=== alu_seq ===
Figure 1. Met1 routing (alu_seq).
Bar = 50 um. Supply wires on this layer in grey.
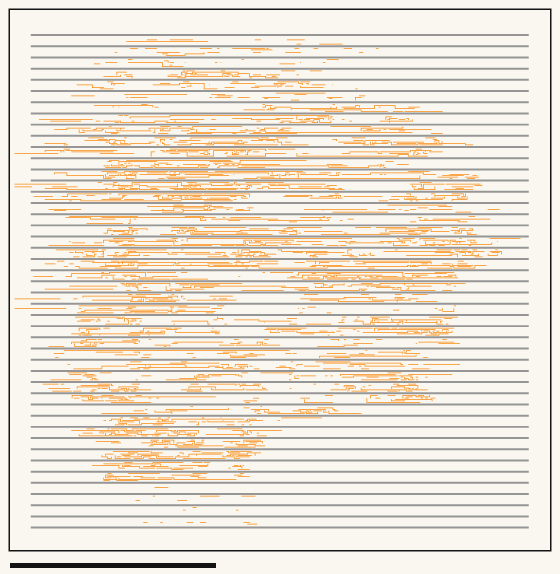
Figure 2. Signal wires on met2 (alu_seq).
Bar = 50 um.
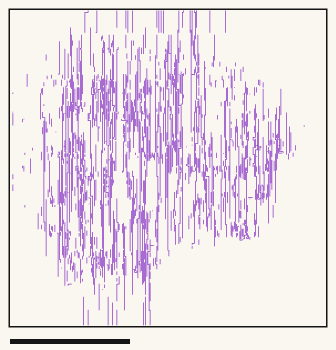
--- config.mk ---
export PLATFORM = sky130hd
export DESIGN_NAME = alu_seq
export DESIGN_NICKNAME = d
export VERILOG_FILES = /design/src/rtl/alu_seq.sv
export SDC_FILE = /design/constraint.sdc
export NUM_CORES = 1
export LEC_CHECK = 0
export CAP_MARGIN = 5
export CORE_MARGIN = 5
export CORE_UTILIZATION = 30
export CTS_BUF_LIST = sky130_fd_sc_hd__clkbuf_8 sky130_fd_sc_hd__clkbuf_16
export CTS_CLUSTER_DIAMETER = 100
export CTS_CLUSTER_SIZE = 24
export DETAILED_ROUTE_END_ITERATION = 10
export PLACE_DENSITY = 0.51
export SYNTH_ARGS = -nofsm -noshare
export SYNTH_HDL_FRONTEND = slang
export SYNTH_SLANG_ARGS = --single-unit
--- constraint.sdc ---
create_clock -name clk -period 5.15 [get_ports clk]
set_clock_uncertainty 0.1 [all_clocks]
set_input_delay 0.7725 -clock clk [delete_from_list [all_inputs] [get_ports clk]]
set_output_delay 0.7725 -clock clk [all_outputs]
set_load 0.05 [all_outputs]
--- src/rtl/alu_seq.sv ---
// alu_seq: WIDTH-bit sequential ALU, single-cycle logic/add/sub plus iterative shift-add MUL and restoring DIV
module alu_seq #(
    parameter int WIDTH = 8
) (
    input  logic             clk,
    input  logic             rst,
    input  logic             start,
    input  logic [2:0]       op,
    input  logic [WIDTH-1:0] a,
    input  logic [WIDTH-1:0] b,
    output logic [WIDTH-1:0] r,
    output logic [WIDTH-1:0] rem,
    output logic             cf,
    output logic             zf,
    output logic             vf,
    output logic             busy,
    output logic             done
);
    localparam int CW = $clog2(WIDTH);

    typedef enum logic [1:0] {IDLE, ITER, DONE} state_t;

    state_t           state, state_n;
    logic [WIDTH-1:0] hi, lo, b_q, hi_n, lo_n, r_c, rem_c;
    logic [WIDTH:0]   sum, diff, mul_sum, div_sh;
    logic [WIDTH+1:0] div_df;
    logic [CW-1:0]    cnt;
    logic             is_mul, accept, iterative, last, cf_c, vf_c;

    assign accept    = start && state != ITER;
    assign iterative = op == 3'b110 || (op == 3'b111 && b != '0);
    assign last      = cnt == CW'(WIDTH - 1);
    assign busy      = state == ITER;
    assign done      = state == DONE;

    // single-cycle results, including the divide-by-zero shortcut
    always_comb begin
        sum   = {1'b0, a} + {1'b0, b};
        diff  = {1'b0, a} - {1'b0, b};
        r_c   = '0;
        rem_c = '0;
        cf_c  = 1'b0;
        vf_c  = 1'b0;
        case (op)
            3'b000: begin
                r_c  = sum[WIDTH-1:0];
                cf_c = sum[WIDTH];
                vf_c = a[WIDTH-1] == b[WIDTH-1] && sum[WIDTH-1] != a[WIDTH-1];
            end
            3'b001: begin
                r_c  = diff[WIDTH-1:0];
                cf_c = diff[WIDTH];
                vf_c = a[WIDTH-1] != b[WIDTH-1] && diff[WIDTH-1] != a[WIDTH-1];
            end
            3'b010: r_c = a & b;
            3'b011: r_c = a | b;
            3'b100: r_c = a ^ b;
            3'b101: r_c = ~a;
            3'b111: begin
                r_c   = '1;
                rem_c = a;
                cf_c  = 1'b1;
            end
            default: ;
        endcase
    end

    // one iteration step: hi/lo hold product halves for MUL, remainder/quotient for DIV
    always_comb begin
        mul_sum = {1'b0, hi} + (lo[0] ? {1'b0, b_q} : '0);
        div_sh  = {hi, lo[WIDTH-1]};
        div_df  = {1'b0, div_sh} - {2'b00, b_q};
        hi_n    = is_mul ? mul_sum[WIDTH:1] : (div_df[WIDTH+1] ? div_sh[WIDTH-1:0] : div_df[WIDTH-1:0]);
        lo_n    = is_mul ? {mul_sum[0], lo[WIDTH-1:1]} : {lo[WIDTH-2:0], ~div_df[WIDTH+1]};
    end

    // state register
    always_ff @(posedge clk) begin
        if (rst) state <= IDLE;
        else     state <= state_n;
    end

    // next state; DONE accepts a new start just like IDLE
    always_comb begin
        state_n = state;
        case (state)
            IDLE, DONE: state_n = accept ? (iterative ? ITER : DONE) : IDLE;
            ITER:       state_n = last ? DONE : ITER;
            default:    state_n = IDLE;
        endcase
    end

    // datapath: latch operands, iterate, and register results/flags on completion
    always_ff @(posedge clk) begin
        if (rst) begin
            r      <= '0;
            rem    <= '0;
            cf     <= 1'b0;
            zf     <= 1'b0;
            vf     <= 1'b0;
            hi     <= '0;
            lo     <= '0;
            b_q    <= '0;
            cnt    <= '0;
            is_mul <= 1'b0;
        end else if (accept && iterative) begin
            hi     <= '0;
            lo     <= a;
            b_q    <= b;
            cnt    <= '0;
            is_mul <= op == 3'b110;
        end else if (accept) begin
            r   <= r_c;
            rem <= rem_c;
            cf  <= cf_c;
            zf  <= r_c == '0;
            vf  <= vf_c;
        end else if (state == ITER) begin
            hi  <= hi_n;
            lo  <= lo_n;
            cnt <= cnt + 1'b1;
            if (last) begin
                r   <= lo_n;
                rem <= hi_n;
                cf  <= is_mul && hi_n != '0;
                zf  <= lo_n == '0;
                vf  <= 1'b0;
            end
        end
    end
endmodule

==> out/summary.txt <==
die span in y -> 131 um
Gate power share -> 37.4%
pwr dens -> 241 mW/mm2
P_seq -> 0.415 mW
run status -> finished, final reports clean
leakage power -> 2.00 nW
final slew viol count -> 0
Finished Layout Cells -> 792
antenna-violating nets left -> 0
largest net degree at the start of global routing -> 39
highest metal used -> met4
Hold Path Depth -> 2
placed cell count -> 784
Critical Path End -> cf$_SDFFE_PP0P_
Async SR Flop Fraction -> 0%
met2 usage in global routing -> 26.4%
Non-clk invs -> 42
vias in the first global route -> 4,129
family with the most delay on the worst path -> simple AND/OR/NAND/NOR gates
core region area -> 0.0145 mm2
Notes on Figure 1 above:
- main direction: horizontal
- longest straight run: 54.7 um
- wire length on this layer: 6,330 um

Notes on Figure 2 above:
- wire length on this layer: 6,600 um
- longest straight run: 58.0 um
- share of all routed wire: 48%
- nets with wire on the layer: 530
- main direction: vertical

-- cell usage after synthesis, drive strengths merged (4+ instances only) --
| cell type | count | area, um2 |
|---|---|---|
| nor2 | 61 | 229 |
| a21oi | 58 | 298 |
| nand2 | 56 | 210 |
| dfxtp | 49 | 981 |
| ha | 42 | 526 |
| inv | 40 | 150 |
| clkbuf | 24 | 90.1 |
| o21ai | 23 | 115 |
| nor3 | 20 | 100 |
| a211oi | 19 | 153 |
| nand3 | 19 | 105 |
| a22oi | 12 | 90.1 |
| and2 | 11 | 68.8 |
| buf | 11 | 114 |
| xnor2 | 10 | 87.6 |
| nor2b | 9 | 56.3 |
| a21o | 8 | 61.3 |
| mux2i | 8 | 80.1 |
| a221oi | 7 | 61.3 |
| mux2 | 6 | 67.6 |
| xor2 | 6 | 52.6 |
| a2111oi | 5 | 45.0 |
| nand2b | 5 | 31.3 |
| nor4 | 5 | 37.5 |
| o211ai | 5 | 37.5 |
| a31oi | 4 | 25.0 |
| fa | 4 | 80.1 |
| o21a | 4 | 31.3 |
| o31ai | 4 | 30.0 |
| or3 | 4 | 25.0 |
-- worst min-delay path: cells and delay by family, from the launching register on --
kind,cells,cell delay [ps]
compound gates,1,50
flops,1,310
simple gates,1,50

=== pwm_multi_ctrl ===
$ cat src/rtl/pwm_pkg.sv
// Shared encodings for the multi-channel PWM: register-select codes and MODE bit positions.
package pwm_pkg;

   typedef enum logic [1:0] {
      SEL_PERIOD = 2'd0,
      SEL_DUTY   = 2'd1,
      SEL_MODE   = 2'd2,
      SEL_RSVD   = 2'd3
   } wr_sel_e;

   localparam int MODE_CENTRE = 0;
   localparam int MODE_INV    = 1;

endpackage

$ cat src/rtl/pwm_channel.sv
// One PWM channel: shadow/active period, duty and mode, an up or up/down counter,
// a registered output pin and a registered period-end strobe.
module pwm_channel
   import pwm_pkg::*;
#(
   parameter int CW = 28
) (
   input  logic          clk,
   input  logic          rst_n,
   input  logic          wr_en,
   input  wr_sel_e       wr_sel,
   input  logic [CW-1:0] wr_data,
   input  logic          enable,
   output logic          pwm_out,
   output logic          period_end
);

   logic [CW-1:0] shd_period, shd_duty, act_period, act_duty;
   logic [1:0]    shd_mode, act_mode;
   logic [CW-1:0] cnt, last;
   logic          cnt_down;
   logic          centre, wrap, raw;

   // Centre mode with P=1 degenerates to the edge-mode single-cycle period.
   assign centre = act_mode[MODE_CENTRE] && (act_period > CW'(1));
   assign last   = act_period - CW'(1);
   assign raw    = cnt < act_duty;

   always_comb begin
      wrap = 1'b0;
      if (centre)
         wrap = cnt_down ? (cnt == CW'(1)) : ((cnt == last) && (act_period == CW'(2)));
      else
         wrap = (cnt == last);
   end

   always_ff @(posedge clk or negedge rst_n) begin
      if (!rst_n) begin
         shd_period <= '0;
         shd_duty   <= '0;
         shd_mode   <= '0;
         act_period <= '0;
         act_duty   <= '0;
         act_mode   <= '0;
         cnt        <= '0;
         cnt_down   <= 1'b0;
         pwm_out    <= 1'b0;
         period_end <= 1'b0;
      end else begin
         if (wr_en) begin
            case (wr_sel)
               SEL_PERIOD: shd_period <= wr_data;
               SEL_DUTY:   shd_duty   <= wr_data;
               SEL_MODE:   shd_mode   <= wr_data[1:0];
               default:    ;
            endcase
         end
         // Disabled or zero-period channels sit at CNT=0 and track the shadow registers.
         if (!enable || (act_period == '0)) begin
            cnt        <= '0;
            cnt_down   <= 1'b0;
            act_period <= shd_period;
            act_duty   <= shd_duty;
            act_mode   <= shd_mode;
            period_end <= 1'b0;
            pwm_out    <= enable ? act_mode[MODE_INV] : shd_mode[MODE_INV];
         end else begin
            pwm_out    <= raw ^ act_mode[MODE_INV];
            period_end <= wrap;
            if (wrap) begin
               cnt        <= '0;
               cnt_down   <= 1'b0;
               act_period <= shd_period;
               act_duty   <= shd_duty;
               act_mode   <= shd_mode;
            end else if (centre && !cnt_down && (cnt == last)) begin
               cnt      <= cnt - CW'(1);
               cnt_down <= 1'b1;
            end else if (cnt_down) begin
               cnt <= cnt - CW'(1);
            end else begin
               cnt <= cnt + CW'(1);
            end
         end
      end
   end

endmodule

$ cat src/rtl/pwm_multi_ctrl.sv
// N-channel PWM controller: decodes the shared register-write port into per-channel
// write strobes and instantiates one independent pwm_channel per output.
module pwm_multi_ctrl
   import pwm_pkg::*;
#(
   parameter int NCH = 4,
   parameter int CW  = 28,
   parameter int CHW = 4
) (
   input  logic           clk,
   input  logic           rst_n,
   input  logic           wr_en,
   input  logic [CHW-1:0] wr_ch,
   input  logic [1:0]     wr_sel,
   input  logic [CW-1:0]  wr_data,
   input  logic [NCH-1:0] enable,
   output logic [NCH-1:0] pwm_out,
   output logic [NCH-1:0] period_end
);

   logic [NCH-1:0] ch_we;

   generate
      for (genvar gi = 0; gi < NCH; gi++) begin : g_ch
         // Reserved select and out-of-range channel indices never produce a strobe.
         assign ch_we[gi] = wr_en && (wr_ch == CHW'(gi)) && (wr_sel != SEL_RSVD);

         pwm_channel #(.CW(CW)) u_ch (
            .clk        (clk),
            .rst_n      (rst_n),
            .wr_en      (ch_we[gi]),
            .wr_sel     (wr_sel_e'(wr_sel)),
            .wr_data    (wr_data),
            .enable     (enable[gi]),
            .pwm_out    (pwm_out[gi]),
            .period_end (period_end[gi])
         );
      end
   endgenerate

endmodule
$ cat config.mk
export PLATFORM = sky130hd
export DESIGN_NAME = pwm_multi_ctrl
export DESIGN_NICKNAME = d
export VERILOG_FILES = /design/src/rtl/pwm_pkg.sv /design/src/rtl/pwm_channel.sv /design/src/rtl/pwm_multi_ctrl.sv
export SDC_FILE = /design/constraint.sdc
export NUM_CORES = 1
export LEC_CHECK = 0
export ABC_AREA = 0
export CORE_UTILIZATION = 30
export CTS_CLUSTER_DIAMETER = 30
export DETAILED_ROUTE_END_ITERATION = 12
export HOLD_SLACK_MARGIN = 0.08
export PLACE_DENSITY = 0.47
export SLEW_MARGIN = 20
export SYNTH_ARGS = -nofsm -noshare
export SYNTH_HDL_FRONTEND = slang
export SYNTH_SLANG_ARGS = --single-unit
$ cat constraint.sdc
create_clock -name clk -period 6.8 [get_ports clk]
set_input_delay 1.02 -clock clk [delete_from_list [all_inputs] [get_ports clk]]
set_output_delay 1.02 -clock clk [all_outputs]
set_load 0.05 [all_outputs]
Figure 3. Met1 routing (pwm_multi_ctrl).
Bar = 100 um. Supply wires on this layer in grey.
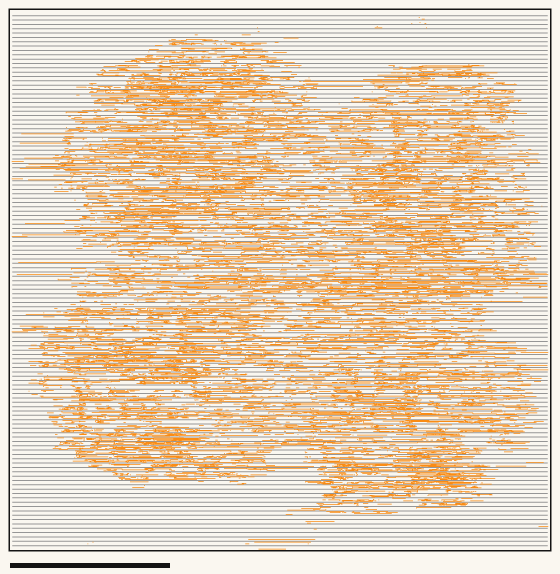
- wire length on this layer: 48.7 mm
- longest straight run: 121 um
- share of all routed wire: 48%
GR Util met1: 24.8%
Total Wirelength: 101 mm
vias post-DR: 25,904

==> out/summary.txt <==
run status -> finished, final reports clean
core region area -> 0.111 mm2
layout cells sized above 1 -> 19.1%
root buf cell -> clkbuf_16
GR peak layer -> met2
pwr dens -> 361 mW/mm2
MUX share of area -> 15.3%
met2 wire len -> 45.0 mm
Post-CTS Hold Buffers -> 0
Min Clock Period, post-route -> 4860 ps
drt initial violations -> 1,706
most numerous logic cell after layout -> dfrtp_1
Gate power share -> 21.0%
top logic cells by instance count in the layout -> dfrtp_1, nand2_1, mux2_2
worst r2r src -> g_ch[2].u_ch.act_period[0]$_DFFE_PN0P_
highest metal used -> met4
Async SR Flop Fraction -> 100%
Slew HR -> 26.3%
Final clock-cell share -> 13.2%
met2 usage in global routing -> 27.0%
P_seq -> 4.31 mW
Worst Path Required -> 7440 ps
final slew viol count -> 0
# IOs -> 49
kind of critical path -> reg -> reg
Tightest Hold Check Type -> in -> async
TAP cells -> 1,488
cts repair resizes -> 0
Met1 Routed Length -> 48.7 mm
Critical Path Start -> g_ch[2].u_ch.act_period[0]$_DFFE_PN0P_
Max-area cell share -> 43.4%
final net count -> 3,649
sequential power share -> 28.9%
Synth logic family -> simple AND/OR/NAND/NOR gates
Worst Path Arrival -> 5510 ps
MaxCap Viol Count -> 0
top cells, area -> dfrtp_1, mux2_2, ha_1, mux2i_1, nand2_1
# diodes -> 3
Psw -> 4.53 mW
NonClk Buf Share -> 2.00%
post-CTS setup buffer count -> 0
WL/cell -> 19.7 um
-- worst min path at each step --
stage / startpoint / endpoint / slack (ps) / depth (start not counted)
global route: rst_n / g_ch[0].u_ch.cnt[12]$_DFF_PN0_ / 360 / 1
detailed placement: g_ch[2].u_ch.shd_period[11]$_DFFE_PN0P_ / g_ch[2].u_ch.act_period[11]$_DFFE_PN0P_ / 460 / 2
finish: rst_n / g_ch[0].u_ch.cnt[13]$_DFF_PN0_ / 300 / 1
floorplan: g_ch[2].u_ch.act_duty[0]$_DFFE_PN0P_ / g_ch[2].u_ch.act_duty[0]$_DFFE_PN0P_ / 440 / 2
global placement: g_ch[2].u_ch.shd_period[12]$_DFFE_PN0P_ / g_ch[2].u_ch.act_period[12]$_DFFE_PN0P_ / 450 / 2
CTS: rst_n / g_ch[0].u_ch.cnt[12]$_DFF_PN0_ / 320 / 1
-- through the flow --
step	instances	area [um2]	setup slack (ps)	util, %
finish	5099	41300	1940	37.1
global route	5096	41300	1480	37.1
CTS	5096	41300	1940	37.1
detailed placement	4804	35800	1950	32.2
global placement	4804	35900	1990	32.2
floorplan	3420	33900	3160	-

=== uart_tx_8n1_flat ===
**config.mk**
```make
export PLATFORM = sky130hd
export DESIGN_NAME = uart_tx_8n1_flat
export DESIGN_NICKNAME = d
export VERILOG_FILES = /design/src/rtl/uart_pkg.sv /design/src/rtl/uart_tx_8n1_if.sv /design/src/rtl/uart_baud_tick.sv /design/src/rtl/uart_tx_8n1.sv /design/src/flat_wrapper.sv
export SDC_FILE = /design/constraint.sdc
export NUM_CORES = 1
export LEC_CHECK = 0
export CORE_MARGIN = 10
export CORE_UTILIZATION = 43
export DETAILED_ROUTE_END_ITERATION = 8
export HOLD_SLACK_MARGIN = 0.03
export PLACE_DENSITY = 0.66
export SLEW_MARGIN = 15
export SYNTH_ARGS = -nofsm -noshare
export SYNTH_HDL_FRONTEND = slang
export SYNTH_HIERARCHICAL = 1
export SYNTH_SLANG_ARGS = --single-unit
```
**constraint.sdc**
```tcl
create_clock -name clk -period 2.4 [get_ports clk]
set_clock_uncertainty 0.1 [all_clocks]
set_input_delay 0.72 -clock clk [delete_from_list [all_inputs] [get_ports clk]]
set_output_delay 0.72 -clock clk [all_outputs]
set_load 0.02 [all_outputs]
```
**src/rtl/uart_pkg.sv**
```systemverilog
// uart_pkg: UART state encoding and frame constants shared by transmitter and receiver
package uart_pkg;
  typedef enum logic [1:0] {IDLE, START, DATA, STOP} uart_state_t;
  localparam int UART_DATA_W = 8;
  localparam int UART_FRAME_BITS = UART_DATA_W + 2;
  function automatic int frame_cycles(int clk_div, int data_w);
    return (data_w + 2) * clk_div;
  endfunction
endpackage

```
**src/rtl/uart_tx_8n1_if.sv**
```systemverilog
// uart_tx_8n1_if: valid/ready byte handshake into the transmitter
interface uart_tx_8n1_if import uart_pkg::*; #(parameter int DATA_W = UART_DATA_W);
  logic [DATA_W-1:0] tx_data;
  logic tx_valid;
  logic tx_ready;
  modport master(output tx_data, tx_valid, input tx_ready);
  modport slave(input tx_data, tx_valid, output tx_ready);
endinterface

```
**src/rtl/uart_baud_tick.sv**
```systemverilog
// uart_baud_tick: divider that pulses bit_end on the last clk of every serial bit
module uart_baud_tick #(parameter int CLK_DIV = 16) (
  input  logic clk,
  input  logic rst_n,
  input  logic clr,
  output logic bit_end
);
  localparam int W = CLK_DIV > 1 ? $clog2(CLK_DIV) : 1;
  logic [W-1:0] cnt;
  assign bit_end = cnt == W'(CLK_DIV - 1);
  always_ff @(posedge clk)
    cnt <= (!rst_n || clr || bit_end) ? '0 : cnt + 1'b1;
endmodule

```
**src/rtl/uart_tx_8n1.sv**
```systemverilog
// uart_tx_8n1: 8N1 serial transmitter with registered txd and valid/ready byte input
module uart_tx_8n1 import uart_pkg::*; #(
  parameter int CLK_DIV = 16,
  parameter int DATA_W  = UART_DATA_W
) (
  input  logic            clk,
  input  logic            rst_n,
  uart_tx_8n1_if.slave    s,
  output logic            txd,
  output logic            busy
);
  localparam int BW = DATA_W > 1 ? $clog2(DATA_W) : 1;
  uart_state_t state, state_n;
  logic [DATA_W-1:0] shift, shift_n;
  logic [BW-1:0] bit_cnt, bit_n;
  logic clr, bit_end, txd_n;
  uart_baud_tick #(.CLK_DIV(CLK_DIV)) u_tick (.clk(clk), .rst_n(rst_n), .clr(clr), .bit_end(bit_end));
  assign s.tx_ready = state == IDLE;
  assign busy = state != IDLE;
  always_ff @(posedge clk) begin
    if (!rst_n) begin
      state   <= IDLE;
      shift   <= '0;
      bit_cnt <= '0;
      txd     <= 1'b1;
    end else begin
      state   <= state_n;
      shift   <= shift_n;
      bit_cnt <= bit_n;
      txd     <= txd_n;
    end
  end
  always_comb begin
    state_n = state;
    shift_n = shift;
    bit_n   = bit_cnt;
    clr     = 1'b0;
    case (state)
      IDLE: if (s.tx_valid) begin
        state_n = START;
        shift_n = s.tx_data;
        clr     = 1'b1;
      end
      START: state_n = bit_end ? DATA : START;
      DATA: if (bit_end) begin
        shift_n = shift >> 1;
        bit_n   = bit_cnt == BW'(DATA_W - 1) ? '0 : bit_cnt + 1'b1;
        state_n = bit_cnt == BW'(DATA_W - 1) ? STOP : DATA;
      end
      STOP: state_n = bit_end ? IDLE : STOP;
      default: state_n = IDLE;
    endcase
    txd_n = state_n == START ? 1'b0 : state_n == DATA ? shift_n[0] : 1'b1;
  end
endmodule
```
**src/flat_wrapper.sv**
```systemverilog
// flat-port wrapper written by rule: the top's interface ports become plain ports
module uart_tx_8n1_flat import uart_pkg::*;
#(
  parameter int CLK_DIV = 16,
  parameter int DATA_W  = UART_DATA_W
)
  (clk, rst_n, txd, busy, s_tx_data, s_tx_valid, s_tx_ready);
  uart_tx_8n1_if #(.DATA_W(DATA_W)) s_i ();
  input  logic clk;
  input  logic rst_n;
  output logic txd;
  output logic busy;
  input wire logic [$bits(s_i.tx_data)-1:0] s_tx_data;
  input wire logic [$bits(s_i.tx_valid)-1:0] s_tx_valid;
  output wire logic [$bits(s_i.tx_ready)-1:0] s_tx_ready;
  assign s_i.tx_data = s_tx_data;
  assign s_i.tx_valid = s_tx_valid;
  assign s_tx_ready = s_i.tx_ready;
  uart_tx_8n1 #(.CLK_DIV(CLK_DIV), .DATA_W(DATA_W)) u_core (.clk(clk), .rst_n(rst_n), .s(s_i), .txd(txd), .busy(busy));
endmodule
```
Figure 4. Met1 routing (uart_tx_8n1_flat).
Bar = 20 um. Supply wires on this layer in grey.
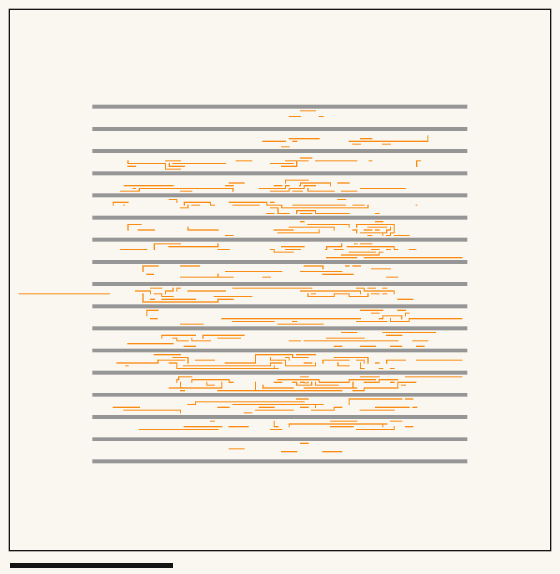
- longest straight run: 17.0 um
- share of all routed wire: 46%
- wire length on this layer: 813 um
- main direction: horizontal
- nets with wire on the layer: 121
Total Wirelength: 1.78 mm
GR Util met1: 10.8%
vias post-DR: 734

Figure 5. Signal wires on met2 (uart_tx_8n1_flat).
Bar = 20 um.
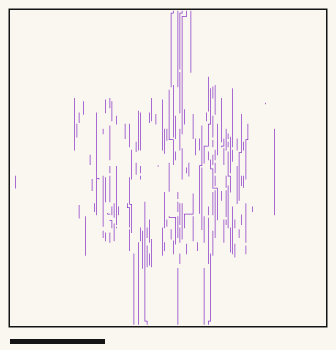
- main direction: vertical
- share of all routed wire: 50%
- wire length on this layer: 889 um
- nets with wire on the layer: 105
- longest straight run: 25.0 um

Figure 6. Met3 routing (uart_tx_8n1_flat).
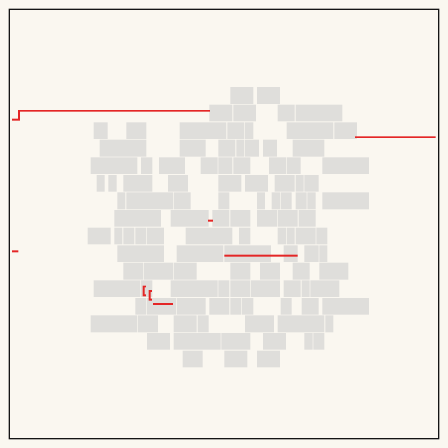
- main direction: horizontal
- nets with wire on the layer: 7
- wire length on this layer: 62.3 um

==> out/summary.txt <==
run status -> finished, final reports clean
Reg2Reg Capture Point -> u_core/bit_cnt[0]$_SDFFE_PN0P_
worst r2r src -> u_core/u_tick/cnt[0]$_SDFF_PP0_
GR Layer Usage met3 -> 3.73%
placed cell count -> 136
most numerous logic cell after layout -> dfxtp_1
Remaining DRCs -> 0
post-CTS setup buffer count -> 0
Critical Path Start -> u_core/state[1]$_SDFF_PN0_
initial antenna violation count -> 0
Rows -> 16
pre-CTS setup slack -> 1.44 ps
MUX share of area -> 0%
reg2reg path depth -> 5
Seq share, synth -> 39.1%
Yosys Instances -> 97
full die area -> 0.00439 mm2
Post-CTS Hold Buffers -> 0
die span in y -> 66.3 um
cell internal pwr -> 0.462 mW
antenna-violating nets left -> 0
max incr delay on CP -> 650 ps
FF-to-FF setup slack -> 590 ps
## layout make-up
cell class | count | area (um2) | area share (%)
clock buffers | 4 | 36.3 | 3.21
inverters | 5 | 31.3 | 2.77
multi-input cells | 68 | 488 | 43.2
flip-flops and latches | 18 | 360 | 31.9
well taps | 27 | 33.8 | 2.99
repair buffers | 18 | 180 | 15.9
## cells in the mapped netlist (all sizes together)
cell type | count | area (um2)
a21oi | 12 | 82.6
a22oi | 6 | 75.1
a31oi | 2 | 12.5
a41oi | 1 | 8.76
and3 | 1 | 11.3
and3b | 2 | 17.5
buf | 5 | 37.5
clkbuf | 1 | 3.75
clkinv | 1 | 16.3
dfxtp | 18 | 360
ha | 3 | 37.5
inv | 4 | 15.0
nand2 | 8 | 30.0
nand3 | 9 | 45.0
nand3b | 2 | 15.0
nor2 | 5 | 21.3
nor2b | 4 | 25.0
nor3b | 2 | 15.0
o211a | 1 | 10.0
o21a | 1 | 7.51
o21ai | 1 | 5.00
o2bb2ai | 1 | 8.76
or2b | 1 | 7.51
or3 | 1 | 6.26
or3b | 2 | 20.0
xnor2 | 2 | 17.5
xor2 | 1 | 8.76

=== mult_rr_scheduler ===
Figure 7. Met1 routing (mult_rr_scheduler).
Bar = 20 um. Supply wires on this layer in grey.
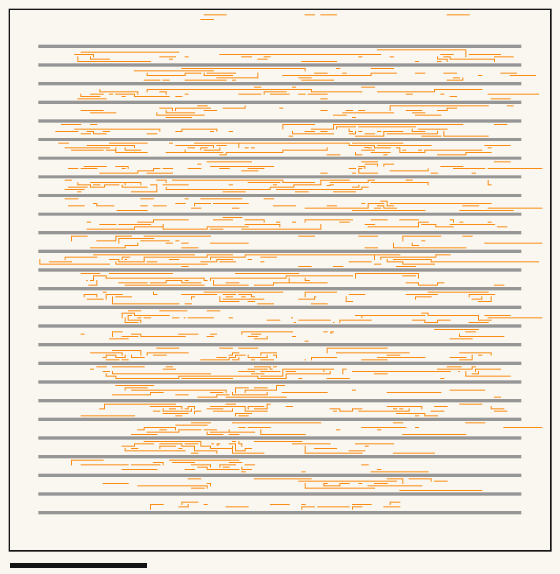
Figure 8. Signal wires on met2 (mult_rr_scheduler).
Bar = 20 um.
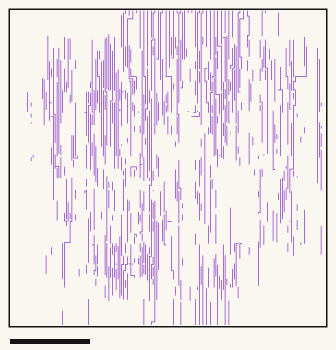
`src/rtl/mult_rr_scheduler.sv`:
```
// mult_rr_scheduler: round-robin front end that shares one
// start/done multiplier, with a watchdog on the done pulse.
module mult_rr_scheduler #(
  parameter int N       = 4,
  parameter int NREQ    = 4,
  parameter int TIMEOUT = 64
) (
  input  logic                     clk,
  input  logic                     rst_n,
  input  logic [NREQ-1:0]          req_valid,
  output logic [NREQ-1:0]          req_ready,
  input  logic [NREQ*N-1:0]        req_a,
  input  logic [NREQ*N-1:0]        req_b,
  output logic [NREQ-1:0]          rsp_valid,
  output logic [2*N-1:0]           rsp_product,
  output logic                     rsp_error,
  output logic [$clog2(NREQ)-1:0]  grant_id,
  output logic                     busy,
  output logic                     mul_start,
  output logic [N-1:0]             mul_a,
  output logic [N-1:0]             mul_b,
  input  logic                     mul_done,
  input  logic [2*N-1:0]           mul_product
);

  localparam int IW = $clog2(NREQ);
  localparam int WW = $clog2(TIMEOUT + 1);

  typedef enum logic [1:0] {
    S_IDLE,
    S_ISSUE,
    S_WAIT,
    S_RESP
  } state_t;

  state_t        state;
  logic [IW-1:0] ptr;
  logic [IW-1:0] win;
  logic          any;
  logic [IW:0]   idx;
  logic [WW-1:0] wd;

  // First requester at or after ptr, wrapping modulo NREQ
  always_comb begin
    win = '0;
    any = 1'b0;
    idx = '0;
    for (int k = 0; k < NREQ; k++) begin
      idx = {1'b0, ptr} + (IW+1)'(k);
      if (idx >= (IW+1)'(NREQ))
        idx = idx - (IW+1)'(NREQ);
      if (!any && req_valid[idx[IW-1:0]]) begin
        win = idx[IW-1:0];
        any = 1'b1;
      end
    end
  end

  // Accept is offered only while idle, one-hot on the winner
  always_comb begin
    req_ready = '0;
    if (state == S_IDLE && any)
      req_ready[win] = 1'b1;
  end

  // Operation sequencer with registered outputs and watchdog
  always_ff @(posedge clk or negedge rst_n) begin
    if (!rst_n) begin
      state       <= S_IDLE;
      ptr         <= '0;
      grant_id    <= '0;
      busy        <= 1'b0;
      mul_start   <= 1'b0;
      mul_a       <= '0;
      mul_b       <= '0;
      rsp_valid   <= '0;
      rsp_product <= '0;
      rsp_error   <= 1'b0;
      wd          <= '0;
    end else begin
      mul_start <= 1'b0;
      rsp_valid <= '0;
      unique case (state)
        S_IDLE: begin
          if (any) begin
            mul_a     <= req_a[win*N +: N];
            mul_b     <= req_b[win*N +: N];
            grant_id  <= win;
            mul_start <= 1'b1;
            busy      <= 1'b1;
            state     <= S_ISSUE;
          end
        end
        S_ISSUE: begin
          wd    <= '0;
          state <= S_WAIT;
        end
        S_WAIT: begin
          if (mul_done) begin
            rsp_product         <= mul_product;
            rsp_error           <= 1'b0;
            rsp_valid[grant_id] <= 1'b1;
            state               <= S_RESP;
          end else if (wd == WW'(TIMEOUT - 1)) begin
            rsp_product         <= '0;
            rsp_error           <= 1'b1;
            rsp_valid[grant_id] <= 1'b1;
            state               <= S_RESP;
          end else begin
            wd <= wd + 1'b1;
          end
        end
        S_RESP: begin
          if (grant_id == IW'(NREQ - 1))
            ptr <= '0;
          else
            ptr <= grant_id + 1'b1;
          busy  <= 1'b0;
          state <= S_IDLE;
        end
        default: state <= S_IDLE;
      endcase
    end
  end

endmodule

```
`config.mk`:
```
export PLATFORM = sky130hd
export DESIGN_NAME = mult_rr_scheduler
export DESIGN_NICKNAME = d
export VERILOG_FILES = /design/src/rtl/mult_rr_scheduler.sv
export SDC_FILE = /design/constraint.sdc
export NUM_CORES = 1
export LEC_CHECK = 0
export CAP_MARGIN = 10
export CORE_MARGIN = 4
export CORE_UTILIZATION = 40
export DETAILED_ROUTE_END_ITERATION = 7
export PLACE_DENSITY = 0.79
export REMOVE_ABC_BUFFERS = 1
export SLEW_MARGIN = 20
export SYNTH_ARGS = -nofsm -noshare
export SYNTH_HDL_FRONTEND = slang
export SYNTH_SLANG_ARGS = --single-unit
```
`constraint.sdc`:
```
create_clock -name clk -period 1.7 [get_ports clk]
set_input_delay 0.255 -clock clk [delete_from_list [all_inputs] [get_ports clk]]
set_output_delay 0.255 -clock clk [all_outputs]
set_load 0.05 [all_outputs]
```
==> out/summary.txt <==
Worst Tran Pin Value -> 471 ps
Hold Slack -> -11.9 ps
total chip power -> 6.20 mW
Remaining DRCs -> 0
endpoints failing hold -> 14
final-report setup violation count -> 12
Seq share, synth -> 45.0%
Latency at later pin -> 290 ps
failing checks -> negative hold slack, negative setup slack
final worst slack -> -318 ps
total congestion overflow -> 0
run status -> finished, violations left
Met1 Routed Length -> 2.50 mm
pwr dens -> 1810 mW/mm2
Fillers -> 351
# IOs -> 76
die span in y -> 78.7 um
## Picture notes: Figure 7
- longest straight run: 23.9 um
- main direction: horizontal
GR Util met1: 22.6%
Total Wirelength: 6.07 mm
vias post-DR: 1,927

## Picture notes: Figure 8
- share of all routed wire: 52%
- nets with wire on the layer: 317
- longest straight run: 33.5 um
met2 usage in global routing: 33.2%

## power breakdown
| group | switching [mW] | total [mW] | internal (mW) |
|---|---|---|---|
| Combinational | 2.30 | 4.02 | 1.72 |
| Clock | 0.327 | 0.761 | 0.434 |
| Sequential | 0.226 | 1.42 | 1.19 |
| Total | 2.85 | 6.20 | 3.35 |
## critical path: stages, from the launching register on
cell	delay [ps]
dfrtp_1	430
mux2i_1	240
or2_1	180
and3_4	210
buf_6	90
and3_4	190
buf_12	130
## cells by family (layout without fill, tap and decap cells)
group                    count (synthesis)  count (layout)  synth area share [%]
AND/OR/NAND/NOR                         70              70                  17.5
AND-OR/OR-AND                           47              47                  21.8
flip-flops                              36              36                  45.0
buffers and inverters                   17             142                  3.81
multiplexers                            11              11                  5.63
adder cells (fa/ha/maj)                 10              10                  6.25
## registers in the layout, summed over array words and instances (netlist names)
register and flops:
grant_id 2, rsp_product 8, mul_start 1, mul_b 4
rsp_valid 4, mul_a 4, state 2, wd 7
ptr 2, busy 1, rsp_error 1
## repair_timing
item,4_1_cts,5_1_grt
pin swaps,11,7
buffers inserted,5,5
endpoints found under the setup margin,13,23
resized,23,12
cloned,1,0

=== mem_arbiter_flat ===
--- src/rtl/mem_arbiter_if.sv ---
// Two-master memory arbiter bus: master request/response pairs plus the
// memory-file side. The arbiter uses the slave modport, the requester/memory
// environment uses the master modport.
interface mem_arbiter_if;
  logic        m0_req;
  logic        m0_we;
  logic [3:0]  m0_addr;
  logic [31:0] m0_wdata;
  logic        m0_ack;
  logic [31:0] m0_rdata;

  logic        m1_req;
  logic        m1_we;
  logic [3:0]  m1_addr;
  logic [31:0] m1_wdata;
  logic        m1_ack;
  logic [31:0] m1_rdata;

  logic [3:0]  mem_addr;
  logic [31:0] mem_wdata;
  logic        mem_ldr_str_en;
  logic        mem_load_en;
  logic        mem_store_en;
  logic [31:0] mem_rdata;

  logic        busy;

  modport slave (
    input  m0_req, m0_we, m0_addr, m0_wdata,
    input  m1_req, m1_we, m1_addr, m1_wdata,
    input  mem_rdata,
    output m0_ack, m0_rdata, m1_ack, m1_rdata,
    output mem_addr, mem_wdata, mem_ldr_str_en, mem_load_en, mem_store_en,
    output busy
  );

  modport master (
    output m0_req, m0_we, m0_addr, m0_wdata,
    output m1_req, m1_we, m1_addr, m1_wdata,
    output mem_rdata,
    input  m0_ack, m0_rdata, m1_ack, m1_rdata,
    input  mem_addr, mem_wdata, mem_ldr_str_en, mem_load_en, mem_store_en,
    input  busy
  );
endinterface

--- src/rtl/mem_arbiter.sv ---
// Two-port memory arbiter: grants one master at a time to a 16-entry memory
// file, one access per three cycles, round-robin or m0-priority on ties.
//
// state  | meaning
// IDLE   | waiting for a request; grant chosen and request latched on exit
// ACCESS | memory enables asserted for the latched request
// RESP   | ack pulse to the granted port; last_grant updated on exit
module mem_arbiter #(
  parameter int FIXED_PRIO = 0
) (
  input  logic         clk,
  input  logic         rst,
  mem_arbiter_if.slave bus
);

  typedef enum logic [1:0] {IDLE, ACCESS, RESP} state_t;

  state_t      state;
  logic        grant;        // 1 = m1 holds the current grant
  logic        last_grant;   // 1 = m1 was served last
  logic        lat_we;
  logic [3:0]  lat_addr;
  logic [31:0] lat_wdata;
  logic        ack0_q;
  logic        ack1_q;
  logic [31:0] rdata0_q;
  logic [31:0] rdata1_q;
  logic        ldr_str_q;
  logic        load_q;
  logic        store_q;
  logic        busy_q;

  logic        any_req;
  logic        pick_m1;
  logic        sel_we;
  logic [3:0]  sel_addr;
  logic [31:0] sel_wdata;

  // Grant choice: lone requester wins; ties go to m0 or to the port not served last.
  always_comb begin
    any_req   = bus.m0_req | bus.m1_req;
    pick_m1   = 1'b0;
    if (bus.m1_req && !bus.m0_req) begin
      pick_m1 = 1'b1;
    end else if (bus.m1_req && bus.m0_req && FIXED_PRIO == 0) begin
      pick_m1 = ~last_grant;
    end
    sel_we    = pick_m1 ? bus.m1_we    : bus.m0_we;
    sel_addr  = pick_m1 ? bus.m1_addr  : bus.m0_addr;
    sel_wdata = pick_m1 ? bus.m1_wdata : bus.m0_wdata;
  end

  // Arbiter FSM with all outputs registered.
  always_ff @(posedge clk or negedge rst) begin
    if (!rst) begin
      state      <= IDLE;
      grant      <= 1'b0;
      last_grant <= 1'b1;
      lat_we     <= 1'b0;
      lat_addr   <= '0;
      lat_wdata  <= '0;
      ack0_q     <= 1'b0;
      ack1_q     <= 1'b0;
      rdata0_q   <= '0;
      rdata1_q   <= '0;
      ldr_str_q  <= 1'b0;
      load_q     <= 1'b0;
      store_q    <= 1'b0;
      busy_q     <= 1'b0;
    end else begin
      case (state)
        IDLE: begin
          if (any_req) begin
            grant     <= pick_m1;
            lat_we    <= sel_we;
            lat_addr  <= sel_addr;
            lat_wdata <= sel_wdata;
            ldr_str_q <= 1'b1;
            store_q   <= sel_we;
            load_q    <= ~sel_we;
            busy_q    <= 1'b1;
            state     <= ACCESS;
          end
        end
        ACCESS: begin
          ldr_str_q <= 1'b0;
          store_q   <= 1'b0;
          load_q    <= 1'b0;
          if (!lat_we) begin
            if (grant) rdata1_q <= bus.mem_rdata;
            else       rdata0_q <= bus.mem_rdata;
          end
          ack1_q <= grant;
          ack0_q <= ~grant;
          state  <= RESP;
        end
        RESP: begin
          ack0_q     <= 1'b0;
          ack1_q     <= 1'b0;
          busy_q     <= 1'b0;
          last_grant <= grant;
          state      <= IDLE;
        end
        default: begin
          ldr_str_q <= 1'b0;
          store_q   <= 1'b0;
          load_q    <= 1'b0;
          ack0_q    <= 1'b0;
          ack1_q    <= 1'b0;
          busy_q    <= 1'b0;
          state     <= IDLE;
        end
      endcase
    end
  end

  assign bus.m0_ack         = ack0_q;
  assign bus.m1_ack         = ack1_q;
  assign bus.m0_rdata       = rdata0_q;
  assign bus.m1_rdata       = rdata1_q;
  assign bus.mem_addr       = lat_addr;
  assign bus.mem_wdata      = lat_wdata;
  assign bus.mem_ldr_str_en = ldr_str_q;
  assign bus.mem_load_en    = load_q;
  assign bus.mem_store_en   = store_q;
  assign bus.busy           = busy_q;

endmodule

--- src/flat_wrapper.sv ---
// flat-port wrapper written by rule: the top's interface ports become plain ports
module mem_arbiter_flat 
#(
  parameter int FIXED_PRIO = 0
)
  (clk, rst, bus_m0_req, bus_m0_we, bus_m0_addr, bus_m0_wdata, bus_m1_req, bus_m1_we, bus_m1_addr, bus_m1_wdata, bus_mem_rdata, bus_m0_ack, bus_m0_rdata, bus_m1_ack, bus_m1_rdata, bus_mem_addr, bus_mem_wdata, bus_mem_ldr_str_en, bus_mem_load_en, bus_mem_store_en, bus_busy);
  mem_arbiter_if bus_i ();
  input  logic clk;
  input  logic rst;
  input wire logic [$bits(bus_i.m0_req)-1:0] bus_m0_req;
  input wire logic [$bits(bus_i.m0_we)-1:0] bus_m0_we;
  input wire logic [$bits(bus_i.m0_addr)-1:0] bus_m0_addr;
  input wire logic [$bits(bus_i.m0_wdata)-1:0] bus_m0_wdata;
  input wire logic [$bits(bus_i.m1_req)-1:0] bus_m1_req;
  input wire logic [$bits(bus_i.m1_we)-1:0] bus_m1_we;
  input wire logic [$bits(bus_i.m1_addr)-1:0] bus_m1_addr;
  input wire logic [$bits(bus_i.m1_wdata)-1:0] bus_m1_wdata;
  input wire logic [$bits(bus_i.mem_rdata)-1:0] bus_mem_rdata;
  output wire logic [$bits(bus_i.m0_ack)-1:0] bus_m0_ack;
  output wire logic [$bits(bus_i.m0_rdata)-1:0] bus_m0_rdata;
  output wire logic [$bits(bus_i.m1_ack)-1:0] bus_m1_ack;
  output wire logic [$bits(bus_i.m1_rdata)-1:0] bus_m1_rdata;
  output wire logic [$bits(bus_i.mem_addr)-1:0] bus_mem_addr;
  output wire logic [$bits(bus_i.mem_wdata)-1:0] bus_mem_wdata;
  output wire logic [$bits(bus_i.mem_ldr_str_en)-1:0] bus_mem_ldr_str_en;
  output wire logic [$bits(bus_i.mem_load_en)-1:0] bus_mem_load_en;
  output wire logic [$bits(bus_i.mem_store_en)-1:0] bus_mem_store_en;
  output wire logic [$bits(bus_i.busy)-1:0] bus_busy;
  assign bus_i.m0_req = bus_m0_req;
  assign bus_i.m0_we = bus_m0_we;
  assign bus_i.m0_addr = bus_m0_addr;
  assign bus_i.m0_wdata = bus_m0_wdata;
  assign bus_i.m1_req = bus_m1_req;
  assign bus_i.m1_we = bus_m1_we;
  assign bus_i.m1_addr = bus_m1_addr;
  assign bus_i.m1_wdata = bus_m1_wdata;
  assign bus_i.mem_rdata = bus_mem_rdata;
  assign bus_m0_ack = bus_i.m0_ack;
  assign bus_m0_rdata = bus_i.m0_rdata;
  assign bus_m1_ack = bus_i.m1_ack;
  assign bus_m1_rdata = bus_i.m1_rdata;
  assign bus_mem_addr = bus_i.mem_addr;
  assign bus_mem_wdata = bus_i.mem_wdata;
  assign bus_mem_ldr_str_en = bus_i.mem_ldr_str_en;
  assign bus_mem_load_en = bus_i.mem_load_en;
  assign bus_mem_store_en = bus_i.mem_store_en;
  assign bus_busy = bus_i.busy;
  mem_arbiter #(.FIXED_PRIO(FIXED_PRIO)) u_core (.clk(clk), .rst(rst), .bus(bus_i));
endmodule
--- config.mk ---
export PLATFORM = sky130hd
export DESIGN_NAME = mem_arbiter_flat
export DESIGN_NICKNAME = d
export VERILOG_FILES = /design/src/rtl/mem_arbiter_if.sv /design/src/rtl/mem_arbiter.sv /design/src/flat_wrapper.sv
export SDC_FILE = /design/constraint.sdc
export NUM_CORES = 1
export LEC_CHECK = 0
export CORE_ASPECT_RATIO = 1.75
export CORE_MARGIN = 8
export CORE_UTILIZATION = 42
export DETAILED_ROUTE_END_ITERATION = 16
export GPL_TIMING_DRIVEN = 0
export HOLD_SLACK_MARGIN = 0.06
export MAX_ROUTING_LAYER = met4
export PLACE_DENSITY = 0.81
export SLEW_MARGIN = 15
export SYNTH_ARGS = -nofsm -noshare
export SYNTH_HDL_FRONTEND = slang
export SYNTH_SLANG_ARGS = --single-unit
--- constraint.sdc ---
create_clock -name clk -period 2.16 [get_ports clk]
set_input_delay 0.432 -clock clk [delete_from_list [all_inputs] [get_ports clk]]
set_output_delay 0.432 -clock clk [all_outputs]
set_load 0.02 [all_outputs]
Figure 9. Met1 routing (mem_arbiter_flat).
Bar = 20 um. Supply wires on this layer in grey.
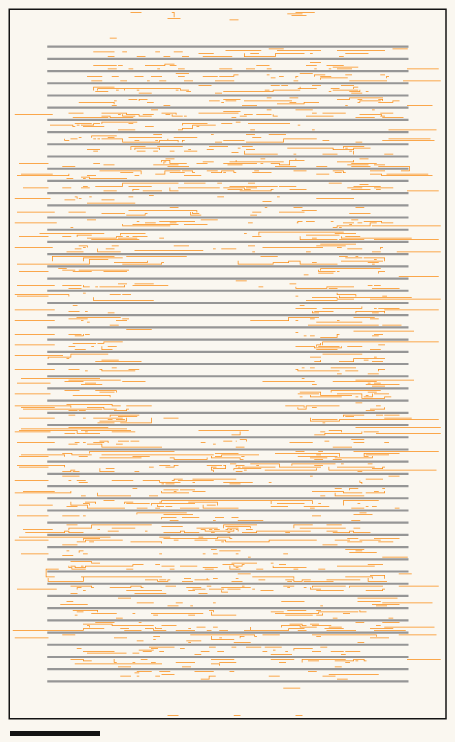
- main direction: horizontal
- longest straight run: 33.6 um
- share of all routed wire: 37%
- wire length on this layer: 4,700 um
Total Wirelength: 12.7 mm
vias post-DR: 3,249
GR Util met1: 18.3%

Figure 10. Signal wires on met2 (mem_arbiter_flat).
Bar = 20 um.
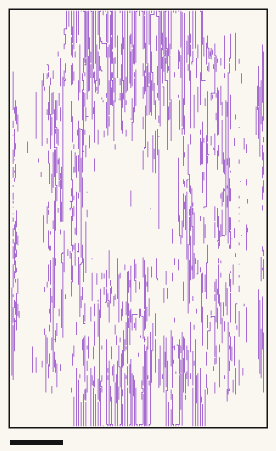
- share of all routed wire: 54%
- nets with wire on the layer: 590

==> out/summary.txt <==
run status -> finished, final reports clean
First-pass DRT Iterations -> 4
first-pass GRT wire length -> 20.6 mm
leading area contributor after synthesis -> dfrtp_1
kind of critical path -> in -> reg
Hold Path Depth -> 1
MaxCap Viol Count -> 0
# IOs -> 216
Hold Path Origin -> u_core.bus.busy$_DFFE_PN0P_
# diodes -> 0
Layout area overhead -> 55.0%
setup TNS -> 0 ps
Async SR Flop Fraction -> 100%
instance area after placement -> 0.00717 mm2
FF-to-FF setup slack -> 420 ps
antenna-violating nets left -> 0
root buf cell -> clkbuf_16
Slew HR -> 70.1%
==> area by class of cell <==
type	instances	area, um2
inverter	4	16.3
buffer	17	169
fill	844	3910
timing repair buffer	217	2190
tap	135	169
clock inverter	7	70.1
multi-input combinational	156	1860
sequential	111	2780
clock buffer	9	225
==> where the power goes <==
group	switching, mW	internal (mW)	leakage [nW]
Sequential	0.568	3.15	1.32
Clock	0.746	0.904	0.151
Combinational	2.70	3.36	1.75
==> critical path: cells and delay by family <==
kind            cells  cell delay, ps
compound gates      1             240
mux                 2             560
buf+inv             3             780
==> registers in the layout (all words and copies together), names as in the netlist, 2 cells and up <==
signal and cells:
u_core.state 2, u_core.bus.mem_addr 4, u_core.bus.m1_rdata 32, u_core.bus.mem_wdata 32
u_core.bus.m0_rdata 32
==> routing by layer <==
metal,routed length (um),share of wire [%]
met5,0,0
met4,295,2.3
met3,848,6.7
met2,6880,54
met1,4700,37
==> cell families (layout without fill, tap and decap cells) <==
logic type	count (synthesis)	in the layout	synth area share (%)
AND-OR/OR-AND	9	9	1.53
AND/OR/NAND/NOR	7	7	1.01
multiplexers	140	140	36.0
buffers and inverters	21	254	3.84
flip-flops	111	111	57.6

=== bitplane_decoder ===
[src/rtl/bitplane_pkg.sv]
// Shared constants and types for the bit-plane zero-skip decompressor.
package bitplane_pkg;
    localparam int WORD_W   = 8;
    localparam int GROUP_SZ = 8;
    localparam int N_GROUPS = 2;
    localparam int N_WORDS  = GROUP_SZ * N_GROUPS;
    localparam int MEM_BW   = 128;
    localparam int MASK_W   = 16;

    typedef logic [WORD_W-1:0] word_t;
    typedef word_t [0:N_WORDS-1] block_t;

    typedef enum logic [1:0] {
        IDLE,
        DECODE,
        DONE
    } dec_state_t;
endpackage

[src/rtl/bitplane_decoder_lead_one_16.sv]
// Combinational 16-bit leading-one detector; idx is the highest set bit, any flags a non-zero vector.
module lead_one_16 (
    input  logic [15:0] vec,
    output logic [3:0]  idx,
    output logic        any
);
    always_comb begin
        idx = 4'd0;
        any = 1'b0;
        // Ascending scan: the last hit is the most significant set bit.
        for (int b = 0; b < 16; b++) begin
            if (vec[b]) begin
                idx = 4'(b);
                any = 1'b1;
            end
        end
    end
endmodule

[src/rtl/bitplane_decoder.sv]
// Bit-plane zero-skip decompressor: rebuilds 16 bytes from a plane mask and packed planes, one plane per cycle.
// Optional payload-overrun check is enabled with the BPDEC_CHECK_EN macro (adds the err port).
//
// state  | meaning
// IDLE   | waiting for a compressed block, in_ready high
// DECODE | scattering one present plane per cycle into the output words
// DONE   | decoded block presented on out_valid until out_ready
module bitplane_decoder
    import bitplane_pkg::*;
(
    input  logic              clk,
    input  logic              rst,
    input  logic              in_valid,
    output logic              in_ready,
    input  logic [MASK_W-1:0] mask,
    input  logic [MEM_BW-1:0] encoded,
    output logic              out_valid,
    input  logic              out_ready,
    output word_t             decoded [0:N_WORDS-1]
`ifdef BPDEC_CHECK_EN
    ,
    output logic              err
`endif
);
    if (MEM_BW != WORD_W * GROUP_SZ * N_GROUPS) begin : g_bw_check
        $error("MEM_BW must equal WORD_W*GROUP_SZ*N_GROUPS");
    end

    dec_state_t        state, state_nxt;
    logic [MASK_W-1:0] mask_r, mask_nxt;
    logic [MEM_BW-1:0] sh_r;
    block_t            dec_r;
    logic [3:0]        lead_idx;
    logic              lead_any;
    logic              accept;

    lead_one_16 u_lead (
        .vec (mask_r),
        .idx (lead_idx),
        .any (lead_any)
    );

    assign in_ready  = (state == IDLE) && !rst;
    assign out_valid = (state == DONE);
    assign accept    = in_valid && in_ready;

    always_comb begin
        mask_nxt           = mask_r;
        mask_nxt[lead_idx] = 1'b0;
    end

    always_ff @(posedge clk) begin
        if (rst) state <= IDLE;
        else     state <= state_nxt;
    end

    always_comb begin
        state_nxt = state;
        case (state)
            IDLE: begin
                if (accept) state_nxt = (mask == '0) ? DONE : DECODE;
            end
            DECODE: begin
                if (!lead_any || mask_nxt == '0) state_nxt = DONE;
            end
            DONE: begin
                if (out_ready) state_nxt = IDLE;
            end
            default: state_nxt = IDLE;
        endcase
    end

    always_ff @(posedge clk) begin
        if (rst) begin
            mask_r <= '0;
            sh_r   <= '0;
            dec_r  <= '0;
        end else if (state == IDLE) begin
            if (accept) begin
                mask_r <= mask;
                sh_r   <= encoded;
                dec_r  <= '0;
            end
        end else if (state == DECODE) begin
            // Group 0 owns the upper mask byte, so its word base is selected by ~p[3].
            for (int j = 0; j < GROUP_SZ; j++) begin
                dec_r[{~lead_idx[3], 3'(j)}][lead_idx[2:0]] <= sh_r[MEM_BW-1-j];
            end
            sh_r   <= sh_r << WORD_W;
            mask_r <= mask_nxt;
        end
    end

    always_comb begin
        for (int w = 0; w < N_WORDS; w++) decoded[w] = dec_r[w];
    end

`ifdef BPDEC_CHECK_EN
    logic err_r;

    // Any payload left after the last declared plane means the mask under-describes the block.
    always_ff @(posedge clk) begin
        if (rst) begin
            err_r <= 1'b0;
        end else begin
            case (state)
                IDLE:    if (accept) err_r <= (mask == '0) ? (|encoded) : 1'b0;
                DECODE:  if (mask_nxt == '0) err_r <= |(sh_r << WORD_W);
                DONE:    if (out_ready) err_r <= 1'b0;
                default: err_r <= 1'b0;
            endcase
        end
    end

    assign err = err_r;
`endif
endmodule

[config.mk]
export PLATFORM = sky130hd
export DESIGN_NAME = bitplane_decoder
export DESIGN_NICKNAME = d
export VERILOG_FILES = /design/src/rtl/bitplane_pkg.sv /design/src/rtl/bitplane_decoder_lead_one_16.sv /design/src/rtl/bitplane_decoder.sv
export SDC_FILE = /design/constraint.sdc
export NUM_CORES = 1
export LEC_CHECK = 0
export CAP_MARGIN = 25
export CORE_ASPECT_RATIO = 1.4
export CORE_UTILIZATION = 49
export CTS_CLUSTER_DIAMETER = 200
export DETAILED_ROUTE_END_ITERATION = 8
export PLACE_DENSITY = 0.89
export SKIP_CTS_REPAIR_TIMING = 1
export SLEW_MARGIN = 20
export SYNTH_ARGS = -nofsm -noshare
export SYNTH_HDL_FRONTEND = slang
export SYNTH_SLANG_ARGS = --single-unit
[constraint.sdc]
create_clock -name clk -period 3.4 [get_ports clk]
set_clock_uncertainty 0.2 [all_clocks]
set_input_delay 0.68 -clock clk [delete_from_list [all_inputs] [get_ports clk]]
set_output_delay 0.68 -clock clk [all_outputs]
set_load 0.005 [all_outputs]
Figure 11. Met1 routing (bitplane_decoder).
Bar = 50 um. Supply wires on this layer in grey.
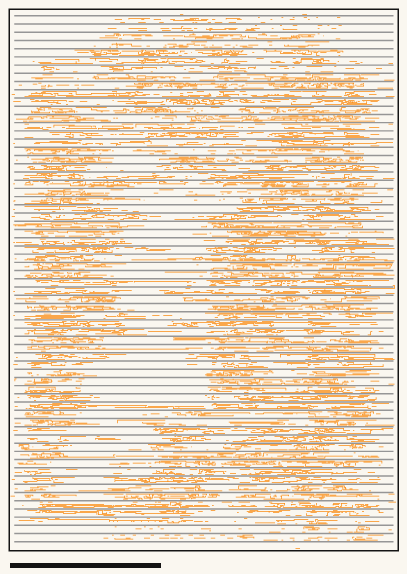
- wire length on this layer: 12,800 um
- nets with wire on the layer: 1,495
- longest straight run: 39.6 um
- main direction: horizontal
- share of all routed wire: 38%

Figure 12. Signal wires on met2 (bitplane_decoder).
Bar = 50 um.
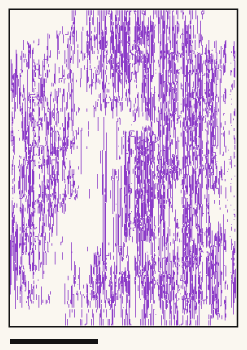
- share of all routed wire: 50%
- longest straight run: 78.4 um
- nets with wire on the layer: 1,419
- main direction: vertical
- wire length on this layer: 17,100 um
Total Wirelength: 33.9 mm
met2 usage in global routing: 50.4%
vias post-DR: 10,919

==> out/summary.txt <==
startpoint types -> flip-flop
Non-CTS buffers -> 303
Init Core Util -> 50.0%
run status -> finished, final reports clean
final worst slack -> 345 ps
Crit Path Max Fanout -> 8
Final clock-cell share -> 5.81%
VDD IR max -> 0.415 mV
Hold Slack -> 277 ps
reg2reg path depth -> 7
total chip power -> 10.6 mW
Yosys Instances -> 1,300
Hold Path Depth -> 2
Rows -> 64
most used flip-flop cell -> dfxtp_1
drt initial violations -> 1,078
Worst Tran Pin Value -> 954 ps
layout cells sized above 1 -> 5.78%
Layout area overhead -> 35.3%
worst r2r src -> mask_r[4]$_SDFFE_PP0P_
-- kinds of logic after synthesis --
kind of cell / Yosys count
compound gates: 341
buf+inv: 116
flops: 274
simple gates: 569
-- metal layers --
| metal | vias to the layer above | share of wire, % | global-route usage [%] |
|---|---|---|---|
| met5 | - | 0 | 0 |
| met2 | 598 | 50 | 50.4 |
| met1 | 5122 | 38 | 34.3 |
| li1 | 5098 | - | - |
| met4 | 0 | 4.0 | 13.0 |
| met3 | 101 | 7.8 | 3.97 |
-- per-stage QoR --
step	instance area, um2	cells	util (%)
5_1_grt	14800	1838	67.6
2_1_floorplan	10900	1300	-
4_1_cts	14800	1838	67.6
6_report	14800	1838	67.6
3_5_place_dp	13900	1791	63.7
3_3_place_gp	13900	1791	63.7
-- power by group --
group | switching, mW | internal [mW] | leakage (nW)
Clock | 1.24 | 1.67 | 0.413
Sequential | 0.386 | 3.77 | 2.24
Combinational | 2.38 | 1.19 | 2.68
-- worst max-delay path, delay by kind of cell (launching register included) --
kind	cells	cell delay [ps]
simple gates	4	1350
compound gates	3	1030
flops	1	390
-- flip-flops by register name, indices dropped and copies added, names as in the netlist --
register,flops
sh_r,128
state,2
decoded,128
mask_r,16

=== rf_wb_arbiter ===
Figure 13. Met1 routing (rf_wb_arbiter).
Bar = 20 um. Supply wires on this layer in grey.
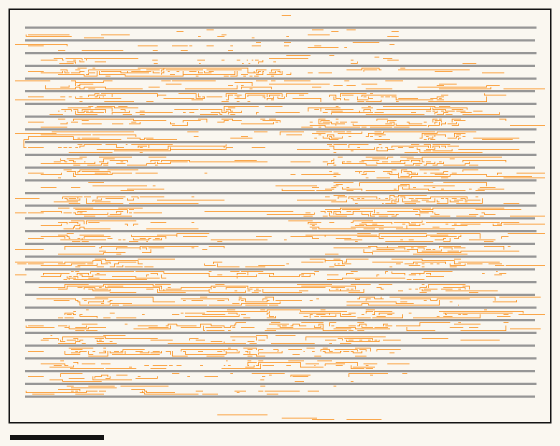
File: src/rtl/rf_wb_arbiter.sv
// Writeback arbiter for the integer register-file write port (ALU vs LSU, round-robin),
// with a registered write stage and a pending-write scoreboard for RAW stall detection.
module rf_wb_arbiter #(
    parameter int unsigned NUM_REGS = 32,
    parameter int unsigned DATA_W   = 32
) (
    input  logic                clk,
    input  logic                rst_n,

    input  logic                alu_valid_i,
    output logic                alu_ready_o,
    input  logic [4:0]          alu_rd_i,
    input  logic [DATA_W-1:0]   alu_data_i,

    input  logic                lsu_valid_i,
    output logic                lsu_ready_o,
    input  logic [4:0]          lsu_rd_i,
    input  logic [DATA_W-1:0]   lsu_data_i,

    input  logic                set_en_i,
    input  logic [4:0]          set_rd_i,

    output logic                rf_wr_en_o,
    output logic [4:0]          rf_wrd_o,
    output logic [DATA_W-1:0]   rf_wdata_o,
    output logic [NUM_REGS-1:0] pending_o
);

    logic                prio_q, prio_d;
    logic                wr_en_q, wr_en_d;
    logic [4:0]          wrd_q, wrd_d;
    logic [DATA_W-1:0]   wdata_q, wdata_d;
    logic [NUM_REGS-1:0] pending_q, pending_d;

    logic alu_gnt, lsu_gnt;

    // prio_q == 0 favours the ALU when both request; readys are held low during reset.
    always_comb begin
        alu_gnt = rst_n & alu_valid_i & (~lsu_valid_i | ~prio_q);
        lsu_gnt = rst_n & lsu_valid_i & (~alu_valid_i |  prio_q);
    end

    assign alu_ready_o = alu_gnt;
    assign lsu_ready_o = lsu_gnt;

    always_comb begin
        prio_d  = prio_q;
        wr_en_d = 1'b0;
        wrd_d   = wrd_q;
        wdata_d = wdata_q;
        if (alu_gnt) begin
            prio_d  = 1'b1;
            wrd_d   = alu_rd_i;
            wdata_d = alu_data_i;
            wr_en_d = (alu_rd_i != 5'd0);
        end else if (lsu_gnt) begin
            prio_d  = 1'b0;
            wrd_d   = lsu_rd_i;
            wdata_d = lsu_data_i;
            wr_en_d = (lsu_rd_i != 5'd0);
        end
    end

    // Clear for the committing write first, then set, so a same-index set wins.
    // Bit 0 is never touched and stays at its reset value of 0.
    always_comb begin
        pending_d = pending_q;
        for (int i = 1; i < NUM_REGS; i++) begin
            if (wr_en_q && (wrd_q == 5'(i))) begin
                pending_d[i] = 1'b0;
            end
            if (set_en_i && (set_rd_i == 5'(i))) begin
                pending_d[i] = 1'b1;
            end
        end
    end

    always_ff @(posedge clk or negedge rst_n) begin
        if (!rst_n) begin
            prio_q    <= 1'b0;
            wr_en_q   <= 1'b0;
            wrd_q     <= 5'd0;
            wdata_q   <= '0;
            pending_q <= '0;
        end else begin
            prio_q    <= prio_d;
            wr_en_q   <= wr_en_d;
            wrd_q     <= wrd_d;
            wdata_q   <= wdata_d;
            pending_q <= pending_d;
        end
    end

    assign rf_wr_en_o = wr_en_q;
    assign rf_wrd_o   = wrd_q;
    assign rf_wdata_o = wdata_q;
    assign pending_o  = pending_q;

endmodule

File: config.mk
export PLATFORM = sky130hd
export DESIGN_NAME = rf_wb_arbiter
export DESIGN_NICKNAME = d
export VERILOG_FILES = /design/src/rtl/rf_wb_arbiter.sv
export SDC_FILE = /design/constraint.sdc
export NUM_CORES = 1
export LEC_CHECK = 0
export ABC_AREA = 1
export ABC_CLOCK_PERIOD_IN_PS = 1000
export CORE_ASPECT_RATIO = 0.75
export CORE_MARGIN = 3
export CORE_UTILIZATION = 40
export CTS_BUF_LIST = sky130_fd_sc_hd__clkbuf_8
export DETAILED_ROUTE_END_ITERATION = 10
export PLACE_DENSITY = 0.8
export SLEW_MARGIN = 20
export SYNTH_ARGS = -nofsm -noshare
export SYNTH_HDL_FRONTEND = slang
export SYNTH_SLANG_ARGS = --single-unit
export TNS_END_PERCENT = 30
File: constraint.sdc
create_clock -name clk -period 1 [get_ports clk]
set_input_delay 0.1 -clock clk [delete_from_list [all_inputs] [get_ports clk]]
set_output_delay 0.1 -clock clk [all_outputs]
set_load 0.005 [all_outputs]
==> out/summary.txt <==
cell internal pwr -> 7.02 mW
max incr delay on CP -> 400 ps
detail-routed via count per cell -> 5.02
Tightest Hold Check Type -> in -> async
yosys adder share -> 0%
compound-gate portion of the synthesized area -> 5.54%
antenna-violating nets left -> 0
pwr dens -> 1800 mW/mm2
Init Core Util -> 41.8%
full die area -> 0.0102 mm2
Max-area cell share -> 48.7%
largest net degree at the start of global routing -> 71
Total Wirelength -> 12.1 mm
critical path's slowest cell -> dfrtp_2
FF-to-FF setup slack -> -230 ps
Crit Path Max Fanout -> 4
Gate power share -> 35.6%
kind of critical path -> reg -> reg
Yosys top cell by instances -> nand2_1
CTS Buf Count -> 9
Biggest Area Class -> buffers
most numerous logic cell after layout -> nand2_1
clock buf count -> 10
die span in y -> 88.1 um
# IOs -> 156
run status -> finished, violations left
pre-CTS setup slack -> -584 ps
final worst slack -> -233 ps
Async SR Flop Fraction -> 100%
Worst Path Required -> 1220 ps
reg2reg path depth -> 6
failing checks -> negative setup slack
final-report setup violation count -> 74
Yosys Chip Area -> 0.00359 mm2
top logic cells by instance count in the layout -> nand2_1, clkdlybuf4s50_1, dfrtp_1
CTS max path bufs -> 2
First-pass DRT Iterations -> 4
NonClk Buf Share -> 30.7%
About Figure 13:
- main direction: horizontal
- nets with wire on the layer: 689

==> per-stage QoR <==
step,area [um2],util (%),hold WS (ps),std cells
detailed placement,5460,63.5,441,763
global route,5780,67.2,89.1,806
finish,5780,67.2,64.5,806
floorplan,3610,-,-196,492
global placement,5460,63.5,425,763
CTS,5740,66.7,69.1,803
==> per-layer routing <==
layer | share of wire [%] | vias to the layer above | GRT usage, % | wire, um
met5 | 0 | - | 0 | 0
met4 | 1.8 | 0 | 6.93 | 213
met3 | 10 | 19 | 8.36 | 1230
li1 | - | 1929 | - | -
met1 | 40 | 1866 | 30.6 | 4870
met2 | 48 | 231 | 39.6 | 5740
==> worst max-delay path, delay by kind of cell (launching register included) <==
kind / cells / cell delay, ps
flip-flops: 1 / 400
AND-OR/OR-AND: 1 / 150
AND/OR/NAND/NOR: 3 / 340
buffers and inverters: 2 / 220
==> sequential cells by signal, indices dropped and copies added (netlist names) <==
signal	cells
pending_o	31
rf_wdata_o	32
rf_wrd_o	5
rf_wr_en_o	1
prio_q	1
==> timing repair <==
| action | CTS | global route |
|---|---|---|
| buffers inserted | 25 | 4 |
| resized | 281 | 80 |
| pin swaps | 6 | 23 |
| setup endpoints to repair | 140 | 134 |
| gates cloned | 0 | 0 |

=== name_scheduler_flat ===
Figure 14. Signal wires on met2 (name_scheduler_flat).
Bar = 20 um.
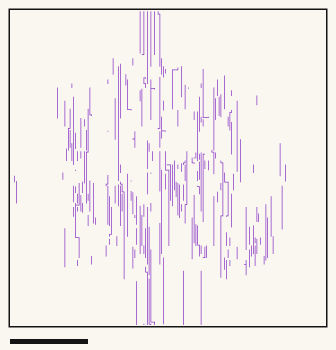
Figure 15. Met3 routing (name_scheduler_flat).
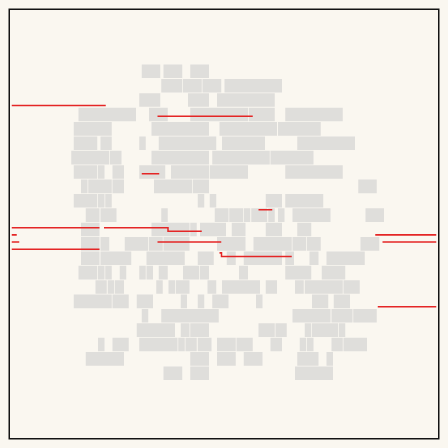
File: config.mk
export PLATFORM = sky130hd
export DESIGN_NAME = name_scheduler_flat
export DESIGN_NICKNAME = d
export VERILOG_FILES = /design/src/rtl/name_scheduler_if.sv /design/src/rtl/name_scheduler.sv /design/src/flat_wrapper.sv
export SDC_FILE = /design/constraint.sdc
export NUM_CORES = 1
export LEC_CHECK = 0
export CAP_MARGIN = 20
export CORE_MARGIN = 10
export CORE_UTILIZATION = 40
export CTS_CLUSTER_DIAMETER = 100
export DETAILED_ROUTE_END_ITERATION = 6
export PLACE_DENSITY_LB_ADDON = 0.05
export SYNTH_ARGS = -nofsm -noshare
export SYNTH_HDL_FRONTEND = slang
export SYNTH_SLANG_ARGS = --single-unit
File: constraint.sdc
create_clock -name clk -period 5.8 [get_ports clk]
set_clock_uncertainty 0.15 [all_clocks]
set_input_delay 0.87 -clock clk [delete_from_list [all_inputs] [get_ports clk]]
set_output_delay 0.87 -clock clk [all_outputs]
set_load 0.005 [all_outputs]
File: src/rtl/name_scheduler_if.sv
// -----------------------------------------------------------------------------
// name_scheduler_if
// Groups the requester handshakes, the display-side controls and the
// status outputs of name_scheduler into one bundle.
//   master : the environment side (requesters, display, flush source)
//   slave  : the scheduler itself
// Signals:
//   req_a_valid/req_a_name/req_a_ready : requester A (front-panel logic)
//   req_b_valid/req_b_name/req_b_ready : requester B (host pins)
//   flush      : drop the queue and the current name
//   word_done  : one-cycle pulse, current word finished on the display
//   name       : registered name select to the display
//   busy       : controller is not idle
//   queue_level: registered FIFO occupancy
// -----------------------------------------------------------------------------
interface name_scheduler_if #(
  parameter int unsigned FIFO_DEPTH = 4
) ();
  localparam int unsigned LVL_W = $clog2(FIFO_DEPTH) + 1;

  logic             req_a_valid;
  logic [2:0]       req_a_name;
  logic             req_a_ready;
  logic             req_b_valid;
  logic [2:0]       req_b_name;
  logic             req_b_ready;
  logic             flush;
  logic             word_done;
  logic [2:0]       name;
  logic             busy;
  logic [LVL_W-1:0] queue_level;

  modport master (
    output req_a_valid, req_a_name, req_b_valid, req_b_name, flush, word_done,
    input  req_a_ready, req_b_ready, name, busy, queue_level
  );

  modport slave (
    input  req_a_valid, req_a_name, req_b_valid, req_b_name, flush, word_done,
    output req_a_ready, req_b_ready, name, busy, queue_level
  );
endinterface

File: src/rtl/name_scheduler.sv
// -----------------------------------------------------------------------------
// name_scheduler
// Chooses which name the seven-segment display shows. Two requesters submit
// 3-bit name codes; a round-robin arbiter admits at most one per cycle into a
// small circular FIFO. A three-state controller (IDLE/LOAD/SHOW) pops the
// head, holds it for REPEAT complete word passes, then moves on, falling back
// to DEFAULT_NAME when the queue runs dry.
// Ports:
//   clk   : rising-edge clock
//   reset : synchronous, active-high
//   bus   : name_scheduler_if.slave (handshakes, flush, word_done, status)
// Parameters:
//   FIFO_DEPTH   : queue entries, power of two, 2..8
//   REPEAT       : word passes per queued name, 1..15
//   DEFAULT_NAME : name shown while idle
// -----------------------------------------------------------------------------
module name_scheduler #(
  parameter int unsigned FIFO_DEPTH   = 4,
  parameter logic [3:0]  REPEAT       = 4'd2,
  parameter logic [2:0]  DEFAULT_NAME = 3'd0
) (
  input logic              clk,
  input logic              reset,
  name_scheduler_if.slave  bus
);
  localparam int unsigned      PTR_W    = $clog2(FIFO_DEPTH);
  localparam int unsigned      LVL_W    = $clog2(FIFO_DEPTH) + 1;
  localparam logic [LVL_W-1:0] FULL_LVL = LVL_W'(FIFO_DEPTH);
  localparam logic [3:0]       LAST_REP = REPEAT - 4'd1;

  localparam logic [1:0] S_IDLE = 2'd0;
  localparam logic [1:0] S_LOAD = 2'd1;
  localparam logic [1:0] S_SHOW = 2'd2;

  logic [1:0]       r_state;
  logic [2:0]       r_name;
  logic [3:0]       r_rep;
  logic [LVL_W-1:0] r_level;
  logic [PTR_W-1:0] r_wr_ptr;
  logic [PTR_W-1:0] r_rd_ptr;
  logic             r_last_b;   // 1: B was granted most recently
  logic [2:0]       r_mem [FIFO_DEPTH];

  logic             w_can_push;
  logic             w_grant_a;
  logic             w_grant_b;
  logic             w_push;
  logic             w_pop;
  logic [2:0]       w_push_name;
  logic [LVL_W-1:0] w_level_next;
  logic             w_last_pass;

  // Fullness is judged on the registered level only, so a pop in the same
  // cycle never opens a slot for a push.
  assign w_can_push = !reset && !bus.flush && (r_level < FULL_LVL);

  // Round robin: on a tie the requester that was not granted last wins.
  assign w_grant_a   = bus.req_a_valid && (!bus.req_b_valid || r_last_b);
  assign w_grant_b   = bus.req_b_valid && !w_grant_a;
  assign w_push      = w_can_push && (bus.req_a_valid || bus.req_b_valid);
  assign w_push_name = w_grant_a ? bus.req_a_name : bus.req_b_name;

  assign bus.req_a_ready = w_push && w_grant_a;
  assign bus.req_b_ready = w_push && w_grant_b;

  assign w_pop       = (r_state == S_LOAD) && !bus.flush;
  assign w_last_pass = (r_state == S_SHOW) && bus.word_done && (r_rep == LAST_REP);

  // NOTE: every signal assigned in always_comb gets a default first so no
  // path leaves it unassigned and infers a latch.
  always_comb begin
    w_level_next = r_level;
    case ({w_push, w_pop})
      2'b10:   w_level_next = r_level + LVL_W'(1);
      2'b01:   w_level_next = r_level - LVL_W'(1);
      default: w_level_next = r_level;
    endcase
  end

  // NOTE: sequential state uses non-blocking assignments so every register
  // samples pre-edge values regardless of statement order.
  always_ff @(posedge clk) begin
    if (reset) begin
      r_state  <= S_IDLE;
      r_name   <= DEFAULT_NAME;
      r_rep    <= 4'd0;
      r_level  <= '0;
      r_wr_ptr <= '0;
      r_rd_ptr <= '0;
      r_last_b <= 1'b1;
    end else if (bus.flush) begin
      // Flush beats word_done and any pop; the arbiter history is kept.
      r_state  <= S_IDLE;
      r_name   <= DEFAULT_NAME;
      r_rep    <= 4'd0;
      r_level  <= '0;
      r_wr_ptr <= '0;
      r_rd_ptr <= '0;
    end else begin
      r_level <= w_level_next;
      if (w_push) begin
        r_wr_ptr <= r_wr_ptr + PTR_W'(1);
        r_last_b <= w_grant_b;
      end
      if (w_pop) begin
        r_rd_ptr <= r_rd_ptr + PTR_W'(1);
      end

      case (r_state)
        S_IDLE: begin
          if (r_level != '0) begin
            r_state <= S_LOAD;
          end
        end
        S_LOAD: begin
          r_name  <= r_mem[r_rd_ptr];
          r_rep   <= 4'd0;
          r_state <= S_SHOW;
        end
        S_SHOW: begin
          if (w_last_pass) begin
            // Look at the level after this cycle's push so a name arriving
            // on the final pass is picked up without an idle detour.
            if (w_level_next != '0) begin
              r_state <= S_LOAD;
            end else begin
              r_state <= S_IDLE;
              r_name  <= DEFAULT_NAME;
            end
          end else if (bus.word_done) begin
            r_rep <= r_rep + 4'd1;
          end
        end
        default: begin
          r_state <= S_IDLE;
          r_name  <= DEFAULT_NAME;
        end
      endcase
    end
  end

  // NOTE: the storage array has no reset; entries are only ever read after
  // being written, and the pointers/level carry all the validity state.
  always_ff @(posedge clk) begin
    if (w_push) begin
      r_mem[r_wr_ptr] <= w_push_name;
    end
  end

  assign bus.name        = r_name;
  assign bus.busy        = (r_state != S_IDLE);
  assign bus.queue_level = r_level;

endmodule

File: src/flat_wrapper.sv
// flat-port wrapper written by rule: the top's interface ports become plain ports
module name_scheduler_flat 
#(
  parameter int unsigned FIFO_DEPTH   = 4,
  parameter logic [3:0]  REPEAT       = 4'd2,
  parameter logic [2:0]  DEFAULT_NAME = 3'd0
)
  (clk, reset, bus_req_a_valid, bus_req_a_name, bus_req_b_valid, bus_req_b_name, bus_flush, bus_word_done, bus_req_a_ready, bus_req_b_ready, bus_name, bus_busy, bus_queue_level);
  name_scheduler_if #(.FIFO_DEPTH(FIFO_DEPTH)) bus_i ();
  input logic clk;
  input logic reset;
  input wire logic [$bits(bus_i.req_a_valid)-1:0] bus_req_a_valid;
  input wire logic [$bits(bus_i.req_a_name)-1:0] bus_req_a_name;
  input wire logic [$bits(bus_i.req_b_valid)-1:0] bus_req_b_valid;
  input wire logic [$bits(bus_i.req_b_name)-1:0] bus_req_b_name;
  input wire logic [$bits(bus_i.flush)-1:0] bus_flush;
  input wire logic [$bits(bus_i.word_done)-1:0] bus_word_done;
  output wire logic [$bits(bus_i.req_a_ready)-1:0] bus_req_a_ready;
  output wire logic [$bits(bus_i.req_b_ready)-1:0] bus_req_b_ready;
  output wire logic [$bits(bus_i.name)-1:0] bus_name;
  output wire logic [$bits(bus_i.busy)-1:0] bus_busy;
  output wire logic [$bits(bus_i.queue_level)-1:0] bus_queue_level;
  assign bus_i.req_a_valid = bus_req_a_valid;
  assign bus_i.req_a_name = bus_req_a_name;
  assign bus_i.req_b_valid = bus_req_b_valid;
  assign bus_i.req_b_name = bus_req_b_name;
  assign bus_i.flush = bus_flush;
  assign bus_i.word_done = bus_word_done;
  assign bus_req_a_ready = bus_i.req_a_ready;
  assign bus_req_b_ready = bus_i.req_b_ready;
  assign bus_name = bus_i.name;
  assign bus_busy = bus_i.busy;
  assign bus_queue_level = bus_i.queue_level;
  name_scheduler #(.FIFO_DEPTH(FIFO_DEPTH), .REPEAT(REPEAT), .DEFAULT_NAME(DEFAULT_NAME)) u_core (.clk(clk), .reset(reset), .bus(bus_i));
endmodule
==> out/summary.txt <==
Worst path most repeated cell -> clkdlybuf4s50_1
Post-DP HPWL -> 2.32 mm
Fillers -> 357
startpoint types -> input pin
Non-CTS buffers -> 20
Rows -> 22
largest net degree at the start of global routing -> 21
tool warning count -> 30
Achievable Freq -> 264 MHz
Latency at later pin -> 280 ps
RSZ-0062 raised after global routing -> false
cell internal pwr -> 0.371 mW
First-pass DRT Iterations -> 4
MUX share of area -> 8.33%
critical path's slowest cell -> o21ai_0
run status -> finished, final reports clean
## Picture notes: Figure 14
- share of all routed wire: 46%
- main direction: vertical
- longest straight run: 29.2 um

## Picture notes: Figure 15
- longest straight run: 17.7 um
- share of all routed wire: 5.1%
- wire length on this layer: 152 um
- main direction: horizontal
- nets with wire on the layer: 10
Total Wirelength: 2.98 mm
GR Layer Usage met3: 4.42%
vias post-DR: 1,005

[power groups by stage]
stage / combinational, mW / clock, mW / sequential (mW)
after detailed placement: 0.0296 / 0 / 0.236
final: 0.0294 / 0.201 / 0.232
after floorplan: 0.0161 / 0 / 0.236
after global routing: 0.0325 / 0.217 / 0.232
after CTS: 0.0300 / 0.206 / 0.232
after global placement: 0.0293 / 0 / 0.236
[placed cells by master (no fill, tap or decap), drive strengths merged]
cell type / count
fa: 1
a32oi: 3
ha: 7
nor4b: 1
xor2: 4
a221oi: 1
or2: 2
clkbuf: 5
mux4: 3
nor3b: 6
and3: 1
o21a: 1
edfxtp: 12
a21oi: 1
inv: 8
xnor2: 3
nor2: 14
clkinv: 2
o31ai: 4
dfxtp: 19
nand2b: 2
and3b: 3
and2: 4
nor3: 7
nand4: 1
a211o: 1
o21ai: 3
bufinv: 1
nor2b: 2
mux2: 5
clkdlybuf4s50: 20
nand2: 8
[state kept, by name, summed over array words and instances (netlist names), named ones only]
signal	count
u_core.r_mem	12
u_core.r_rep	4
u_core.bus.name	3
u_core.bus.queue_level	3
u_core.r_rd_ptr	2
u_core.r_state	2
u_core.r_wr_ptr	2
u_core.r_last_b	1

=== pe_mac_sat ===
`config.mk`:
```
export PLATFORM = sky130hd
export DESIGN_NAME = pe_mac_sat
export DESIGN_NICKNAME = d
export VERILOG_FILES = /design/src/rtl/pe_pkg.sv /design/src/rtl/pe_sat_add.sv /design/src/rtl/pe_mac_sat.sv
export SDC_FILE = /design/constraint.sdc
export NUM_CORES = 1
export LEC_CHECK = 0
export CAP_MARGIN = 30
export CORE_MARGIN = 3
export CORE_UTILIZATION = 45
export CTS_BUF_LIST = sky130_fd_sc_hd__clkbuf_4
export CTS_CLUSTER_SIZE = 14
export DETAILED_ROUTE_END_ITERATION = 7
export PLACE_DENSITY = 0.75
export SYNTH_ARGS = -nofsm -noshare
export SYNTH_HDL_FRONTEND = slang
export SYNTH_SLANG_ARGS = --single-unit
export TNS_END_PERCENT = 50
```
`constraint.sdc`:
```
create_clock -name clk_i -period 5.3 [get_ports clk_i]
set_input_delay 1.06 -clock clk_i [delete_from_list [all_inputs] [get_ports clk_i]]
set_output_delay 1.06 -clock clk_i [all_outputs]
set_load 0.1 [all_outputs]
```
`src/rtl/pe_pkg.sv`:
```
// Shared FSM state encoding for the pe_mac_sat processing element.
package pe_pkg;

  localparam int STATE_W = 2;

  typedef enum logic [STATE_W-1:0] {
    IDLE  = 2'd0,
    ACCUM = 2'd1,
    DONE  = 2'd2
  } pe_state_e;

endpackage

```
`src/rtl/pe_sat_add.sv`:
```
// Accumulator adder with overflow detection; saturates on overflow when
// PE_SATURATE_EN is defined, otherwise wraps modulo 2^BUS_WIDTH.
module pe_sat_add #(
  parameter int BUS_WIDTH   = 32,
  parameter int SIGNED_MODE = 0
) (
  input  logic [BUS_WIDTH-1:0] a,
  input  logic [BUS_WIDTH-1:0] b,
  output logic [BUS_WIDTH-1:0] sum,
  output logic                 overflow
);

  logic [BUS_WIDTH:0] raw;

  // Signed overflow is carry-into-MSB xor carry-out, both recovered from raw.
  always_comb begin
    raw = {1'b0, a} + {1'b0, b};
    sum = raw[BUS_WIDTH-1:0];
    if (SIGNED_MODE != 0) begin
      overflow = raw[BUS_WIDTH] ^ raw[BUS_WIDTH-1] ^ a[BUS_WIDTH-1] ^ b[BUS_WIDTH-1];
    end else begin
      overflow = raw[BUS_WIDTH];
    end
`ifdef PE_SATURATE_EN
    if (overflow) begin
      if (SIGNED_MODE != 0) begin
        sum = a[BUS_WIDTH-1] ? {1'b1, {(BUS_WIDTH-1){1'b0}}}
                             : {1'b0, {(BUS_WIDTH-1){1'b1}}};
      end else begin
        sum = '1;
      end
    end
`endif
  end

endmodule

```
`src/rtl/pe_mac_sat.sv`:
```
// Systolic multiply-accumulate processing element with sticky overflow flag.
// Optional clamping of the accumulator is enabled by defining PE_SATURATE_EN.
module pe_mac_sat
  import pe_pkg::*;
#(
  parameter int DATA_WIDTH  = 8,
  parameter int BUS_WIDTH   = 32,
  parameter int SIGNED_MODE = 0
) (
  input  logic                  clk_i,
  input  logic                  rst_n_i,
  input  logic                  start_operation_i,
  input  logic                  clear_i,
  input  logic                  valid_i,
  input  logic [DATA_WIDTH-1:0] data_A_i,
  input  logic [DATA_WIDTH-1:0] data_B_i,
  output logic [DATA_WIDTH-1:0] data_A_o,
  output logic [DATA_WIDTH-1:0] data_B_o,
  output logic                  valid_o,
  output logic [BUS_WIDTH-1:0]  accum_o,
  output logic                  overflow_o,
  output logic                  done_o
);

  localparam int PW = 2 * DATA_WIDTH;

  pe_state_e            state_q, state_d;
  logic [PW-1:0]        prod;
  logic [BUS_WIDTH-1:0] prod_ext;
  logic [BUS_WIDTH-1:0] accum_q;
  logic [BUS_WIDTH-1:0] sum;
  logic                 add_ovf;
  logic                 ovf_q;

  always_ff @(posedge clk_i) begin
    if (!rst_n_i) begin
      state_q <= IDLE;
    end else begin
      state_q <= state_d;
    end
  end

  always_comb begin
    state_d = state_q;
    case (state_q)
      IDLE:    if (start_operation_i) state_d = ACCUM;
      ACCUM:   if (!start_operation_i) state_d = DONE;
      DONE:    state_d = IDLE;
      default: state_d = IDLE;
    endcase
  end

  // Product is formed at full 2*DATA_WIDTH precision, then widened per signedness.
  always_comb begin
    if (SIGNED_MODE != 0) begin
      prod     = $unsigned(PW'($signed(data_A_i)) * PW'($signed(data_B_i)));
      prod_ext = $unsigned(BUS_WIDTH'($signed(prod)));
    end else begin
      prod     = PW'(data_A_i) * PW'(data_B_i);
      prod_ext = BUS_WIDTH'(prod);
    end
  end

  pe_sat_add #(
    .BUS_WIDTH  (BUS_WIDTH),
    .SIGNED_MODE(SIGNED_MODE)
  ) u_sat_add (
    .a       (accum_q),
    .b       (prod_ext),
    .sum     (sum),
    .overflow(add_ovf)
  );

  // Clear wins over a coincident MAC; operands are only taken while the window stays open.
  always_ff @(posedge clk_i) begin
    if (!rst_n_i) begin
      accum_q <= '0;
      ovf_q   <= 1'b0;
    end else if (clear_i) begin
      accum_q <= '0;
      ovf_q   <= 1'b0;
    end else if (state_q == IDLE && start_operation_i) begin
      accum_q <= '0;
      ovf_q   <= 1'b0;
    end else if (state_q == ACCUM && start_operation_i && valid_i) begin
      accum_q <= sum;
      ovf_q   <= ovf_q | add_ovf;
    end
  end

  always_ff @(posedge clk_i) begin
    if (!rst_n_i) begin
      data_A_o <= '0;
      data_B_o <= '0;
      valid_o  <= 1'b0;
    end else begin
      data_A_o <= data_A_i;
      data_B_o <= data_B_i;
      valid_o  <= valid_i;
    end
  end

  assign accum_o    = accum_q;
  assign overflow_o = ovf_q;
  assign done_o     = (state_q == DONE);

endmodule

```
Figure 16. Met1 routing (pe_mac_sat).
Bar = 20 um. Supply wires on this layer in grey.
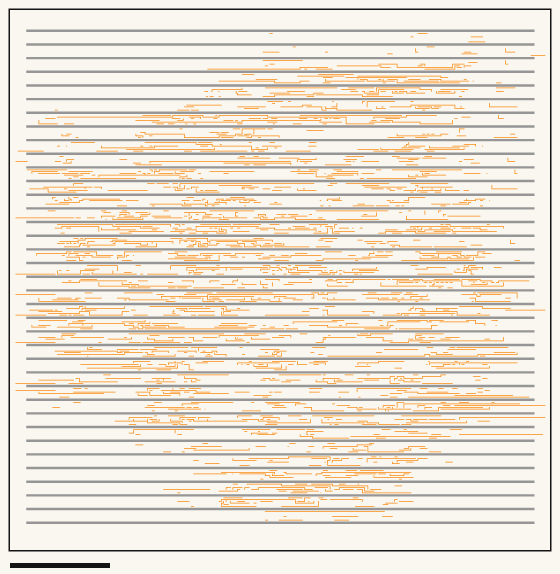
- wire length on this layer: 4,930 um
- longest straight run: 28.1 um
- nets with wire on the layer: 709
- main direction: horizontal
- share of all routed wire: 44%
GR Util met1: 25.9%
vias post-DR: 3,972
Total Wirelength: 11.2 mm

Figure 17. Signal wires on met2 (pe_mac_sat).
Bar = 20 um.
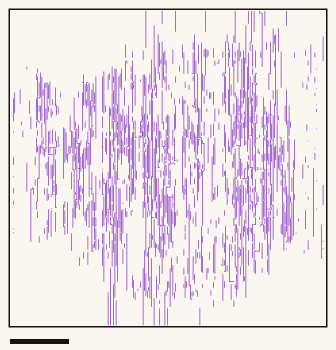
- share of all routed wire: 49%
- main direction: vertical
- wire length on this layer: 5,540 um
- nets with wire on the layer: 647
met2 usage in global routing: 35.3%

Figure 18. Met3 routing (pe_mac_sat).
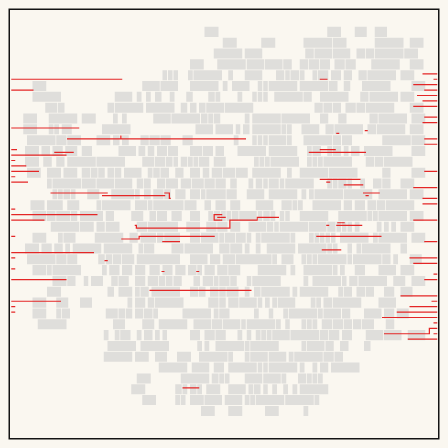
- wire length on this layer: 557 um
- nets with wire on the layer: 68
- share of all routed wire: 5.0%
- longest straight run: 44.6 um
GR Layer Usage met3: 3.90%

[critical path: stages]
cell and delay [ps]:
dlygate4sd2_1 390, and2_1 200, fa_1 450, fa_1 550, inv_1 60, fa_1 440, fa_1 510, inv_1 40
ha_1 310, o21ai_0 400, or3_1 260, a211o_1 170, o211ai_4 130, a2111o_1 430, nand2_1 60
[synthesized netlist by cell type (3+ instances only)]
library cell | number | area, um2
a21boi_1 | 3 | 22.5
o21ai_0 | 9 | 45.0
a31oi_1 | 3 | 18.8
and2_1 | 54 | 338
nand3_1 | 13 | 65.1
xor2_1 | 5 | 43.8
nand4_1 | 4 | 25.0
nor2_1 | 13 | 48.8
o21a_1 | 4 | 30.0
ha_1 | 41 | 513
inv_1 | 102 | 383
and3_1 | 5 | 31.3
o21ai_1 | 7 | 35.0
a21oi_1 | 31 | 155
mux2i_1 | 3 | 30.0
dfxtp_1 | 52 | 1040
a211oi_1 | 5 | 37.5
clkbuf_1 | 11 | 41.3
or3_1 | 3 | 18.8
xnor2_1 | 12 | 105
nand2b_1 | 7 | 43.8
o211ai_1 | 3 | 22.5
a41oi_1 | 3 | 26.3
a21o_1 | 5 | 37.5
fa_1 | 50 | 1000
nand2_1 | 66 | 248
==> out/summary.txt <==
run status -> finished, final reports clean
Synth Area in Simple Gates -> 20.1%
Achievable Freq -> 195 MHz
most numerous logic cell after layout -> inv_1
Met1 Routed Length -> 4.93 mm
top power group -> combinational cells
CTS max path bufs -> 2
Layout area overhead -> 29.0%
P_seq -> 0.405 mW
final slew viol count -> 0
# IOs -> 72
CTS Buf Count -> 5
kind of critical path -> in -> reg
endpoints failing hold -> 0
Critical Path Start -> data_B_i[5]
max reg flops -> 32
NonClk Buf Share -> 18.1%
Comb/total area -> 53.9%
clock tree sinks -> 52
Non-clk invs -> 102
Tightest Hold Check Type -> reg -> reg
MUX share of area -> 0.648%
largest net degree at the start of global routing -> 25
Synth logic family -> adder cells
total congestion overflow -> 0
drt initial violations -> 165
die span in y -> 107 um
# diodes -> 0
detail-routed via count per cell -> 5.03
Worst Path Arrival -> 5460 ps
Post-Syn Nets -> 652
CTS clk-pin slew, worst paths -> 160 ps
Reg2Reg Capture Point -> accum_o[18]$_SDFFE_PP0P_
met2 wire len -> 5.54 mm
met3 WL post-DR -> 556 um

=== instr_fetch ===
===== src/rtl/instr_fetch.sv =====
// Fetch stage: owns the fetch PC, reads the program ROM and feeds
// decode through a 2-entry {pc, word} skid buffer with sticky faults.
module instr_fetch #(
   parameter logic [31:0] RESET_PC  = 32'h0000_0000,
   parameter int unsigned ROM_WORDS = 100
) (
   input  logic        clk,
   input  logic        rst_n,
   output logic [31:0] rom_addr,
   input  logic [31:0] rom_data,
   input  logic        redirect_valid,
   input  logic [31:0] redirect_pc,
   output logic        inst_valid,
   output logic [31:0] inst,
   output logic [31:0] inst_pc,
   input  logic        inst_ready,
   output logic        fault,
   output logic [31:0] fault_pc
);

   typedef enum logic {
      RUN,
      FAULT
   } state_t;

   localparam logic [32:0] LIMIT = 33'(ROM_WORDS) << 2;

   state_t      state;
   logic [31:0] fetch_pc;
   logic [31:0] pc0;
   logic [31:0] w0;
   logic [31:0] pc1;
   logic [31:0] w1;
   logic [1:0]  count;

   logic pop;
   logic can_push;
   logic in_range;
   logic flush;
   logic push;
   logic range_fault;

   assign rom_addr   = fetch_pc;
   assign inst_valid = (count != 2'd0);
   assign inst       = w0;
   assign inst_pc    = pc0;

   assign pop         = inst_valid & inst_ready;
   assign can_push    = (count != 2'd2) | pop;
   assign in_range    = ({1'b0, fetch_pc} < LIMIT);
   assign flush       = (state == RUN) & redirect_valid;
   assign push        = (state == RUN) & ~redirect_valid
                        & can_push & in_range;
   assign range_fault = (state == RUN) & ~redirect_valid
                        & can_push & ~in_range;

   always_ff @(posedge clk) begin
      if (!rst_n) begin
         state    <= RUN;
         fetch_pc <= RESET_PC;
         count    <= 2'd0;
         pc0      <= 32'h0;
         w0       <= 32'h0;
         pc1      <= 32'h0;
         w1       <= 32'h0;
         fault    <= 1'b0;
         fault_pc <= 32'h0;
      end else if (flush) begin
         // head is squashed even if decode takes it this cycle
         count <= 2'd0;
         if (redirect_pc[1:0] != 2'b00) begin
            state    <= FAULT;
            fault    <= 1'b1;
            fault_pc <= redirect_pc;
         end else begin
            fetch_pc <= redirect_pc;
         end
      end else begin
         if (range_fault) begin
            state    <= FAULT;
            fault    <= 1'b1;
            fault_pc <= fetch_pc;
         end
         if (push) begin
            fetch_pc <= fetch_pc + 32'd4;
         end
         case ({push, pop})
            2'b10: begin
               if (count == 2'd0) begin
                  pc0 <= fetch_pc;
                  w0  <= rom_data;
               end else begin
                  pc1 <= fetch_pc;
                  w1  <= rom_data;
               end
               count <= count + 2'd1;
            end
            2'b01: begin
               pc0   <= pc1;
               w0    <= w1;
               count <= count - 2'd1;
            end
            2'b11: begin
               if (count == 2'd1) begin
                  pc0 <= fetch_pc;
                  w0  <= rom_data;
               end else begin
                  pc0 <= pc1;
                  w0  <= w1;
                  pc1 <= fetch_pc;
                  w1  <= rom_data;
               end
            end
            default: begin
            end
         endcase
      end
   end

endmodule

===== config.mk =====
export PLATFORM = sky130hd
export DESIGN_NAME = instr_fetch
export DESIGN_NICKNAME = d
export VERILOG_FILES = /design/src/rtl/instr_fetch.sv
export SDC_FILE = /design/constraint.sdc
export NUM_CORES = 1
export LEC_CHECK = 0
export CAP_MARGIN = 5
export CELL_PAD_IN_SITES_DETAIL_PLACEMENT = 1
export CELL_PAD_IN_SITES_GLOBAL_PLACEMENT = 1
export CORE_MARGIN = 2
export CORE_UTILIZATION = 39
export DETAILED_ROUTE_END_ITERATION = 16
export PLACE_DENSITY_LB_ADDON = 0.1
export SYNTH_ARGS = -nofsm -noshare
export SYNTH_HDL_FRONTEND = slang
export SYNTH_SLANG_ARGS = --single-unit

===== constraint.sdc =====
create_clock -name clk -period 5.65 [get_ports clk]
set_input_delay 1.4125 -clock clk [delete_from_list [all_inputs] [get_ports clk]]
set_output_delay 1.4125 -clock clk [all_outputs]
set_load 0.01 [all_outputs]

Figure 19. Met1 routing (instr_fetch).
Bar = 50 um. Supply wires on this layer in grey.
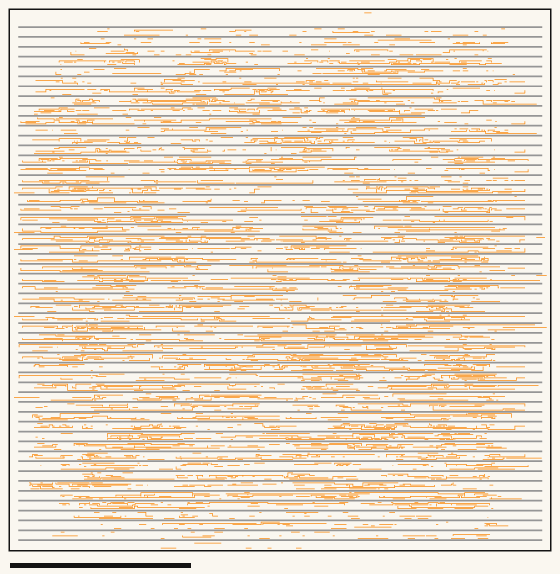
- longest straight run: 52.9 um
- wire length on this layer: 11,600 um
- share of all routed wire: 44%
vias post-DR: 7,730
Total Wirelength: 26.3 mm

Figure 20. Met3 routing (instr_fetch).
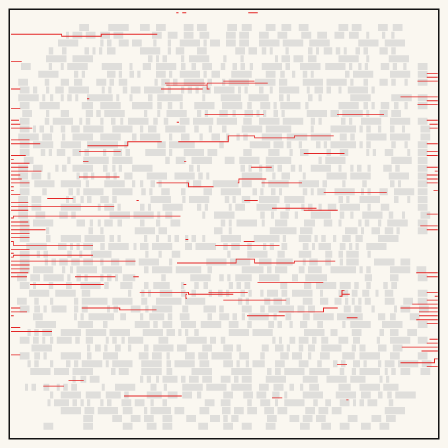
- longest straight run: 58.0 um
- main direction: horizontal
- share of all routed wire: 5.0%

Figure 21. Signal wires on met2 (instr_fetch).
Bar = 50 um.
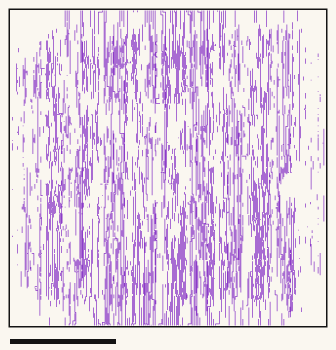
- nets with wire on the layer: 1,016
- main direction: vertical
- share of all routed wire: 50%
met2 usage in global routing: 41.0%

==> out/summary.txt <==
Critical Path End -> inst_pc[14]$_SDFFE_PN0P_
Critical Path Start -> inst_ready
Synth Instances -> 965
setup TNS -> 0 ps
sequential power share -> 34.0%
Hold Path Origin -> pc1[15]$_SDFFE_PN0P_
run status -> finished, final reports clean
Synth Area in Simple Gates -> 22.6%
First-pass DRT Iterations -> 4
Remaining DRCs -> 0
CTS tree -> done
Rows -> 52
Flop area -> 0.00390 mm2
final slew viol count -> 0
leading area contributor after synthesis -> dfxtp_1
cell internal pwr -> 3.75 mW
Seq share, synth -> 47.7%
# IOs -> 198
WL/cell -> 19.0 um
average footprint of a synthesized cell -> 8.48 um2
kind of critical path -> in -> reg
first-pass GRT wire length -> 42.5 mm
Init Core Util -> 40.1%
-- per-layer routing --
layer  part of all wire, %  track usage (%)  vias up
li1                      -                -     3740
met1                    44             31.7     3785
met2                    50             41.0      185
met3                   5.0             5.35       20
met4                   1.2             5.00        0
met5                     0                0        -
-- power groups by stage --
stage | Clock, mW | Sequential (mW) | Combinational (mW)
after floorplan | 0 | 2.21 | 1.63
after global placement | 0 | 2.17 | 2.91
after detailed placement | 0 | 2.17 | 2.96
after CTS | 1.25 | 2.15 | 2.98
after global routing | 1.31 | 2.20 | 3.24
final | 1.22 | 2.14 | 2.94
-- cell type report --
class / count / area share (%)
Multi-Input combinational cell: 671 / 35.7
Tap cell: 270 / 3.10
Clock inverter: 15 / 1.56
Inverter: 7 / 0.287
Sequential cell: 195 / 35.8
Timing Repair Buffer: 213 / 19.7
Clock buffer: 17 / 3.90
-- critical path, stage by stage --
cell	delay [ps]
clkdlybuf4s50_1	490
nor2b_2	250
inv_2	100
a211o_1	360
or3_1	440
inv_1	100
ha_1	250
nor2b_1	290
or3_2	630
buf_12	290
a221oi_1	70
nor3_1	160

=== wb_grf_flat ===
Figure 22. Met1 routing (wb_grf_flat).
Bar = 100 um. Supply wires on this layer in grey.
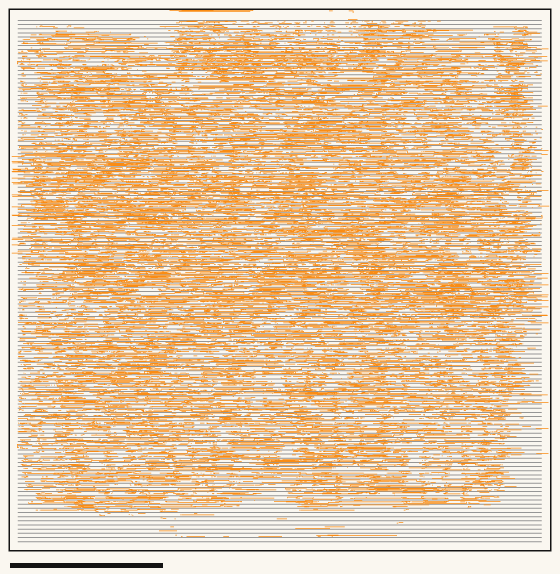
Figure 23. Signal wires on met2 (wb_grf_flat).
Bar = 100 um.
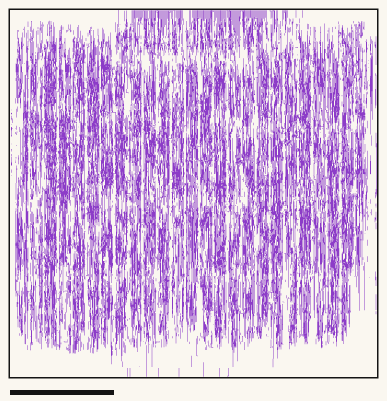
**src/rtl/wb_grf_pkg.sv**
```systemverilog
// Shared types and constants for the write-back stage and its register file.
package wb_grf_pkg;

  localparam logic [4:0]  REG_ZERO       = 5'd0;
  localparam logic [31:0] PC_LINK_OFFSET = 32'd8;
  localparam logic [31:0] RESET_PC       = 32'h0000_3000;
  localparam int unsigned GRF_DEPTH      = 32;

  typedef logic [31:0] word_t;
  typedef logic [4:0]  reg_addr_t;

endpackage

```
**src/rtl/wb_grf_if.sv**
```systemverilog
// WB-stage bundle, ID-stage read ports and commit trace between the pipeline and wb_grf.
interface wb_grf_if
  import wb_grf_pkg::*;
#(
  parameter int unsigned CNT_W = 32
) ();

  logic             stall;
  word_t            wb_pc;
  reg_addr_t        wb_regaddr;
  word_t            wb_alures;
  word_t            wb_memres;
  logic             wb_memToReg;
  logic             wb_regWrite;
  logic             wb_jump;
  reg_addr_t        rs_addr;
  reg_addr_t        rt_addr;
  word_t            rs_data;
  word_t            rt_data;
  logic             trace_valid;
  word_t            trace_pc;
  reg_addr_t        trace_addr;
  word_t            trace_data;
  logic [CNT_W-1:0] commit_cnt;

  modport master (
    output stall, wb_pc, wb_regaddr, wb_alures, wb_memres,
           wb_memToReg, wb_regWrite, wb_jump, rs_addr, rt_addr,
    input  rs_data, rt_data, trace_valid, trace_pc, trace_addr,
           trace_data, commit_cnt
  );

  modport slave (
    input  stall, wb_pc, wb_regaddr, wb_alures, wb_memres,
           wb_memToReg, wb_regWrite, wb_jump, rs_addr, rt_addr,
    output rs_data, rt_data, trace_valid, trace_pc, trace_addr,
           trace_data, commit_cnt
  );

endinterface

```
**src/rtl/wb_grf_core.sv**
```systemverilog
// 32x32 register storage: one synchronous write port, two asynchronous read ports, r0 tied to zero.
module grf_core
  import wb_grf_pkg::*;
(
  input  logic      clk,
  input  logic      reset,
  input  logic      we,
  input  reg_addr_t waddr,
  input  word_t     wdata,
  input  reg_addr_t raddr_a,
  input  reg_addr_t raddr_b,
  output word_t     rdata_a,
  output word_t     rdata_b
);

  word_t regs [GRF_DEPTH];

  // NOTE: this array is a flop-based register file whose architectural state must be zero after
  // reset, so it is cleared explicitly; a RAM macro would not be reset like this.
  always_ff @(posedge clk) begin
    if (reset) begin
      for (int i = 0; i < GRF_DEPTH; i++) begin
        regs[i] <= '0;
      end
    end else if (we && (waddr != REG_ZERO)) begin
      regs[waddr] <= wdata;
    end
  end

  assign rdata_a = (raddr_a == REG_ZERO) ? '0 : regs[raddr_a];
  assign rdata_b = (raddr_b == REG_ZERO) ? '0 : regs[raddr_b];

endmodule

```
**src/rtl/wb_grf.sv**
```systemverilog
// Write-back stage: selects write data, commits it exactly once per WB bundle, and serves
// bypassed register reads plus a commit trace and counter.
module wb_grf #(
  parameter int unsigned CNT_W          = 32,
  parameter logic [31:0] PC_LINK_OFFSET = wb_grf_pkg::PC_LINK_OFFSET
) (
  input  logic     clk,
  input  logic     reset,
  wb_grf_if.slave  bus
);

  import wb_grf_pkg::*;

  logic             fresh_q;
  logic             we;
  word_t            wdata;
  word_t            core_rs;
  word_t            core_rt;
  logic [CNT_W-1:0] commit_cnt_q;

  // A bundle held by stall is committed on its first cycle only; fresh drops while it is held.
  // NOTE: state registers use non-blocking assignment so every flop samples pre-edge values.
  always_ff @(posedge clk) begin
    if (reset) begin
      fresh_q <= 1'b1;
    end else begin
      fresh_q <= ~bus.stall;
    end
  end

  // NOTE: each combinational output gets a default before any branch so no latch is inferred.
  always_comb begin
    wdata = bus.wb_alures;
    if (bus.wb_jump) begin
      wdata = bus.wb_pc + PC_LINK_OFFSET;
    end else if (bus.wb_memToReg) begin
      wdata = bus.wb_memres;
    end
  end

  assign we = fresh_q & bus.wb_regWrite & (bus.wb_regaddr != REG_ZERO);

  always_ff @(posedge clk) begin
    if (reset) begin
      commit_cnt_q <= '0;
    end else if (we) begin
      commit_cnt_q <= commit_cnt_q + 1'b1;
    end
  end

  grf_core u_core (
    .clk     (clk),
    .reset   (reset),
    .we      (we),
    .waddr   (bus.wb_regaddr),
    .wdata   (wdata),
    .raddr_a (bus.rs_addr),
    .raddr_b (bus.rt_addr),
    .rdata_a (core_rs),
    .rdata_b (core_rt)
  );

  // Write-through: a read of the register being committed this cycle sees the new value.
  always_comb begin
    bus.rs_data = core_rs;
    if (bus.rs_addr == REG_ZERO) begin
      bus.rs_data = '0;
    end else if (we && (bus.rs_addr == bus.wb_regaddr)) begin
      bus.rs_data = wdata;
    end
  end

  always_comb begin
    bus.rt_data = core_rt;
    if (bus.rt_addr == REG_ZERO) begin
      bus.rt_data = '0;
    end else if (we && (bus.rt_addr == bus.wb_regaddr)) begin
      bus.rt_data = wdata;
    end
  end

  assign bus.trace_valid = we;
  assign bus.trace_pc    = bus.wb_pc;
  assign bus.trace_addr  = bus.wb_regaddr;
  assign bus.trace_data  = wdata;
  assign bus.commit_cnt  = commit_cnt_q;

endmodule

```
**src/flat_wrapper.sv**
```systemverilog
// flat-port wrapper written by rule: the top's interface ports become plain ports
module wb_grf_flat import wb_grf_pkg::*;
#(
  parameter int unsigned CNT_W          = 32,
  parameter logic [31:0] PC_LINK_OFFSET = wb_grf_pkg::PC_LINK_OFFSET
)
  (clk, reset, bus_stall, bus_wb_pc, bus_wb_regaddr, bus_wb_alures, bus_wb_memres, bus_wb_memToReg, bus_wb_regWrite, bus_wb_jump, bus_rs_addr, bus_rt_addr, bus_rs_data, bus_rt_data, bus_trace_valid, bus_trace_pc, bus_trace_addr, bus_trace_data, bus_commit_cnt);
  wb_grf_if #(.CNT_W(CNT_W)) bus_i ();
  input  logic clk;
  input  logic reset;
  input wire logic [$bits(bus_i.stall)-1:0] bus_stall;
  input wire logic [$bits(bus_i.wb_pc)-1:0] bus_wb_pc;
  input wire logic [$bits(bus_i.wb_regaddr)-1:0] bus_wb_regaddr;
  input wire logic [$bits(bus_i.wb_alures)-1:0] bus_wb_alures;
  input wire logic [$bits(bus_i.wb_memres)-1:0] bus_wb_memres;
  input wire logic [$bits(bus_i.wb_memToReg)-1:0] bus_wb_memToReg;
  input wire logic [$bits(bus_i.wb_regWrite)-1:0] bus_wb_regWrite;
  input wire logic [$bits(bus_i.wb_jump)-1:0] bus_wb_jump;
  input wire logic [$bits(bus_i.rs_addr)-1:0] bus_rs_addr;
  input wire logic [$bits(bus_i.rt_addr)-1:0] bus_rt_addr;
  output wire logic [$bits(bus_i.rs_data)-1:0] bus_rs_data;
  output wire logic [$bits(bus_i.rt_data)-1:0] bus_rt_data;
  output wire logic [$bits(bus_i.trace_valid)-1:0] bus_trace_valid;
  output wire logic [$bits(bus_i.trace_pc)-1:0] bus_trace_pc;
  output wire logic [$bits(bus_i.trace_addr)-1:0] bus_trace_addr;
  output wire logic [$bits(bus_i.trace_data)-1:0] bus_trace_data;
  output wire logic [$bits(bus_i.commit_cnt)-1:0] bus_commit_cnt;
  assign bus_i.stall = bus_stall;
  assign bus_i.wb_pc = bus_wb_pc;
  assign bus_i.wb_regaddr = bus_wb_regaddr;
  assign bus_i.wb_alures = bus_wb_alures;
  assign bus_i.wb_memres = bus_wb_memres;
  assign bus_i.wb_memToReg = bus_wb_memToReg;
  assign bus_i.wb_regWrite = bus_wb_regWrite;
  assign bus_i.wb_jump = bus_wb_jump;
  assign bus_i.rs_addr = bus_rs_addr;
  assign bus_i.rt_addr = bus_rt_addr;
  assign bus_rs_data = bus_i.rs_data;
  assign bus_rt_data = bus_i.rt_data;
  assign bus_trace_valid = bus_i.trace_valid;
  assign bus_trace_pc = bus_i.trace_pc;
  assign bus_trace_addr = bus_i.trace_addr;
  assign bus_trace_data = bus_i.trace_data;
  assign bus_commit_cnt = bus_i.commit_cnt;
  wb_grf #(.CNT_W(CNT_W), .PC_LINK_OFFSET(PC_LINK_OFFSET)) u_core (.clk(clk), .reset(reset), .bus(bus_i));
endmodule
```
**config.mk**
```make
export PLATFORM = sky130hd
export DESIGN_NAME = wb_grf_flat
export DESIGN_NICKNAME = d
export VERILOG_FILES = /design/src/rtl/wb_grf_pkg.sv /design/src/rtl/wb_grf_if.sv /design/src/rtl/wb_grf_core.sv /design/src/rtl/wb_grf.sv /design/src/flat_wrapper.sv
export SDC_FILE = /design/constraint.sdc
export NUM_CORES = 2
export LEC_CHECK = 0
export CAP_MARGIN = 20
export CORE_MARGIN = 5
export CORE_UTILIZATION = 50
export DETAILED_ROUTE_END_ITERATION = 7
export PLACE_DENSITY_LB_ADDON = 0.12
export SYNTH_ARGS = -nofsm -noshare
export SYNTH_HDL_FRONTEND = slang
export SYNTH_HIERARCHICAL = 1
export SYNTH_SLANG_ARGS = --single-unit
```
**constraint.sdc**
```tcl
create_clock -name clk -period 3 [get_ports clk]
set_input_delay 0.45 -clock clk [delete_from_list [all_inputs] [get_ports clk]]
set_output_delay 0.45 -clock clk [all_outputs]
set_load 0.01 [all_outputs]
```
==> out/summary.txt <==
# IOs -> 283
core region area -> 0.116 mm2
CTS tree -> done
final worst slack -> -495 ps
final-report setup violation count -> 62
Synth Instances -> 4,149
initial antenna violation count -> 5
number of logic gates -> 2,629
CP endpoint kind -> output pin
layout cells sized above 1 -> 38.4%
Seq/total area -> 41.5%
post-synthesis instance area -> 0.0586 mm2
FF-to-FF setup slack -> 270 ps
Placer Congestion -> 0.918
Non-CTS buffers -> 1,035
failing checks -> negative setup slack
Slew HR -> 47.5%
Finished Layout Cells -> 6,483
Critical Path End -> bus_rs_data[31]
Finished Cell Area -> 0.0756 mm2
full die area -> 0.124 mm2
run status -> finished, violations left
compound-gate portion of the synthesized area -> 4.82%
CP bufs+invs -> 1
worst r2r src -> u_core/fresh_q$_SDFF_PP1_
average footprint of a synthesized cell -> 14.1 um2
total chip power -> 36.2 mW
root buf cell -> clkbuf_16
CP Cell Sequence -> mux4_2, mux4_2, o22ai_4, nor3_2, and3_1, a311o_1, buf_2
highest metal used -> met5
clock tree sinks -> 1,057
instance area after placement -> 0.0683 mm2
TAP cells -> 1,524
yosys xor share -> 0.598%
Fillers -> 8,295
top logic cells by instance count in the layout -> edfxtp_1, and2_1, buf_4
Clock Skew -> 27.7 ps
Seq share, synth -> 53.6%
Worst Tran Pin Value -> 781 ps
family with the most delay on the worst path -> multiplexers
die span in y -> 352 um
Reg2Reg Capture Point -> u_core/u_core/regs[8][19]$_SDFFCE_PN0P_
port bufs -> 282
Min Clock Period, post-route -> 3490 ps
Final clock-cell share -> 4.55%
Notes on Figure 22 above:
- share of all routed wire: 37%
- wire length on this layer: 78.9 mm
- longest straight run: 111 um
- nets with wire on the layer: 4,752
- main direction: horizontal
GR Util met1: 45.2%
Total Wirelength: 214 mm

Notes on Figure 23 above:
- nets with wire on the layer: 4,318
- main direction: vertical
- wire length on this layer: 98.7 mm

-- power by group --
part           internal, mW  leakage (nW)  switching [mW]
clock                  7.33          1.69            5.93
combinational          2.79          15.8            3.38
sequential             16.6          11.2           0.229
-- timing repair --
| action | in CTS | in global routing |
|---|---|---|
| buffers inserted | 74 | 40 |
| endpoints found under the setup margin | 122 | 77 |
| cloned | 6 | 4 |
| pin swaps | 183 | 47 |
| resized | 853 | 100 |
-- cell usage after synthesis, types with 33 or more instances --
cell type | number | area, um2
mux2i_1 | 178 | 1780
or2_2 | 33 | 206
buf_4 | 75 | 563
mux4_2 | 472 | 10600
mux2_2 | 33 | 372
buf_2 | 52 | 260
a21oi_1 | 44 | 220
o22ai_1 | 105 | 657
a22o_1 | 55 | 482
dfxtp_1 | 33 | 661
nand2_1 | 88 | 330
and2_1 | 1002 | 6270
nor3_1 | 74 | 370
clkbuf_1 | 305 | 1140
nor2_1 | 86 | 323
a2111oi_1 | 41 | 410
edfxtp_1 | 1024 | 30700
nand3_1 | 55 | 275
-- sequential cells by signal, summed over array words and instances, names as in the netlist --
register / cells
u_core/fresh_q: 1
u_core/u_core/regs: 1024
u_core/bus.commit_cnt: 32

=== vend_ctrl_multi ===
Figure 24. Met1 routing (vend_ctrl_multi).
Bar = 20 um. Supply wires on this layer in grey.
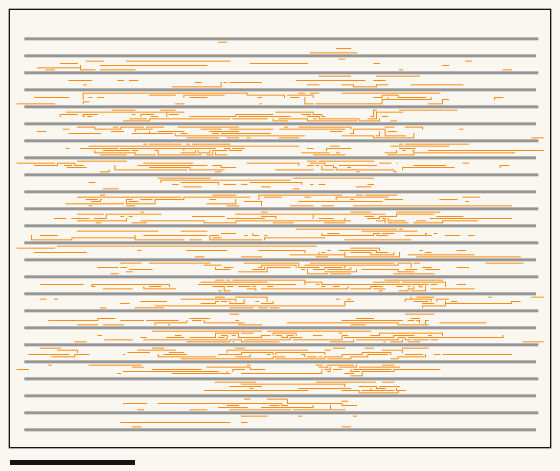
Figure 25. Signal wires on met2 (vend_ctrl_multi).
Bar = 20 um.
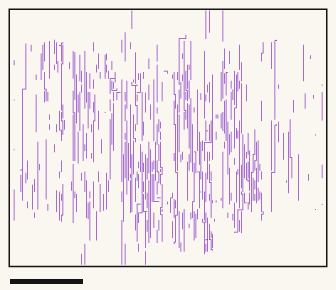
$ cat src/rtl/vend_ctrl_multi_pkg.sv
// Shared definitions for the multi-product vending controller: coin codes,
// FSM state encoding and the coin-code to unit-value mapping.
package vend_ctrl_multi_pkg;

  typedef enum logic [1:0] {
    COIN_5  = 2'd0,
    COIN_10 = 2'd1,
    COIN_25 = 2'd2,
    COIN_50 = 2'd3
  } coin_e;

  typedef enum logic [1:0] {
    ST_IDLE   = 2'd0,
    ST_CREDIT = 2'd1,
    ST_VEND   = 2'd2,
    ST_CHANGE = 2'd3
  } state_e;

  // Values are in 5-cent units.
  function automatic logic [3:0] coin_value(input logic [1:0] code);
    logic [3:0] val;
    case (code)
      COIN_5:  val = 4'd1;
      COIN_10: val = 4'd2;
      COIN_25: val = 4'd5;
      default: val = 4'd10;
    endcase
    return val;
  endfunction

endpackage

$ cat src/rtl/vm_change_picker.sv
// Greedy change selector: offers the largest coin whose value does not
// exceed the remaining credit (order 10, 5, 2, 1 units).
module vm_change_picker
  import vend_ctrl_multi_pkg::*;
#(
  parameter int CREDIT_W = 8
) (
  input  logic [CREDIT_W-1:0] credit,
  output logic [1:0]          coin,
  output logic [3:0]          value
);

  always_comb begin
    if (credit >= CREDIT_W'(10))      coin = COIN_50;
    else if (credit >= CREDIT_W'(5))  coin = COIN_25;
    else if (credit >= CREDIT_W'(2))  coin = COIN_10;
    else                              coin = COIN_5;
    value = coin_value(coin);
  end

endmodule

$ cat src/rtl/vend_ctrl_multi.sv
// Multi-product vending controller: credit accumulation, per-product pricing,
// cancel/refund and greedy change payout over a valid/ready hopper handshake.
module vend_ctrl_multi
  import vend_ctrl_multi_pkg::*;
#(
  parameter int                    NUM_PROD   = 4,
  parameter int                    CREDIT_W   = 8,
  parameter int                    MAX_CREDIT = 200,
  parameter logic [8*NUM_PROD-1:0] PRICES     = {8'd9, 8'd7, 8'd5, 8'd3},
  localparam int                   PID_W      = (NUM_PROD > 1) ? $clog2(NUM_PROD) : 1
) (
  input  logic                clk,
  input  logic                rst_n,
  input  logic                coin_valid,
  input  logic [1:0]          coin_sel,
  input  logic                sel_valid,
  input  logic [PID_W-1:0]    sel_id,
  input  logic                cancel,
  output logic                vend,
  output logic [PID_W-1:0]    vend_id,
  output logic                coin_reject,
  output logic                sel_denied,
  output logic                chg_valid,
  output logic [1:0]          chg_coin,
  input  logic                chg_ready,
  output logic [CREDIT_W-1:0] credit,
  output logic                busy
);

  localparam logic [CREDIT_W:0] MAX_C = (CREDIT_W+1)'(MAX_CREDIT);

  state_e              state_q, state_d;
  logic [CREDIT_W-1:0] credit_q, credit_d;
  logic                vend_q, vend_d;
  logic [PID_W-1:0]    vend_id_q, vend_id_d;
  logic                coin_reject_q, coin_reject_d;
  logic                sel_denied_q, sel_denied_d;
  logic                chg_valid_q, chg_valid_d;
  logic [1:0]          chg_coin_q, chg_coin_d;
  logic [3:0]          chg_val_q, chg_val_d;
  logic                busy_q, busy_d;

  logic [7:0]          sel_price;
  logic                id_ok;
  logic                sel_ok;
  logic [CREDIT_W:0]   coin_sum;
  logic [CREDIT_W-1:0] pick_in;
  logic [1:0]          pick_coin;
  logic [3:0]          pick_val;

  always_comb begin
    sel_price = '0;
    for (int i = 0; i < NUM_PROD; i++) begin
      if (int'(sel_id) == i) sel_price = PRICES[8*i +: 8];
    end
  end

  assign id_ok    = (int'(sel_id) < NUM_PROD);
  assign sel_ok   = id_ok && ({1'b0, credit_q} >= (CREDIT_W+1)'(sel_price));
  // One extra bit so a coin that would overflow the register is still caught.
  assign coin_sum = {1'b0, credit_q} + (CREDIT_W+1)'(coin_value(coin_sel));

  // In CHANGE the picker looks at the credit left after the coin on offer,
  // so the next coin is ready the cycle after a handshake.
  assign pick_in = (state_q == ST_CHANGE) ? (credit_q - CREDIT_W'(chg_val_q)) : credit_q;

  vm_change_picker #(.CREDIT_W(CREDIT_W)) u_picker (
    .credit (pick_in),
    .coin   (pick_coin),
    .value  (pick_val)
  );

  // NOTE: every signal written here gets a default first, so no path leaves
  // one unassigned and no latch is inferred.
  always_comb begin
    state_d       = state_q;
    credit_d      = credit_q;
    vend_d        = 1'b0;
    vend_id_d     = vend_id_q;
    coin_reject_d = 1'b0;
    sel_denied_d  = 1'b0;
    chg_valid_d   = chg_valid_q;
    chg_coin_d    = chg_coin_q;
    chg_val_d     = chg_val_q;

    unique case (state_q)
      ST_IDLE, ST_CREDIT: begin
        if ((state_q == ST_CREDIT) && cancel) begin
          state_d       = ST_CHANGE;
          chg_valid_d   = 1'b1;
          chg_coin_d    = pick_coin;
          chg_val_d     = pick_val;
          coin_reject_d = coin_valid;
        end else if ((state_q == ST_CREDIT) && sel_valid && sel_ok) begin
          state_d       = ST_VEND;
          credit_d      = credit_q - CREDIT_W'(sel_price);
          vend_d        = 1'b1;
          vend_id_d     = sel_id;
          coin_reject_d = coin_valid;
        end else begin
          // A refused selection does not block a coin arriving alongside it.
          sel_denied_d = sel_valid;
          if (coin_valid) begin
            if (coin_sum > MAX_C) begin
              coin_reject_d = 1'b1;
            end else begin
              credit_d = coin_sum[CREDIT_W-1:0];
              state_d  = ST_CREDIT;
            end
          end
        end
      end
      ST_VEND: begin
        coin_reject_d = coin_valid;
        if (credit_q != '0) begin
          state_d     = ST_CHANGE;
          chg_valid_d = 1'b1;
          chg_coin_d  = pick_coin;
          chg_val_d   = pick_val;
        end else begin
          state_d = ST_IDLE;
        end
      end
      ST_CHANGE: begin
        coin_reject_d = coin_valid;
        if (chg_valid_q && chg_ready) begin
          credit_d = pick_in;
          if (pick_in == '0) begin
            state_d     = ST_IDLE;
            chg_valid_d = 1'b0;
            chg_coin_d  = COIN_5;
            chg_val_d   = '0;
          end else begin
            chg_coin_d = pick_coin;
            chg_val_d  = pick_val;
          end
        end
      end
    endcase

    busy_d = (state_d == ST_VEND) || (state_d == ST_CHANGE);
  end

  // NOTE: state is updated with non-blocking assignments only, so every flop
  // samples its _d value from before this edge.
  always_ff @(posedge clk or negedge rst_n) begin
    if (!rst_n) begin
      state_q       <= ST_IDLE;
      credit_q      <= '0;
      vend_q        <= 1'b0;
      vend_id_q     <= '0;
      coin_reject_q <= 1'b0;
      sel_denied_q  <= 1'b0;
      chg_valid_q   <= 1'b0;
      chg_coin_q    <= COIN_5;
      chg_val_q     <= '0;
      busy_q        <= 1'b0;
    end else begin
      state_q       <= state_d;
      credit_q      <= credit_d;
      vend_q        <= vend_d;
      vend_id_q     <= vend_id_d;
      coin_reject_q <= coin_reject_d;
      sel_denied_q  <= sel_denied_d;
      chg_valid_q   <= chg_valid_d;
      chg_coin_q    <= chg_coin_d;
      chg_val_q     <= chg_val_d;
      busy_q        <= busy_d;
    end
  end

  assign vend        = vend_q;
  assign vend_id     = vend_id_q;
  assign coin_reject = coin_reject_q;
  assign sel_denied  = sel_denied_q;
  assign chg_valid   = chg_valid_q;
  assign chg_coin    = chg_coin_q;
  assign credit      = credit_q;
  assign busy        = busy_q;

endmodule
$ cat config.mk
export PLATFORM = sky130hd
export DESIGN_NAME = vend_ctrl_multi
export DESIGN_NICKNAME = d
export VERILOG_FILES = /design/src/rtl/vend_ctrl_multi_pkg.sv /design/src/rtl/vm_change_picker.sv /design/src/rtl/vend_ctrl_multi.sv
export SDC_FILE = /design/constraint.sdc
export NUM_CORES = 1
export LEC_CHECK = 0
export CELL_PAD_IN_SITES_DETAIL_PLACEMENT = 1
export CELL_PAD_IN_SITES_GLOBAL_PLACEMENT = 2
export CORE_ASPECT_RATIO = 0.8
export CORE_MARGIN = 2
export CORE_UTILIZATION = 36
export CTS_CLUSTER_DIAMETER = 120
export DETAILED_ROUTE_END_ITERATION = 16
export PLACE_DENSITY = 0.89
export SLEW_MARGIN = 20
export SYNTH_ARGS = -nofsm -noshare
export SYNTH_HDL_FRONTEND = slang
export SYNTH_SLANG_ARGS = --single-unit
$ cat constraint.sdc
create_clock -name clk -period 5.85 [get_ports clk]
set_input_delay 1.17 -clock clk [delete_from_list [all_inputs] [get_ports clk]]
set_output_delay 1.17 -clock clk [all_outputs]
set_load 0.005 [all_outputs]
==> out/summary.txt <==
Synth logic family -> AND-OR/OR-AND gates
Seq share, synth -> 29.4%
Tightest Hold Check Type -> reg -> reg
initial antenna violation count -> 0
kind of critical path -> in -> reg
die span in y -> 69.9 um
# diodes -> 0
Latency at later pin -> 260 ps
final slew viol count -> 0
run status -> finished, final reports clean
worst r2r src -> credit[0]$_DFFE_PN0P_
core region area -> 0.00512 mm2
First-pass DRT Iterations -> 4
Min Clock Period, post-route -> 4030 ps
Gate power share -> 68.4%
die width -> 86.4 um
family with the most delay on the worst path -> AND-OR/OR-AND gates
MUX share of area -> 1.73%
max incr delay on CP -> 720 ps
sequential power share -> 24.6%
Crit Path Max Fanout -> 13
gr usage total -> 18.6%
leading area contributor after synthesis -> dfrtp_1
Yosys warnings -> 0
cell internal pwr -> 0.706 mW
most numerous logic cell after layout -> clkdlybuf4s50_1
critical path's slowest cell -> a211oi_2
Layout area overhead -> 15.5%
Slew HR -> 45.6%
Notes on Figure 24 above:
- main direction: horizontal
- share of all routed wire: 52%
- wire length on this layer: 2,790 um
- longest straight run: 41.4 um
- nets with wire on the layer: 242
vias post-DR: 1,726
GR Util met1: 28.0%

Notes on Figure 25 above:
- share of all routed wire: 44%
- main direction: vertical

-- per-layer routing --
metal / GRT usage, % / routed length [um] / vias up
li1: - / - / 840
met1: 28.0 / 2790 / 846
met2: 27.7 / 2400 / 34
met3: 4.02 / 164 / 6
met4: 2.78 / 56 / 0
met5: 0 / 0 / -
-- path summary, 6_finish.rpt --
path | endpoint | slack, ps | cells after the start
min in group asynchronous | credit[6]$_DFFE_PN0P_ | 870 | 1
max in group asynchronous | credit[2]$_DFFE_PN0P_ | 4630 | 1
max | credit[3]$_DFFE_PN0P_ | 1820 | 11
max reg2reg | credit[2]$_DFFE_PN0P_ | 2810 | 9
min | chg_val_q[3]$_DFFE_PN0P_ | 490 | 1
min reg2reg | chg_val_q[3]$_DFFE_PN0P_ | 490 | 1
-- layout make-up --
class | count | area (um2) | area share, %
multi-input cells | 170 | 1250 | 55.2
clock buffers | 4 | 45.0 | 1.99
flip-flops and latches | 23 | 576 | 25.5
inverters | 15 | 58.8 | 2.60
well taps | 62 | 77.6 | 3.43
repair buffers | 26 | 255 | 11.3

=== sdf_r2_butterfly_stage ===
Figure 26. Met1 routing (sdf_r2_butterfly_stage).
Bar = 100 um. Supply wires on this layer in grey.
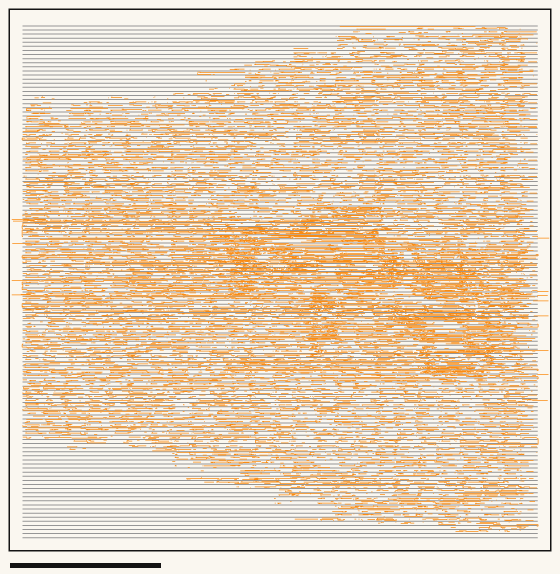
[config.mk]
export PLATFORM = sky130hd
export DESIGN_NAME = sdf_r2_butterfly_stage
export DESIGN_NICKNAME = d
export VERILOG_FILES = /design/src/rtl/sdf_r2_butterfly_stage.sv
export SDC_FILE = /design/constraint.sdc
export NUM_CORES = 1
export LEC_CHECK = 0
export CORE_MARGIN = 8
export CORE_UTILIZATION = 61
export CTS_BUF_LIST = sky130_fd_sc_hd__clkbuf_8
export CTS_CLUSTER_DIAMETER = 100
export DETAILED_ROUTE_END_ITERATION = 16
export GPL_TIMING_DRIVEN = 0
export PLACE_DENSITY = 0.86
export SYNTH_ARGS = -nofsm -noshare
export SYNTH_HDL_FRONTEND = slang
export SYNTH_SLANG_ARGS = --single-unit
[constraint.sdc]
create_clock -name clk -period 78.7 [get_ports clk]
set_input_delay 11.805 -clock clk [delete_from_list [all_inputs] [get_ports clk]]
set_output_delay 11.805 -clock clk [all_outputs]
set_load 0.05 [all_outputs]
[src/rtl/sdf_r2_butterfly_stage.sv]
// ---------------------------------------------------------------------------
// sdf_r2_butterfly_stage
//   Radix-2 single-path delay-feedback butterfly stage of the streaming FFT.
//   A gapless frame of NFFT complex samples enters; NFFT butterfly results
//   leave in SDF order (D sums, D diffs, ... , D flushed diffs), with
//   D = NFFT >> STAGE_NO. Twiddle_active pulses one cycle ahead of the first
//   result so the paired twiddle address generator lines up with it.
//
//   Ports
//     clk            rising-edge clock
//     rst            synchronous reset, active low
//     in_valid       sample valid, high for exactly NFFT cycles per frame
//     in_re/in_im    signed input sample, DATA_W bits
//     out_valid      result valid
//     out_re/out_im  signed result, OUT_W bits
//     Twiddle_active one-cycle start pulse for the twiddle address generator
//     frame_err      sticky protocol error (in_valid drop mid-frame, or
//                    in_valid during flush); cleared only by reset
//
//   Optional feature macro: SDF_SCALE_EN
//     defined   : every butterfly result is scaled by (x+1)>>>1, the delay
//                 line and outputs are DATA_W wide (OUT_W = DATA_W)
//     undefined : full growth, OUT_W = DATA_W+1
// ---------------------------------------------------------------------------

// One real component of the butterfly. Purely combinational; the stage
// instantiates one per component (re, im).
module sdf_r2_bf_lane #(
  parameter int DATA_W = 16,
  parameter int OUT_W  = 17
) (
  input  logic                     p1,     // second half of a 2D block
  input  logic                     flush,
  input  logic signed [DATA_W-1:0] b,      // incoming sample
  input  logic signed [OUT_W-1:0]  a,      // value popped from the delay line
  output logic signed [OUT_W-1:0]  push,
  output logic signed [OUT_W-1:0]  res
);
  // a and b both carry DATA_W-bit magnitudes, so DATA_W+1 holds a+b and a-b
  // exactly.
  localparam int SW = DATA_W + 1;

  logic signed [SW-1:0]    a_x, b_x, sum_f, dif_f;
  logic signed [OUT_W-1:0] sum_o, dif_o;

  always_comb begin
    a_x   = SW'(a);
    b_x   = SW'(b);
    sum_f = a_x + b_x;
    dif_f = a_x - b_x;
`ifdef SDF_SCALE_EN
    // (x+1)>>>1 == (x>>>1) + x[0]: round half up without a wider adder.
    // Only a-b = 2^DATA_W-1 (max minus min) exceeds DATA_W after rounding
    // and wraps.
    sum_o = sum_f[SW-1:1] + OUT_W'(sum_f[0]);
    dif_o = dif_f[SW-1:1] + OUT_W'(dif_f[0]);
`else
    sum_o = sum_f;
    dif_o = dif_f;
`endif
    push = OUT_W'(b);   // first half: store the raw sample, sign-extended
    res  = a;           // first half / flush: emit the stored difference
    if (flush) begin
      push = '0;
    end else if (p1) begin
      res  = sum_o;
      push = dif_o;
    end
  end
endmodule

module sdf_r2_butterfly_stage #(
  parameter int NFFT     = 128,
  parameter int STAGE_NO = 1,
  parameter int DATA_W   = 16,
`ifdef SDF_SCALE_EN
  localparam int OUT_W   = DATA_W
`else
  localparam int OUT_W   = DATA_W + 1
`endif
) (
  input  logic                     clk,
  input  logic                     rst,
  input  logic                     in_valid,
  input  logic signed [DATA_W-1:0] in_re,
  input  logic signed [DATA_W-1:0] in_im,
  output logic                     out_valid,
  output logic signed [OUT_W-1:0]  out_re,
  output logic signed [OUT_W-1:0]  out_im,
  output logic                     Twiddle_active,
  output logic                     frame_err
);
  localparam int LOGN  = $clog2(NFFT);
  localparam int D     = NFFT >> STAGE_NO;
  localparam int LOG2D = LOGN - STAGE_NO;
  localparam int KW    = LOGN + 1;          // k reaches NFFT+D-1 < 2*NFFT

  typedef enum logic [1:0] {IDLE, RUN, FLUSH} state_t;

  state_t          state, state_nx;
  logic [KW-1:0]   k, k_nx;
  logic            abort, flush_err;
  logic            run_cyc, flush_cyc, shift_en, p, bf_vld;

  logic [1:0][DATA_W-1:0] din;
  logic [1:0][OUT_W-1:0]  pop, push, res, s1;
  logic [1:0][OUT_W-1:0]  dl [D];
  logic [1:0]             vld_pipe;

  // ---------------- control ----------------
  always_ff @(posedge clk) begin
    if (!rst) begin
      state <= IDLE;
      k     <= '0;
    end else begin
      state <= state_nx;
      k     <= k_nx;
    end
  end

  // IDLE consumes the first sample itself (as k=0) so a frame is exactly
  // NFFT consecutive in_valid cycles.
  always_comb begin
    state_nx  = state;
    k_nx      = k;
    abort     = 1'b0;
    flush_err = 1'b0;
    case (state)
      IDLE: if (in_valid) begin
        state_nx = RUN;
        k_nx     = KW'(1);
      end
      RUN: begin
        if (!in_valid) begin
          abort    = 1'b1;
          state_nx = IDLE;
          k_nx     = '0;
        end else begin
          k_nx = k + KW'(1);
          if (k == KW'(NFFT - 1)) state_nx = FLUSH;
        end
      end
      FLUSH: begin
        flush_err = in_valid;
        if (k == KW'(NFFT + D - 1)) begin
          state_nx = IDLE;
          k_nx     = '0;
        end else begin
          k_nx = k + KW'(1);
        end
      end
      default: begin
        state_nx = IDLE;
        k_nx     = '0;
      end
    endcase
  end

  assign run_cyc   = in_valid && (state == IDLE || state == RUN);
  assign flush_cyc = (state == FLUSH);
  assign shift_en  = run_cyc || flush_cyc;
  assign p         = k[LOG2D];
  assign bf_vld    = flush_cyc || (run_cyc && (p || k >= KW'(2 * D)));

  // ---------------- datapath ----------------
  assign din = {in_im, in_re};
  assign pop = dl[D-1];

  for (genvar g = 0; g < 2; g++) begin : g_lane
    sdf_r2_bf_lane #(.DATA_W(DATA_W), .OUT_W(OUT_W)) u_lane (
      .p1    (p),
      .flush (flush_cyc),
      .b     (din[g]),
      .a     (pop[g]),
      .push  (push[g]),
      .res   (res[g])
    );
  end

  // Feedback delay line; contents are don't-care outside a frame, so no reset.
  always_ff @(posedge clk) begin
    if (shift_en) begin
      for (int i = D - 1; i > 0; i--) dl[i] <= dl[i-1];
      dl[0] <= push;
    end
  end

  // Two register stages: the extra one lets Twiddle_active (registered off
  // the k=D sample) lead the first result by exactly one cycle.
  always_ff @(posedge clk) begin
    if (!rst) begin
      vld_pipe       <= '0;
      s1             <= '0;
      out_re         <= '0;
      out_im         <= '0;
      Twiddle_active <= 1'b0;
      frame_err      <= 1'b0;
    end else begin
      vld_pipe[0]    <= bf_vld;
      vld_pipe[1]    <= vld_pipe[0] && !abort;
      s1             <= bf_vld ? res : '0;
      out_re         <= (vld_pipe[0] && !abort) ? s1[0] : '0;
      out_im         <= (vld_pipe[0] && !abort) ? s1[1] : '0;
      Twiddle_active <= run_cyc && (k == KW'(D));
      if (abort || flush_err) frame_err <= 1'b1;
    end
  end

  assign out_valid = vld_pipe[1];

endmodule

==> out/summary.txt <==
max incr delay on CP -> 650 ps
Psw -> 0.477 mW
final-report setup violation count -> 0
Worst Path Arrival -> 15,370 ps
Seq/total area -> 82.6%
Remaining DRCs -> 0
GR Layer Usage met3 -> 6.42%
CTS clk-pin slew, worst paths -> 60 ps
Clock group -> 0.844 mW
Finished Layout Cells -> 5,224
Tightest Hold Check Type -> reg -> reg
NonClk Buf Share -> 2.21%
number of logic gates -> 640
Yosys Chip Area -> 0.0716 mm2
largest net degree at the start of global routing -> 84
most used flip-flop cell -> edfxtp_1
total chip power -> 2.32 mW
full die area -> 0.129 mm2
Non-CTS buffers -> 152
kind of critical path -> in -> reg
largest registers -> dl: 2176 flops, s1: 34 flops
Slew HR -> 8.81%
Crit path depth -> 9
placed cell count -> 4,635
Hold Slack -> 367 ps
worst r2r src -> state[1]$_SDFFE_PN0P_
Rows -> 125
WL/cell -> 22.2 um
Post-Syn Nets -> 3,112
Hold Path Depth -> 0
detail-routed via count per cell -> 5.45
final core occ -> 69.7%
highest metal used -> met5
Post-synth regs -> 2,258
core region area -> 0.116 mm2
run status -> finished, final reports clean
# diodes -> 14
compound-gate portion of the synthesized area -> 1.94%
Biggest register -> dl
Yosys Instances -> 3,007
CP Cell Sequence -> clkdlybuf4s50_1, nand2b_1, nand2_4, buf_16, buf_16, buf_16, buf_16, buf_16, buf_16
About Figure 26:
- wire length on this layer: 49.4 mm
- longest straight run: 125 um

[cells in the mapped netlist (3+ instances only)]
| cell type | count |
|---|---|
| o31ai_1 | 5 |
| nand2_1 | 58 |
| o211ai_1 | 4 |
| o21bai_1 | 7 |
| ha_1 | 66 |
| o31a_1 | 7 |
| nor4_1 | 7 |
| nand2b_1 | 14 |
| and2_1 | 39 |
| mux2i_1 | 11 |
| o21a_1 | 6 |
| nor2b_1 | 14 |
| and3_1 | 5 |
| clkbuf_1 | 42 |
| xnor2_1 | 29 |
| o21ai_0 | 37 |
| or3_1 | 11 |
| a21o_1 | 9 |
| nor3_1 | 15 |
| edfxtp_1 | 2176 |
| fa_1 | 4 |
| or4_1 | 3 |
| inv_1 | 61 |
| nand4_1 | 7 |
| o22ai_1 | 6 |
| buf_1 | 4 |
| a21oi_1 | 70 |
| a31oi_1 | 10 |
| o21ai_1 | 9 |
| dfxtp_1 | 82 |
| nand3_1 | 14 |
| nor2_1 | 98 |
| a311oi_1 | 6 |
| nand3b_1 | 4 |
| a211oi_1 | 20 |
| xor2_1 | 15 |

=== mem_stage ===
**src/rtl/mem_stage.sv**
```systemverilog
// mem_stage: memory-access stage of the five-stage MIPS pipeline.
//
// Holds the EX/MEM pipeline register, runs loads and stores against an external
// word memory through a req/ack handshake, and loads the MEM/WB register.
// The EX/MEM contents are forwarded back to execute, and upstream is stalled
// while a memory access waits for its acknowledge.
//
// Ports:
//   clk, reset                       clock, synchronous active-high reset
//   in_valid, alu_result, store_data,
//   dest_reg, mem_read, mem_write,
//   reg_write, mem_to_reg            instruction from the execute stage
//   stall_o                          upstream must hold and not advance
//   fwd_en, fwd_reg, fwd_value       MEM-stage forwarding path to execute
//   mem_req, mem_we, mem_addr,
//   mem_wdata, mem_rdata, mem_ack    word-memory handshake
//   wb_valid, wb_reg_write, wb_reg,
//   wb_data                          MEM/WB register towards write-back
//   misalign_o                       pulse: access with alu_result[1:0] != 0
//   bus_err_o                        pulse: access aborted on timeout
module mem_stage #(
    parameter int unsigned TIMEOUT = 16
) (
    input  logic        clk,
    input  logic        reset,
    input  logic        in_valid,
    input  logic [31:0] alu_result,
    input  logic [31:0] store_data,
    input  logic [4:0]  dest_reg,
    input  logic        mem_read,
    input  logic        mem_write,
    input  logic        reg_write,
    input  logic        mem_to_reg,
    output logic        stall_o,
    output logic        fwd_en,
    output logic [4:0]  fwd_reg,
    output logic [31:0] fwd_value,
    output logic        mem_req,
    output logic        mem_we,
    output logic [31:0] mem_addr,
    output logic [31:0] mem_wdata,
    input  logic [31:0] mem_rdata,
    input  logic        mem_ack,
    output logic        wb_valid,
    output logic        wb_reg_write,
    output logic [4:0]  wb_reg,
    output logic [31:0] wb_data,
    output logic        misalign_o,
    output logic        bus_err_o
);

    typedef enum logic [0:0] {StIdle, StAccess} state_e;

    state_e      state_q, state_d;
    logic [7:0]  cnt_q, cnt_d;

    // EX/MEM register
    logic        ex_valid_q;
    logic        ex_load_q;
    logic        ex_store_q;
    logic        ex_reg_write_q;
    logic        ex_mem_to_reg_q;
    logic [31:0] ex_alu_q;
    logic [31:0] ex_sdata_q;
    logic [4:0]  ex_dest_q;

    // MEM/WB register
    logic        wb_valid_q, wb_valid_d;
    logic        wb_reg_write_q, wb_reg_write_d;
    logic [4:0]  wb_reg_q, wb_reg_d;
    logic [31:0] wb_data_q, wb_data_d;

    logic        misalign_q;

    logic        in_load;
    logic        in_store;
    logic        in_mem_op;
    logic        in_access;
    logic        timeout_hit;
    logic        stall;
    logic        load_en;

    // Store wins over load when both control bits are set.
    assign in_store  = in_valid & mem_write;
    assign in_load   = in_valid & ~mem_write & mem_read;
    assign in_mem_op = in_store | in_load;

    assign in_access   = (state_q == StAccess);
    assign timeout_hit = in_access & ~mem_ack & (cnt_q == 8'(TIMEOUT - 1));
    assign stall       = in_access & ~mem_ack & ~timeout_hit;
    assign load_en     = ~stall;

    // ------------------------------------------------------------------
    // Access FSM and timeout counter
    // ------------------------------------------------------------------
    always_comb begin
        state_d = state_q;
        cnt_d   = cnt_q;
        unique case (state_q)
            StIdle: begin
                if (in_mem_op) begin
                    state_d = StAccess;
                    cnt_d   = 8'd0;
                end
            end
            StAccess: begin
                if (stall) begin
                    cnt_d = cnt_q + 8'd1;
                end else begin
                    // A new load/store entering on the completing edge keeps
                    // the request asserted without a gap.
                    state_d = in_mem_op ? StAccess : StIdle;
                    cnt_d   = 8'd0;
                end
            end
            default: begin
                state_d = StIdle;
                cnt_d   = 8'd0;
            end
        endcase
    end

    always_ff @(posedge clk) begin
        if (reset) begin
            state_q <= StIdle;
            cnt_q   <= 8'd0;
        end else begin
            state_q <= state_d;
            cnt_q   <= cnt_d;
        end
    end

    // ------------------------------------------------------------------
    // EX/MEM register
    // ------------------------------------------------------------------
    always_ff @(posedge clk) begin
        if (reset) begin
            ex_valid_q      <= 1'b0;
            ex_load_q       <= 1'b0;
            ex_store_q      <= 1'b0;
            ex_reg_write_q  <= 1'b0;
            ex_mem_to_reg_q <= 1'b0;
            ex_alu_q        <= 32'd0;
            ex_sdata_q      <= 32'd0;
            ex_dest_q       <= 5'd0;
        end else if (load_en) begin
            ex_valid_q      <= in_valid;
            ex_load_q       <= in_load;
            ex_store_q      <= in_store;
            ex_reg_write_q  <= in_valid & reg_write & ~mem_write;
            ex_mem_to_reg_q <= in_valid & mem_to_reg;
            ex_alu_q        <= alu_result;
            ex_sdata_q      <= store_data;
            ex_dest_q       <= dest_reg;
        end
    end

    always_ff @(posedge clk) begin
        if (reset) begin
            misalign_q <= 1'b0;
        end else begin
            misalign_q <= load_en & in_mem_op & (alu_result[1:0] != 2'b00);
        end
    end

    // ------------------------------------------------------------------
    // MEM/WB register: the EX/MEM instruction retires whenever the stage is
    // not stalled, otherwise a bubble is inserted.
    // ------------------------------------------------------------------
    always_comb begin
        wb_valid_d     = 1'b0;
        wb_reg_write_d = 1'b0;
        wb_reg_d       = 5'd0;
        wb_data_d      = 32'd0;
        if (load_en && ex_valid_q) begin
            wb_valid_d     = 1'b1;
            // An aborted access must not update the register file.
            wb_reg_write_d = ex_reg_write_q & (ex_dest_q != 5'd0) & ~timeout_hit;
            wb_reg_d       = ex_dest_q;
            wb_data_d      = (ex_load_q && ex_mem_to_reg_q && in_access && mem_ack)
                             ? mem_rdata : ex_alu_q;
        end
    end

    always_ff @(posedge clk) begin
        if (reset) begin
            wb_valid_q     <= 1'b0;
            wb_reg_write_q <= 1'b0;
            wb_reg_q       <= 5'd0;
            wb_data_q      <= 32'd0;
        end else begin
            wb_valid_q     <= wb_valid_d;
            wb_reg_write_q <= wb_reg_write_d;
            wb_reg_q       <= wb_reg_d;
            wb_data_q      <= wb_data_d;
        end
    end

    // ------------------------------------------------------------------
    // Outputs
    // ------------------------------------------------------------------
    assign stall_o   = stall;
    // Loads never forward from here; load-use is resolved by the hazard unit.
    assign fwd_en    = ex_valid_q & ex_reg_write_q & ~ex_mem_to_reg_q & ~ex_load_q
                       & (ex_dest_q != 5'd0);
    assign fwd_reg   = ex_dest_q;
    assign fwd_value = ex_alu_q;

    assign mem_req   = in_access;
    assign mem_we    = in_access & ex_store_q;
    assign mem_addr  = {ex_alu_q[31:2], 2'b00};
    assign mem_wdata = ex_sdata_q;

    assign wb_valid     = wb_valid_q;
    assign wb_reg_write = wb_reg_write_q;
    assign wb_reg       = wb_reg_q;
    assign wb_data      = wb_data_q;

    assign misalign_o = misalign_q;
    assign bus_err_o  = timeout_hit;

endmodule

```
**config.mk**
```make
export PLATFORM = sky130hd
export DESIGN_NAME = mem_stage
export DESIGN_NICKNAME = d
export VERILOG_FILES = /design/src/rtl/mem_stage.sv
export SDC_FILE = /design/constraint.sdc
export NUM_CORES = 1
export LEC_CHECK = 0
export CAP_MARGIN = 30
export CORE_ASPECT_RATIO = 0.6
export CORE_MARGIN = 8
export CORE_UTILIZATION = 39
export CTS_CLUSTER_DIAMETER = 200
export DETAILED_ROUTE_END_ITERATION = 10
export GPL_TIMING_DRIVEN = 1
export PLACE_DENSITY = 0.89
export SLEW_MARGIN = 20
export SYNTH_ARGS = -nofsm -noshare
export SYNTH_HDL_FRONTEND = slang
export SYNTH_SLANG_ARGS = --single-unit
```
**constraint.sdc**
```tcl
create_clock -name clk -period 2.1 [get_ports clk]
set_input_delay 0.63 -clock clk [delete_from_list [all_inputs] [get_ports clk]]
set_output_delay 0.63 -clock clk [all_outputs]
set_load 0.01 [all_outputs]
```
Figure 27. Met1 routing (mem_stage).
Bar = 50 um. Supply wires on this layer in grey.
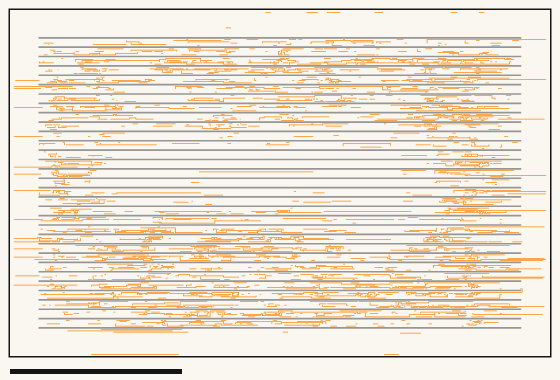
- nets with wire on the layer: 786
- main direction: horizontal

==> out/summary.txt <==
run status -> finished, violations left
final slew viol count -> 0
met3 WL post-DR -> 1.66 mm
total congestion overflow -> 0
CTS Buf Count -> 17
final-report setup violation count -> 1
Seq/total area -> 31.8%
CP Cell Sequence -> or4_1, o21ai_1, buf_4, nor4b_1, buf_2
failing checks -> negative setup slack
gr usage total -> 19.4%
Total Wirelength -> 15.6 mm
Hold Path End -> mem_wdata[28]$_SDFFE_PP0N_
Slew HR -> 60.3%
final net count -> 902
pwr dens -> 800 mW/mm2
final worst slack -> -179 ps
initial antenna violation count -> 0
Max-area cell share -> 53.0%
core region area -> 0.0118 mm2
Init Core Util -> 39.3%
Synth Instances -> 565
==> metrics by stage <==
stage,setup WS [ps],power [mW]
after floorplan,154,2.88
after global placement,-579,3.36
after detailed placement,-576,3.38
after CTS,-206,6.28
after global routing,-241,6.46
final,-179,6.20
==> timing repair <==
item                                    CTS  global route
resized                                  21             5
endpoints found under the setup margin   83            23
cloned                                    0             0
endpoints found under the hold margin     0             0
pin swaps                                 1             1
==> cell families (layout without fill, tap and decap cells) <==
| kind of cell | Yosys count | count (layout) | synth area share, % |
|---|---|---|---|
| and+or+nand+nor | 243 | 243 | 21.4 |
| DFF | 123 | 123 | 53.0 |
| AOI/OAI and AO/OA | 119 | 119 | 13.5 |
| buffers and inverters | 71 | 310 | 10.5 |
| xor gates and xnor gates | 7 | 7 | 1.32 |
| adders and majority gates | 1 | 1 | 0.269 |
| other | 1 | 2 | 0.0807 |
==> worst reg2reg max path, delay by kind of cell (launching register included) <==
kind | cells | cell delay, ps
buffers and inverters | 3 | 660
AND/OR/NAND/NOR | 2 | 440
AND-OR/OR-AND | 2 | 380
flip-flops | 1 | 330

=== vcc_pok_rst_seq ===
Figure 28. Met1 routing (vcc_pok_rst_seq).
Bar = 20 um. Supply wires on this layer in grey.
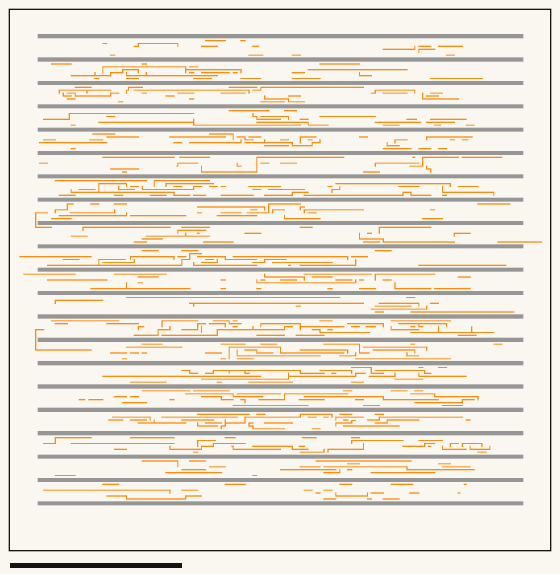
## src/rtl/vcc_pok_rst_seq.sv

```systemverilog
// vcc_pok_rst_seq: consumer end of the VCC power-good interface.
// Synchronizes and debounces the asynchronous power-ok level, filters
// short drop-outs, sequences power-on-reset release to the reset manager
// through a req/ack handshake and counts power-loss events from ACTIVE.
//
// Ports:
//   clk_i        always-on clock
//   rst_i        asynchronous, active-high reset
//   vcc_pok_i    asynchronous power-ok level from the power-good detector
//   pok_o        filtered, synchronous power-ok
//   por_rst_o    active-high power-on reset to downstream logic
//   rel_req_o    reset-release request to the reset manager
//   rel_ack_i    reset-release acknowledge, synchronous to clk_i
//   glitch_cnt_o saturating count of power-loss events from ACTIVE
`timescale 1ns/1ps

module vcc_pok_rst_seq #(
    parameter int SyncStages     = 2,
    parameter int AssertCycles   = 16,
    parameter int DeassertCycles = 2,
    parameter int RelDelay       = 8
) (
    input  logic       clk_i,
    input  logic       rst_i,
    input  logic       vcc_pok_i,
    output logic       pok_o,
    output logic       por_rst_o,
    output logic       rel_req_o,
    input  logic       rel_ack_i,
    output logic [7:0] glitch_cnt_o
);

    localparam int MaxAR  = (AssertCycles > RelDelay) ? AssertCycles : RelDelay;
    localparam int MaxCnt = (MaxAR > DeassertCycles) ? MaxAR : DeassertCycles;
    localparam int CW     = $clog2(MaxCnt + 1);

    localparam logic [CW-1:0] AssertLast   = CW'(AssertCycles - 1);
    localparam logic [CW-1:0] RelLast      = CW'(RelDelay - 1);
    localparam logic [CW-1:0] DeassertLast = CW'(DeassertCycles - 1);
    localparam logic [CW-1:0] CntOne       = CW'(1);

    localparam logic [2:0] ST_OFF      = 3'd0;
    localparam logic [2:0] ST_DEBOUNCE = 3'd1;
    localparam logic [2:0] ST_DELAY    = 3'd2;
    localparam logic [2:0] ST_REQ      = 3'd3;
    localparam logic [2:0] ST_ACTIVE   = 3'd4;

    // Synchronizer
    logic [SyncStages-1:0] sync_q;
    logic                  pok_s;

    always_ff @(posedge clk_i or posedge rst_i) begin
        if (rst_i) begin
            sync_q <= '0;
        end else begin
            sync_q <= {sync_q[SyncStages-2:0], vcc_pok_i};
        end
    end

    assign pok_s = sync_q[SyncStages-1];

    // FSM state and registered outputs
    logic [2:0]    state_q, state_d;
    logic [CW-1:0] cnt_q, cnt_d;
    logic [CW-1:0] lowcnt_q, lowcnt_d;
    logic          pok_q, pok_d;
    logic          por_q, por_d;
    logic          req_q, req_d;
    logic [7:0]    glitch_q, glitch_d;

    logic in_filter;
    logic loss;

    // Drop-out filter only applies once power has been declared good.
    assign in_filter = (state_q == ST_DELAY) ||
                       (state_q == ST_REQ)   ||
                       (state_q == ST_ACTIVE);

    // The edge on which the low run reaches DeassertCycles.
    assign loss = in_filter && !pok_s && (lowcnt_q == DeassertLast);

    always_comb begin
        state_d  = state_q;
        cnt_d    = cnt_q;
        lowcnt_d = lowcnt_q;
        pok_d    = pok_q;
        por_d    = por_q;
        req_d    = req_q;
        glitch_d = glitch_q;

        unique case (state_q)
            ST_OFF: begin
                pok_d    = 1'b0;
                por_d    = 1'b1;
                req_d    = 1'b0;
                cnt_d    = '0;
                lowcnt_d = '0;
                if (pok_s) begin
                    state_d = ST_DEBOUNCE;
                end
            end

            ST_DEBOUNCE: begin
                lowcnt_d = '0;
                if (!pok_s) begin
                    state_d = ST_OFF;
                    cnt_d   = '0;
                end else if (cnt_q == AssertLast) begin
                    state_d = ST_DELAY;
                    pok_d   = 1'b1;
                    cnt_d   = '0;
                end else begin
                    cnt_d = cnt_q + CntOne;
                end
            end

            ST_DELAY: begin
                if (cnt_q == RelLast) begin
                    state_d = ST_REQ;
                    req_d   = 1'b1;
                    cnt_d   = '0;
                end else begin
                    cnt_d = cnt_q + CntOne;
                end
            end

            ST_REQ: begin
                if (rel_ack_i) begin
                    state_d = ST_ACTIVE;
                    req_d   = 1'b0;
                    por_d   = 1'b0;
                end
            end

            ST_ACTIVE: begin
                pok_d = 1'b1;
                por_d = 1'b0;
                req_d = 1'b0;
            end

            default: begin
                state_d  = ST_OFF;
                pok_d    = 1'b0;
                por_d    = 1'b1;
                req_d    = 1'b0;
                cnt_d    = '0;
                lowcnt_d = '0;
            end
        endcase

        if (in_filter) begin
            lowcnt_d = pok_s ? '0 : (lowcnt_q + CntOne);
        end

        // Loss overrides every transition above, including an ack in REQ.
        if (loss) begin
            state_d  = ST_OFF;
            pok_d    = 1'b0;
            por_d    = 1'b1;
            req_d    = 1'b0;
            cnt_d    = '0;
            lowcnt_d = '0;
            if (state_q == ST_ACTIVE && glitch_q != 8'hFF) begin
                glitch_d = glitch_q + 8'd1;
            end
        end
    end

    always_ff @(posedge clk_i or posedge rst_i) begin
        if (rst_i) begin
            state_q  <= ST_OFF;
            cnt_q    <= '0;
            lowcnt_q <= '0;
            pok_q    <= 1'b0;
            por_q    <= 1'b1;
            req_q    <= 1'b0;
            glitch_q <= 8'd0;
        end else begin
            state_q  <= state_d;
            cnt_q    <= cnt_d;
            lowcnt_q <= lowcnt_d;
            pok_q    <= pok_d;
            por_q    <= por_d;
            req_q    <= req_d;
            glitch_q <= glitch_d;
        end
    end

    assign pok_o        = pok_q;
    assign por_rst_o    = por_q;
    assign rel_req_o    = req_q;
    assign glitch_cnt_o = glitch_q;

endmodule

```

## config.mk

```make
export PLATFORM = sky130hd
export DESIGN_NAME = vcc_pok_rst_seq
export DESIGN_NICKNAME = d
export VERILOG_FILES = /design/src/rtl/vcc_pok_rst_seq.sv
export SDC_FILE = /design/constraint.sdc
export NUM_CORES = 1
export LEC_CHECK = 0
export ABC_AREA = 1
export CELL_PAD_IN_SITES_DETAIL_PLACEMENT = 1
export CELL_PAD_IN_SITES_GLOBAL_PLACEMENT = 1
export CORE_MARGIN = 3
export CORE_UTILIZATION = 46
export CTS_BUF_LIST = sky130_fd_sc_hd__clkbuf_2 sky130_fd_sc_hd__clkbuf_4 sky130_fd_sc_hd__clkbuf_8
export CTS_CLUSTER_SIZE = 20
export DETAILED_ROUTE_END_ITERATION = 8
export GPL_ROUTABILITY_DRIVEN = 0
export PLACE_DENSITY_LB_ADDON = 0.12
export SLEW_MARGIN = 20
export SYNTH_ARGS = -nofsm -noshare
export SYNTH_HDL_FRONTEND = slang
export SYNTH_SLANG_ARGS = --single-unit
```

## constraint.sdc

```tcl
create_clock -name clk_i -period 3.2 [get_ports clk_i]
set_clock_uncertainty 0.2 [all_clocks]
set_input_delay 0.64 -clock clk_i [delete_from_list [all_inputs] [get_ports clk_i]]
set_output_delay 0.64 -clock clk_i [all_outputs]
set_load 0.005 [all_outputs]
```

==> out/summary.txt <==
total congestion overflow -> 0
Comb/total area -> 41.6%
Worst Path Required -> 2360 ps
Layout area overhead -> 15.9%
layout cells sized above 1 -> 5.66%
TAP cells -> 44
placed cell count -> 252
CP endpoint kind -> output pin
Tightest Hold Check Type -> reg -> reg
antenna-violating nets left -> 0
post-synthesis instance area -> 0.00149 mm2
run status -> finished, final reports clean
top cells, area -> dfrtp_1, nand2_1, inv_1, nand3_1, ha_1
endpoints failing hold -> 0
top logic cells by instance count in the layout -> nand2_1, inv_1, dfrtp_1
sequential power share -> 40.1%
P_seq -> 0.454 mW
Final clock-cell share -> 3.05%
Post-synth EDFFs -> 0
average footprint of a synthesized cell -> 7.64 um2
# diodes -> 0
critical path's slowest cell -> dfstp_2
Clock group -> 0.229 mW
Hold Path Origin -> sync_q[0]$_DFF_PP0_
CTS max path bufs -> 2
post-CTS setup buffer count -> 0
Comb gate area -> 717 um2
drt initial violations -> 33
Flop area -> 652 um2
Hold Slack -> 168 ps
Worst Tran Pin Value -> 500 ps
About Figure 28:
- longest straight run: 24.8 um
- share of all routed wire: 46%
- nets with wire on the layer: 209
- main direction: horizontal

sequential cells by signal (all words and copies together) (netlist names):
| register | count |
|---|---|
| pok_o | 1 |
| glitch_cnt_o | 8 |
| cnt_q | 5 |
| sync_q | 2 |
| por_rst_o | 1 |
| rel_req_o | 1 |
| lowcnt_q | 5 |
| state_q | 3 |
kinds of logic after synthesis:
family / Yosys count / share of synthesized area, %
simple gates: 111 / 33.6
buf+inv: 29 / 8.07
flops: 26 / 43.8
compound gates: 17 / 5.97
xor+xnor: 6 / 3.53
fa+ha+maj: 6 / 5.04
worst paths after layout:
kind	end	slack, ps	cells past startpoint
worst max-delay path	por_rst_o	970	1
min in group asynchronous	glitch_cnt_o[1]$_DFFE_PP0P_	410	2
worst max register to register	state_q[2]$_DFFE_PP0P_	1180	8
max in group asynchronous	cnt_q[3]$_DFFE_PP0P_	1800	3
worst min-delay path	sync_q[1]$_DFF_PP0_	170	0
worst min register to register	sync_q[1]$_DFF_PP0_	170	0
routing by layer:
layer / routed length, um / track usage (%) / up-vias
met1: 1680 / 25.3 / 627
met5: 0 / 0 / -
met4: 23 / 3.58 / 0
li1: - / - / 652
met2: 1820 / 38.1 / 17
met3: 111 / 3.24 / 4

=== motoro3_line_calc_param_seq ===
Figure 29. Met4 routing (motoro3_line_calc_param_seq).
Bar = 50 um. Supply wires on this layer in grey.
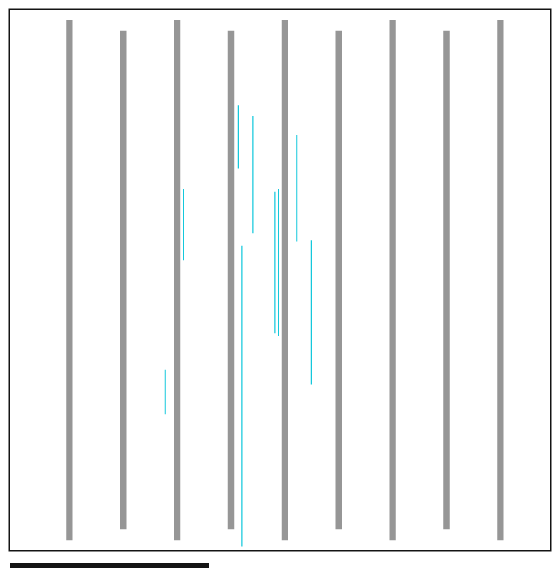
==> config.mk <==
export PLATFORM = sky130hd
export DESIGN_NAME = motoro3_line_calc_param_seq
export DESIGN_NICKNAME = d
export VERILOG_FILES = /design/src/rtl/motoro3_lc_pkg.sv /design/src/rtl/motoro3_seq_divider.sv /design/src/rtl/motoro3_line_calc_param_seq.sv
export SDC_FILE = /design/constraint.sdc
export NUM_CORES = 1
export LEC_CHECK = 0
export CELL_PAD_IN_SITES_DETAIL_PLACEMENT = 1
export CELL_PAD_IN_SITES_GLOBAL_PLACEMENT = 2
export CORE_UTILIZATION = 30
export CTS_CLUSTER_SIZE = 12
export DETAILED_ROUTE_END_ITERATION = 7
export PLACE_DENSITY = 0.74
export SYNTH_ARGS = -nofsm -noshare
export SYNTH_HDL_FRONTEND = slang
export SYNTH_SLANG_ARGS = --single-unit
==> constraint.sdc <==
create_clock -name clk -period 4.33 [get_ports clk]
set_input_delay 0.6495 -clock clk [delete_from_list [all_inputs] [get_ports clk]]
set_output_delay 0.6495 -clock clk [all_outputs]
set_load 0.03 [all_outputs]
==> src/rtl/motoro3_lc_pkg.sv <==
// rtl/motoro3_lc_pkg.sv - shared types and default widths for the line-parameter sequencer
package motoro3_lc_pkg;

   localparam int LC_PWM_W  = 8;
   localparam int LC_STEP_W = 4;
   localparam int LC_FRAC_W = 8;
   localparam int LC_ACC_W  = LC_PWM_W + LC_FRAC_W + 1;

   typedef enum logic [2:0] {
      IDLE  = 3'd0,
      CHECK = 3'd1,
      DIV   = 3'd2,
      EMIT  = 3'd3,
      DONE  = 3'd4
   } lc_state_t;

endpackage

==> src/rtl/motoro3_seq_divider.sv <==
// rtl/motoro3_seq_divider.sv - restoring shift-subtract divider, one quotient bit per cycle
module motoro3_seq_divider #(
   parameter int NUM_W = 16,
   parameter int DEN_W = 4
) (
   input  logic             clk,
   input  logic             nRst,
   input  logic             start,
   input  logic [NUM_W-1:0] num,
   input  logic [DEN_W-1:0] den,
   output logic             done,
   output logic [NUM_W-1:0] quot
);

   localparam int CNT_W = $clog2(NUM_W + 1);

   logic [NUM_W-1:0] q;
   logic [DEN_W-1:0] rem;
   logic [CNT_W-1:0] cnt;
   logic             running;
   logic [DEN_W:0]   trial;
   logic [DEN_W:0]   sub;
   logic             fits;

   // q shifts the numerator out of its MSB while quotient bits enter at the LSB.
   // The remainder stays below den, so a borrow in the top bit of sub means "does not fit".
   always_comb begin
      trial = {rem, q[NUM_W-1]};
      sub   = trial - {1'b0, den};
      fits  = ~sub[DEN_W];
   end

   always_ff @(posedge clk) begin
      if (!nRst) begin
         q       <= '0;
         rem     <= '0;
         cnt     <= '0;
         running <= 1'b0;
         done    <= 1'b0;
      end else if (start) begin
         q       <= num;
         rem     <= '0;
         cnt     <= CNT_W'(NUM_W);
         running <= 1'b1;
         done    <= 1'b0;
      end else if (running) begin
         q   <= {q[NUM_W-2:0], fits};
         rem <= fits ? sub[DEN_W-1:0] : trial[DEN_W-1:0];
         cnt <= cnt - CNT_W'(1);
         if (cnt == CNT_W'(1)) begin
            running <= 1'b0;
            done    <= 1'b1;
         end
      end
   end

   assign quot = q;

endmodule

==> src/rtl/motoro3_line_calc_param_seq.sv <==
// rtl/motoro3_line_calc_param_seq.sv - sequential ramp generator streaming one PWM value per step
module motoro3_line_calc_param_seq
   import motoro3_lc_pkg::*;
#(
   parameter int PWM_W  = LC_PWM_W,
   parameter int STEP_W = LC_STEP_W,
   parameter int FRAC_W = LC_FRAC_W
) (
   input  logic              clk,
   input  logic              nRst,
   input  logic              start,
   input  logic [PWM_W-1:0]  pwmLen,
   input  logic [PWM_W-1:0]  pwmMin,
   input  logic [STEP_W-1:0] lcStepNum,
   input  logic              lcDir,
   output logic              busy,
   output logic              done,
   output logic              err,
   output logic              outValid,
   input  logic              outReady,
   output logic [STEP_W-1:0] outIdx,
   output logic [PWM_W-1:0]  outVal
);

   localparam int QUO_W = PWM_W + FRAC_W;
   localparam int ACC_W = PWM_W + FRAC_W + 1;

   lc_state_t         state, next_state;
   logic [PWM_W-1:0]  len_r, min_r;
   logic [STEP_W-1:0] n_r;
   logic              dir_r;
   logic [ACC_W-1:0]  acc, acc_next;
   logic [QUO_W-1:0]  slope;
   logic [PWM_W-1:0]  span;
   logic [STEP_W-1:0] idx_inc;
   logic [PWM_W-1:0]  end_val;
   logic              bad, div_start, div_done, xfer, last_xfer;

   motoro3_seq_divider #(
      .NUM_W(QUO_W),
      .DEN_W(STEP_W)
   ) u_div (
      .clk  (clk),
      .nRst (nRst),
      .start(div_start),
      .num  ({span, {FRAC_W{1'b0}}}),
      .den  (n_r),
      .done (div_done),
      .quot (slope)
   );

   always_ff @(posedge clk) begin
      if (!nRst) state <= IDLE;
      else       state <= next_state;
   end

   always_comb begin
      next_state = state;
      case (state)
         IDLE:    if (start) next_state = CHECK;
         CHECK:   next_state = bad ? DONE : DIV;
         DIV:     if (div_done) next_state = EMIT;
         EMIT:    if (last_xfer) next_state = DONE;
         DONE:    next_state = IDLE;
         default: next_state = IDLE;
      endcase
   end

   always_comb begin
      busy      = (state != IDLE);
      bad       = (len_r < min_r) || (n_r == '0);
      span      = len_r - min_r;
      div_start = (state == CHECK) && !bad;
      xfer      = (state == EMIT) && outValid && outReady;
      last_xfer = xfer && (outIdx == n_r);
      idx_inc   = outIdx + STEP_W'(1);
      end_val   = dir_r ? min_r : len_r;
      acc_next  = dir_r ? (acc - ACC_W'(slope)) : (acc + ACC_W'(slope));
   end

   always_ff @(posedge clk) begin
      if (!nRst) begin
         len_r    <= '0;
         min_r    <= '0;
         n_r      <= '0;
         dir_r    <= 1'b0;
         acc      <= '0;
         done     <= 1'b0;
         err      <= 1'b0;
         outValid <= 1'b0;
         outIdx   <= '0;
         outVal   <= '0;
      end else begin
         // Registered so the pulse lines up with busy falling.
         done <= (state == DONE);
         case (state)
            IDLE: begin
               if (start) begin
                  len_r <= pwmLen;
                  min_r <= pwmMin;
                  n_r   <= lcStepNum;
                  dir_r <= lcDir;
                  err   <= 1'b0;
               end
            end
            CHECK: err <= bad;
            DIV: begin
               if (div_done) begin
                  acc      <= dir_r ? {1'b0, len_r, {FRAC_W{1'b0}}}
                                    : {1'b0, min_r, {FRAC_W{1'b0}}};
                  outVal   <= dir_r ? len_r : min_r;
                  outIdx   <= '0;
                  outValid <= 1'b1;
               end
            end
            EMIT: begin
               if (last_xfer) begin
                  outValid <= 1'b0;
               end else if (xfer) begin
                  // The final entry is pinned to the endpoint to hide slope truncation.
                  acc    <= acc_next;
                  outIdx <= idx_inc;
                  outVal <= (idx_inc == n_r) ? end_val : acc_next[FRAC_W +: PWM_W];
               end
            end
            default: ;
         endcase
      end
   end

endmodule

==> out/summary.txt <==
run status -> finished, final reports clean
Sw Ratio -> 33.2%
Clock group -> 0.799 mW
final worst slack -> 1100 ps
pwr dens -> 365 mW/mm2
final-report setup violation count -> 0
WL/cell -> 18.3 um
Non-clk invs -> 30
First-pass DRT Iterations -> 4
# IOs -> 41
average footprint of a synthesized cell -> 8.05 um2
Synth Instances -> 669
flop count -> 82
Fillers -> 2,110
Yosys Instances -> 669
CTS Buf Count -> 9
clock buf count -> 12
Placer Congestion -> 0.829
Non-CTS buffers -> 47
Seq share, synth -> 30.5%
Worst Path Arrival -> 3490 ps
Hold Path Depth -> 2
Clock Skew -> 7.56 ps
Comb/total area -> 55.6%
CTS tree -> done
Gate power share -> 29.2%
About Figure 29:
- main direction: vertical
- wire length on this layer: 284 um
- share of all routed wire: 1.7%
Total Wirelength: 16.9 mm
vias post-DR: 4,933

stage by stage:
| stage | instances | hold WS (ps) |
|---|---|---|
| after floorplan | 669 | 436 |
| after global placement | 907 | 451 |
| final | 923 | 465 |
| after CTS | 923 | 467 |
| after detailed placement | 907 | 457 |
| after global routing | 923 | 489 |
cell families (layout without fill, tap and decap cells):
kind of cell,count (synthesis),in the layout,synth area share [%]
compound gates,183,183,22.7
xor+xnor,37,37,6.43
fa+ha+maj,34,34,8.31
buf+inv,64,93,4.85
flops,82,82,30.5
mux,26,26,4.90
simple gates,243,243,22.4
layer usage:
layer | track usage [%] | vias up | wire length (um) | share of wire, %
met1 | 25.8 | 2404 | 8150 | 48
li1 | - | 2434 | - | -
met2 | 31.3 | 75 | 7850 | 46
met4 | 6.05 | 0 | 283 | 1.7
met3 | 4.14 | 20 | 607 | 3.6
met5 | 0 | - | 0 | 0
critical path: stages (launching register included):
cell       delay, ps
dfxtp_1          360
or4_1            600
nor2_1           160
a21oi_1          100
xnor2_1          160
ha_1             400
a21oi_2          380
o21bai_1         120
a2111oi_2        490
nor3_1           110
o31ai_1          250

=== snake_head_mover ===
### src/rtl/snake_head_mover.sv
// Snake head mover: tick divider, 2-deep turn queue, heading and head position with wall detection.
// Define SNAKE_WRAP_EN to wrap the head around grid edges instead of stopping on a wall.
module snake_head_mover #(
    parameter int unsigned GRID_W   = 32,
    parameter int unsigned GRID_H   = 24,
    parameter int unsigned TICK_DIV = 12500000,
    parameter int unsigned X_W      = 5,
    parameter int unsigned Y_W      = 5
) (
    input  logic           CLOCK_50,
    input  logic           reset,
    input  logic [1:0]     direction,
    input  logic           dir_valid,
    input  logic           enable,
    output logic [X_W-1:0] head_x,
    output logic [Y_W-1:0] head_y,
    output logic [1:0]     cur_dir,
    output logic           step,
    output logic           wall_hit,
    output logic           queue_full
);

    localparam int unsigned CNT_W = (TICK_DIV > 1) ? $clog2(TICK_DIV) : 1;
    localparam logic [1:0] DIR_UP    = 2'b00;
    localparam logic [1:0] DIR_LEFT  = 2'b01;
    localparam logic [1:0] DIR_RIGHT = 2'b10;
    localparam logic [1:0] DIR_DOWN  = 2'b11;
`ifdef SNAKE_WRAP_EN
    localparam bit WRAP_EN = 1'b1;
`else
    localparam bit WRAP_EN = 1'b0;
`endif

    logic [CNT_W-1:0] tick_cnt;
    logic [1:0]       fifo0, fifo1;
    logic [1:0]       fifo_cnt;

    logic             tick_c, pop_c, push_c, blocked_c, move_c;
    logic [1:0]       ref_dir_c, heading_c;
    logic [1:0]       fifo0_n_c, fifo1_n_c, fifo_cnt_n_c;
    logic [X_W-1:0]   nx_c;
    logic [Y_W-1:0]   ny_c;

    // Tick qualification, turn filtering and FIFO next state
    always_comb begin
        tick_c       = enable && (tick_cnt == CNT_W'(TICK_DIV - 1)) && !wall_hit;
        pop_c        = tick_c && (fifo_cnt != 2'd0);
        ref_dir_c    = (fifo_cnt == 2'd2) ? fifo1 : (fifo_cnt == 2'd1) ? fifo0 : cur_dir;
        push_c       = dir_valid && (direction != ref_dir_c) && (direction != ~ref_dir_c)
                       && ((fifo_cnt != 2'd2) || pop_c);
        heading_c    = pop_c ? fifo0 : cur_dir;
        fifo0_n_c    = fifo0;
        fifo1_n_c    = fifo1;
        fifo_cnt_n_c = fifo_cnt;
        if (pop_c) begin
            fifo0_n_c    = fifo1;
            fifo_cnt_n_c = fifo_cnt - 2'd1;
        end
        if (push_c) begin
            if (fifo_cnt_n_c == 2'd0) fifo0_n_c = direction;
            else                      fifo1_n_c = direction;
            fifo_cnt_n_c = fifo_cnt_n_c + 2'd1;
        end
    end

    // Candidate next head position; edge crossings yield the wrapped coordinate
    always_comb begin
        nx_c      = head_x;
        ny_c      = head_y;
        blocked_c = 1'b0;
        case (heading_c)
            DIR_UP: begin
                blocked_c = (head_y == '0);
                ny_c      = blocked_c ? Y_W'(GRID_H - 1) : head_y - Y_W'(1);
            end
            DIR_DOWN: begin
                blocked_c = (head_y == Y_W'(GRID_H - 1));
                ny_c      = blocked_c ? '0 : head_y + Y_W'(1);
            end
            DIR_LEFT: begin
                blocked_c = (head_x == '0);
                nx_c      = blocked_c ? X_W'(GRID_W - 1) : head_x - X_W'(1);
            end
            DIR_RIGHT: begin
                blocked_c = (head_x == X_W'(GRID_W - 1));
                nx_c      = blocked_c ? '0 : head_x + X_W'(1);
            end
            default: blocked_c = 1'b0;
        endcase
        move_c = WRAP_EN || !blocked_c;
    end

    always_ff @(posedge CLOCK_50 or posedge reset) begin
        if (reset) begin
            tick_cnt   <= '0;
            fifo0      <= DIR_UP;
            fifo1      <= DIR_UP;
            fifo_cnt   <= 2'd0;
            queue_full <= 1'b0;
            head_x     <= X_W'(GRID_W / 2);
            head_y     <= Y_W'(GRID_H / 2);
            cur_dir    <= DIR_RIGHT;
            step       <= 1'b0;
            wall_hit   <= 1'b0;
        end else begin
            if (!enable || (tick_cnt == CNT_W'(TICK_DIV - 1))) tick_cnt <= '0;
            else                                                  tick_cnt <= tick_cnt + CNT_W'(1);
            fifo0      <= fifo0_n_c;
            fifo1      <= fifo1_n_c;
            fifo_cnt   <= fifo_cnt_n_c;
            queue_full <= (fifo_cnt_n_c == 2'd2);
            step       <= 1'b0;
            if (tick_c) begin
                cur_dir <= heading_c;
                if (move_c) begin
                    head_x <= nx_c;
                    head_y <= ny_c;
                    step   <= 1'b1;
                end else begin
                    wall_hit <= 1'b1;
                end
            end
        end
    end

endmodule

### config.mk
export PLATFORM = sky130hd
export DESIGN_NAME = snake_head_mover
export DESIGN_NICKNAME = d
export VERILOG_FILES = /design/src/rtl/snake_head_mover.sv
export SDC_FILE = /design/constraint.sdc
export NUM_CORES = 1
export LEC_CHECK = 0
export ABC_AREA = 1
export CORE_ASPECT_RATIO = 2
export CORE_MARGIN = 10
export CORE_UTILIZATION = 52
export DETAILED_ROUTE_END_ITERATION = 10
export GPL_TIMING_DRIVEN = 0
export PLACE_DENSITY = 0.73
export SETUP_SLACK_MARGIN = 0.4
export SLEW_MARGIN = 10
export SYNTH_ARGS = -nofsm -noshare
export SYNTH_HDL_FRONTEND = slang
export SYNTH_SLANG_ARGS = --single-unit
### constraint.sdc
create_clock -name CLOCK_50 -period 7.8 [get_ports CLOCK_50]
set_input_delay 0.78 -clock CLOCK_50 [delete_from_list [all_inputs] [get_ports CLOCK_50]]
set_output_delay 0.78 -clock CLOCK_50 [all_outputs]
set_load 0.01 [all_outputs]
Figure 30. Met1 routing (snake_head_mover).
Bar = 20 um. Supply wires on this layer in grey.
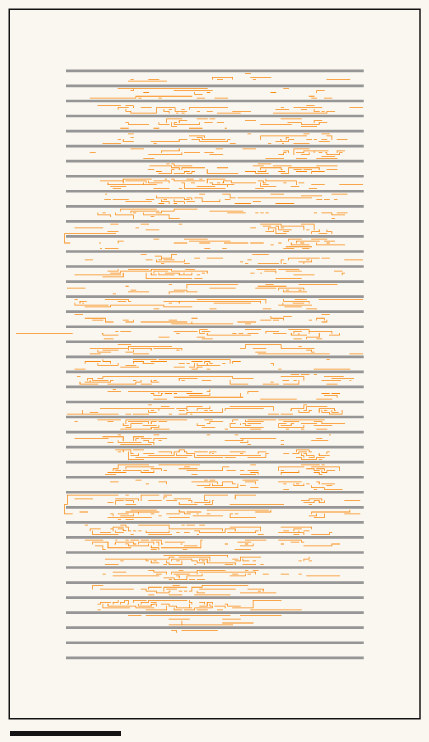
- longest straight run: 23.5 um
- nets with wire on the layer: 414
- main direction: horizontal
vias post-DR: 2,783
Total Wirelength: 7.05 mm

Figure 31. Signal wires on met2 (snake_head_mover).
Bar = 20 um.
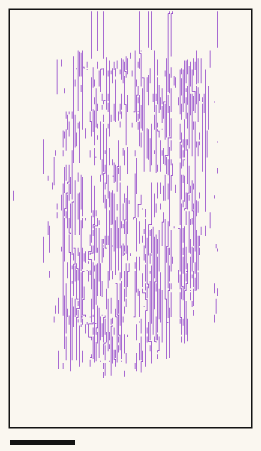
- nets with wire on the layer: 393
- share of all routed wire: 55%
- longest straight run: 43.5 um
met2 usage in global routing: 28.6%

Figure 32. Met3 routing (snake_head_mover).
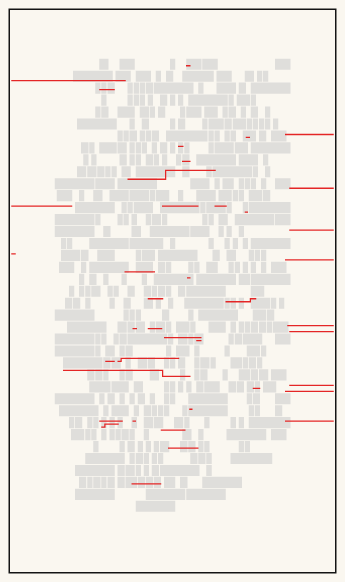
- share of all routed wire: 4.0%
- wire length on this layer: 279 um
- nets with wire on the layer: 29
- main direction: horizontal
GR Layer Usage met3: 3.26%

==> out/summary.txt <==
Worst Tran Pin Value -> 437 ps
met3 WL post-DR -> 279 um
sequential power share -> 41.6%
full die area -> 0.00947 mm2
MaxCap Viol Count -> 0
Hold Path Depth -> 1
FF-to-FF setup slack -> 4670 ps
Met1 Routed Length -> 2.61 mm
Gate power share -> 24.7%
Slew HR -> 70.7%
Crit Path Max Fanout -> 8
GR peak layer -> met2
Psw -> 0.198 mW
most numerous logic cell after layout -> nand2_1
detail-routed via count per cell -> 5.44
Seq share, synth -> 37.3%
Netlist cell types -> 33
GR Util met1 -> 15.2%
Hold Slack -> 469 ps
total congestion overflow -> 0
CTS Buf Count -> 5
pre-CTS setup slack -> 3960 ps
yosys adder share -> 5.78%
compound-gate portion of the synthesized area -> 7.10%
tool warning count -> 33
post-synthesis instance area -> 0.00303 mm2
run status -> finished, final reports clean
Layout area overhead -> 14.6%
top power group -> registers
Sw Ratio -> 31.1%
Worst Path Arrival -> 3750 ps
CP endpoint kind -> flip-flop
MUX share of area -> 0%
final-report setup violation count -> 0
antenna-violating nets left -> 0
Comb group -> 0.157 mW
Latency at later pin -> 290 ps
Yosys Instances -> 422
Init Core Util -> 53.1%
final worst slack -> 4230 ps
RSZ-0062 raised after global routing -> false
Clock group -> 0.214 mW
root buf cell -> clkbuf_16
first-pass GRT wire length -> 12.1 mm
port bufs -> 20
[final timing paths]
| path | start | endpoint |
|---|---|---|
| worst max-delay path | enable | head_y[4]$_DFFE_PP0P_ |
| worst min-delay path | tick_cnt[0]$_DFF_PP0_ | tick_cnt[0]$_DFF_PP0_ |
| worst max register to register | tick_cnt[0]$_DFF_PP0_ | head_y[4]$_DFFE_PP0P_ |
| worst min register to register | tick_cnt[0]$_DFF_PP0_ | tick_cnt[0]$_DFF_PP0_ |
| max in group asynchronous | reset | head_y[2]$_DFFE_PP1P_ |
| min in group asynchronous | reset | fifo0[0]$_DFF_PP0_ |
[worst max-delay path, stage by stage]
cell and delay, ps:
clkdlybuf4s50_1 560, inv_1 60, nor2_1 350, nand4_4 190, inv_2 160, nand2_1 80
o21ai_1 170, inv_1 100, ha_1 290, nand2_1 140, nand4_1 130, o21ai_2 110
inv_1 110, nor2_1 250, nand2_1 150, nand2_1 80, nand2_1 50
[final cells by class]
class                   instances  area, um2
inverters                      61        229
fillers                       527       2240
repair buffers                 21        220
multi-input cells             314       1660
flip-flops and latches         45       1130
clock buffers                   8        146
plain buffers                   2       10.0
well taps                      61       76.3

=== mdio_link_poll ===
<file path="config.mk">
export PLATFORM = sky130hd
export DESIGN_NAME = mdio_link_poll
export DESIGN_NICKNAME = d
export VERILOG_FILES = /design/src/rtl/mdio_link_poll.sv
export SDC_FILE = /design/constraint.sdc
export NUM_CORES = 1
export LEC_CHECK = 0
export ABC_AREA = 0
export CORE_MARGIN = 4
export CORE_UTILIZATION = 53
export DETAILED_ROUTE_END_ITERATION = 8
export GPL_TIMING_DRIVEN = 0
export PLACE_DENSITY_LB_ADDON = 0.25
export SLEW_MARGIN = 30
export SYNTH_ARGS = -nofsm -noshare
export SYNTH_HDL_FRONTEND = slang
export SYNTH_SLANG_ARGS = --single-unit
</file>
<file path="constraint.sdc">
create_clock -name sys_clk -period 2.78 [get_ports sys_clk]
set_input_delay 0.556 -clock sys_clk [delete_from_list [all_inputs] [get_ports sys_clk]]
set_output_delay 0.556 -clock sys_clk [all_outputs]
set_load 0.02 [all_outputs]
</file>
<file path="src/rtl/mdio_link_poll.sv">
// MDIO management sequencer: writes a config word to every PHY once, then sweeps
// their status registers forever, keeping a per-PHY link vector with change pulse.
module mdio_link_poll #(
    parameter int          PHY_NUM       = 4,
    parameter int          PHY_BASE_ADDR = 0,
    parameter int          CFG_REG_ADDR  = 0,
    parameter logic [15:0] CFG_DATA      = 16'h0100,
    parameter int          STAT_REG_ADDR = 1,
    parameter int          LINK_BIT      = 2,
    parameter int          POLL_GAP      = 1000,
    parameter int          TIMEOUT       = 4096
) (
    input  logic               sys_clk,
    input  logic               sys_rst_n,
    input  logic               start_flag,
    input  logic               stop_flag,
    output logic               mdio_start_flag,
    output logic               r_w,
    output logic [4:0]         phy_add,
    output logic [4:0]         reg_add,
    output logic [15:0]        write_reg_data,
    input  logic [15:0]        read_reg_data,
    input  logic               mdio_end_flag,
    output logic [PHY_NUM-1:0] link_vec,
    output logic               link_change,
    output logic               cfg_done,
    output logic               busy,
    output logic               timeout_err
);
    localparam int IW = (PHY_NUM > 1) ? $clog2(PHY_NUM) : 1;
    localparam int TW = $clog2(TIMEOUT);
    localparam int GW = $clog2(POLL_GAP + 1);

    typedef enum logic [2:0] {IDLE, CFG_REQ, CFG_WAIT, POLL_REQ, POLL_WAIT, GAP} state_t;

    state_t        state, state_nx;
    logic [IW-1:0] idx;
    logic [TW-1:0] wait_cnt;
    logic [GW-1:0] gap_cnt;
    logic          stop_pend, chg_pend;
    logic          in_wait, tmo_hit, done, last, stop_now, new_bit;
    logic [4:0]    cur_phy;
    logic          unused_rd;

    assign in_wait  = (state == CFG_WAIT) || (state == POLL_WAIT);
    // end_flag wins over a timeout landing in the same cycle
    assign tmo_hit  = in_wait && !mdio_end_flag && (wait_cnt == TW'(TIMEOUT - 1));
    assign done     = in_wait && (mdio_end_flag || tmo_hit);
    assign last     = (idx == IW'(PHY_NUM - 1));
    assign stop_now = stop_pend || stop_flag;
    assign new_bit  = mdio_end_flag && read_reg_data[LINK_BIT];
    assign cur_phy  = 5'(PHY_BASE_ADDR) + 5'(idx);
    assign busy     = (state != IDLE);
    // only the link bit of the status word matters
    assign unused_rd = ^read_reg_data;

    always_ff @(posedge sys_clk or negedge sys_rst_n) begin
        if (!sys_rst_n) state <= IDLE;
        else            state <= state_nx;
    end

    always_comb begin
        state_nx = state;
        case (state)
            IDLE:      if (start_flag && !stop_flag) state_nx = CFG_REQ;
            CFG_REQ:   state_nx = stop_flag ? IDLE : CFG_WAIT;
            CFG_WAIT:  if (done) state_nx = stop_now ? IDLE : (last ? POLL_REQ : CFG_REQ);
            POLL_REQ:  state_nx = stop_flag ? IDLE : POLL_WAIT;
            POLL_WAIT: if (done) state_nx = stop_now ? IDLE : (last ? GAP : POLL_REQ);
            GAP: begin
                if (stop_flag)                      state_nx = IDLE;
                else if (gap_cnt == GW'(POLL_GAP)) state_nx = POLL_REQ;
            end
            default:   state_nx = IDLE;
        endcase
    end

    always_ff @(posedge sys_clk or negedge sys_rst_n) begin
        if (!sys_rst_n) begin
            mdio_start_flag <= 1'b0;
            r_w             <= 1'b1;
            phy_add         <= '0;
            reg_add         <= '0;
            write_reg_data  <= '0;
            link_vec        <= '0;
            link_change     <= 1'b0;
            cfg_done        <= 1'b0;
            timeout_err     <= 1'b0;
            idx             <= '0;
            wait_cnt        <= '0;
            gap_cnt         <= '0;
            stop_pend       <= 1'b0;
            chg_pend        <= 1'b0;
        end else begin
            mdio_start_flag <= 1'b0;
            chg_pend        <= 1'b0;
            link_change     <= chg_pend;
            gap_cnt         <= (state == GAP) ? gap_cnt + 1'b1 : '0;
            case (state)
                IDLE: if (start_flag && !stop_flag) begin
                    idx         <= '0;
                    timeout_err <= 1'b0;
                    cfg_done    <= 1'b0;
                end
                CFG_REQ, POLL_REQ: begin
                    wait_cnt <= '0;
                    if (!stop_flag) begin
                        mdio_start_flag <= 1'b1;
                        r_w             <= (state == POLL_REQ);
                        phy_add         <= cur_phy;
                        reg_add         <= (state == POLL_REQ) ? 5'(STAT_REG_ADDR) : 5'(CFG_REG_ADDR);
                        if (state == CFG_REQ) write_reg_data <= CFG_DATA;
                    end
                end
                CFG_WAIT, POLL_WAIT: begin
                    wait_cnt <= wait_cnt + 1'b1;
                    if (stop_flag) stop_pend   <= 1'b1;
                    if (tmo_hit)   timeout_err <= 1'b1;
                    if (done) begin
                        idx <= last ? '0 : idx + 1'b1;
                        if (state == POLL_WAIT) begin
                            link_vec[idx] <= new_bit;
                            chg_pend      <= (link_vec[idx] != new_bit);
                        end else if (last) begin
                            cfg_done <= 1'b1;
                        end
                    end
                end
                default: ;
            endcase
            if (state_nx == IDLE) begin
                cfg_done  <= 1'b0;
                stop_pend <= 1'b0;
            end
        end
    end
endmodule
</file>
Figure 33. Clock distribution (mdio_link_poll).
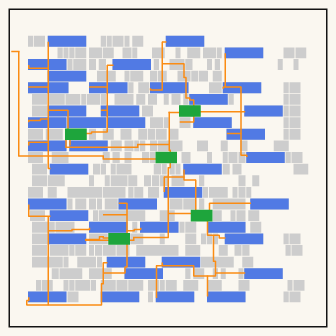
- blue: flip-flops (count 42)
- green: clock-net drivers (count 5)
- orange: clock wires (length 532 um)
- routed clock nets: 6
Clk network pwr share: 25.7%
Clock group: 0.487 mW
Clock Skew: 5.27 ps

Figure 34. Met1 routing (mdio_link_poll).
Bar = 20 um. Supply wires on this layer in grey.
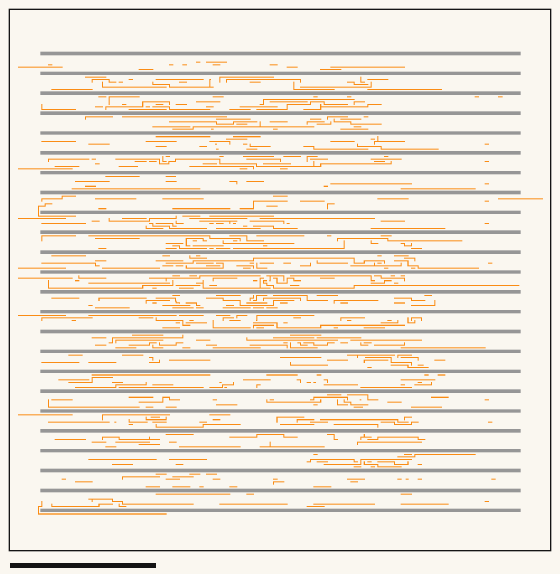
- nets with wire on the layer: 247
- main direction: horizontal
- longest straight run: 22.5 um
GR Util met1: 25.8%
Total Wirelength: 4.45 mm

Figure 35. Signal wires on met2 (mdio_link_poll).
Bar = 20 um.
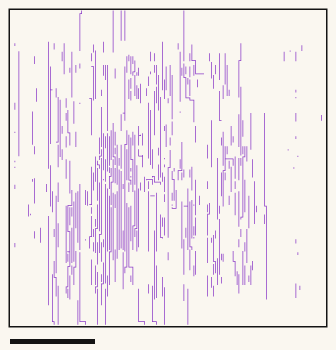
- longest straight run: 29.6 um
- main direction: vertical
vias post-DR: 1,712
met2 usage in global routing: 29.5%

==> out/summary.txt <==
run status -> finished, final reports clean
kind of critical path -> reg -> out
Placer Congestion -> 0.863
Post-synth regs -> 42
port bufs -> 19
Post-CTS Hold Buffers -> 0
Remaining DRCs -> 0
clock tree sinks -> 42
FF-to-FF setup slack -> 770 ps
final-report setup violation count -> 0
Reg2Reg Capture Point -> link_vec[0]$_DFFE_PN0P_
top cells, area -> dfrtp_1, buf_4, nand2_1, ha_1, nor2_1
total congestion overflow -> 0
Netlist cell types -> 47
Achievable Freq -> 417 MHz
Max-area cell share -> 44.5%
first-pass GRT wire length -> 7.87 mm
CP Cell Sequence -> clkbuf_1, or3_1, clkdlybuf4s50_1
reg2reg path depth -> 6
post-synthesis instance area -> 0.00231 mm2
registers in the layout (all words and copies together) (netlist names):
register         cells
stop_pend            1
wait_cnt            12
mdio_start_flag      1
phy_add              2
idx                  2
state                3
write_reg_data       1
timeout_err          1
cfg_done             1
reg_add              1
r_w                  1
gap_cnt             10
link_vec             4
chg_pend             1
link_change          1
worst min-delay path by stage:
stage,endpoint,cells after the start,slack (ps)
floorplan,cfg_done$_DFFE_PN0P_,0,260
CTS,link_change$_DFF_PN0_,1,180
global route,link_vec[2]$_DFFE_PN0P_,1,190
global placement,link_change$_DFF_PN0_,0,340
detailed placement,link_change$_DFF_PN0_,0,340
finish,link_vec[2]$_DFFE_PN0P_,1,160
final cells by class:
type | instances | area, um2
sequential | 42 | 1050
multi-input combinational | 170 | 1120
timing repair buffer | 20 | 205
fill | 336 | 1350
buffer | 25 | 181
inverter | 8 | 30.0
clock inverter | 3 | 45.0
tap | 50 | 62.6
clock buffer | 5 | 68.8
routing by layer:
metal / vias up / part of all wire [%] / track usage (%)
li1: 843 / - / -
met1: 809 / 45 / 25.8
met2: 56 / 48 / 29.5
met3: 4 / 6.7 / 4.73
met4: 0 / 0.52 / 6.44
met5: - / 0 / 0

=== meteor_spawn_scheduler ===
## src/rtl/spawn_pkg.sv

```systemverilog
// Shared types and constants for the meteor spawn scheduler and its LFSR.
package spawn_pkg;

  typedef enum logic [1:0] {
    IDLE  = 2'd0,
    READY = 2'd1,
    GRANT = 2'd2,
    HOLD  = 2'd3
  } state_t;

  localparam logic [15:0] LFSR_SEED = 16'hACE1;
  // Polynomial x^16+x^14+x^13+x^11+1 expressed as right-shift feedback taps (bits 0,2,3,5).
  localparam logic [15:0] LFSR_TAPS = 16'h002D;

  localparam int DEFAULT_X_MIN = 25;
  localparam int DEFAULT_X_MAX = 605;

  function automatic int calc_ceff(input int cooldown, input int lvl);
    int c;
    c = cooldown - lvl;
    return (c < 1) ? 1 : c;
  endfunction

endpackage

```

## src/rtl/spawn_lfsr.sv

```systemverilog
// Free-running 16-bit Fibonacci LFSR, synchronously reset to the package seed.
module spawn_lfsr
  import spawn_pkg::*;
(
  input  logic        frame_clk,
  input  logic        reset,
  output logic [15:0] value
);

  logic feedback;

  assign feedback = ^(value & LFSR_TAPS);

  always_ff @(posedge frame_clk) begin
    if (reset) value <= LFSR_SEED;
    else       value <= {feedback, value[15:1]};
  end

endmodule

```

## src/rtl/meteor_spawn_scheduler.sv

```systemverilog
// Round-robin meteor respawn arbiter with cooldown spacing and LFSR-driven spawn payload.
// Define SPAWN_DIFFICULTY_EN to let kills raise the difficulty level.
module meteor_spawn_scheduler
  import spawn_pkg::*;
#(
  parameter int OBJ_NUM         = 4,
  parameter int COOLDOWN        = 8,
  parameter int X_MIN           = DEFAULT_X_MIN,
  parameter int X_MAX           = DEFAULT_X_MAX,
  parameter int KILLS_PER_LEVEL = 8,
  parameter int MAX_LEVEL       = 7
) (
  input  logic               frame_clk,
  input  logic               Reset,
  input  logic               enable,
  input  logic [OBJ_NUM-1:0] spawn_req,
  input  logic               bullet_hit,
  output logic [OBJ_NUM-1:0] spawn_grant,
  output logic [9:0]         spawn_x,
  output logic [4:0]         spawn_y_speed,
  output logic [4:0]         spawn_x_speed,
  output logic               spawn_sign,
  output logic [2:0]         level,
  output logic [7:0]         kill_count
);

  localparam int PTR_W = (OBJ_NUM > 1) ? $clog2(OBJ_NUM) : 1;
  localparam int CNT_W = $clog2(COOLDOWN + 1);
  localparam int RANGE = X_MAX - X_MIN + 1;

  if (COOLDOWN < 1 || MAX_LEVEL > 7 || KILLS_PER_LEVEL < 1) begin : g_bad_params
    $error("meteor_spawn_scheduler: illegal parameter combination");
  end

  state_t               state, next_state;
  logic [PTR_W-1:0]     ptr;
  logic [CNT_W-1:0]     counter;
  logic [CNT_W-1:0]     ceff;
  logic [15:0]          lfsr_value;
  logic [2*OBJ_NUM-1:0] req_dbl;
  logic [OBJ_NUM-1:0]   req_rot;
  logic                 found;
  logic [PTR_W-1:0]     winner;
  logic [OBJ_NUM-1:0]   winner_onehot;
  logic [9:0]           raw;
  logic [9:0]           x_offset;
  logic [5:0]           y_sum;
  logic [4:0]           y_speed_next;
  logic                 hit_counted;

  spawn_lfsr u_lfsr (
    .frame_clk (frame_clk),
    .reset     (Reset),
    .value     (lfsr_value)
  );

  always_ff @(posedge frame_clk) begin
    if (Reset) state <= IDLE;
    else       state <= next_state;
  end

  always_comb begin
    next_state = state;
    if (!enable) begin
      next_state = IDLE;
    end else begin
      case (state)
        IDLE:    next_state = READY;
        READY:   if (found) next_state = GRANT;
        GRANT:   next_state = HOLD;
        HOLD:    if (counter == CNT_W'(1)) next_state = READY;
        default: next_state = IDLE;
      endcase
    end
  end

  // Rotating the doubled request vector puts the pointer slot at bit 0, so the scan is a plain priority search.
  assign req_dbl = {spawn_req, spawn_req};
  assign req_rot = req_dbl[ptr +: OBJ_NUM];

  always_comb begin
    found  = 1'b0;
    winner = '0;
    for (int i = 0; i < OBJ_NUM; i++) begin
      if (!found && req_rot[i]) begin
        found  = 1'b1;
        winner = PTR_W'((int'(ptr) + i) % OBJ_NUM);
      end
    end
  end

  assign winner_onehot = OBJ_NUM'(1) << winner;

  // One conditional subtraction folds the 10-bit raw value into range because 1023 < 2*RANGE.
  assign raw          = lfsr_value[9:0];
  assign x_offset     = (raw >= 10'(RANGE)) ? raw - 10'(RANGE) : raw;
  assign y_sum        = {3'b000, lfsr_value[12:10]} + {3'b000, level};
  assign y_speed_next = (y_sum > 6'd31) ? 5'd31 : y_sum[4:0];
  assign ceff         = CNT_W'(calc_ceff(COOLDOWN, int'(level)));

  always_ff @(posedge frame_clk) begin
    if (Reset) begin
      spawn_grant   <= '0;
      spawn_x       <= 10'(X_MIN);
      spawn_y_speed <= '0;
      spawn_x_speed <= '0;
      spawn_sign    <= 1'b0;
      ptr           <= '0;
      counter       <= '0;
    end else begin
      spawn_grant <= '0;
      if (enable && state == READY && found) begin
        spawn_grant   <= winner_onehot;
        spawn_x       <= 10'(X_MIN) + x_offset;
        spawn_y_speed <= y_speed_next;
        spawn_x_speed <= {3'b000, lfsr_value[14:13]};
        spawn_sign    <= lfsr_value[15];
        ptr           <= PTR_W'((int'(winner) + 1) % OBJ_NUM);
      end
      if (enable && state == GRANT)     counter <= ceff;
      else if (enable && state == HOLD) counter <= counter - CNT_W'(1);
    end
  end

  assign hit_counted = enable && bullet_hit && (kill_count != 8'hFF);

  always_ff @(posedge frame_clk) begin
    if (Reset)            kill_count <= '0;
    else if (hit_counted) kill_count <= kill_count + 8'd1;
  end

`ifdef SPAWN_DIFFICULTY_EN
  // The level steps on the hit that lands the counter exactly on a multiple of KILLS_PER_LEVEL.
  always_ff @(posedge frame_clk) begin
    if (Reset) begin
      level <= '0;
    end else if (hit_counted && ((int'(kill_count) + 1) % KILLS_PER_LEVEL == 0)
                 && (level < 3'(MAX_LEVEL))) begin
      level <= level + 3'd1;
    end
  end
`else
  assign level = 3'd0;
`endif

endmodule

```

## config.mk

```make
export PLATFORM = sky130hd
export DESIGN_NAME = meteor_spawn_scheduler
export DESIGN_NICKNAME = d
export VERILOG_FILES = /design/src/rtl/spawn_pkg.sv /design/src/rtl/spawn_lfsr.sv /design/src/rtl/meteor_spawn_scheduler.sv
export SDC_FILE = /design/constraint.sdc
export NUM_CORES = 1
export LEC_CHECK = 0
export CAP_MARGIN = 5
export CORE_ASPECT_RATIO = 1.2
export CORE_MARGIN = 3
export CORE_UTILIZATION = 55
export CTS_BUF_LIST = sky130_fd_sc_hd__clkbuf_8
export DETAILED_ROUTE_END_ITERATION = 12
export GPL_TIMING_DRIVEN = 1
export PLACE_DENSITY = 0.92
export SLEW_MARGIN = 25
export SYNTH_ARGS = -nofsm -noshare
export SYNTH_HDL_FRONTEND = slang
export SYNTH_SLANG_ARGS = --single-unit
```

## constraint.sdc

```tcl
create_clock -name frame_clk -period 4.05 [get_ports frame_clk]
set_clock_uncertainty 0.2 [all_clocks]
set_input_delay 0.81 -clock frame_clk [delete_from_list [all_inputs] [get_ports frame_clk]]
set_output_delay 0.81 -clock frame_clk [all_outputs]
set_load 0.02 [all_outputs]
```

Figure 36. Routing congestion map (meteor_spawn_scheduler).
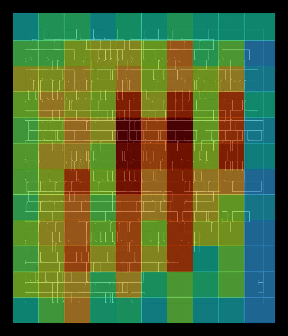
gr usage total: 22.1%
WL/cell: 15.5 um

Figure 37. Signal wires on met2 (meteor_spawn_scheduler).
Bar = 20 um.
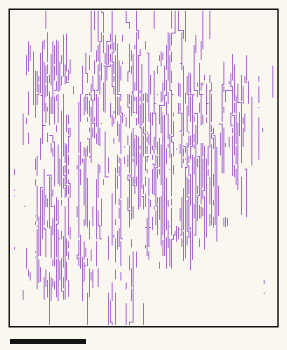
- wire length on this layer: 3,390 um
- nets with wire on the layer: 333

==> out/summary.txt <==
run status -> finished, final reports clean
Rows -> 27
drt initial violations -> 175
post-synthesis instance area -> 0.00274 mm2
leakage power -> 1.19 nW
critical path's slowest cell -> or4_1
Biggest register -> u_lfsr.value
Synth Area in Simple Gates -> 23.8%
GR Layer Usage met3 -> 4.00%
max incr delay on CP -> 460 ps
cts repair resizes -> 0
max reg flops -> 16
Post-CTS Hold Buffers -> 0
Commonest cells post-synth -> dfxtp_1, nand2_1, a21oi_1, nor2_1, o21ai_0
largest registers -> u_lfsr.value: 16 flops, spawn_x: 10 flops, kill_count: 8 flops
placed cell count -> 408
Seq share, synth -> 38.1%
family with the most delay on the worst path -> simple AND/OR/NAND/NOR gates
## layout make-up
cell class | count | area, um2 | area share, %
multi-input cells | 247 | 1550 | 48.5
repair buffers | 38 | 373 | 11.6
well taps | 58 | 72.6 | 2.26
clock inverters | 3 | 46.3 | 1.44
inverters | 13 | 48.8 | 1.52
clock buffers | 5 | 68.8 | 2.15
flip-flops and latches | 52 | 1040 | 32.5
## worst max-delay path by stage
stage                                          start                 endpoint  slack [ps]  cells after the start
after floorplan           u_lfsr.value[0]$_SDFF_PP1_  spawn_x[8]$_SDFFE_PP0P_         540                     13
after global placement    u_lfsr.value[0]$_SDFF_PP1_  spawn_x[8]$_SDFFE_PP0P_         330                     13
after detailed placement  u_lfsr.value[0]$_SDFF_PP1_  spawn_x[8]$_SDFFE_PP0P_         190                     13
after CTS                 u_lfsr.value[0]$_SDFF_PP1_  spawn_x[8]$_SDFFE_PP0P_         130                     13
after global routing      u_lfsr.value[3]$_SDFF_PP0_  spawn_x[8]$_SDFFE_PP0P_          40                     13
final                     u_lfsr.value[0]$_SDFF_PP1_  spawn_x[8]$_SDFFE_PP0P_         310                     13
## where the power goes
group	switching [mW]	internal (mW)
Sequential	0.0267	0.534
Combinational	0.109	0.0785
Clock	0.179	0.186

=== irq_request_latch_flat ===
**src/rtl/irq_request_latch_pkg.sv**
```systemverilog
// irq_pkg: shared types and constants for the interrupt request latch.
//   NCHAN    - channels per bank (fixed at 9 for the 432 controller)
//   CHAN_MAX - highest valid controller channel index
//   bank_t   - bank encoding BANK_A/BANK_B/BANK_C
//   state_t  - offer FSM states IDLE/SETTLE/OFFER
package irq_pkg;

    localparam int unsigned NCHAN = 9;

    typedef logic [NCHAN-1:0] chan_vec_t;
    typedef logic [3:0]       chan_t;
    typedef logic [1:0]       bank_t;

    localparam bank_t BANK_A = 2'd0;
    localparam bank_t BANK_B = 2'd1;
    localparam bank_t BANK_C = 2'd2;

    localparam chan_t CHAN_MAX = 4'd8;

    typedef enum logic [1:0] {
        IDLE,
        SETTLE,
        OFFER
    } state_t;

endpackage

```
**src/rtl/irq_request_latch_if.sv**
```systemverilog
// irq_request_latch_if: CPU-facing offer handshake.
//   irq_valid - offer present            (master -> slave)
//   irq_bank  - bank of the offer        (master -> slave)
//   irq_chan  - channel of the offer     (master -> slave)
//   irq_err   - invalid-channel pulse    (master -> slave)
//   irq_ready - CPU accepts the offer    (slave -> master)
interface irq_request_latch_if;

    logic          irq_valid;
    logic          irq_ready;
    irq_pkg::bank_t irq_bank;
    irq_pkg::chan_t irq_chan;
    logic          irq_err;

    modport master (
        output irq_valid,
        output irq_bank,
        output irq_chan,
        output irq_err,
        input  irq_ready
    );

    modport slave (
        input  irq_valid,
        input  irq_bank,
        input  irq_chan,
        input  irq_err,
        output irq_ready
    );

endinterface

```
**src/rtl/irq_request_latch_edge_sync.sv**
```systemverilog
// irq_edge_sync: optional 2-flop synchroniser followed by a rising-edge detector.
// Build option: IRQ_SYNC_EN adds the synchroniser (2 cycles of extra latency);
// without it the request lines are assumed synchronous to clk.
//   clk   - clock
//   rst_n - asynchronous active-low reset
//   req   - raw request lines
//   rise  - one-cycle pulse per rising edge of the (synchronised) request
module irq_edge_sync #(
    parameter int unsigned Width = 9
) (
    input  logic             clk,
    input  logic             rst_n,
    input  logic [Width-1:0] req,
    output logic [Width-1:0] rise
);

    logic [Width-1:0] req_s;
    logic [Width-1:0] prev_q;

`ifdef IRQ_SYNC_EN
    logic [Width-1:0] sync1_q;
    logic [Width-1:0] sync2_q;

    always_ff @(posedge clk or negedge rst_n) begin
        if (!rst_n) begin
            sync1_q <= '0;
            sync2_q <= '0;
        end else begin
            sync1_q <= req;
            sync2_q <= sync1_q;
        end
    end

    assign req_s = sync2_q;
`else
    assign req_s = req;
`endif

    always_ff @(posedge clk or negedge rst_n) begin
        if (!rst_n) begin
            prev_q <= '0;
        end else begin
            prev_q <= req_s;
        end
    end

    assign rise = req_s & ~prev_q;

endmodule

```
**src/rtl/irq_request_latch.sv**
```systemverilog
// irq_request_latch: capture stage in front of the 27-channel priority controller.
// Build option: IRQ_SYNC_EN enables 2-flop request synchronisers in irq_edge_sync.
//   clk, rst_n             - clock, asynchronous active-low reset
//   req_a/req_b/req_c      - raw request lines, rising edge raises a request
//   en                     - per-channel enable, shared by all banks
//   e_out                  - registered en, controller E input
//   pend_a/pend_b/pend_c   - pending bits, controller A/B/C inputs
//   pa/pb/pc, chan         - controller result (combinational from pend/e_out)
//   bus                    - CPU offer handshake (master side)
module irq_request_latch
    import irq_pkg::*;
(
    input  logic                clk,
    input  logic                rst_n,
    input  chan_vec_t           req_a,
    input  chan_vec_t           req_b,
    input  chan_vec_t           req_c,
    input  chan_vec_t           en,
    output chan_vec_t           e_out,
    output chan_vec_t           pend_a,
    output chan_vec_t           pend_b,
    output chan_vec_t           pend_c,
    input  logic                pa,
    input  logic                pb,
    input  logic                pc,
    input  chan_t               chan,
    irq_request_latch_if.master bus
);

    chan_vec_t rise_a, rise_b, rise_c;
    chan_vec_t clr_a, clr_b, clr_c;
    chan_vec_t e_q, pend_a_q, pend_b_q, pend_c_q;
    state_t    state_q;
    logic      valid_q, err_q;
    bank_t     bank_q;
    chan_t     chan_q;
    logic      any_pend;
    logic      accept;

    irq_edge_sync #(.Width(NCHAN)) u_sync_a (.clk(clk), .rst_n(rst_n), .req(req_a), .rise(rise_a));
    irq_edge_sync #(.Width(NCHAN)) u_sync_b (.clk(clk), .rst_n(rst_n), .req(req_b), .rise(rise_b));
    irq_edge_sync #(.Width(NCHAN)) u_sync_c (.clk(clk), .rst_n(rst_n), .req(req_c), .rise(rise_c));

    assign accept   = (state_q == OFFER) && bus.irq_ready;
    assign any_pend = |((pend_a_q | pend_b_q | pend_c_q) & e_q);

    // chan_q is always <= CHAN_MAX while in OFFER, so the shift stays in range.
    always_comb begin
        clr_a = '0;
        clr_b = '0;
        clr_c = '0;
        if (accept) begin
            case (bank_q)
                BANK_A:  clr_a = chan_vec_t'(1) << chan_q;
                BANK_B:  clr_b = chan_vec_t'(1) << chan_q;
                default: clr_c = chan_vec_t'(1) << chan_q;
            endcase
        end
    end

    // Set is OR-ed in after the clear so a same-cycle new edge is retained.
    always_ff @(posedge clk or negedge rst_n) begin
        if (!rst_n) begin
            e_q      <= '0;
            pend_a_q <= '0;
            pend_b_q <= '0;
            pend_c_q <= '0;
        end else begin
            e_q      <= en;
            pend_a_q <= (pend_a_q & ~clr_a) | (rise_a & en);
            pend_b_q <= (pend_b_q & ~clr_b) | (rise_b & en);
            pend_c_q <= (pend_c_q & ~clr_c) | (rise_c & en);
        end
    end

    always_ff @(posedge clk or negedge rst_n) begin
        if (!rst_n) begin
            state_q <= IDLE;
            valid_q <= 1'b0;
            bank_q  <= BANK_A;
            chan_q  <= '0;
            err_q   <= 1'b0;
        end else begin
            err_q <= 1'b0;
            case (state_q)
                IDLE: begin
                    if (any_pend) state_q <= SETTLE;
                end
                SETTLE: begin
                    if (!(pa | pb | pc)) begin
                        state_q <= IDLE;
                    end else if (chan > CHAN_MAX) begin
                        err_q   <= 1'b1;
                        state_q <= IDLE;
                    end else begin
                        bank_q  <= pa ? BANK_A : (pb ? BANK_B : BANK_C);
                        chan_q  <= chan;
                        valid_q <= 1'b1;
                        state_q <= OFFER;
                    end
                end
                OFFER: begin
                    if (bus.irq_ready) begin
                        valid_q <= 1'b0;
                        state_q <= IDLE;
                    end
                end
                default: state_q <= IDLE;
            endcase
        end
    end

    assign e_out         = e_q;
    assign pend_a        = pend_a_q;
    assign pend_b        = pend_b_q;
    assign pend_c        = pend_c_q;
    assign bus.irq_valid = valid_q;
    assign bus.irq_bank  = bank_q;
    assign bus.irq_chan  = chan_q;
    assign bus.irq_err   = err_q;

endmodule

```
**src/flat_wrapper.sv**
```systemverilog
// flat-port wrapper written by rule: the top's interface ports become plain ports
module irq_request_latch_flat import irq_pkg::*;
  (clk, rst_n, req_a, req_b, req_c, en, e_out, pend_a, pend_b, pend_c, pa, pb, pc, chan, bus_irq_valid, bus_irq_bank, bus_irq_chan, bus_irq_err, bus_irq_ready);
  irq_request_latch_if bus_i ();
  input  logic clk;
  input  logic rst_n;
  input  chan_vec_t req_a;
  input  chan_vec_t req_b;
  input  chan_vec_t req_c;
  input  chan_vec_t en;
  output chan_vec_t e_out;
  output chan_vec_t pend_a;
  output chan_vec_t pend_b;
  output chan_vec_t pend_c;
  input  logic pa;
  input  logic pb;
  input  logic pc;
  input  chan_t chan;
  output wire logic [$bits(bus_i.irq_valid)-1:0] bus_irq_valid;
  output wire logic [$bits(bus_i.irq_bank)-1:0] bus_irq_bank;
  output wire logic [$bits(bus_i.irq_chan)-1:0] bus_irq_chan;
  output wire logic [$bits(bus_i.irq_err)-1:0] bus_irq_err;
  input wire logic [$bits(bus_i.irq_ready)-1:0] bus_irq_ready;
  assign bus_irq_valid = bus_i.irq_valid;
  assign bus_irq_bank = bus_i.irq_bank;
  assign bus_irq_chan = bus_i.irq_chan;
  assign bus_irq_err = bus_i.irq_err;
  assign bus_i.irq_ready = bus_irq_ready;
  irq_request_latch u_core (.clk(clk), .rst_n(rst_n), .req_a(req_a), .req_b(req_b), .req_c(req_c), .en(en), .e_out(e_out), .pend_a(pend_a), .pend_b(pend_b), .pend_c(pend_c), .pa(pa), .pb(pb), .pc(pc), .chan(chan), .bus(bus_i));
endmodule
```
**config.mk**
```make
export PLATFORM = sky130hd
export DESIGN_NAME = irq_request_latch_flat
export DESIGN_NICKNAME = d
export VERILOG_FILES = /design/src/rtl/irq_request_latch_pkg.sv /design/src/rtl/irq_request_latch_if.sv /design/src/rtl/irq_request_latch_edge_sync.sv /design/src/rtl/irq_request_latch.sv /design/src/flat_wrapper.sv
export SDC_FILE = /design/constraint.sdc
export NUM_CORES = 1
export LEC_CHECK = 0
export CAP_MARGIN = 20
export CORE_MARGIN = 1.5
export CORE_UTILIZATION = 45
export DETAILED_ROUTE_END_ITERATION = 16
export HOLD_SLACK_MARGIN = 0.15
export PLACE_DENSITY = 0.87
export SLEW_MARGIN = 10
export SYNTH_ARGS = -nofsm -noshare
export SYNTH_HDL_FRONTEND = slang
export SYNTH_SLANG_ARGS = --single-unit
```
**constraint.sdc**
```tcl
create_clock -name clk -period 2 [get_ports clk]
set_clock_uncertainty 0.05 [all_clocks]
set_input_delay 0.5 -clock clk [delete_from_list [all_inputs] [get_ports clk]]
set_output_delay 0.5 -clock clk [all_outputs]
set_load 0.05 [all_outputs]
```
Figure 38. Met1 routing (irq_request_latch_flat).
Bar = 20 um. Supply wires on this layer in grey.
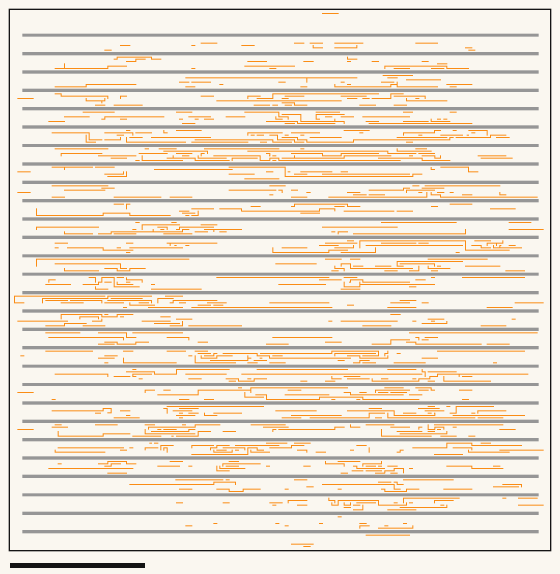
- wire length on this layer: 2,830 um
- longest straight run: 26.7 um
- share of all routed wire: 42%
- nets with wire on the layer: 307
- main direction: horizontal

==> out/summary.txt <==
setup TNS -> 0 ps
initial antenna violation count -> 0
Comb/total area -> 21.0%
Latency at later pin -> 350 ps
final slew viol count -> 0
Achievable Freq -> 553 MHz
Yosys warnings -> 0
Finished Cell Area -> 0.00384 mm2
die span in y -> 79.9 um
max incr delay on CP -> 430 ps
Hold Path Depth -> 1
Total Wirelength -> 6.67 mm
most used flip-flop cell -> dfrtp_1
top cells, area -> dfrtp_1, o31ai_1, nand3b_1, nand2_1, o21ai_0
run status -> finished, final reports clean
Post-synth EDFFs -> 0
final-report setup violation count -> 0
placed cell count -> 368
Seq share, synth -> 68.7%
full die area -> 0.00638 mm2
CP bufs+invs -> 1
## per-layer routing
layer | global-route usage (%) | part of all wire (%) | up-vias | routed length [um]
li1 | - | - | 957 | -
met1 | 29.0 | 42 | 1036 | 2830
met2 | 37.6 | 51 | 82 | 3390
met3 | 6.40 | 5.9 | 7 | 391
met4 | 8.45 | 0.87 | 0 | 58
met5 | 0 | 0 | - | 0
## power groups by stage
stage               clock [mW]  combinational [mW]  sequential, mW
finish                    1.01                1.42            1.96
global route              1.11                1.50            1.99
CTS                       1.04                1.43            1.95
detailed placement           0                1.43            1.98
global placement             0                1.39            1.97
floorplan                    0               0.364            2.31
## worst reg2reg max path: cells and delay by family, from the launching register on
kind             cells  cell delay, ps
flip-flops           1             540
AND/OR/NAND/NOR      1             640
AND-OR/OR-AND        2             380
## state kept, by name, indices dropped and copies added (netlist names)
signal and cells:
u_core.bus.irq_bank 2, u_core.bus.irq_chan 4, u_core.bus.irq_err 1, u_core.bus.irq_valid 1, u_core.e_out 9, u_core.pend_a 9, u_core.pend_b 9, u_core.pend_c 9
u_core.state_q 2, u_core.u_sync_a.prev_q 9, u_core.u_sync_b.prev_q 9, u_core.u_sync_c.prev_q 9

=== if_id_queue_flat ===
Figure 39. Met1 routing (if_id_queue_flat).
Bar = 20 um. Supply wires on this layer in grey.
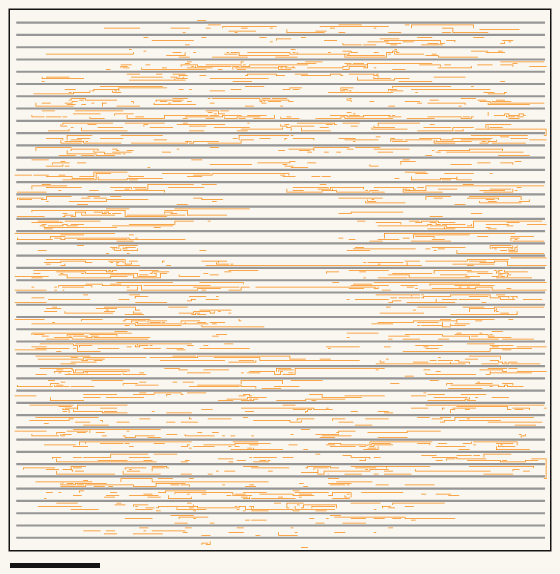
Figure 40. Signal wires on met2 (if_id_queue_flat).
Bar = 20 um.
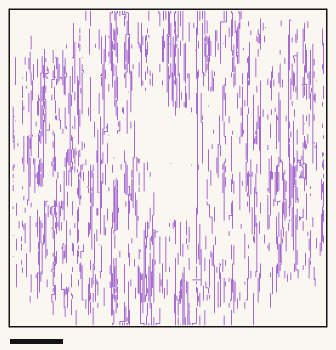
==> src/rtl/cpu_pkg.sv <==
// Instruction-field positions and opcode/funct constants shared by the front end.
package cpu_pkg;
  localparam int OP_MSB = 31;
  localparam int OP_LSB = 26;
  localparam int FN_MSB = 5;
  localparam int FN_LSB = 0;

  localparam logic [5:0] OP_SPECIAL  = 6'h00;
  localparam logic [5:0] OP_SPECIAL2 = 6'h1c;

  localparam logic [5:0] FN_MFHI  = 6'h10;
  localparam logic [5:0] FN_MTHI  = 6'h11;
  localparam logic [5:0] FN_MFLO  = 6'h12;
  localparam logic [5:0] FN_MTLO  = 6'h13;
  localparam logic [5:0] FN_MULT  = 6'h18;
  localparam logic [5:0] FN_MULTU = 6'h19;
  localparam logic [5:0] FN_DIV   = 6'h1a;
  localparam logic [5:0] FN_DIVU  = 6'h1b;
  localparam logic [5:0] FN_MADD  = 6'h00;
endpackage

==> src/rtl/if_id_queue_if.sv <==
// Fetch-to-decode handshake bundle; the queue takes the slave side.
interface if_id_queue_if #(
  parameter int DATA_W = 32,
  parameter int DEPTH  = 2,
  parameter int CNT_W  = $clog2(DEPTH) + 1
);
  logic              in_valid;
  logic              in_ready;
  logic [DATA_W-1:0] in_pc;
  logic [DATA_W-1:0] in_ir;
  logic              out_valid;
  logic              out_ready;
  logic [DATA_W-1:0] out_pc;
  logic [DATA_W-1:0] out_ir;
  logic              out_md;
  logic [CNT_W-1:0]  count;

  modport master (
    output in_valid, in_pc, in_ir, out_ready,
    input  in_ready, out_valid, out_pc, out_ir, out_md, count
  );

  modport slave (
    input  in_valid, in_pc, in_ir, out_ready,
    output in_ready, out_valid, out_pc, out_ir, out_md, count
  );
endinterface

==> src/rtl/md_predecode.sv <==
// Combinational flag: instruction reads or writes the HI/LO multiply/divide unit.
module md_predecode
  import cpu_pkg::*;
(
  input  logic [5:0] op,
  input  logic [5:0] funct,
  output logic       md
);
  always_comb begin
    md = 1'b0;
    if (op == OP_SPECIAL) begin
      case (funct)
        FN_MFHI, FN_MTHI, FN_MFLO, FN_MTLO,
        FN_MULT, FN_MULTU, FN_DIV, FN_DIVU: md = 1'b1;
        default:                            md = 1'b0;
      endcase
    end else if (op == OP_SPECIAL2 && funct == FN_MADD) begin
      md = 1'b1;
    end
  end
endmodule

==> src/rtl/if_id_queue.sv <==
// IF/ID instruction queue: circular buffer, 1-cycle push-to-visible, full accepts push while popping.
// Optional per-entry HI/LO predecode flag under IF_ID_MD_PREDECODE_EN.
module if_id_queue #(
  parameter int DATA_W = 32,
  parameter int DEPTH  = 2,
  parameter int CNT_W  = $clog2(DEPTH) + 1
) (
  input logic          clk,
  input logic          reset,
  input logic          flush,
  if_id_queue_if.slave q
);
  localparam int PTR_W = $clog2(DEPTH);

  logic [PTR_W-1:0]  rd_ptr;
  logic [PTR_W-1:0]  wr_ptr;
  logic [CNT_W-1:0]  cnt;
  logic [DATA_W-1:0] pc_mem [DEPTH];
  logic [DATA_W-1:0] ir_mem [DEPTH];
  logic              full;
  logic              out_vld;
  logic              push;
  logic              pop;

  assign full       = (cnt == CNT_W'(DEPTH));
  assign out_vld    = (cnt != '0);
  assign q.in_ready = !full || q.out_ready;
  assign q.out_valid = out_vld;
  assign q.count    = cnt;
  assign push       = q.in_valid && q.in_ready;
  assign pop        = out_vld && q.out_ready;

  // Bubble outputs are zero so an empty head decodes as a NOP.
  assign q.out_pc = out_vld ? pc_mem[rd_ptr] : '0;
  assign q.out_ir = out_vld ? ir_mem[rd_ptr] : '0;

  always_ff @(posedge clk or negedge reset) begin
    if (!reset) begin
      rd_ptr <= '0;
      wr_ptr <= '0;
      cnt    <= '0;
      for (int i = 0; i < DEPTH; i++) begin
        pc_mem[i] <= '0;
        ir_mem[i] <= '0;
      end
    end else if (flush) begin
      rd_ptr <= '0;
      wr_ptr <= '0;
      cnt    <= '0;
    end else begin
      if (push) begin
        pc_mem[wr_ptr] <= q.in_pc;
        ir_mem[wr_ptr] <= q.in_ir;
        wr_ptr         <= wr_ptr + PTR_W'(1);
      end
      if (pop) begin
        rd_ptr <= rd_ptr + PTR_W'(1);
      end
      if (push && !pop) begin
        cnt <= cnt + CNT_W'(1);
      end else if (pop && !push) begin
        cnt <= cnt - CNT_W'(1);
      end
    end
  end

`ifdef IF_ID_MD_PREDECODE_EN
  import cpu_pkg::*;

  logic in_md;
  logic md_mem [DEPTH];

  md_predecode u_md_predecode (
    .op    (q.in_ir[OP_MSB:OP_LSB]),
    .funct (q.in_ir[FN_MSB:FN_LSB]),
    .md    (in_md)
  );

  always_ff @(posedge clk or negedge reset) begin
    if (!reset) begin
      for (int i = 0; i < DEPTH; i++) begin
        md_mem[i] <= 1'b0;
      end
    end else if (!flush && push) begin
      md_mem[wr_ptr] <= in_md;
    end
  end

  assign q.out_md = out_vld && md_mem[rd_ptr];
`else
  assign q.out_md = 1'b0;
`endif
endmodule

==> src/flat_wrapper.sv <==
// flat-port wrapper written by rule: the top's interface ports become plain ports
module if_id_queue_flat 
#(
  parameter int DATA_W = 32,
  parameter int DEPTH  = 2,
  parameter int CNT_W  = $clog2(DEPTH) + 1
)
  (clk, reset, flush, q_in_valid, q_in_pc, q_in_ir, q_out_ready, q_in_ready, q_out_valid, q_out_pc, q_out_ir, q_out_md, q_count);
  if_id_queue_if #(.DATA_W(DATA_W), .DEPTH(DEPTH), .CNT_W(CNT_W)) q_i ();
  input logic clk;
  input logic reset;
  input logic flush;
  input wire logic [$bits(q_i.in_valid)-1:0] q_in_valid;
  input wire logic [$bits(q_i.in_pc)-1:0] q_in_pc;
  input wire logic [$bits(q_i.in_ir)-1:0] q_in_ir;
  input wire logic [$bits(q_i.out_ready)-1:0] q_out_ready;
  output wire logic [$bits(q_i.in_ready)-1:0] q_in_ready;
  output wire logic [$bits(q_i.out_valid)-1:0] q_out_valid;
  output wire logic [$bits(q_i.out_pc)-1:0] q_out_pc;
  output wire logic [$bits(q_i.out_ir)-1:0] q_out_ir;
  output wire logic [$bits(q_i.out_md)-1:0] q_out_md;
  output wire logic [$bits(q_i.count)-1:0] q_count;
  assign q_i.in_valid = q_in_valid;
  assign q_i.in_pc = q_in_pc;
  assign q_i.in_ir = q_in_ir;
  assign q_i.out_ready = q_out_ready;
  assign q_in_ready = q_i.in_ready;
  assign q_out_valid = q_i.out_valid;
  assign q_out_pc = q_i.out_pc;
  assign q_out_ir = q_i.out_ir;
  assign q_out_md = q_i.out_md;
  assign q_count = q_i.count;
  if_id_queue #(.DATA_W(DATA_W), .DEPTH(DEPTH), .CNT_W(CNT_W)) u_core (.clk(clk), .reset(reset), .flush(flush), .q(q_i));
endmodule
==> config.mk <==
export PLATFORM = sky130hd
export DESIGN_NAME = if_id_queue_flat
export DESIGN_NICKNAME = d
export VERILOG_FILES = /design/src/rtl/cpu_pkg.sv /design/src/rtl/if_id_queue_if.sv /design/src/rtl/md_predecode.sv /design/src/rtl/if_id_queue.sv /design/src/flat_wrapper.sv
export SDC_FILE = /design/constraint.sdc
export NUM_CORES = 1
export LEC_CHECK = 0
export CAP_MARGIN = 10
export CORE_UTILIZATION = 45
export DETAILED_ROUTE_END_ITERATION = 7
export MAX_ROUTING_LAYER = met4
export PLACE_DENSITY = 0.71
export SETUP_SLACK_MARGIN = 0.02
export SLEW_MARGIN = 20
export SYNTH_ARGS = -nofsm -noshare
export SYNTH_HDL_FRONTEND = slang
export SYNTH_SLANG_ARGS = --single-unit
==> constraint.sdc <==
create_clock -name clk -period 2.52 [get_ports clk]
set_input_delay 0.504 -clock clk [delete_from_list [all_inputs] [get_ports clk]]
set_output_delay 0.504 -clock clk [all_outputs]
set_load 0.01 [all_outputs]
==> out/summary.txt <==
Crit Path Max Fanout -> 28
yosys adder share -> 0%
endpoints failing hold -> 0
Netlist cell types -> 27
FF-to-FF setup slack -> 550 ps
Achievable Freq -> 405 MHz
RSZ-0062 raised after global routing -> true
final worst slack -> 50.0 ps
most numerous logic cell after layout -> dfrtp_1
Comb/total area -> 31.9%
Clock Skew -> 7.48 ps
Finished Layout Cells -> 769
Biggest Area Class -> registers
antenna-violating nets left -> 0
startpoint types -> flip-flop
kind of critical path -> reg -> out
WL/cell -> 17.2 um
pwr dens -> 817 mW/mm2
Yosys warnings -> 0
average footprint of a synthesized cell -> 14.2 um2
sequential power share -> 42.4%
Synth Instances -> 440
Post-DP HPWL -> 8.26 mm
met2 wire len -> 6.13 mm
Critical Path End -> q_out_ir[19]
Final clock-cell share -> 6.94%
CP Cell Sequence -> buf_12, mux2i_1, nor2_1, clkdlybuf4s50_1
full die area -> 0.0143 mm2
initial antenna violation count -> 0
Comb gate area -> 0.00270 mm2
NonClk Buf Share -> 19.3%
leading area contributor after synthesis -> dfrtp_1
P_seq -> 2.93 mW
compound-gate portion of the synthesized area -> 0.521%
Clk network pwr share -> 35.1%
Commonest cells post-synth -> dfrtp_1, nor2_1, mux2_2, mux2i_1, mux2_4
run status -> finished, final reports clean
CTS clk-pin slew, worst paths -> 60 ps
gr usage total -> 20.2%
Notes on Figure 39 above:
- wire length on this layer: 6,200 um
- longest straight run: 47.8 um
- share of all routed wire: 47%
- nets with wire on the layer: 579
- main direction: horizontal
Total Wirelength: 13.2 mm
GR Util met1: 27.0%
vias post-DR: 3,938

Notes on Figure 40 above:
- share of all routed wire: 46%
- wire length on this layer: 6,130 um
- main direction: vertical
- longest straight run: 54.1 um
- nets with wire on the layer: 601
met2 usage in global routing: 29.8%

-- worst max-delay path: cells and delay by family, from the launching register on --
family | cells | cell delay (ps)
flip-flops | 1 | 530
AND/OR/NAND/NOR | 1 | 120
buffers and inverters | 2 | 760
multiplexers | 1 | 140
-- metrics by stage --
| stage | util [%] | hold WS (ps) | power [mW] |
|---|---|---|---|
| floorplan | - | 208 | 3.90 |
| global placement | 58.1 | 402 | 4.44 |
| detailed placement | 58.1 | 410 | 4.53 |
| CTS | 62.6 | 496 | 6.99 |
| global route | 63.1 | 512 | 7.24 |
| finish | 63.1 | 494 | 6.90 |
-- flip-flops by register name, summed over array words and instances, names as in the netlist --
name	count
u_core.pc_mem	64
u_core.q.count	2
u_core.wr_ptr	1
u_core.rd_ptr	1
u_core.ir_mem	64
-- timing repair --
item	4_1_cts	5_1_grt
hold endpoints to repair	17	0
gates resized	4	27
setup buffers	2	0
setup endpoints to repair	49	51
hold buffers	1	0
-- routing by layer --
metal / up-vias / GRT usage, %
met2: 114 / 29.8
met5: - / -
met1: 2007 / 27.0
li1: 1800 / -
met4: 0 / 6.41
met3: 17 / 5.47

=== ex_hilo_muldiv ===
Figure 41. Signal wires on met2 (ex_hilo_muldiv).
Bar = 100 um.
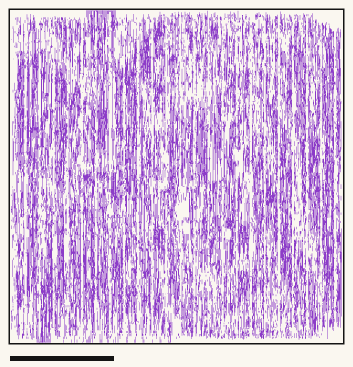
Figure 42. Met3 routing (ex_hilo_muldiv).
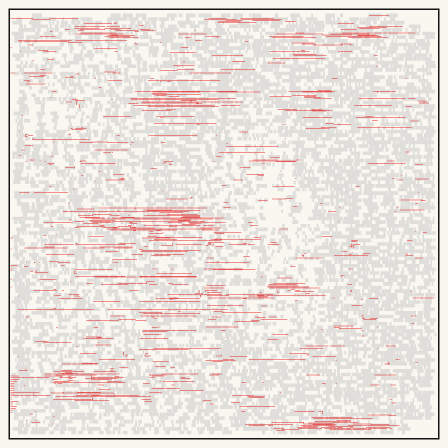
Figure 43. Met1 routing (ex_hilo_muldiv).
Bar = 100 um. Supply wires on this layer in grey.
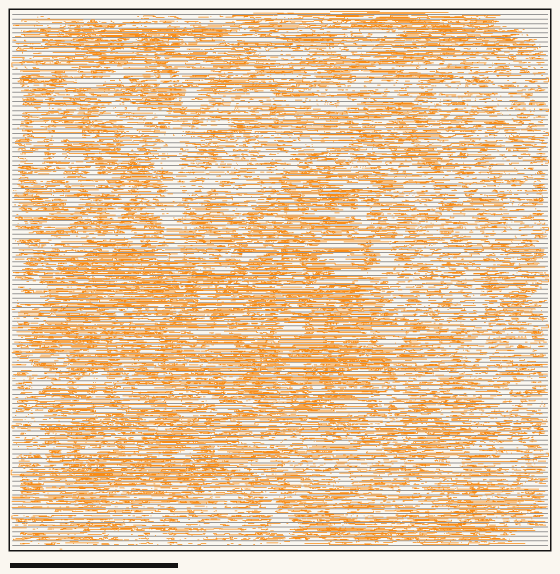
`src/rtl/ex_hilo_muldiv_pkg.sv`:
```
// ex_hilo_muldiv_pkg: shared state encoding, HI/LO select indices and operand helper for the EX mul/div unit
package ex_hilo_muldiv_pkg;
  typedef enum logic [1:0] {ST_IDLE, ST_MUL, ST_DIV, ST_DONE} md_state_e;
  localparam int HILO_SEL_LO = 0;
  localparam int HILO_SEL_HI = 1;
  function automatic logic [31:0] abs_if(input logic sgn, input logic [31:0] v);
    return (sgn && v[31]) ? -v : v;
  endfunction
endpackage

```
`src/rtl/ex_hilo_muldiv_div_restoring32.sv`:
```
// div_restoring32: 32-step restoring divider on magnitudes with signed fix-up of quotient and remainder
module div_restoring32
  import ex_hilo_muldiv_pkg::*;
(
  input  logic        clk,
  input  logic        resetn,
  input  logic        start,
  input  logic        abort,
  input  logic        sgn,
  input  logic [31:0] a,
  input  logic [31:0] b,
  output logic        busy,
  output logic        done,
  output logic [31:0] q,
  output logic [31:0] r
);
  logic        busy_q, busy_d, nq_q, nq_d, nr_q, nr_d;
  logic [4:0]  cnt_q, cnt_d;
  logic [31:0] rem_q, rem_d, quo_q, quo_d, dvs_q, dvs_d, rem_nx, quo_nx;
  logic [32:0] rem_sh, diff;
  // A zero divisor never borrows, so the quotient fills with ones and the remainder ends as the dividend
  always_comb begin
    rem_sh = {rem_q, quo_q[31]};
    diff   = rem_sh - {1'b0, dvs_q};
    rem_nx = diff[32] ? rem_sh[31:0] : diff[31:0];
    quo_nx = {quo_q[30:0], ~diff[32]};
    busy_d = busy_q;
    cnt_d  = cnt_q;
    rem_d  = rem_q;
    quo_d  = quo_q;
    dvs_d  = dvs_q;
    nq_d   = nq_q;
    nr_d   = nr_q;
    if (abort) begin
      busy_d = 1'b0;
    end else if (start) begin
      busy_d = 1'b1;
      cnt_d  = 5'd0;
      rem_d  = 32'd0;
      quo_d  = abs_if(sgn, a);
      dvs_d  = abs_if(sgn, b);
      nq_d   = sgn && (a[31] ^ b[31]);
      nr_d   = sgn && a[31];
    end else if (busy_q) begin
      rem_d  = rem_nx;
      quo_d  = quo_nx;
      cnt_d  = cnt_q + 5'd1;
      busy_d = cnt_q != 5'd31;
    end
  end
  always_ff @(posedge clk) begin
    if (!resetn) begin
      busy_q <= 1'b0;
      cnt_q  <= 5'd0;
      rem_q  <= 32'd0;
      quo_q  <= 32'd0;
      dvs_q  <= 32'd0;
      nq_q   <= 1'b0;
      nr_q   <= 1'b0;
    end else begin
      busy_q <= busy_d;
      cnt_q  <= cnt_d;
      rem_q  <= rem_d;
      quo_q  <= quo_d;
      dvs_q  <= dvs_d;
      nq_q   <= nq_d;
      nr_q   <= nr_d;
    end
  end
  assign busy = busy_q;
  assign done = busy_q && (cnt_q == 5'd31);
  assign q    = nq_q ? -quo_nx : quo_nx;
  assign r    = nr_q ? -rem_nx : rem_nx;
endmodule

```
`src/rtl/ex_hilo_muldiv.sv`:
```
// ex_hilo_muldiv: EX-stage multiply/divide unit owning HI/LO; stalls while busy, commits when EX retires
module ex_hilo_muldiv
  import ex_hilo_muldiv_pkg::*;
#(
  parameter int MUL_CYCLES = 2
) (
  input  logic        clk,
  input  logic        resetn,
  input  logic        ex_mult,
  input  logic        ex_div,
  input  logic        ex_mdsign,
  input  logic [1:0]  ex_hiloren,
  input  logic [1:0]  ex_hilowen,
  input  logic [31:0] ex_A,
  input  logic [31:0] ex_B,
  input  logic        ex_cancel,
  input  logic        refresh,
  input  logic        pipe_stall,
  output logic        md_stall,
  output logic [31:0] hilo_rdata
);
  md_state_e   state_q, state_d;
  logic [7:0]  cnt_q, cnt_d;
  logic [31:0] ma_q, ma_d, mb_q, mb_d, res_hi_q, res_hi_d, res_lo_q, res_lo_d, hi_q, hi_d, lo_q, lo_d;
  logic        mneg_q, mneg_d;
  logic        start, kill, leave, div_busy, div_done;
  logic [31:0] div_q, div_r;
  logic [63:0] prod_abs, prod;
  assign start      = (ex_mult || ex_div) && !ex_cancel && !refresh;
  // A cancel seen mid-operation is handled exactly like a flush
  assign kill       = refresh || (ex_cancel && (state_q == ST_MUL || state_q == ST_DIV));
  assign md_stall   = !kill && ((state_q == ST_IDLE && start) || state_q == ST_MUL
                                || (state_q == ST_DIV && div_busy));
  assign leave      = !pipe_stall && !md_stall && !refresh;
  assign prod_abs   = {32'd0, ma_q} * {32'd0, mb_q};
  assign prod       = mneg_q ? -prod_abs : prod_abs;
  assign hilo_rdata = ex_hiloren[HILO_SEL_HI] ? hi_q : ex_hiloren[HILO_SEL_LO] ? lo_q : 32'd0;
  div_restoring32 u_div (
    .clk   (clk),
    .resetn(resetn),
    .start (state_q == ST_IDLE && start && ex_div),
    .abort (kill),
    .sgn   (ex_mdsign),
    .a     (ex_A),
    .b     (ex_B),
    .busy  (div_busy),
    .done  (div_done),
    .q     (div_q),
    .r     (div_r)
  );
  always_comb begin
    state_d  = state_q;
    cnt_d    = cnt_q;
    ma_d     = ma_q;
    mb_d     = mb_q;
    mneg_d   = mneg_q;
    res_hi_d = res_hi_q;
    res_lo_d = res_lo_q;
    hi_d     = hi_q;
    lo_d     = lo_q;
    if (kill) begin
      state_d = ST_IDLE;
    end else begin
      case (state_q)
        ST_IDLE: begin
          if (start) begin
            cnt_d   = 8'd0;
            ma_d    = abs_if(ex_mdsign, ex_A);
            mb_d    = abs_if(ex_mdsign, ex_B);
            mneg_d  = ex_mdsign && (ex_A[31] ^ ex_B[31]);
            state_d = ex_mult ? ST_MUL : ST_DIV;
          end else if (leave && !ex_cancel) begin
            hi_d = ex_hilowen[HILO_SEL_HI] ? ex_A : hi_q;
            lo_d = ex_hilowen[HILO_SEL_LO] ? ex_A : lo_q;
          end
        end
        ST_MUL: begin
          cnt_d = cnt_q + 8'd1;
          if (cnt_q == 8'(MUL_CYCLES - 1)) begin
            {res_hi_d, res_lo_d} = prod;
            state_d              = ST_DONE;
          end
        end
        ST_DIV: begin
          if (div_done) begin
            res_hi_d = div_r;
            res_lo_d = div_q;
            state_d  = ST_DONE;
          end
        end
        default: begin
          if (leave) begin
            hi_d    = ex_cancel ? hi_q : res_hi_q;
            lo_d    = ex_cancel ? lo_q : res_lo_q;
            state_d = ST_IDLE;
          end
        end
      endcase
    end
  end
  always_ff @(posedge clk) begin
    if (!resetn) begin
      state_q  <= ST_IDLE;
      cnt_q    <= 8'd0;
      ma_q     <= 32'd0;
      mb_q     <= 32'd0;
      mneg_q   <= 1'b0;
      res_hi_q <= 32'd0;
      res_lo_q <= 32'd0;
      hi_q     <= 32'd0;
      lo_q     <= 32'd0;
    end else begin
      state_q  <= state_d;
      cnt_q    <= cnt_d;
      ma_q     <= ma_d;
      mb_q     <= mb_d;
      mneg_q   <= mneg_d;
      res_hi_q <= res_hi_d;
      res_lo_q <= res_lo_d;
      hi_q     <= hi_d;
      lo_q     <= lo_d;
    end
  end
endmodule

```
`config.mk`:
```
export PLATFORM = sky130hd
export DESIGN_NAME = ex_hilo_muldiv
export DESIGN_NICKNAME = d
export VERILOG_FILES = /design/src/rtl/ex_hilo_muldiv_pkg.sv /design/src/rtl/ex_hilo_muldiv_div_restoring32.sv /design/src/rtl/ex_hilo_muldiv.sv
export SDC_FILE = /design/constraint.sdc
export NUM_CORES = 2
export LEC_CHECK = 0
export CAP_MARGIN = 20
export CELL_PAD_IN_SITES_DETAIL_PLACEMENT = 0
export CELL_PAD_IN_SITES_GLOBAL_PLACEMENT = 1
export CORE_UTILIZATION = 55
export CTS_BUF_LIST = sky130_fd_sc_hd__clkbuf_8 sky130_fd_sc_hd__clkbuf_16
export CTS_CLUSTER_SIZE = 14
export DETAILED_ROUTE_END_ITERATION = 10
export MAX_ROUTING_LAYER = met4
export PLACE_DENSITY_LB_ADDON = 0.05
export SYNTH_ARGS = -nofsm -noshare
export SYNTH_HDL_FRONTEND = slang
export SYNTH_HIERARCHICAL = 1
export SYNTH_SLANG_ARGS = --single-unit
export TNS_END_PERCENT = 5
```
`constraint.sdc`:
```
create_clock -name clk -period 16.7 [get_ports clk]
set_input_delay 5.01 -clock clk [delete_from_list [all_inputs] [get_ports clk]]
set_output_delay 5.01 -clock clk [all_outputs]
set_load 0.02 [all_outputs]
```
==> out/summary.txt <==
CP Cell Sequence -> clkdlybuf4s50_1, nor2_1, o21ai_0, or2_2, a21oi_1, clkdlybuf4s50_1
Comb gate area -> 0.0446 mm2
tool warning count -> 36
VDD IR max -> 0.0843 mV
Post-synth EDFFs -> 0
antenna-violating nets left -> 0
Hold Slack -> 470 ps
CP bufs+invs -> 2
First-pass DRT Iterations -> 8
compound-gate portion of the synthesized area -> 14.0%
Yosys warnings -> 6
Worst Path Arrival -> 7570 ps
average footprint of a synthesized cell -> 8.43 um2
Post-CTS Hold Buffers -> 0
Finished Cell Area -> 0.0588 mm2
full die area -> 0.103 mm2
family with the most delay on the worst path -> buffers and inverters
kind of critical path -> in -> out
post-synthesis instance area -> 0.0559 mm2
CTS tree -> done
Fillers -> 9,352
Tcrit/Tclk final -> 75.3%
top cells, area -> fa_1, dfxtp_1, and2_1, ha_1, nand2_1
placed cell count -> 7,750
Placer Congestion -> 0.961
max incr delay on CP -> 660 ps
final-report setup violation count -> 0
Crit path depth -> 6
run status -> finished, final reports clean
first-pass GRT wire length -> 264 mm
vias in the first global route -> 46,151
CP endpoint kind -> output pin
Remaining DRCs -> 0
Synth Instances -> 6,636
yosys adder share -> 39.0%
endpoints failing hold -> 0
Worst path most repeated cell -> clkdlybuf4s50_1
Init Core Util -> 55.7%
About Figure 41:
- share of all routed wire: 48%
- longest straight run: 117 um
- main direction: vertical
- wire length on this layer: 81.8 mm
vias post-DR: 45,805
met2 usage in global routing: 56.1%

About Figure 42:
- main direction: horizontal
- wire length on this layer: 9,460 um
- nets with wire on the layer: 420
- longest straight run: 94.3 um
- share of all routed wire: 5.6%
GR Layer Usage met3: 3.38%
Total Wirelength: 169 mm

About Figure 43:
- longest straight run: 76.8 um
- nets with wire on the layer: 7,058
- main direction: horizontal
- wire length on this layer: 70.9 mm

synthesized netlist by cell type, drive strengths merged, types with 30 or more instances:
cell    instances
xnor2         146
nor2b          39
xor2          143
nor3           64
o21a           30
o211ai         32
a21o           38
inv           928
nand3          69
a211oi         41
dfxtp         307
a21boi         49
o21ai         297
ha            310
o211a         153
o41ai          39
mux2i          99
o31ai          66
fa            897
nand2         976
nor4           32
nor2          191
clkbuf        369
buf            60
a21oi         220
nand4          45
and2          652
or3            58
report_power, final:
part	internal [mW]	switching, mW	total (mW)
Combinational	0.582	1.14	1.72
Sequential	0.754	0.0363	0.791
Clock	0.461	0.345	0.806
final cells by class:
class | count | area share, %
Clock inverter | 21 | 0.400
Antenna cell | 3 | 0.0128
Sequential cell | 307 | 10.5
Inverter | 928 | 5.93
Tap cell | 1357 | 2.89
Multi-Input combinational cell | 4971 | 75.8
Clock buffer | 39 | 1.57
Timing Repair Buffer | 189 | 2.88
per-layer routing:
layer / wire length (um) / up-vias / track usage (%)
met5: 0 / - / -
met4: 6640 / 0 / 12.0
met3: 9460 / 293 / 3.38
met2: 81800 / 1346 / 56.1
met1: 70900 / 23240 / 43.7
li1: - / 20926 / -

=== simd_alu_pipe ===
**src/rtl/simd_alu_pipe.sv**
```systemverilog
// -----------------------------------------------------------------------------
// simd_alu_pipe
//
// Two-stage pipelined add/sub/reduction unit with valid/ready handshakes on
// both sides. Sits between decode/register-read and execute writeback.
//
// Operations (op):
//   2'b00 ADD    : full-width signed add, saturating
//   2'b01 SUB    : full-width signed subtract (a - b), saturating
//   2'b10 PADDSB : lane-wise signed saturating add, LANE_W-bit lanes
//   2'b11 RED    : signed sum of all per-lane (a_lane + b_lane) pair sums,
//                  sign-extended to WIDTH, never saturates
//
// Ports:
//   clk, rst          rising-edge clock, asynchronous active-high reset
//   in_valid/in_ready input handshake; op, a, b are the payload
//   out_valid/out_ready output handshake; result, ovfl are the payload
//   err_sticky        OR of ovfl over all output transfers since reset/clear
//   err_clr           clears err_sticky (a same-cycle setting transfer wins)
//   ovfl_cnt          (only with SIMD_ALU_OVFL_CNT_EN defined) saturating
//                     16-bit count of output transfers with ovfl=1
//
// Optional feature macro: SIMD_ALU_OVFL_CNT_EN
//
// Handshake: a transfer happens on a rising edge where valid & ready are
// both high. A producer holding valid keeps its payload stable until the
// transfer; ready may depend combinationally on downstream ready.
// -----------------------------------------------------------------------------
module simd_alu_pipe #(
    parameter int WIDTH  = 16,
    parameter int LANE_W = 4
) (
    input  logic             clk,
    input  logic             rst,
    input  logic             in_valid,
    output logic             in_ready,
    input  logic [1:0]       op,
    input  logic [WIDTH-1:0] a,
    input  logic [WIDTH-1:0] b,
    output logic             out_valid,
    input  logic             out_ready,
    output logic [WIDTH-1:0] result,
    output logic             ovfl,
    input  logic             err_clr,
    output logic             err_sticky
`ifdef SIMD_ALU_OVFL_CNT_EN
    ,
    output logic [15:0]      ovfl_cnt
`endif
);

    localparam int NL = WIDTH / LANE_W;
    localparam logic [WIDTH-1:0] SAT_POS = {1'b0, {(WIDTH-1){1'b1}}};
    localparam logic [WIDTH-1:0] SAT_NEG = {1'b1, {(WIDTH-1){1'b0}}};

    typedef enum logic [1:0] {
        OP_ADD    = 2'b00,
        OP_SUB    = 2'b01,
        OP_PADDSB = 2'b10,
        OP_RED    = 2'b11
    } op_e;

    // ------------------------------------------------------------------
    // Pipeline control
    // ------------------------------------------------------------------
    logic s1_valid;
    logic s2_adv;
    logic in_xfer;
    logic out_xfer;

    assign s2_adv   = !out_valid || out_ready;   // S2 empty or draining
    assign in_ready = !s1_valid || s2_adv;
    assign in_xfer  = in_valid && in_ready;
    assign out_xfer = out_valid && out_ready;

    // ------------------------------------------------------------------
    // Stage 1: per-lane sums, each LANE_W+1 bits wide
    // ------------------------------------------------------------------
    op_e                     op_d;
    logic [WIDTH-1:0]        b_eff;
    logic                    carry;
    logic [LANE_W-1:0]       a_l;
    logic [LANE_W-1:0]       b_l;
    logic [NL-1:0][LANE_W:0] lane_sum_d;

    assign op_d = op_e'(op);

    always_comb begin
        b_eff      = (op_d == OP_SUB) ? ~b : b;
        carry      = (op_d == OP_SUB);
        a_l        = '0;
        b_l        = '0;
        lane_sum_d = '0;
        for (int i = 0; i < NL; i++) begin
            a_l = a[i*LANE_W +: LANE_W];
            b_l = b_eff[i*LANE_W +: LANE_W];
            if (op_d == OP_ADD || op_d == OP_SUB) begin
                // Carry ripples lane to lane: one full-width adder.
                lane_sum_d[i] = {1'b0, a_l} + {1'b0, b_l} + {{LANE_W{1'b0}}, carry};
                carry         = lane_sum_d[i][LANE_W];
            end else begin
                // Independent signed lane add; top bit is the sign extension.
                lane_sum_d[i] = {a_l[LANE_W-1], a_l} + {b_l[LANE_W-1], b_l};
            end
        end
    end

    op_e                     s1_op;
    logic [NL-1:0][LANE_W:0] s1_sum;
    logic                    s1_sa;   // sign of a
    logic                    s1_sb;   // sign of b after SUB inversion

    always_ff @(posedge clk or posedge rst) begin
        if (rst) begin
            s1_valid <= 1'b0;
            s1_op    <= OP_ADD;
            s1_sum   <= '0;
            s1_sa    <= 1'b0;
            s1_sb    <= 1'b0;
        end else if (in_ready) begin
            s1_valid <= in_valid;
            if (in_xfer) begin
                s1_op  <= op_d;
                s1_sum <= lane_sum_d;
                s1_sa  <= a[WIDTH-1];
                s1_sb  <= b_eff[WIDTH-1];
            end
        end
    end

    // ------------------------------------------------------------------
    // Stage 2: saturation / reduction
    // ------------------------------------------------------------------
    logic [WIDTH-1:0] full_sum;
    logic [WIDTH-1:0] padd_res;
    logic             padd_ovf;
    logic [WIDTH-1:0] red_acc;
    logic             add_ovf;
    logic [WIDTH-1:0] s2_result;
    logic             s2_ovfl;

    always_comb begin
        full_sum = '0;
        padd_res = '0;
        padd_ovf = 1'b0;
        red_acc  = '0;
        for (int i = 0; i < NL; i++) begin
            full_sum[i*LANE_W +: LANE_W] = s1_sum[i][LANE_W-1:0];
            // Lane overflow: sign-extension bit disagrees with lane MSB.
            if (s1_sum[i][LANE_W] != s1_sum[i][LANE_W-1]) begin
                padd_ovf = 1'b1;
                padd_res[i*LANE_W +: LANE_W] =
                    {s1_sum[i][LANE_W], {(LANE_W-1){~s1_sum[i][LANE_W]}}};
            end else begin
                padd_res[i*LANE_W +: LANE_W] = s1_sum[i][LANE_W-1:0];
            end
            red_acc = red_acc + WIDTH'($signed(s1_sum[i]));
        end

        add_ovf = (s1_sa == s1_sb) && (full_sum[WIDTH-1] != s1_sa);

        s2_result = full_sum;
        s2_ovfl   = 1'b0;
        case (s1_op)
            OP_ADD, OP_SUB: begin
                s2_ovfl   = add_ovf;
                s2_result = add_ovf ? (s1_sa ? SAT_NEG : SAT_POS) : full_sum;
            end
            OP_PADDSB: begin
                s2_ovfl   = padd_ovf;
                s2_result = padd_res;
            end
            OP_RED: begin
                s2_ovfl   = 1'b0;
                s2_result = red_acc;
            end
            default: begin
                s2_ovfl   = 1'b0;
                s2_result = full_sum;
            end
        endcase
    end

    always_ff @(posedge clk or posedge rst) begin
        if (rst) begin
            out_valid <= 1'b0;
            result    <= '0;
            ovfl      <= 1'b0;
        end else if (s2_adv) begin
            out_valid <= s1_valid;
            if (s1_valid) begin
                result <= s2_result;
                ovfl   <= s2_ovfl;
            end
        end
    end

    // ------------------------------------------------------------------
    // Error tracking: a setting transfer takes priority over err_clr
    // ------------------------------------------------------------------
    always_ff @(posedge clk or posedge rst) begin
        if (rst) begin
            err_sticky <= 1'b0;
        end else if (out_xfer && ovfl) begin
            err_sticky <= 1'b1;
        end else if (err_clr) begin
            err_sticky <= 1'b0;
        end
    end

`ifdef SIMD_ALU_OVFL_CNT_EN
    always_ff @(posedge clk or posedge rst) begin
        if (rst) begin
            ovfl_cnt <= '0;
        end else if (out_xfer && ovfl) begin
            if (ovfl_cnt != 16'hFFFF) begin
                ovfl_cnt <= ovfl_cnt + 16'd1;
            end
        end else if (err_clr) begin
            ovfl_cnt <= '0;
        end
    end
`endif

endmodule

```
**config.mk**
```make
export PLATFORM = sky130hd
export DESIGN_NAME = simd_alu_pipe
export DESIGN_NICKNAME = d
export VERILOG_FILES = /design/src/rtl/simd_alu_pipe.sv
export SDC_FILE = /design/constraint.sdc
export NUM_CORES = 1
export LEC_CHECK = 0
export ABC_CLOCK_PERIOD_IN_PS = 5450
export CORE_UTILIZATION = 43
export DETAILED_ROUTE_END_ITERATION = 10
export GPL_TIMING_DRIVEN = 1
export PLACE_DENSITY = 0.67
export REMOVE_ABC_BUFFERS = 1
export SLEW_MARGIN = 10
export SYNTH_ARGS = -nofsm -noshare
export SYNTH_HDL_FRONTEND = slang
export SYNTH_SLANG_ARGS = --single-unit
```
**constraint.sdc**
```tcl
create_clock -name clk -period 5.45 [get_ports clk]
set_input_delay 0.8175 -clock clk [delete_from_list [all_inputs] [get_ports clk]]
set_output_delay 0.8175 -clock clk [all_outputs]
set_load 0.02 [all_outputs]
```
Figure 44. Met1 routing (simd_alu_pipe).
Bar = 20 um. Supply wires on this layer in grey.
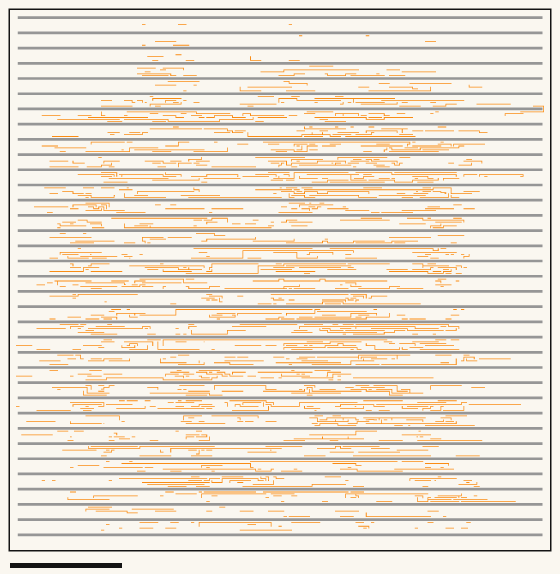
- share of all routed wire: 46%
- wire length on this layer: 4,100 um

==> out/summary.txt <==
Slew HR -> 31.6%
final worst slack -> 239 ps
# diodes -> 0
kind of critical path -> in -> reg
most numerous logic cell after layout -> clkdlybuf4s50_1
root buf cell -> clkbuf_8
pre-CTS setup slack -> -626 ps
FF-to-FF setup slack -> 2270 ps
endpoints failing hold -> 0
max incr delay on CP -> 380 ps
Worst Path Required -> 5590 ps
run status -> finished, final reports clean
Finished Layout Cells -> 589
Netlist cell types -> 49
MUX share of area -> 3.51%
Critical Path Start -> b[0]
Figure 45. Signal wires on met2 (simd_alu_pipe).
Bar = 20 um.
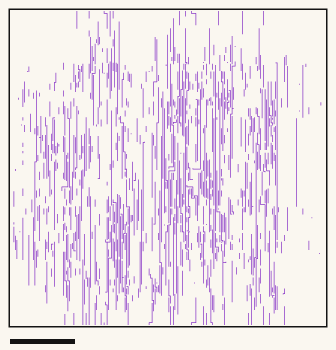
- share of all routed wire: 50%
- main direction: vertical

worst max path at each step:
stage / to / slack (ps) / depth (start not counted)
after floorplan: s1_sum[19]$_DFFE_PP0P_ / -360 / 27
after global placement: s1_sum[19]$_DFFE_PP0P_ / -490 / 28
after detailed placement: s1_sum[19]$_DFFE_PP0P_ / -630 / 28
after CTS: s1_sum[19]$_DFFE_PP0P_ / 8 / 27
after global routing: s1_sum[19]$_DFFE_PP0P_ / -0.9 / 27
final: full_sum[15]$_DFFE_PP0P_ / 240 / 25
sequential cells by signal, summed over array words and instances, names as in the netlist:
register / flops
full_sum: 16
result: 16
s1_sum: 4
s1_op: 2
err_sticky: 1
out_valid: 1
ovfl: 1
s1_sa: 1
s1_sb: 1
s1_valid: 1
cell type report:
type                       count  area [um2]
inverter                      27         101
fill                         810        3850
tap                          108         135
multi-input combinational    322        2640
sequential                    44        1100
clock inverter                 3        42.5
clock buffer                   5        68.8
timing repair buffer          80         739
metal layers:
layer	track usage (%)	part of all wire, %	up-vias
met2	37.9	50	59
met3	2.11	2.8	12
met1	28.1	46	1569
met5	0	0	-
met4	6.00	1.7	0
li1	-	-	1600

=== udp_tx_sched_flat ===
Figure 46. Met1 routing (udp_tx_sched_flat).
Bar = 20 um. Supply wires on this layer in grey.
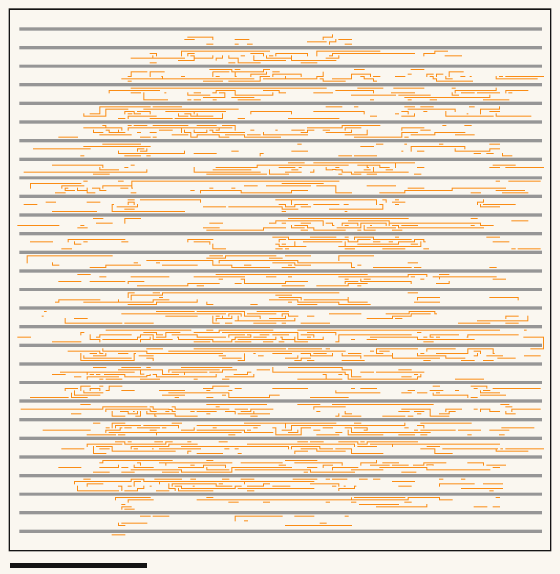
Figure 47. Signal wires on met2 (udp_tx_sched_flat).
Bar = 20 um.
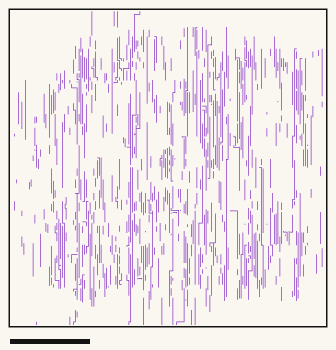
## config.mk

```make
export PLATFORM = sky130hd
export DESIGN_NAME = udp_tx_sched_flat
export DESIGN_NICKNAME = d
export VERILOG_FILES = /design/src/rtl/udp_tx_sched_if.sv /design/src/rtl/udp_tx_sched.sv /design/src/flat_wrapper.sv
export SDC_FILE = /design/constraint.sdc
export NUM_CORES = 1
export LEC_CHECK = 0
export ABC_AREA = 1
export CORE_UTILIZATION = 50
export CTS_CLUSTER_SIZE = 40
export DETAILED_ROUTE_END_ITERATION = 16
export PLACE_DENSITY = 0.74
export SYNTH_ARGS = -nofsm -noshare
export SYNTH_HDL_FRONTEND = slang
export SYNTH_SLANG_ARGS = --single-unit
```

## constraint.sdc

```tcl
create_clock -name clk -period 5.4 [get_ports clk]
set_clock_uncertainty 0.05 [all_clocks]
set_input_delay 1.08 -clock clk [delete_from_list [all_inputs] [get_ports clk]]
set_output_delay 1.08 -clock clk [all_outputs]
set_load 0.1 [all_outputs]
```

## src/rtl/udp_tx_sched_if.sv

```systemverilog
// Handshake bundle between the UDP transmit sources/mux and the packet scheduler.
// The master side (sources + mux) drives request and beat status; the scheduler returns a one-hot grant.
interface udp_tx_sched_if #(
  parameter int N = 3
);
  logic [N-1:0] req;
  logic         beat_vld;
  logic         beat_rdy;
  logic         beat_last;
  logic [N-1:0] gnt;

  modport master (
    output req,
    output beat_vld,
    output beat_rdy,
    output beat_last,
    input  gnt
  );

  modport slave (
    input  req,
    input  beat_vld,
    input  beat_rdy,
    input  beat_last,
    output gnt
  );
endinterface

```

## src/rtl/udp_tx_sched.sv

```systemverilog
// Packet-granular weighted round-robin scheduler for the shared IP/UDP output mux.
// Ownership changes only on a last-beat handshake; a stall watchdog flags a silent owner without aborting it.
module udp_tx_sched #(
  parameter int N  = 3,
  parameter int WW = 4,
  parameter int TW = 16
) (
  input  logic            clk,
  input  logic            reset,
  input  logic            sched_en_i,
  input  logic [N*WW-1:0] weight_i,
  input  logic [TW-1:0]   stall_lim_i,
  udp_tx_sched_if.slave   bus,
  output logic            busy_o,
  output logic            timeout_o
);
  localparam int PW = (N > 1) ? $clog2(N) : 1;

  localparam logic [0:0] ST_IDLE = 1'b0;
  localparam logic [0:0] ST_XFER = 1'b1;

  function automatic logic [PW-1:0] wrap_inc(input logic [PW-1:0] p);
    if (p == PW'(N - 1)) return '0;
    return p + PW'(1);
  endfunction

  // Rotating priority search starting at p; MSB of the result is the "found" flag.
  function automatic logic [PW:0] sel_fn(input logic [PW-1:0] p, input logic [N-1:0] r);
    logic [PW-1:0] idx;
    logic [PW-1:0] res;
    logic          found;
    idx   = p;
    res   = p;
    found = 1'b0;
    for (int k = 0; k < N; k++) begin
      if (!found && r[idx]) begin
        found = 1'b1;
        res   = idx;
      end
      idx = wrap_inc(idx);
    end
    return {found, res};
  endfunction

  logic [0:0]             state_reg, state_next;
  logic [PW-1:0]          ptr_reg, ptr_next;
  logic [N-1:0]           gnt_reg, gnt_next;
  logic [N-1:0][WW-1:0]   used_reg, used_next;
  logic [TW-1:0]          stall_cnt_reg, stall_cnt_next;
  logic                   timeout_reg, timeout_next;

  logic [WW-1:0]          cur_wt;
  logic [WW-1:0]          eff_wt;
  logic [WW:0]            used_inc;
  logic                   pkt_end;
  logic                   turn_done;
  logic                   grant_go;
  logic                   clr_en;
  logic [PW-1:0]          srch_ptr;
  logic [PW-1:0]          pick_idx;
  logic                   pick_found;

  // While a packet is in flight ptr_reg is the owning channel, so its weight/usage are read directly.
  assign cur_wt    = weight_i[ptr_reg*WW +: WW];
  assign eff_wt    = (cur_wt == '0) ? WW'(1) : cur_wt;
  assign used_inc  = {1'b0, used_reg[ptr_reg]} + (WW+1)'(1);
  assign turn_done = (used_inc >= {1'b0, eff_wt});

  assign pkt_end   = (state_reg == ST_XFER) & bus.beat_vld & bus.beat_rdy & bus.beat_last;
  assign srch_ptr  = (pkt_end && turn_done) ? wrap_inc(ptr_reg) : ptr_reg;

  assign {pick_found, pick_idx} = sel_fn(srch_ptr, bus.req);

  assign grant_go  = sched_en_i & pick_found & ((state_reg == ST_IDLE) | pkt_end);
  // Moving away from the searched channel forfeits whatever remains of its turn.
  assign clr_en    = grant_go & (pick_idx != srch_ptr);

  always_comb begin
    state_next = state_reg;
    ptr_next   = ptr_reg;
    gnt_next   = gnt_reg;
    if (grant_go) begin
      state_next = ST_XFER;
      ptr_next   = pick_idx;
      gnt_next   = N'(1) << pick_idx;
    end else if (pkt_end) begin
      state_next = ST_IDLE;
      ptr_next   = srch_ptr;
      gnt_next   = '0;
    end
  end

  generate
    for (genvar gi = 0; gi < N; gi++) begin : g_used
      assign used_next[gi] =
        (clr_en && (srch_ptr == PW'(gi)))  ? '0 :
        (pkt_end && (ptr_reg == PW'(gi)))  ? (turn_done ? '0 : used_inc[WW-1:0]) :
                                             used_reg[gi];
    end
  endgenerate

  // Backpressure (vld high, rdy low) is progress from the source's point of view, so only vld matters.
  always_comb begin
    stall_cnt_next = stall_cnt_reg;
    timeout_next   = 1'b0;
    if ((state_reg != ST_XFER) || bus.beat_vld) begin
      stall_cnt_next = '0;
    end else if ((stall_lim_i != '0) && (stall_cnt_reg < stall_lim_i)) begin
      stall_cnt_next = stall_cnt_reg + TW'(1);
      timeout_next   = ((stall_cnt_reg + TW'(1)) == stall_lim_i);
    end
  end

  always_ff @(posedge clk or posedge reset) begin
    if (reset) begin
      state_reg     <= ST_IDLE;
      ptr_reg       <= '0;
      gnt_reg       <= '0;
      used_reg      <= '0;
      stall_cnt_reg <= '0;
      timeout_reg   <= 1'b0;
    end else begin
      state_reg     <= state_next;
      ptr_reg       <= ptr_next;
      gnt_reg       <= gnt_next;
      used_reg      <= used_next;
      stall_cnt_reg <= stall_cnt_next;
      timeout_reg   <= timeout_next;
    end
  end

  assign bus.gnt   = gnt_reg;
  assign busy_o    = (state_reg == ST_XFER);
  assign timeout_o = timeout_reg;
endmodule

```

## src/flat_wrapper.sv

```systemverilog
// flat-port wrapper written by rule: the top's interface ports become plain ports
module udp_tx_sched_flat 
#(
  parameter int N  = 3,
  parameter int WW = 4,
  parameter int TW = 16
)
  (clk, reset, sched_en_i, weight_i, stall_lim_i, busy_o, timeout_o, bus_req, bus_beat_vld, bus_beat_rdy, bus_beat_last, bus_gnt);
  udp_tx_sched_if #(.N(N)) bus_i ();
  input  logic clk;
  input  logic reset;
  input  logic sched_en_i;
  input  logic [N*WW-1:0] weight_i;
  input  logic [TW-1:0] stall_lim_i;
  output logic busy_o;
  output logic timeout_o;
  input wire logic [$bits(bus_i.req)-1:0] bus_req;
  input wire logic [$bits(bus_i.beat_vld)-1:0] bus_beat_vld;
  input wire logic [$bits(bus_i.beat_rdy)-1:0] bus_beat_rdy;
  input wire logic [$bits(bus_i.beat_last)-1:0] bus_beat_last;
  output wire logic [$bits(bus_i.gnt)-1:0] bus_gnt;
  assign bus_i.req = bus_req;
  assign bus_i.beat_vld = bus_beat_vld;
  assign bus_i.beat_rdy = bus_beat_rdy;
  assign bus_i.beat_last = bus_beat_last;
  assign bus_gnt = bus_i.gnt;
  udp_tx_sched #(.N(N), .WW(WW), .TW(TW)) u_core (.clk(clk), .reset(reset), .sched_en_i(sched_en_i), .weight_i(weight_i), .stall_lim_i(stall_lim_i), .bus(bus_i), .busy_o(busy_o), .timeout_o(timeout_o));
endmodule
```

==> out/summary.txt <==
leakage power -> 1.65 nW
die span in y -> 78.9 um
CTS tree -> done
yosys adder share -> 9.30%
Worst Path Arrival -> 4050 ps
WL/cell -> 13.4 um
Hold Path Depth -> 2
final slew viol count -> 0
Tcrit/Tclk final -> 73.3%
CTS clk-pin slew, worst paths -> 80 ps
Worst Path Required -> 5500 ps
number of logic gates -> 304
Flop area -> 876 um2
root buf cell -> clkbuf_8
Post-Syn Nets -> 460
max incr delay on CP -> 410 ps
die width -> 78.9 um
Finished Cell Area -> 0.00352 mm2
CP Cell Sequence -> clkdlybuf4s50_1, a22o_1, a21oi_1, nand3_1, nand4_1, ha_1, inv_1, nand2_1, nand2_1, nand2_1, nand2_1, nand2_1, nand2_1, nand3_2, nand3_1, nand2_4, nor2_8, nand2_2, nand2_1, nor2_4, nand3_2, nand3_4, nor2_4, a21boi_0
cell internal pwr -> 0.721 mW
Synth logic family -> simple AND/OR/NAND/NOR gates
met2 wire len -> 3.02 mm
Yosys top cell by instances -> nand2_1
antenna-violating nets left -> 0
Rows -> 27
Psw -> 0.732 mW
most numerous logic cell after layout -> nand2_1
Fillers -> 523
first-pass GRT wire length -> 12.0 mm
cts repair resizes -> 0
Met1 Routed Length -> 3.42 mm
average footprint of a synthesized cell -> 7.38 um2
CP endpoint kind -> flip-flop
NonClk Buf Share -> 11.9%
run status -> finished, final reports clean
Reg2Reg Capture Point -> u_core.used_reg[7]$_DFFE_PP0P_
final net count -> 501
flop count -> 35
tool warning count -> 26
final-report setup violation count -> 0
endpoints failing hold -> 0
detail-routed via count per cell -> 5.44
Non-clk invs -> 54
yosys xor share -> 5.62%
VDD IR max -> 0.318 mV
## Picture notes: Figure 46
- wire length on this layer: 3,420 um
- nets with wire on the layer: 454
- longest straight run: 30.8 um
- main direction: horizontal
- share of all routed wire: 50%
vias post-DR: 2,804
Total Wirelength: 6.88 mm

## Picture notes: Figure 47
- nets with wire on the layer: 401
- longest straight run: 34.3 um
- wire length on this layer: 3,020 um
- main direction: vertical
- share of all routed wire: 44%
met2 usage in global routing: 39.0%

per-stage QoR:
step / setup slack [ps] / instances / hold slack, ps / utilization, % / power [mW]
2_1_floorplan: 1930 / 401 / 454 / - / 1.05
3_3_place_gp: 1270 / 507 / 421 / 60.9 / 1.24
3_5_place_dp: 1150 / 507 / 413 / 60.9 / 1.25
4_1_cts: 1400 / 515 / 439 / 62.7 / 1.46
5_1_grt: 1010 / 515 / 463 / 62.7 / 1.59
6_report: 1440 / 515 / 435 / 62.7 / 1.45
worst max-delay path by stage:
| stage | startpoint | endpoint | cells past startpoint |
|---|---|---|---|
| after global placement | weight_i[10] | u_core.used_reg[7]$_DFFE_PP0P_ | 24 |
| after detailed placement | weight_i[11] | u_core.used_reg[7]$_DFFE_PP0P_ | 24 |
| after global routing | u_core.ptr_reg[0]$_DFFE_PP0P_ | u_core.used_reg[7]$_DFFE_PP0P_ | 21 |
| final | weight_i[11] | u_core.used_reg[7]$_DFFE_PP0P_ | 24 |
| after floorplan | weight_i[11] | u_core.used_reg[10]$_DFFE_PP0P_ | 24 |
| after CTS | u_core.ptr_reg[0]$_DFFE_PP0P_ | u_core.used_reg[7]$_DFFE_PP0P_ | 21 |


## Gallery

Routing congestion map.
Plate I
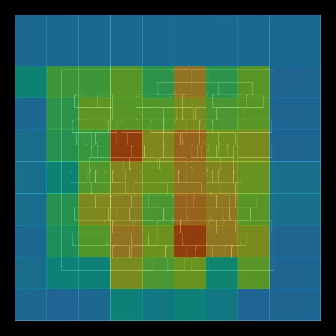
Plate II
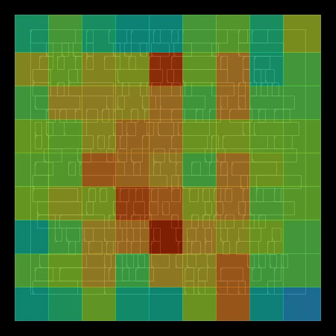
Plate III
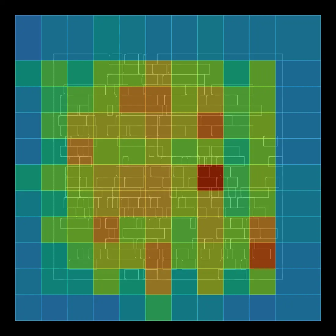
Plate IV
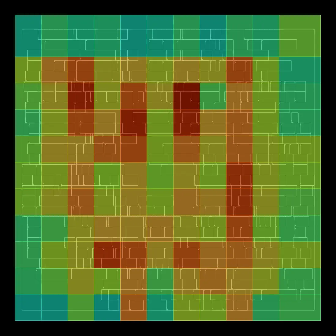
Plate V
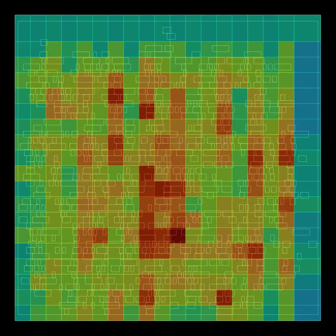
Plate VI
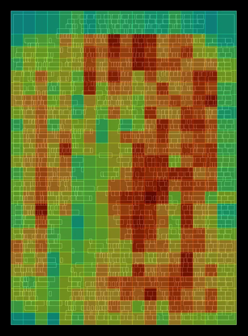
- highest track usage: Plate VI
uart_tx_8n1_flat is Plate I.
vcc_pok_rst_seq is Plate II.
bitplane_decoder is Plate VI.
irq_request_latch_flat is Plate IV.
name_scheduler_flat is Plate III.
motoro3_line_calc_param_seq is Plate V.


==> layout pictures side by side <==
Met3 routing.
(a)
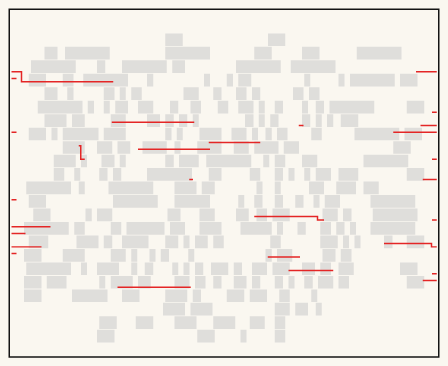
(b)
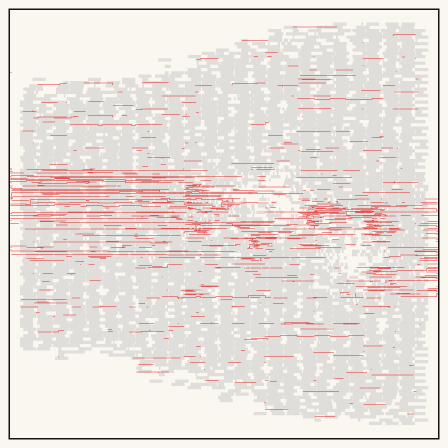
(c)
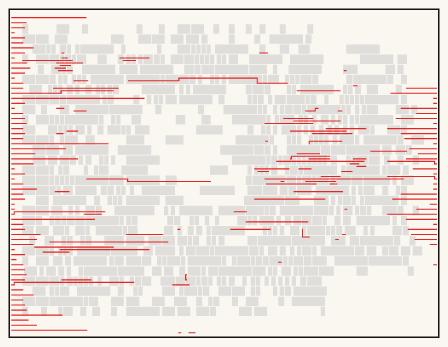
(d)
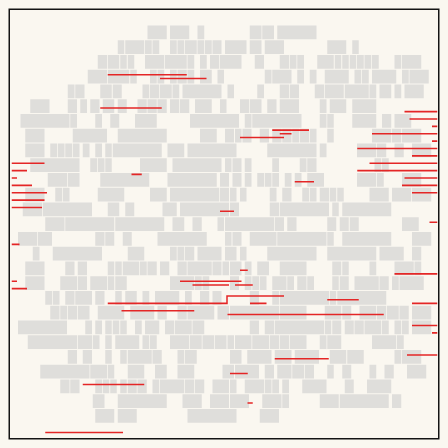
(e)
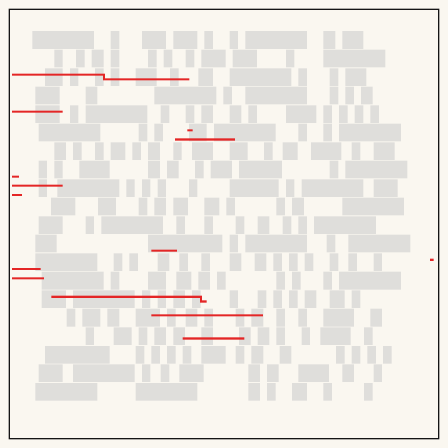
(f)
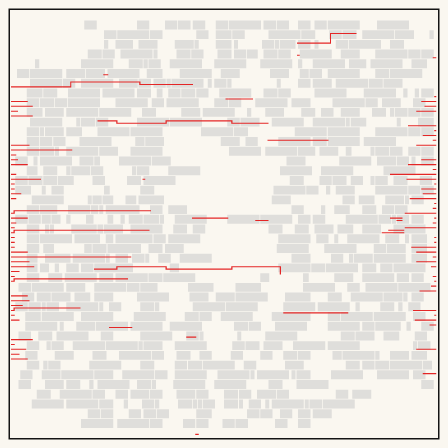
if_id_queue_flat: (f)
udp_tx_sched_flat: (d)
rf_wb_arbiter: (c)
vend_ctrl_multi: (a)
vcc_pok_rst_seq: (e)
sdf_r2_butterfly_stage: (b)

Key to (c):
- main direction: horizontal
- wire length on this layer: 1,230 um
- nets with wire on the layer: 150
- longest straight run: 37.3 um

Power figures rest on the tool's default switching activity, not on a simulated workload.
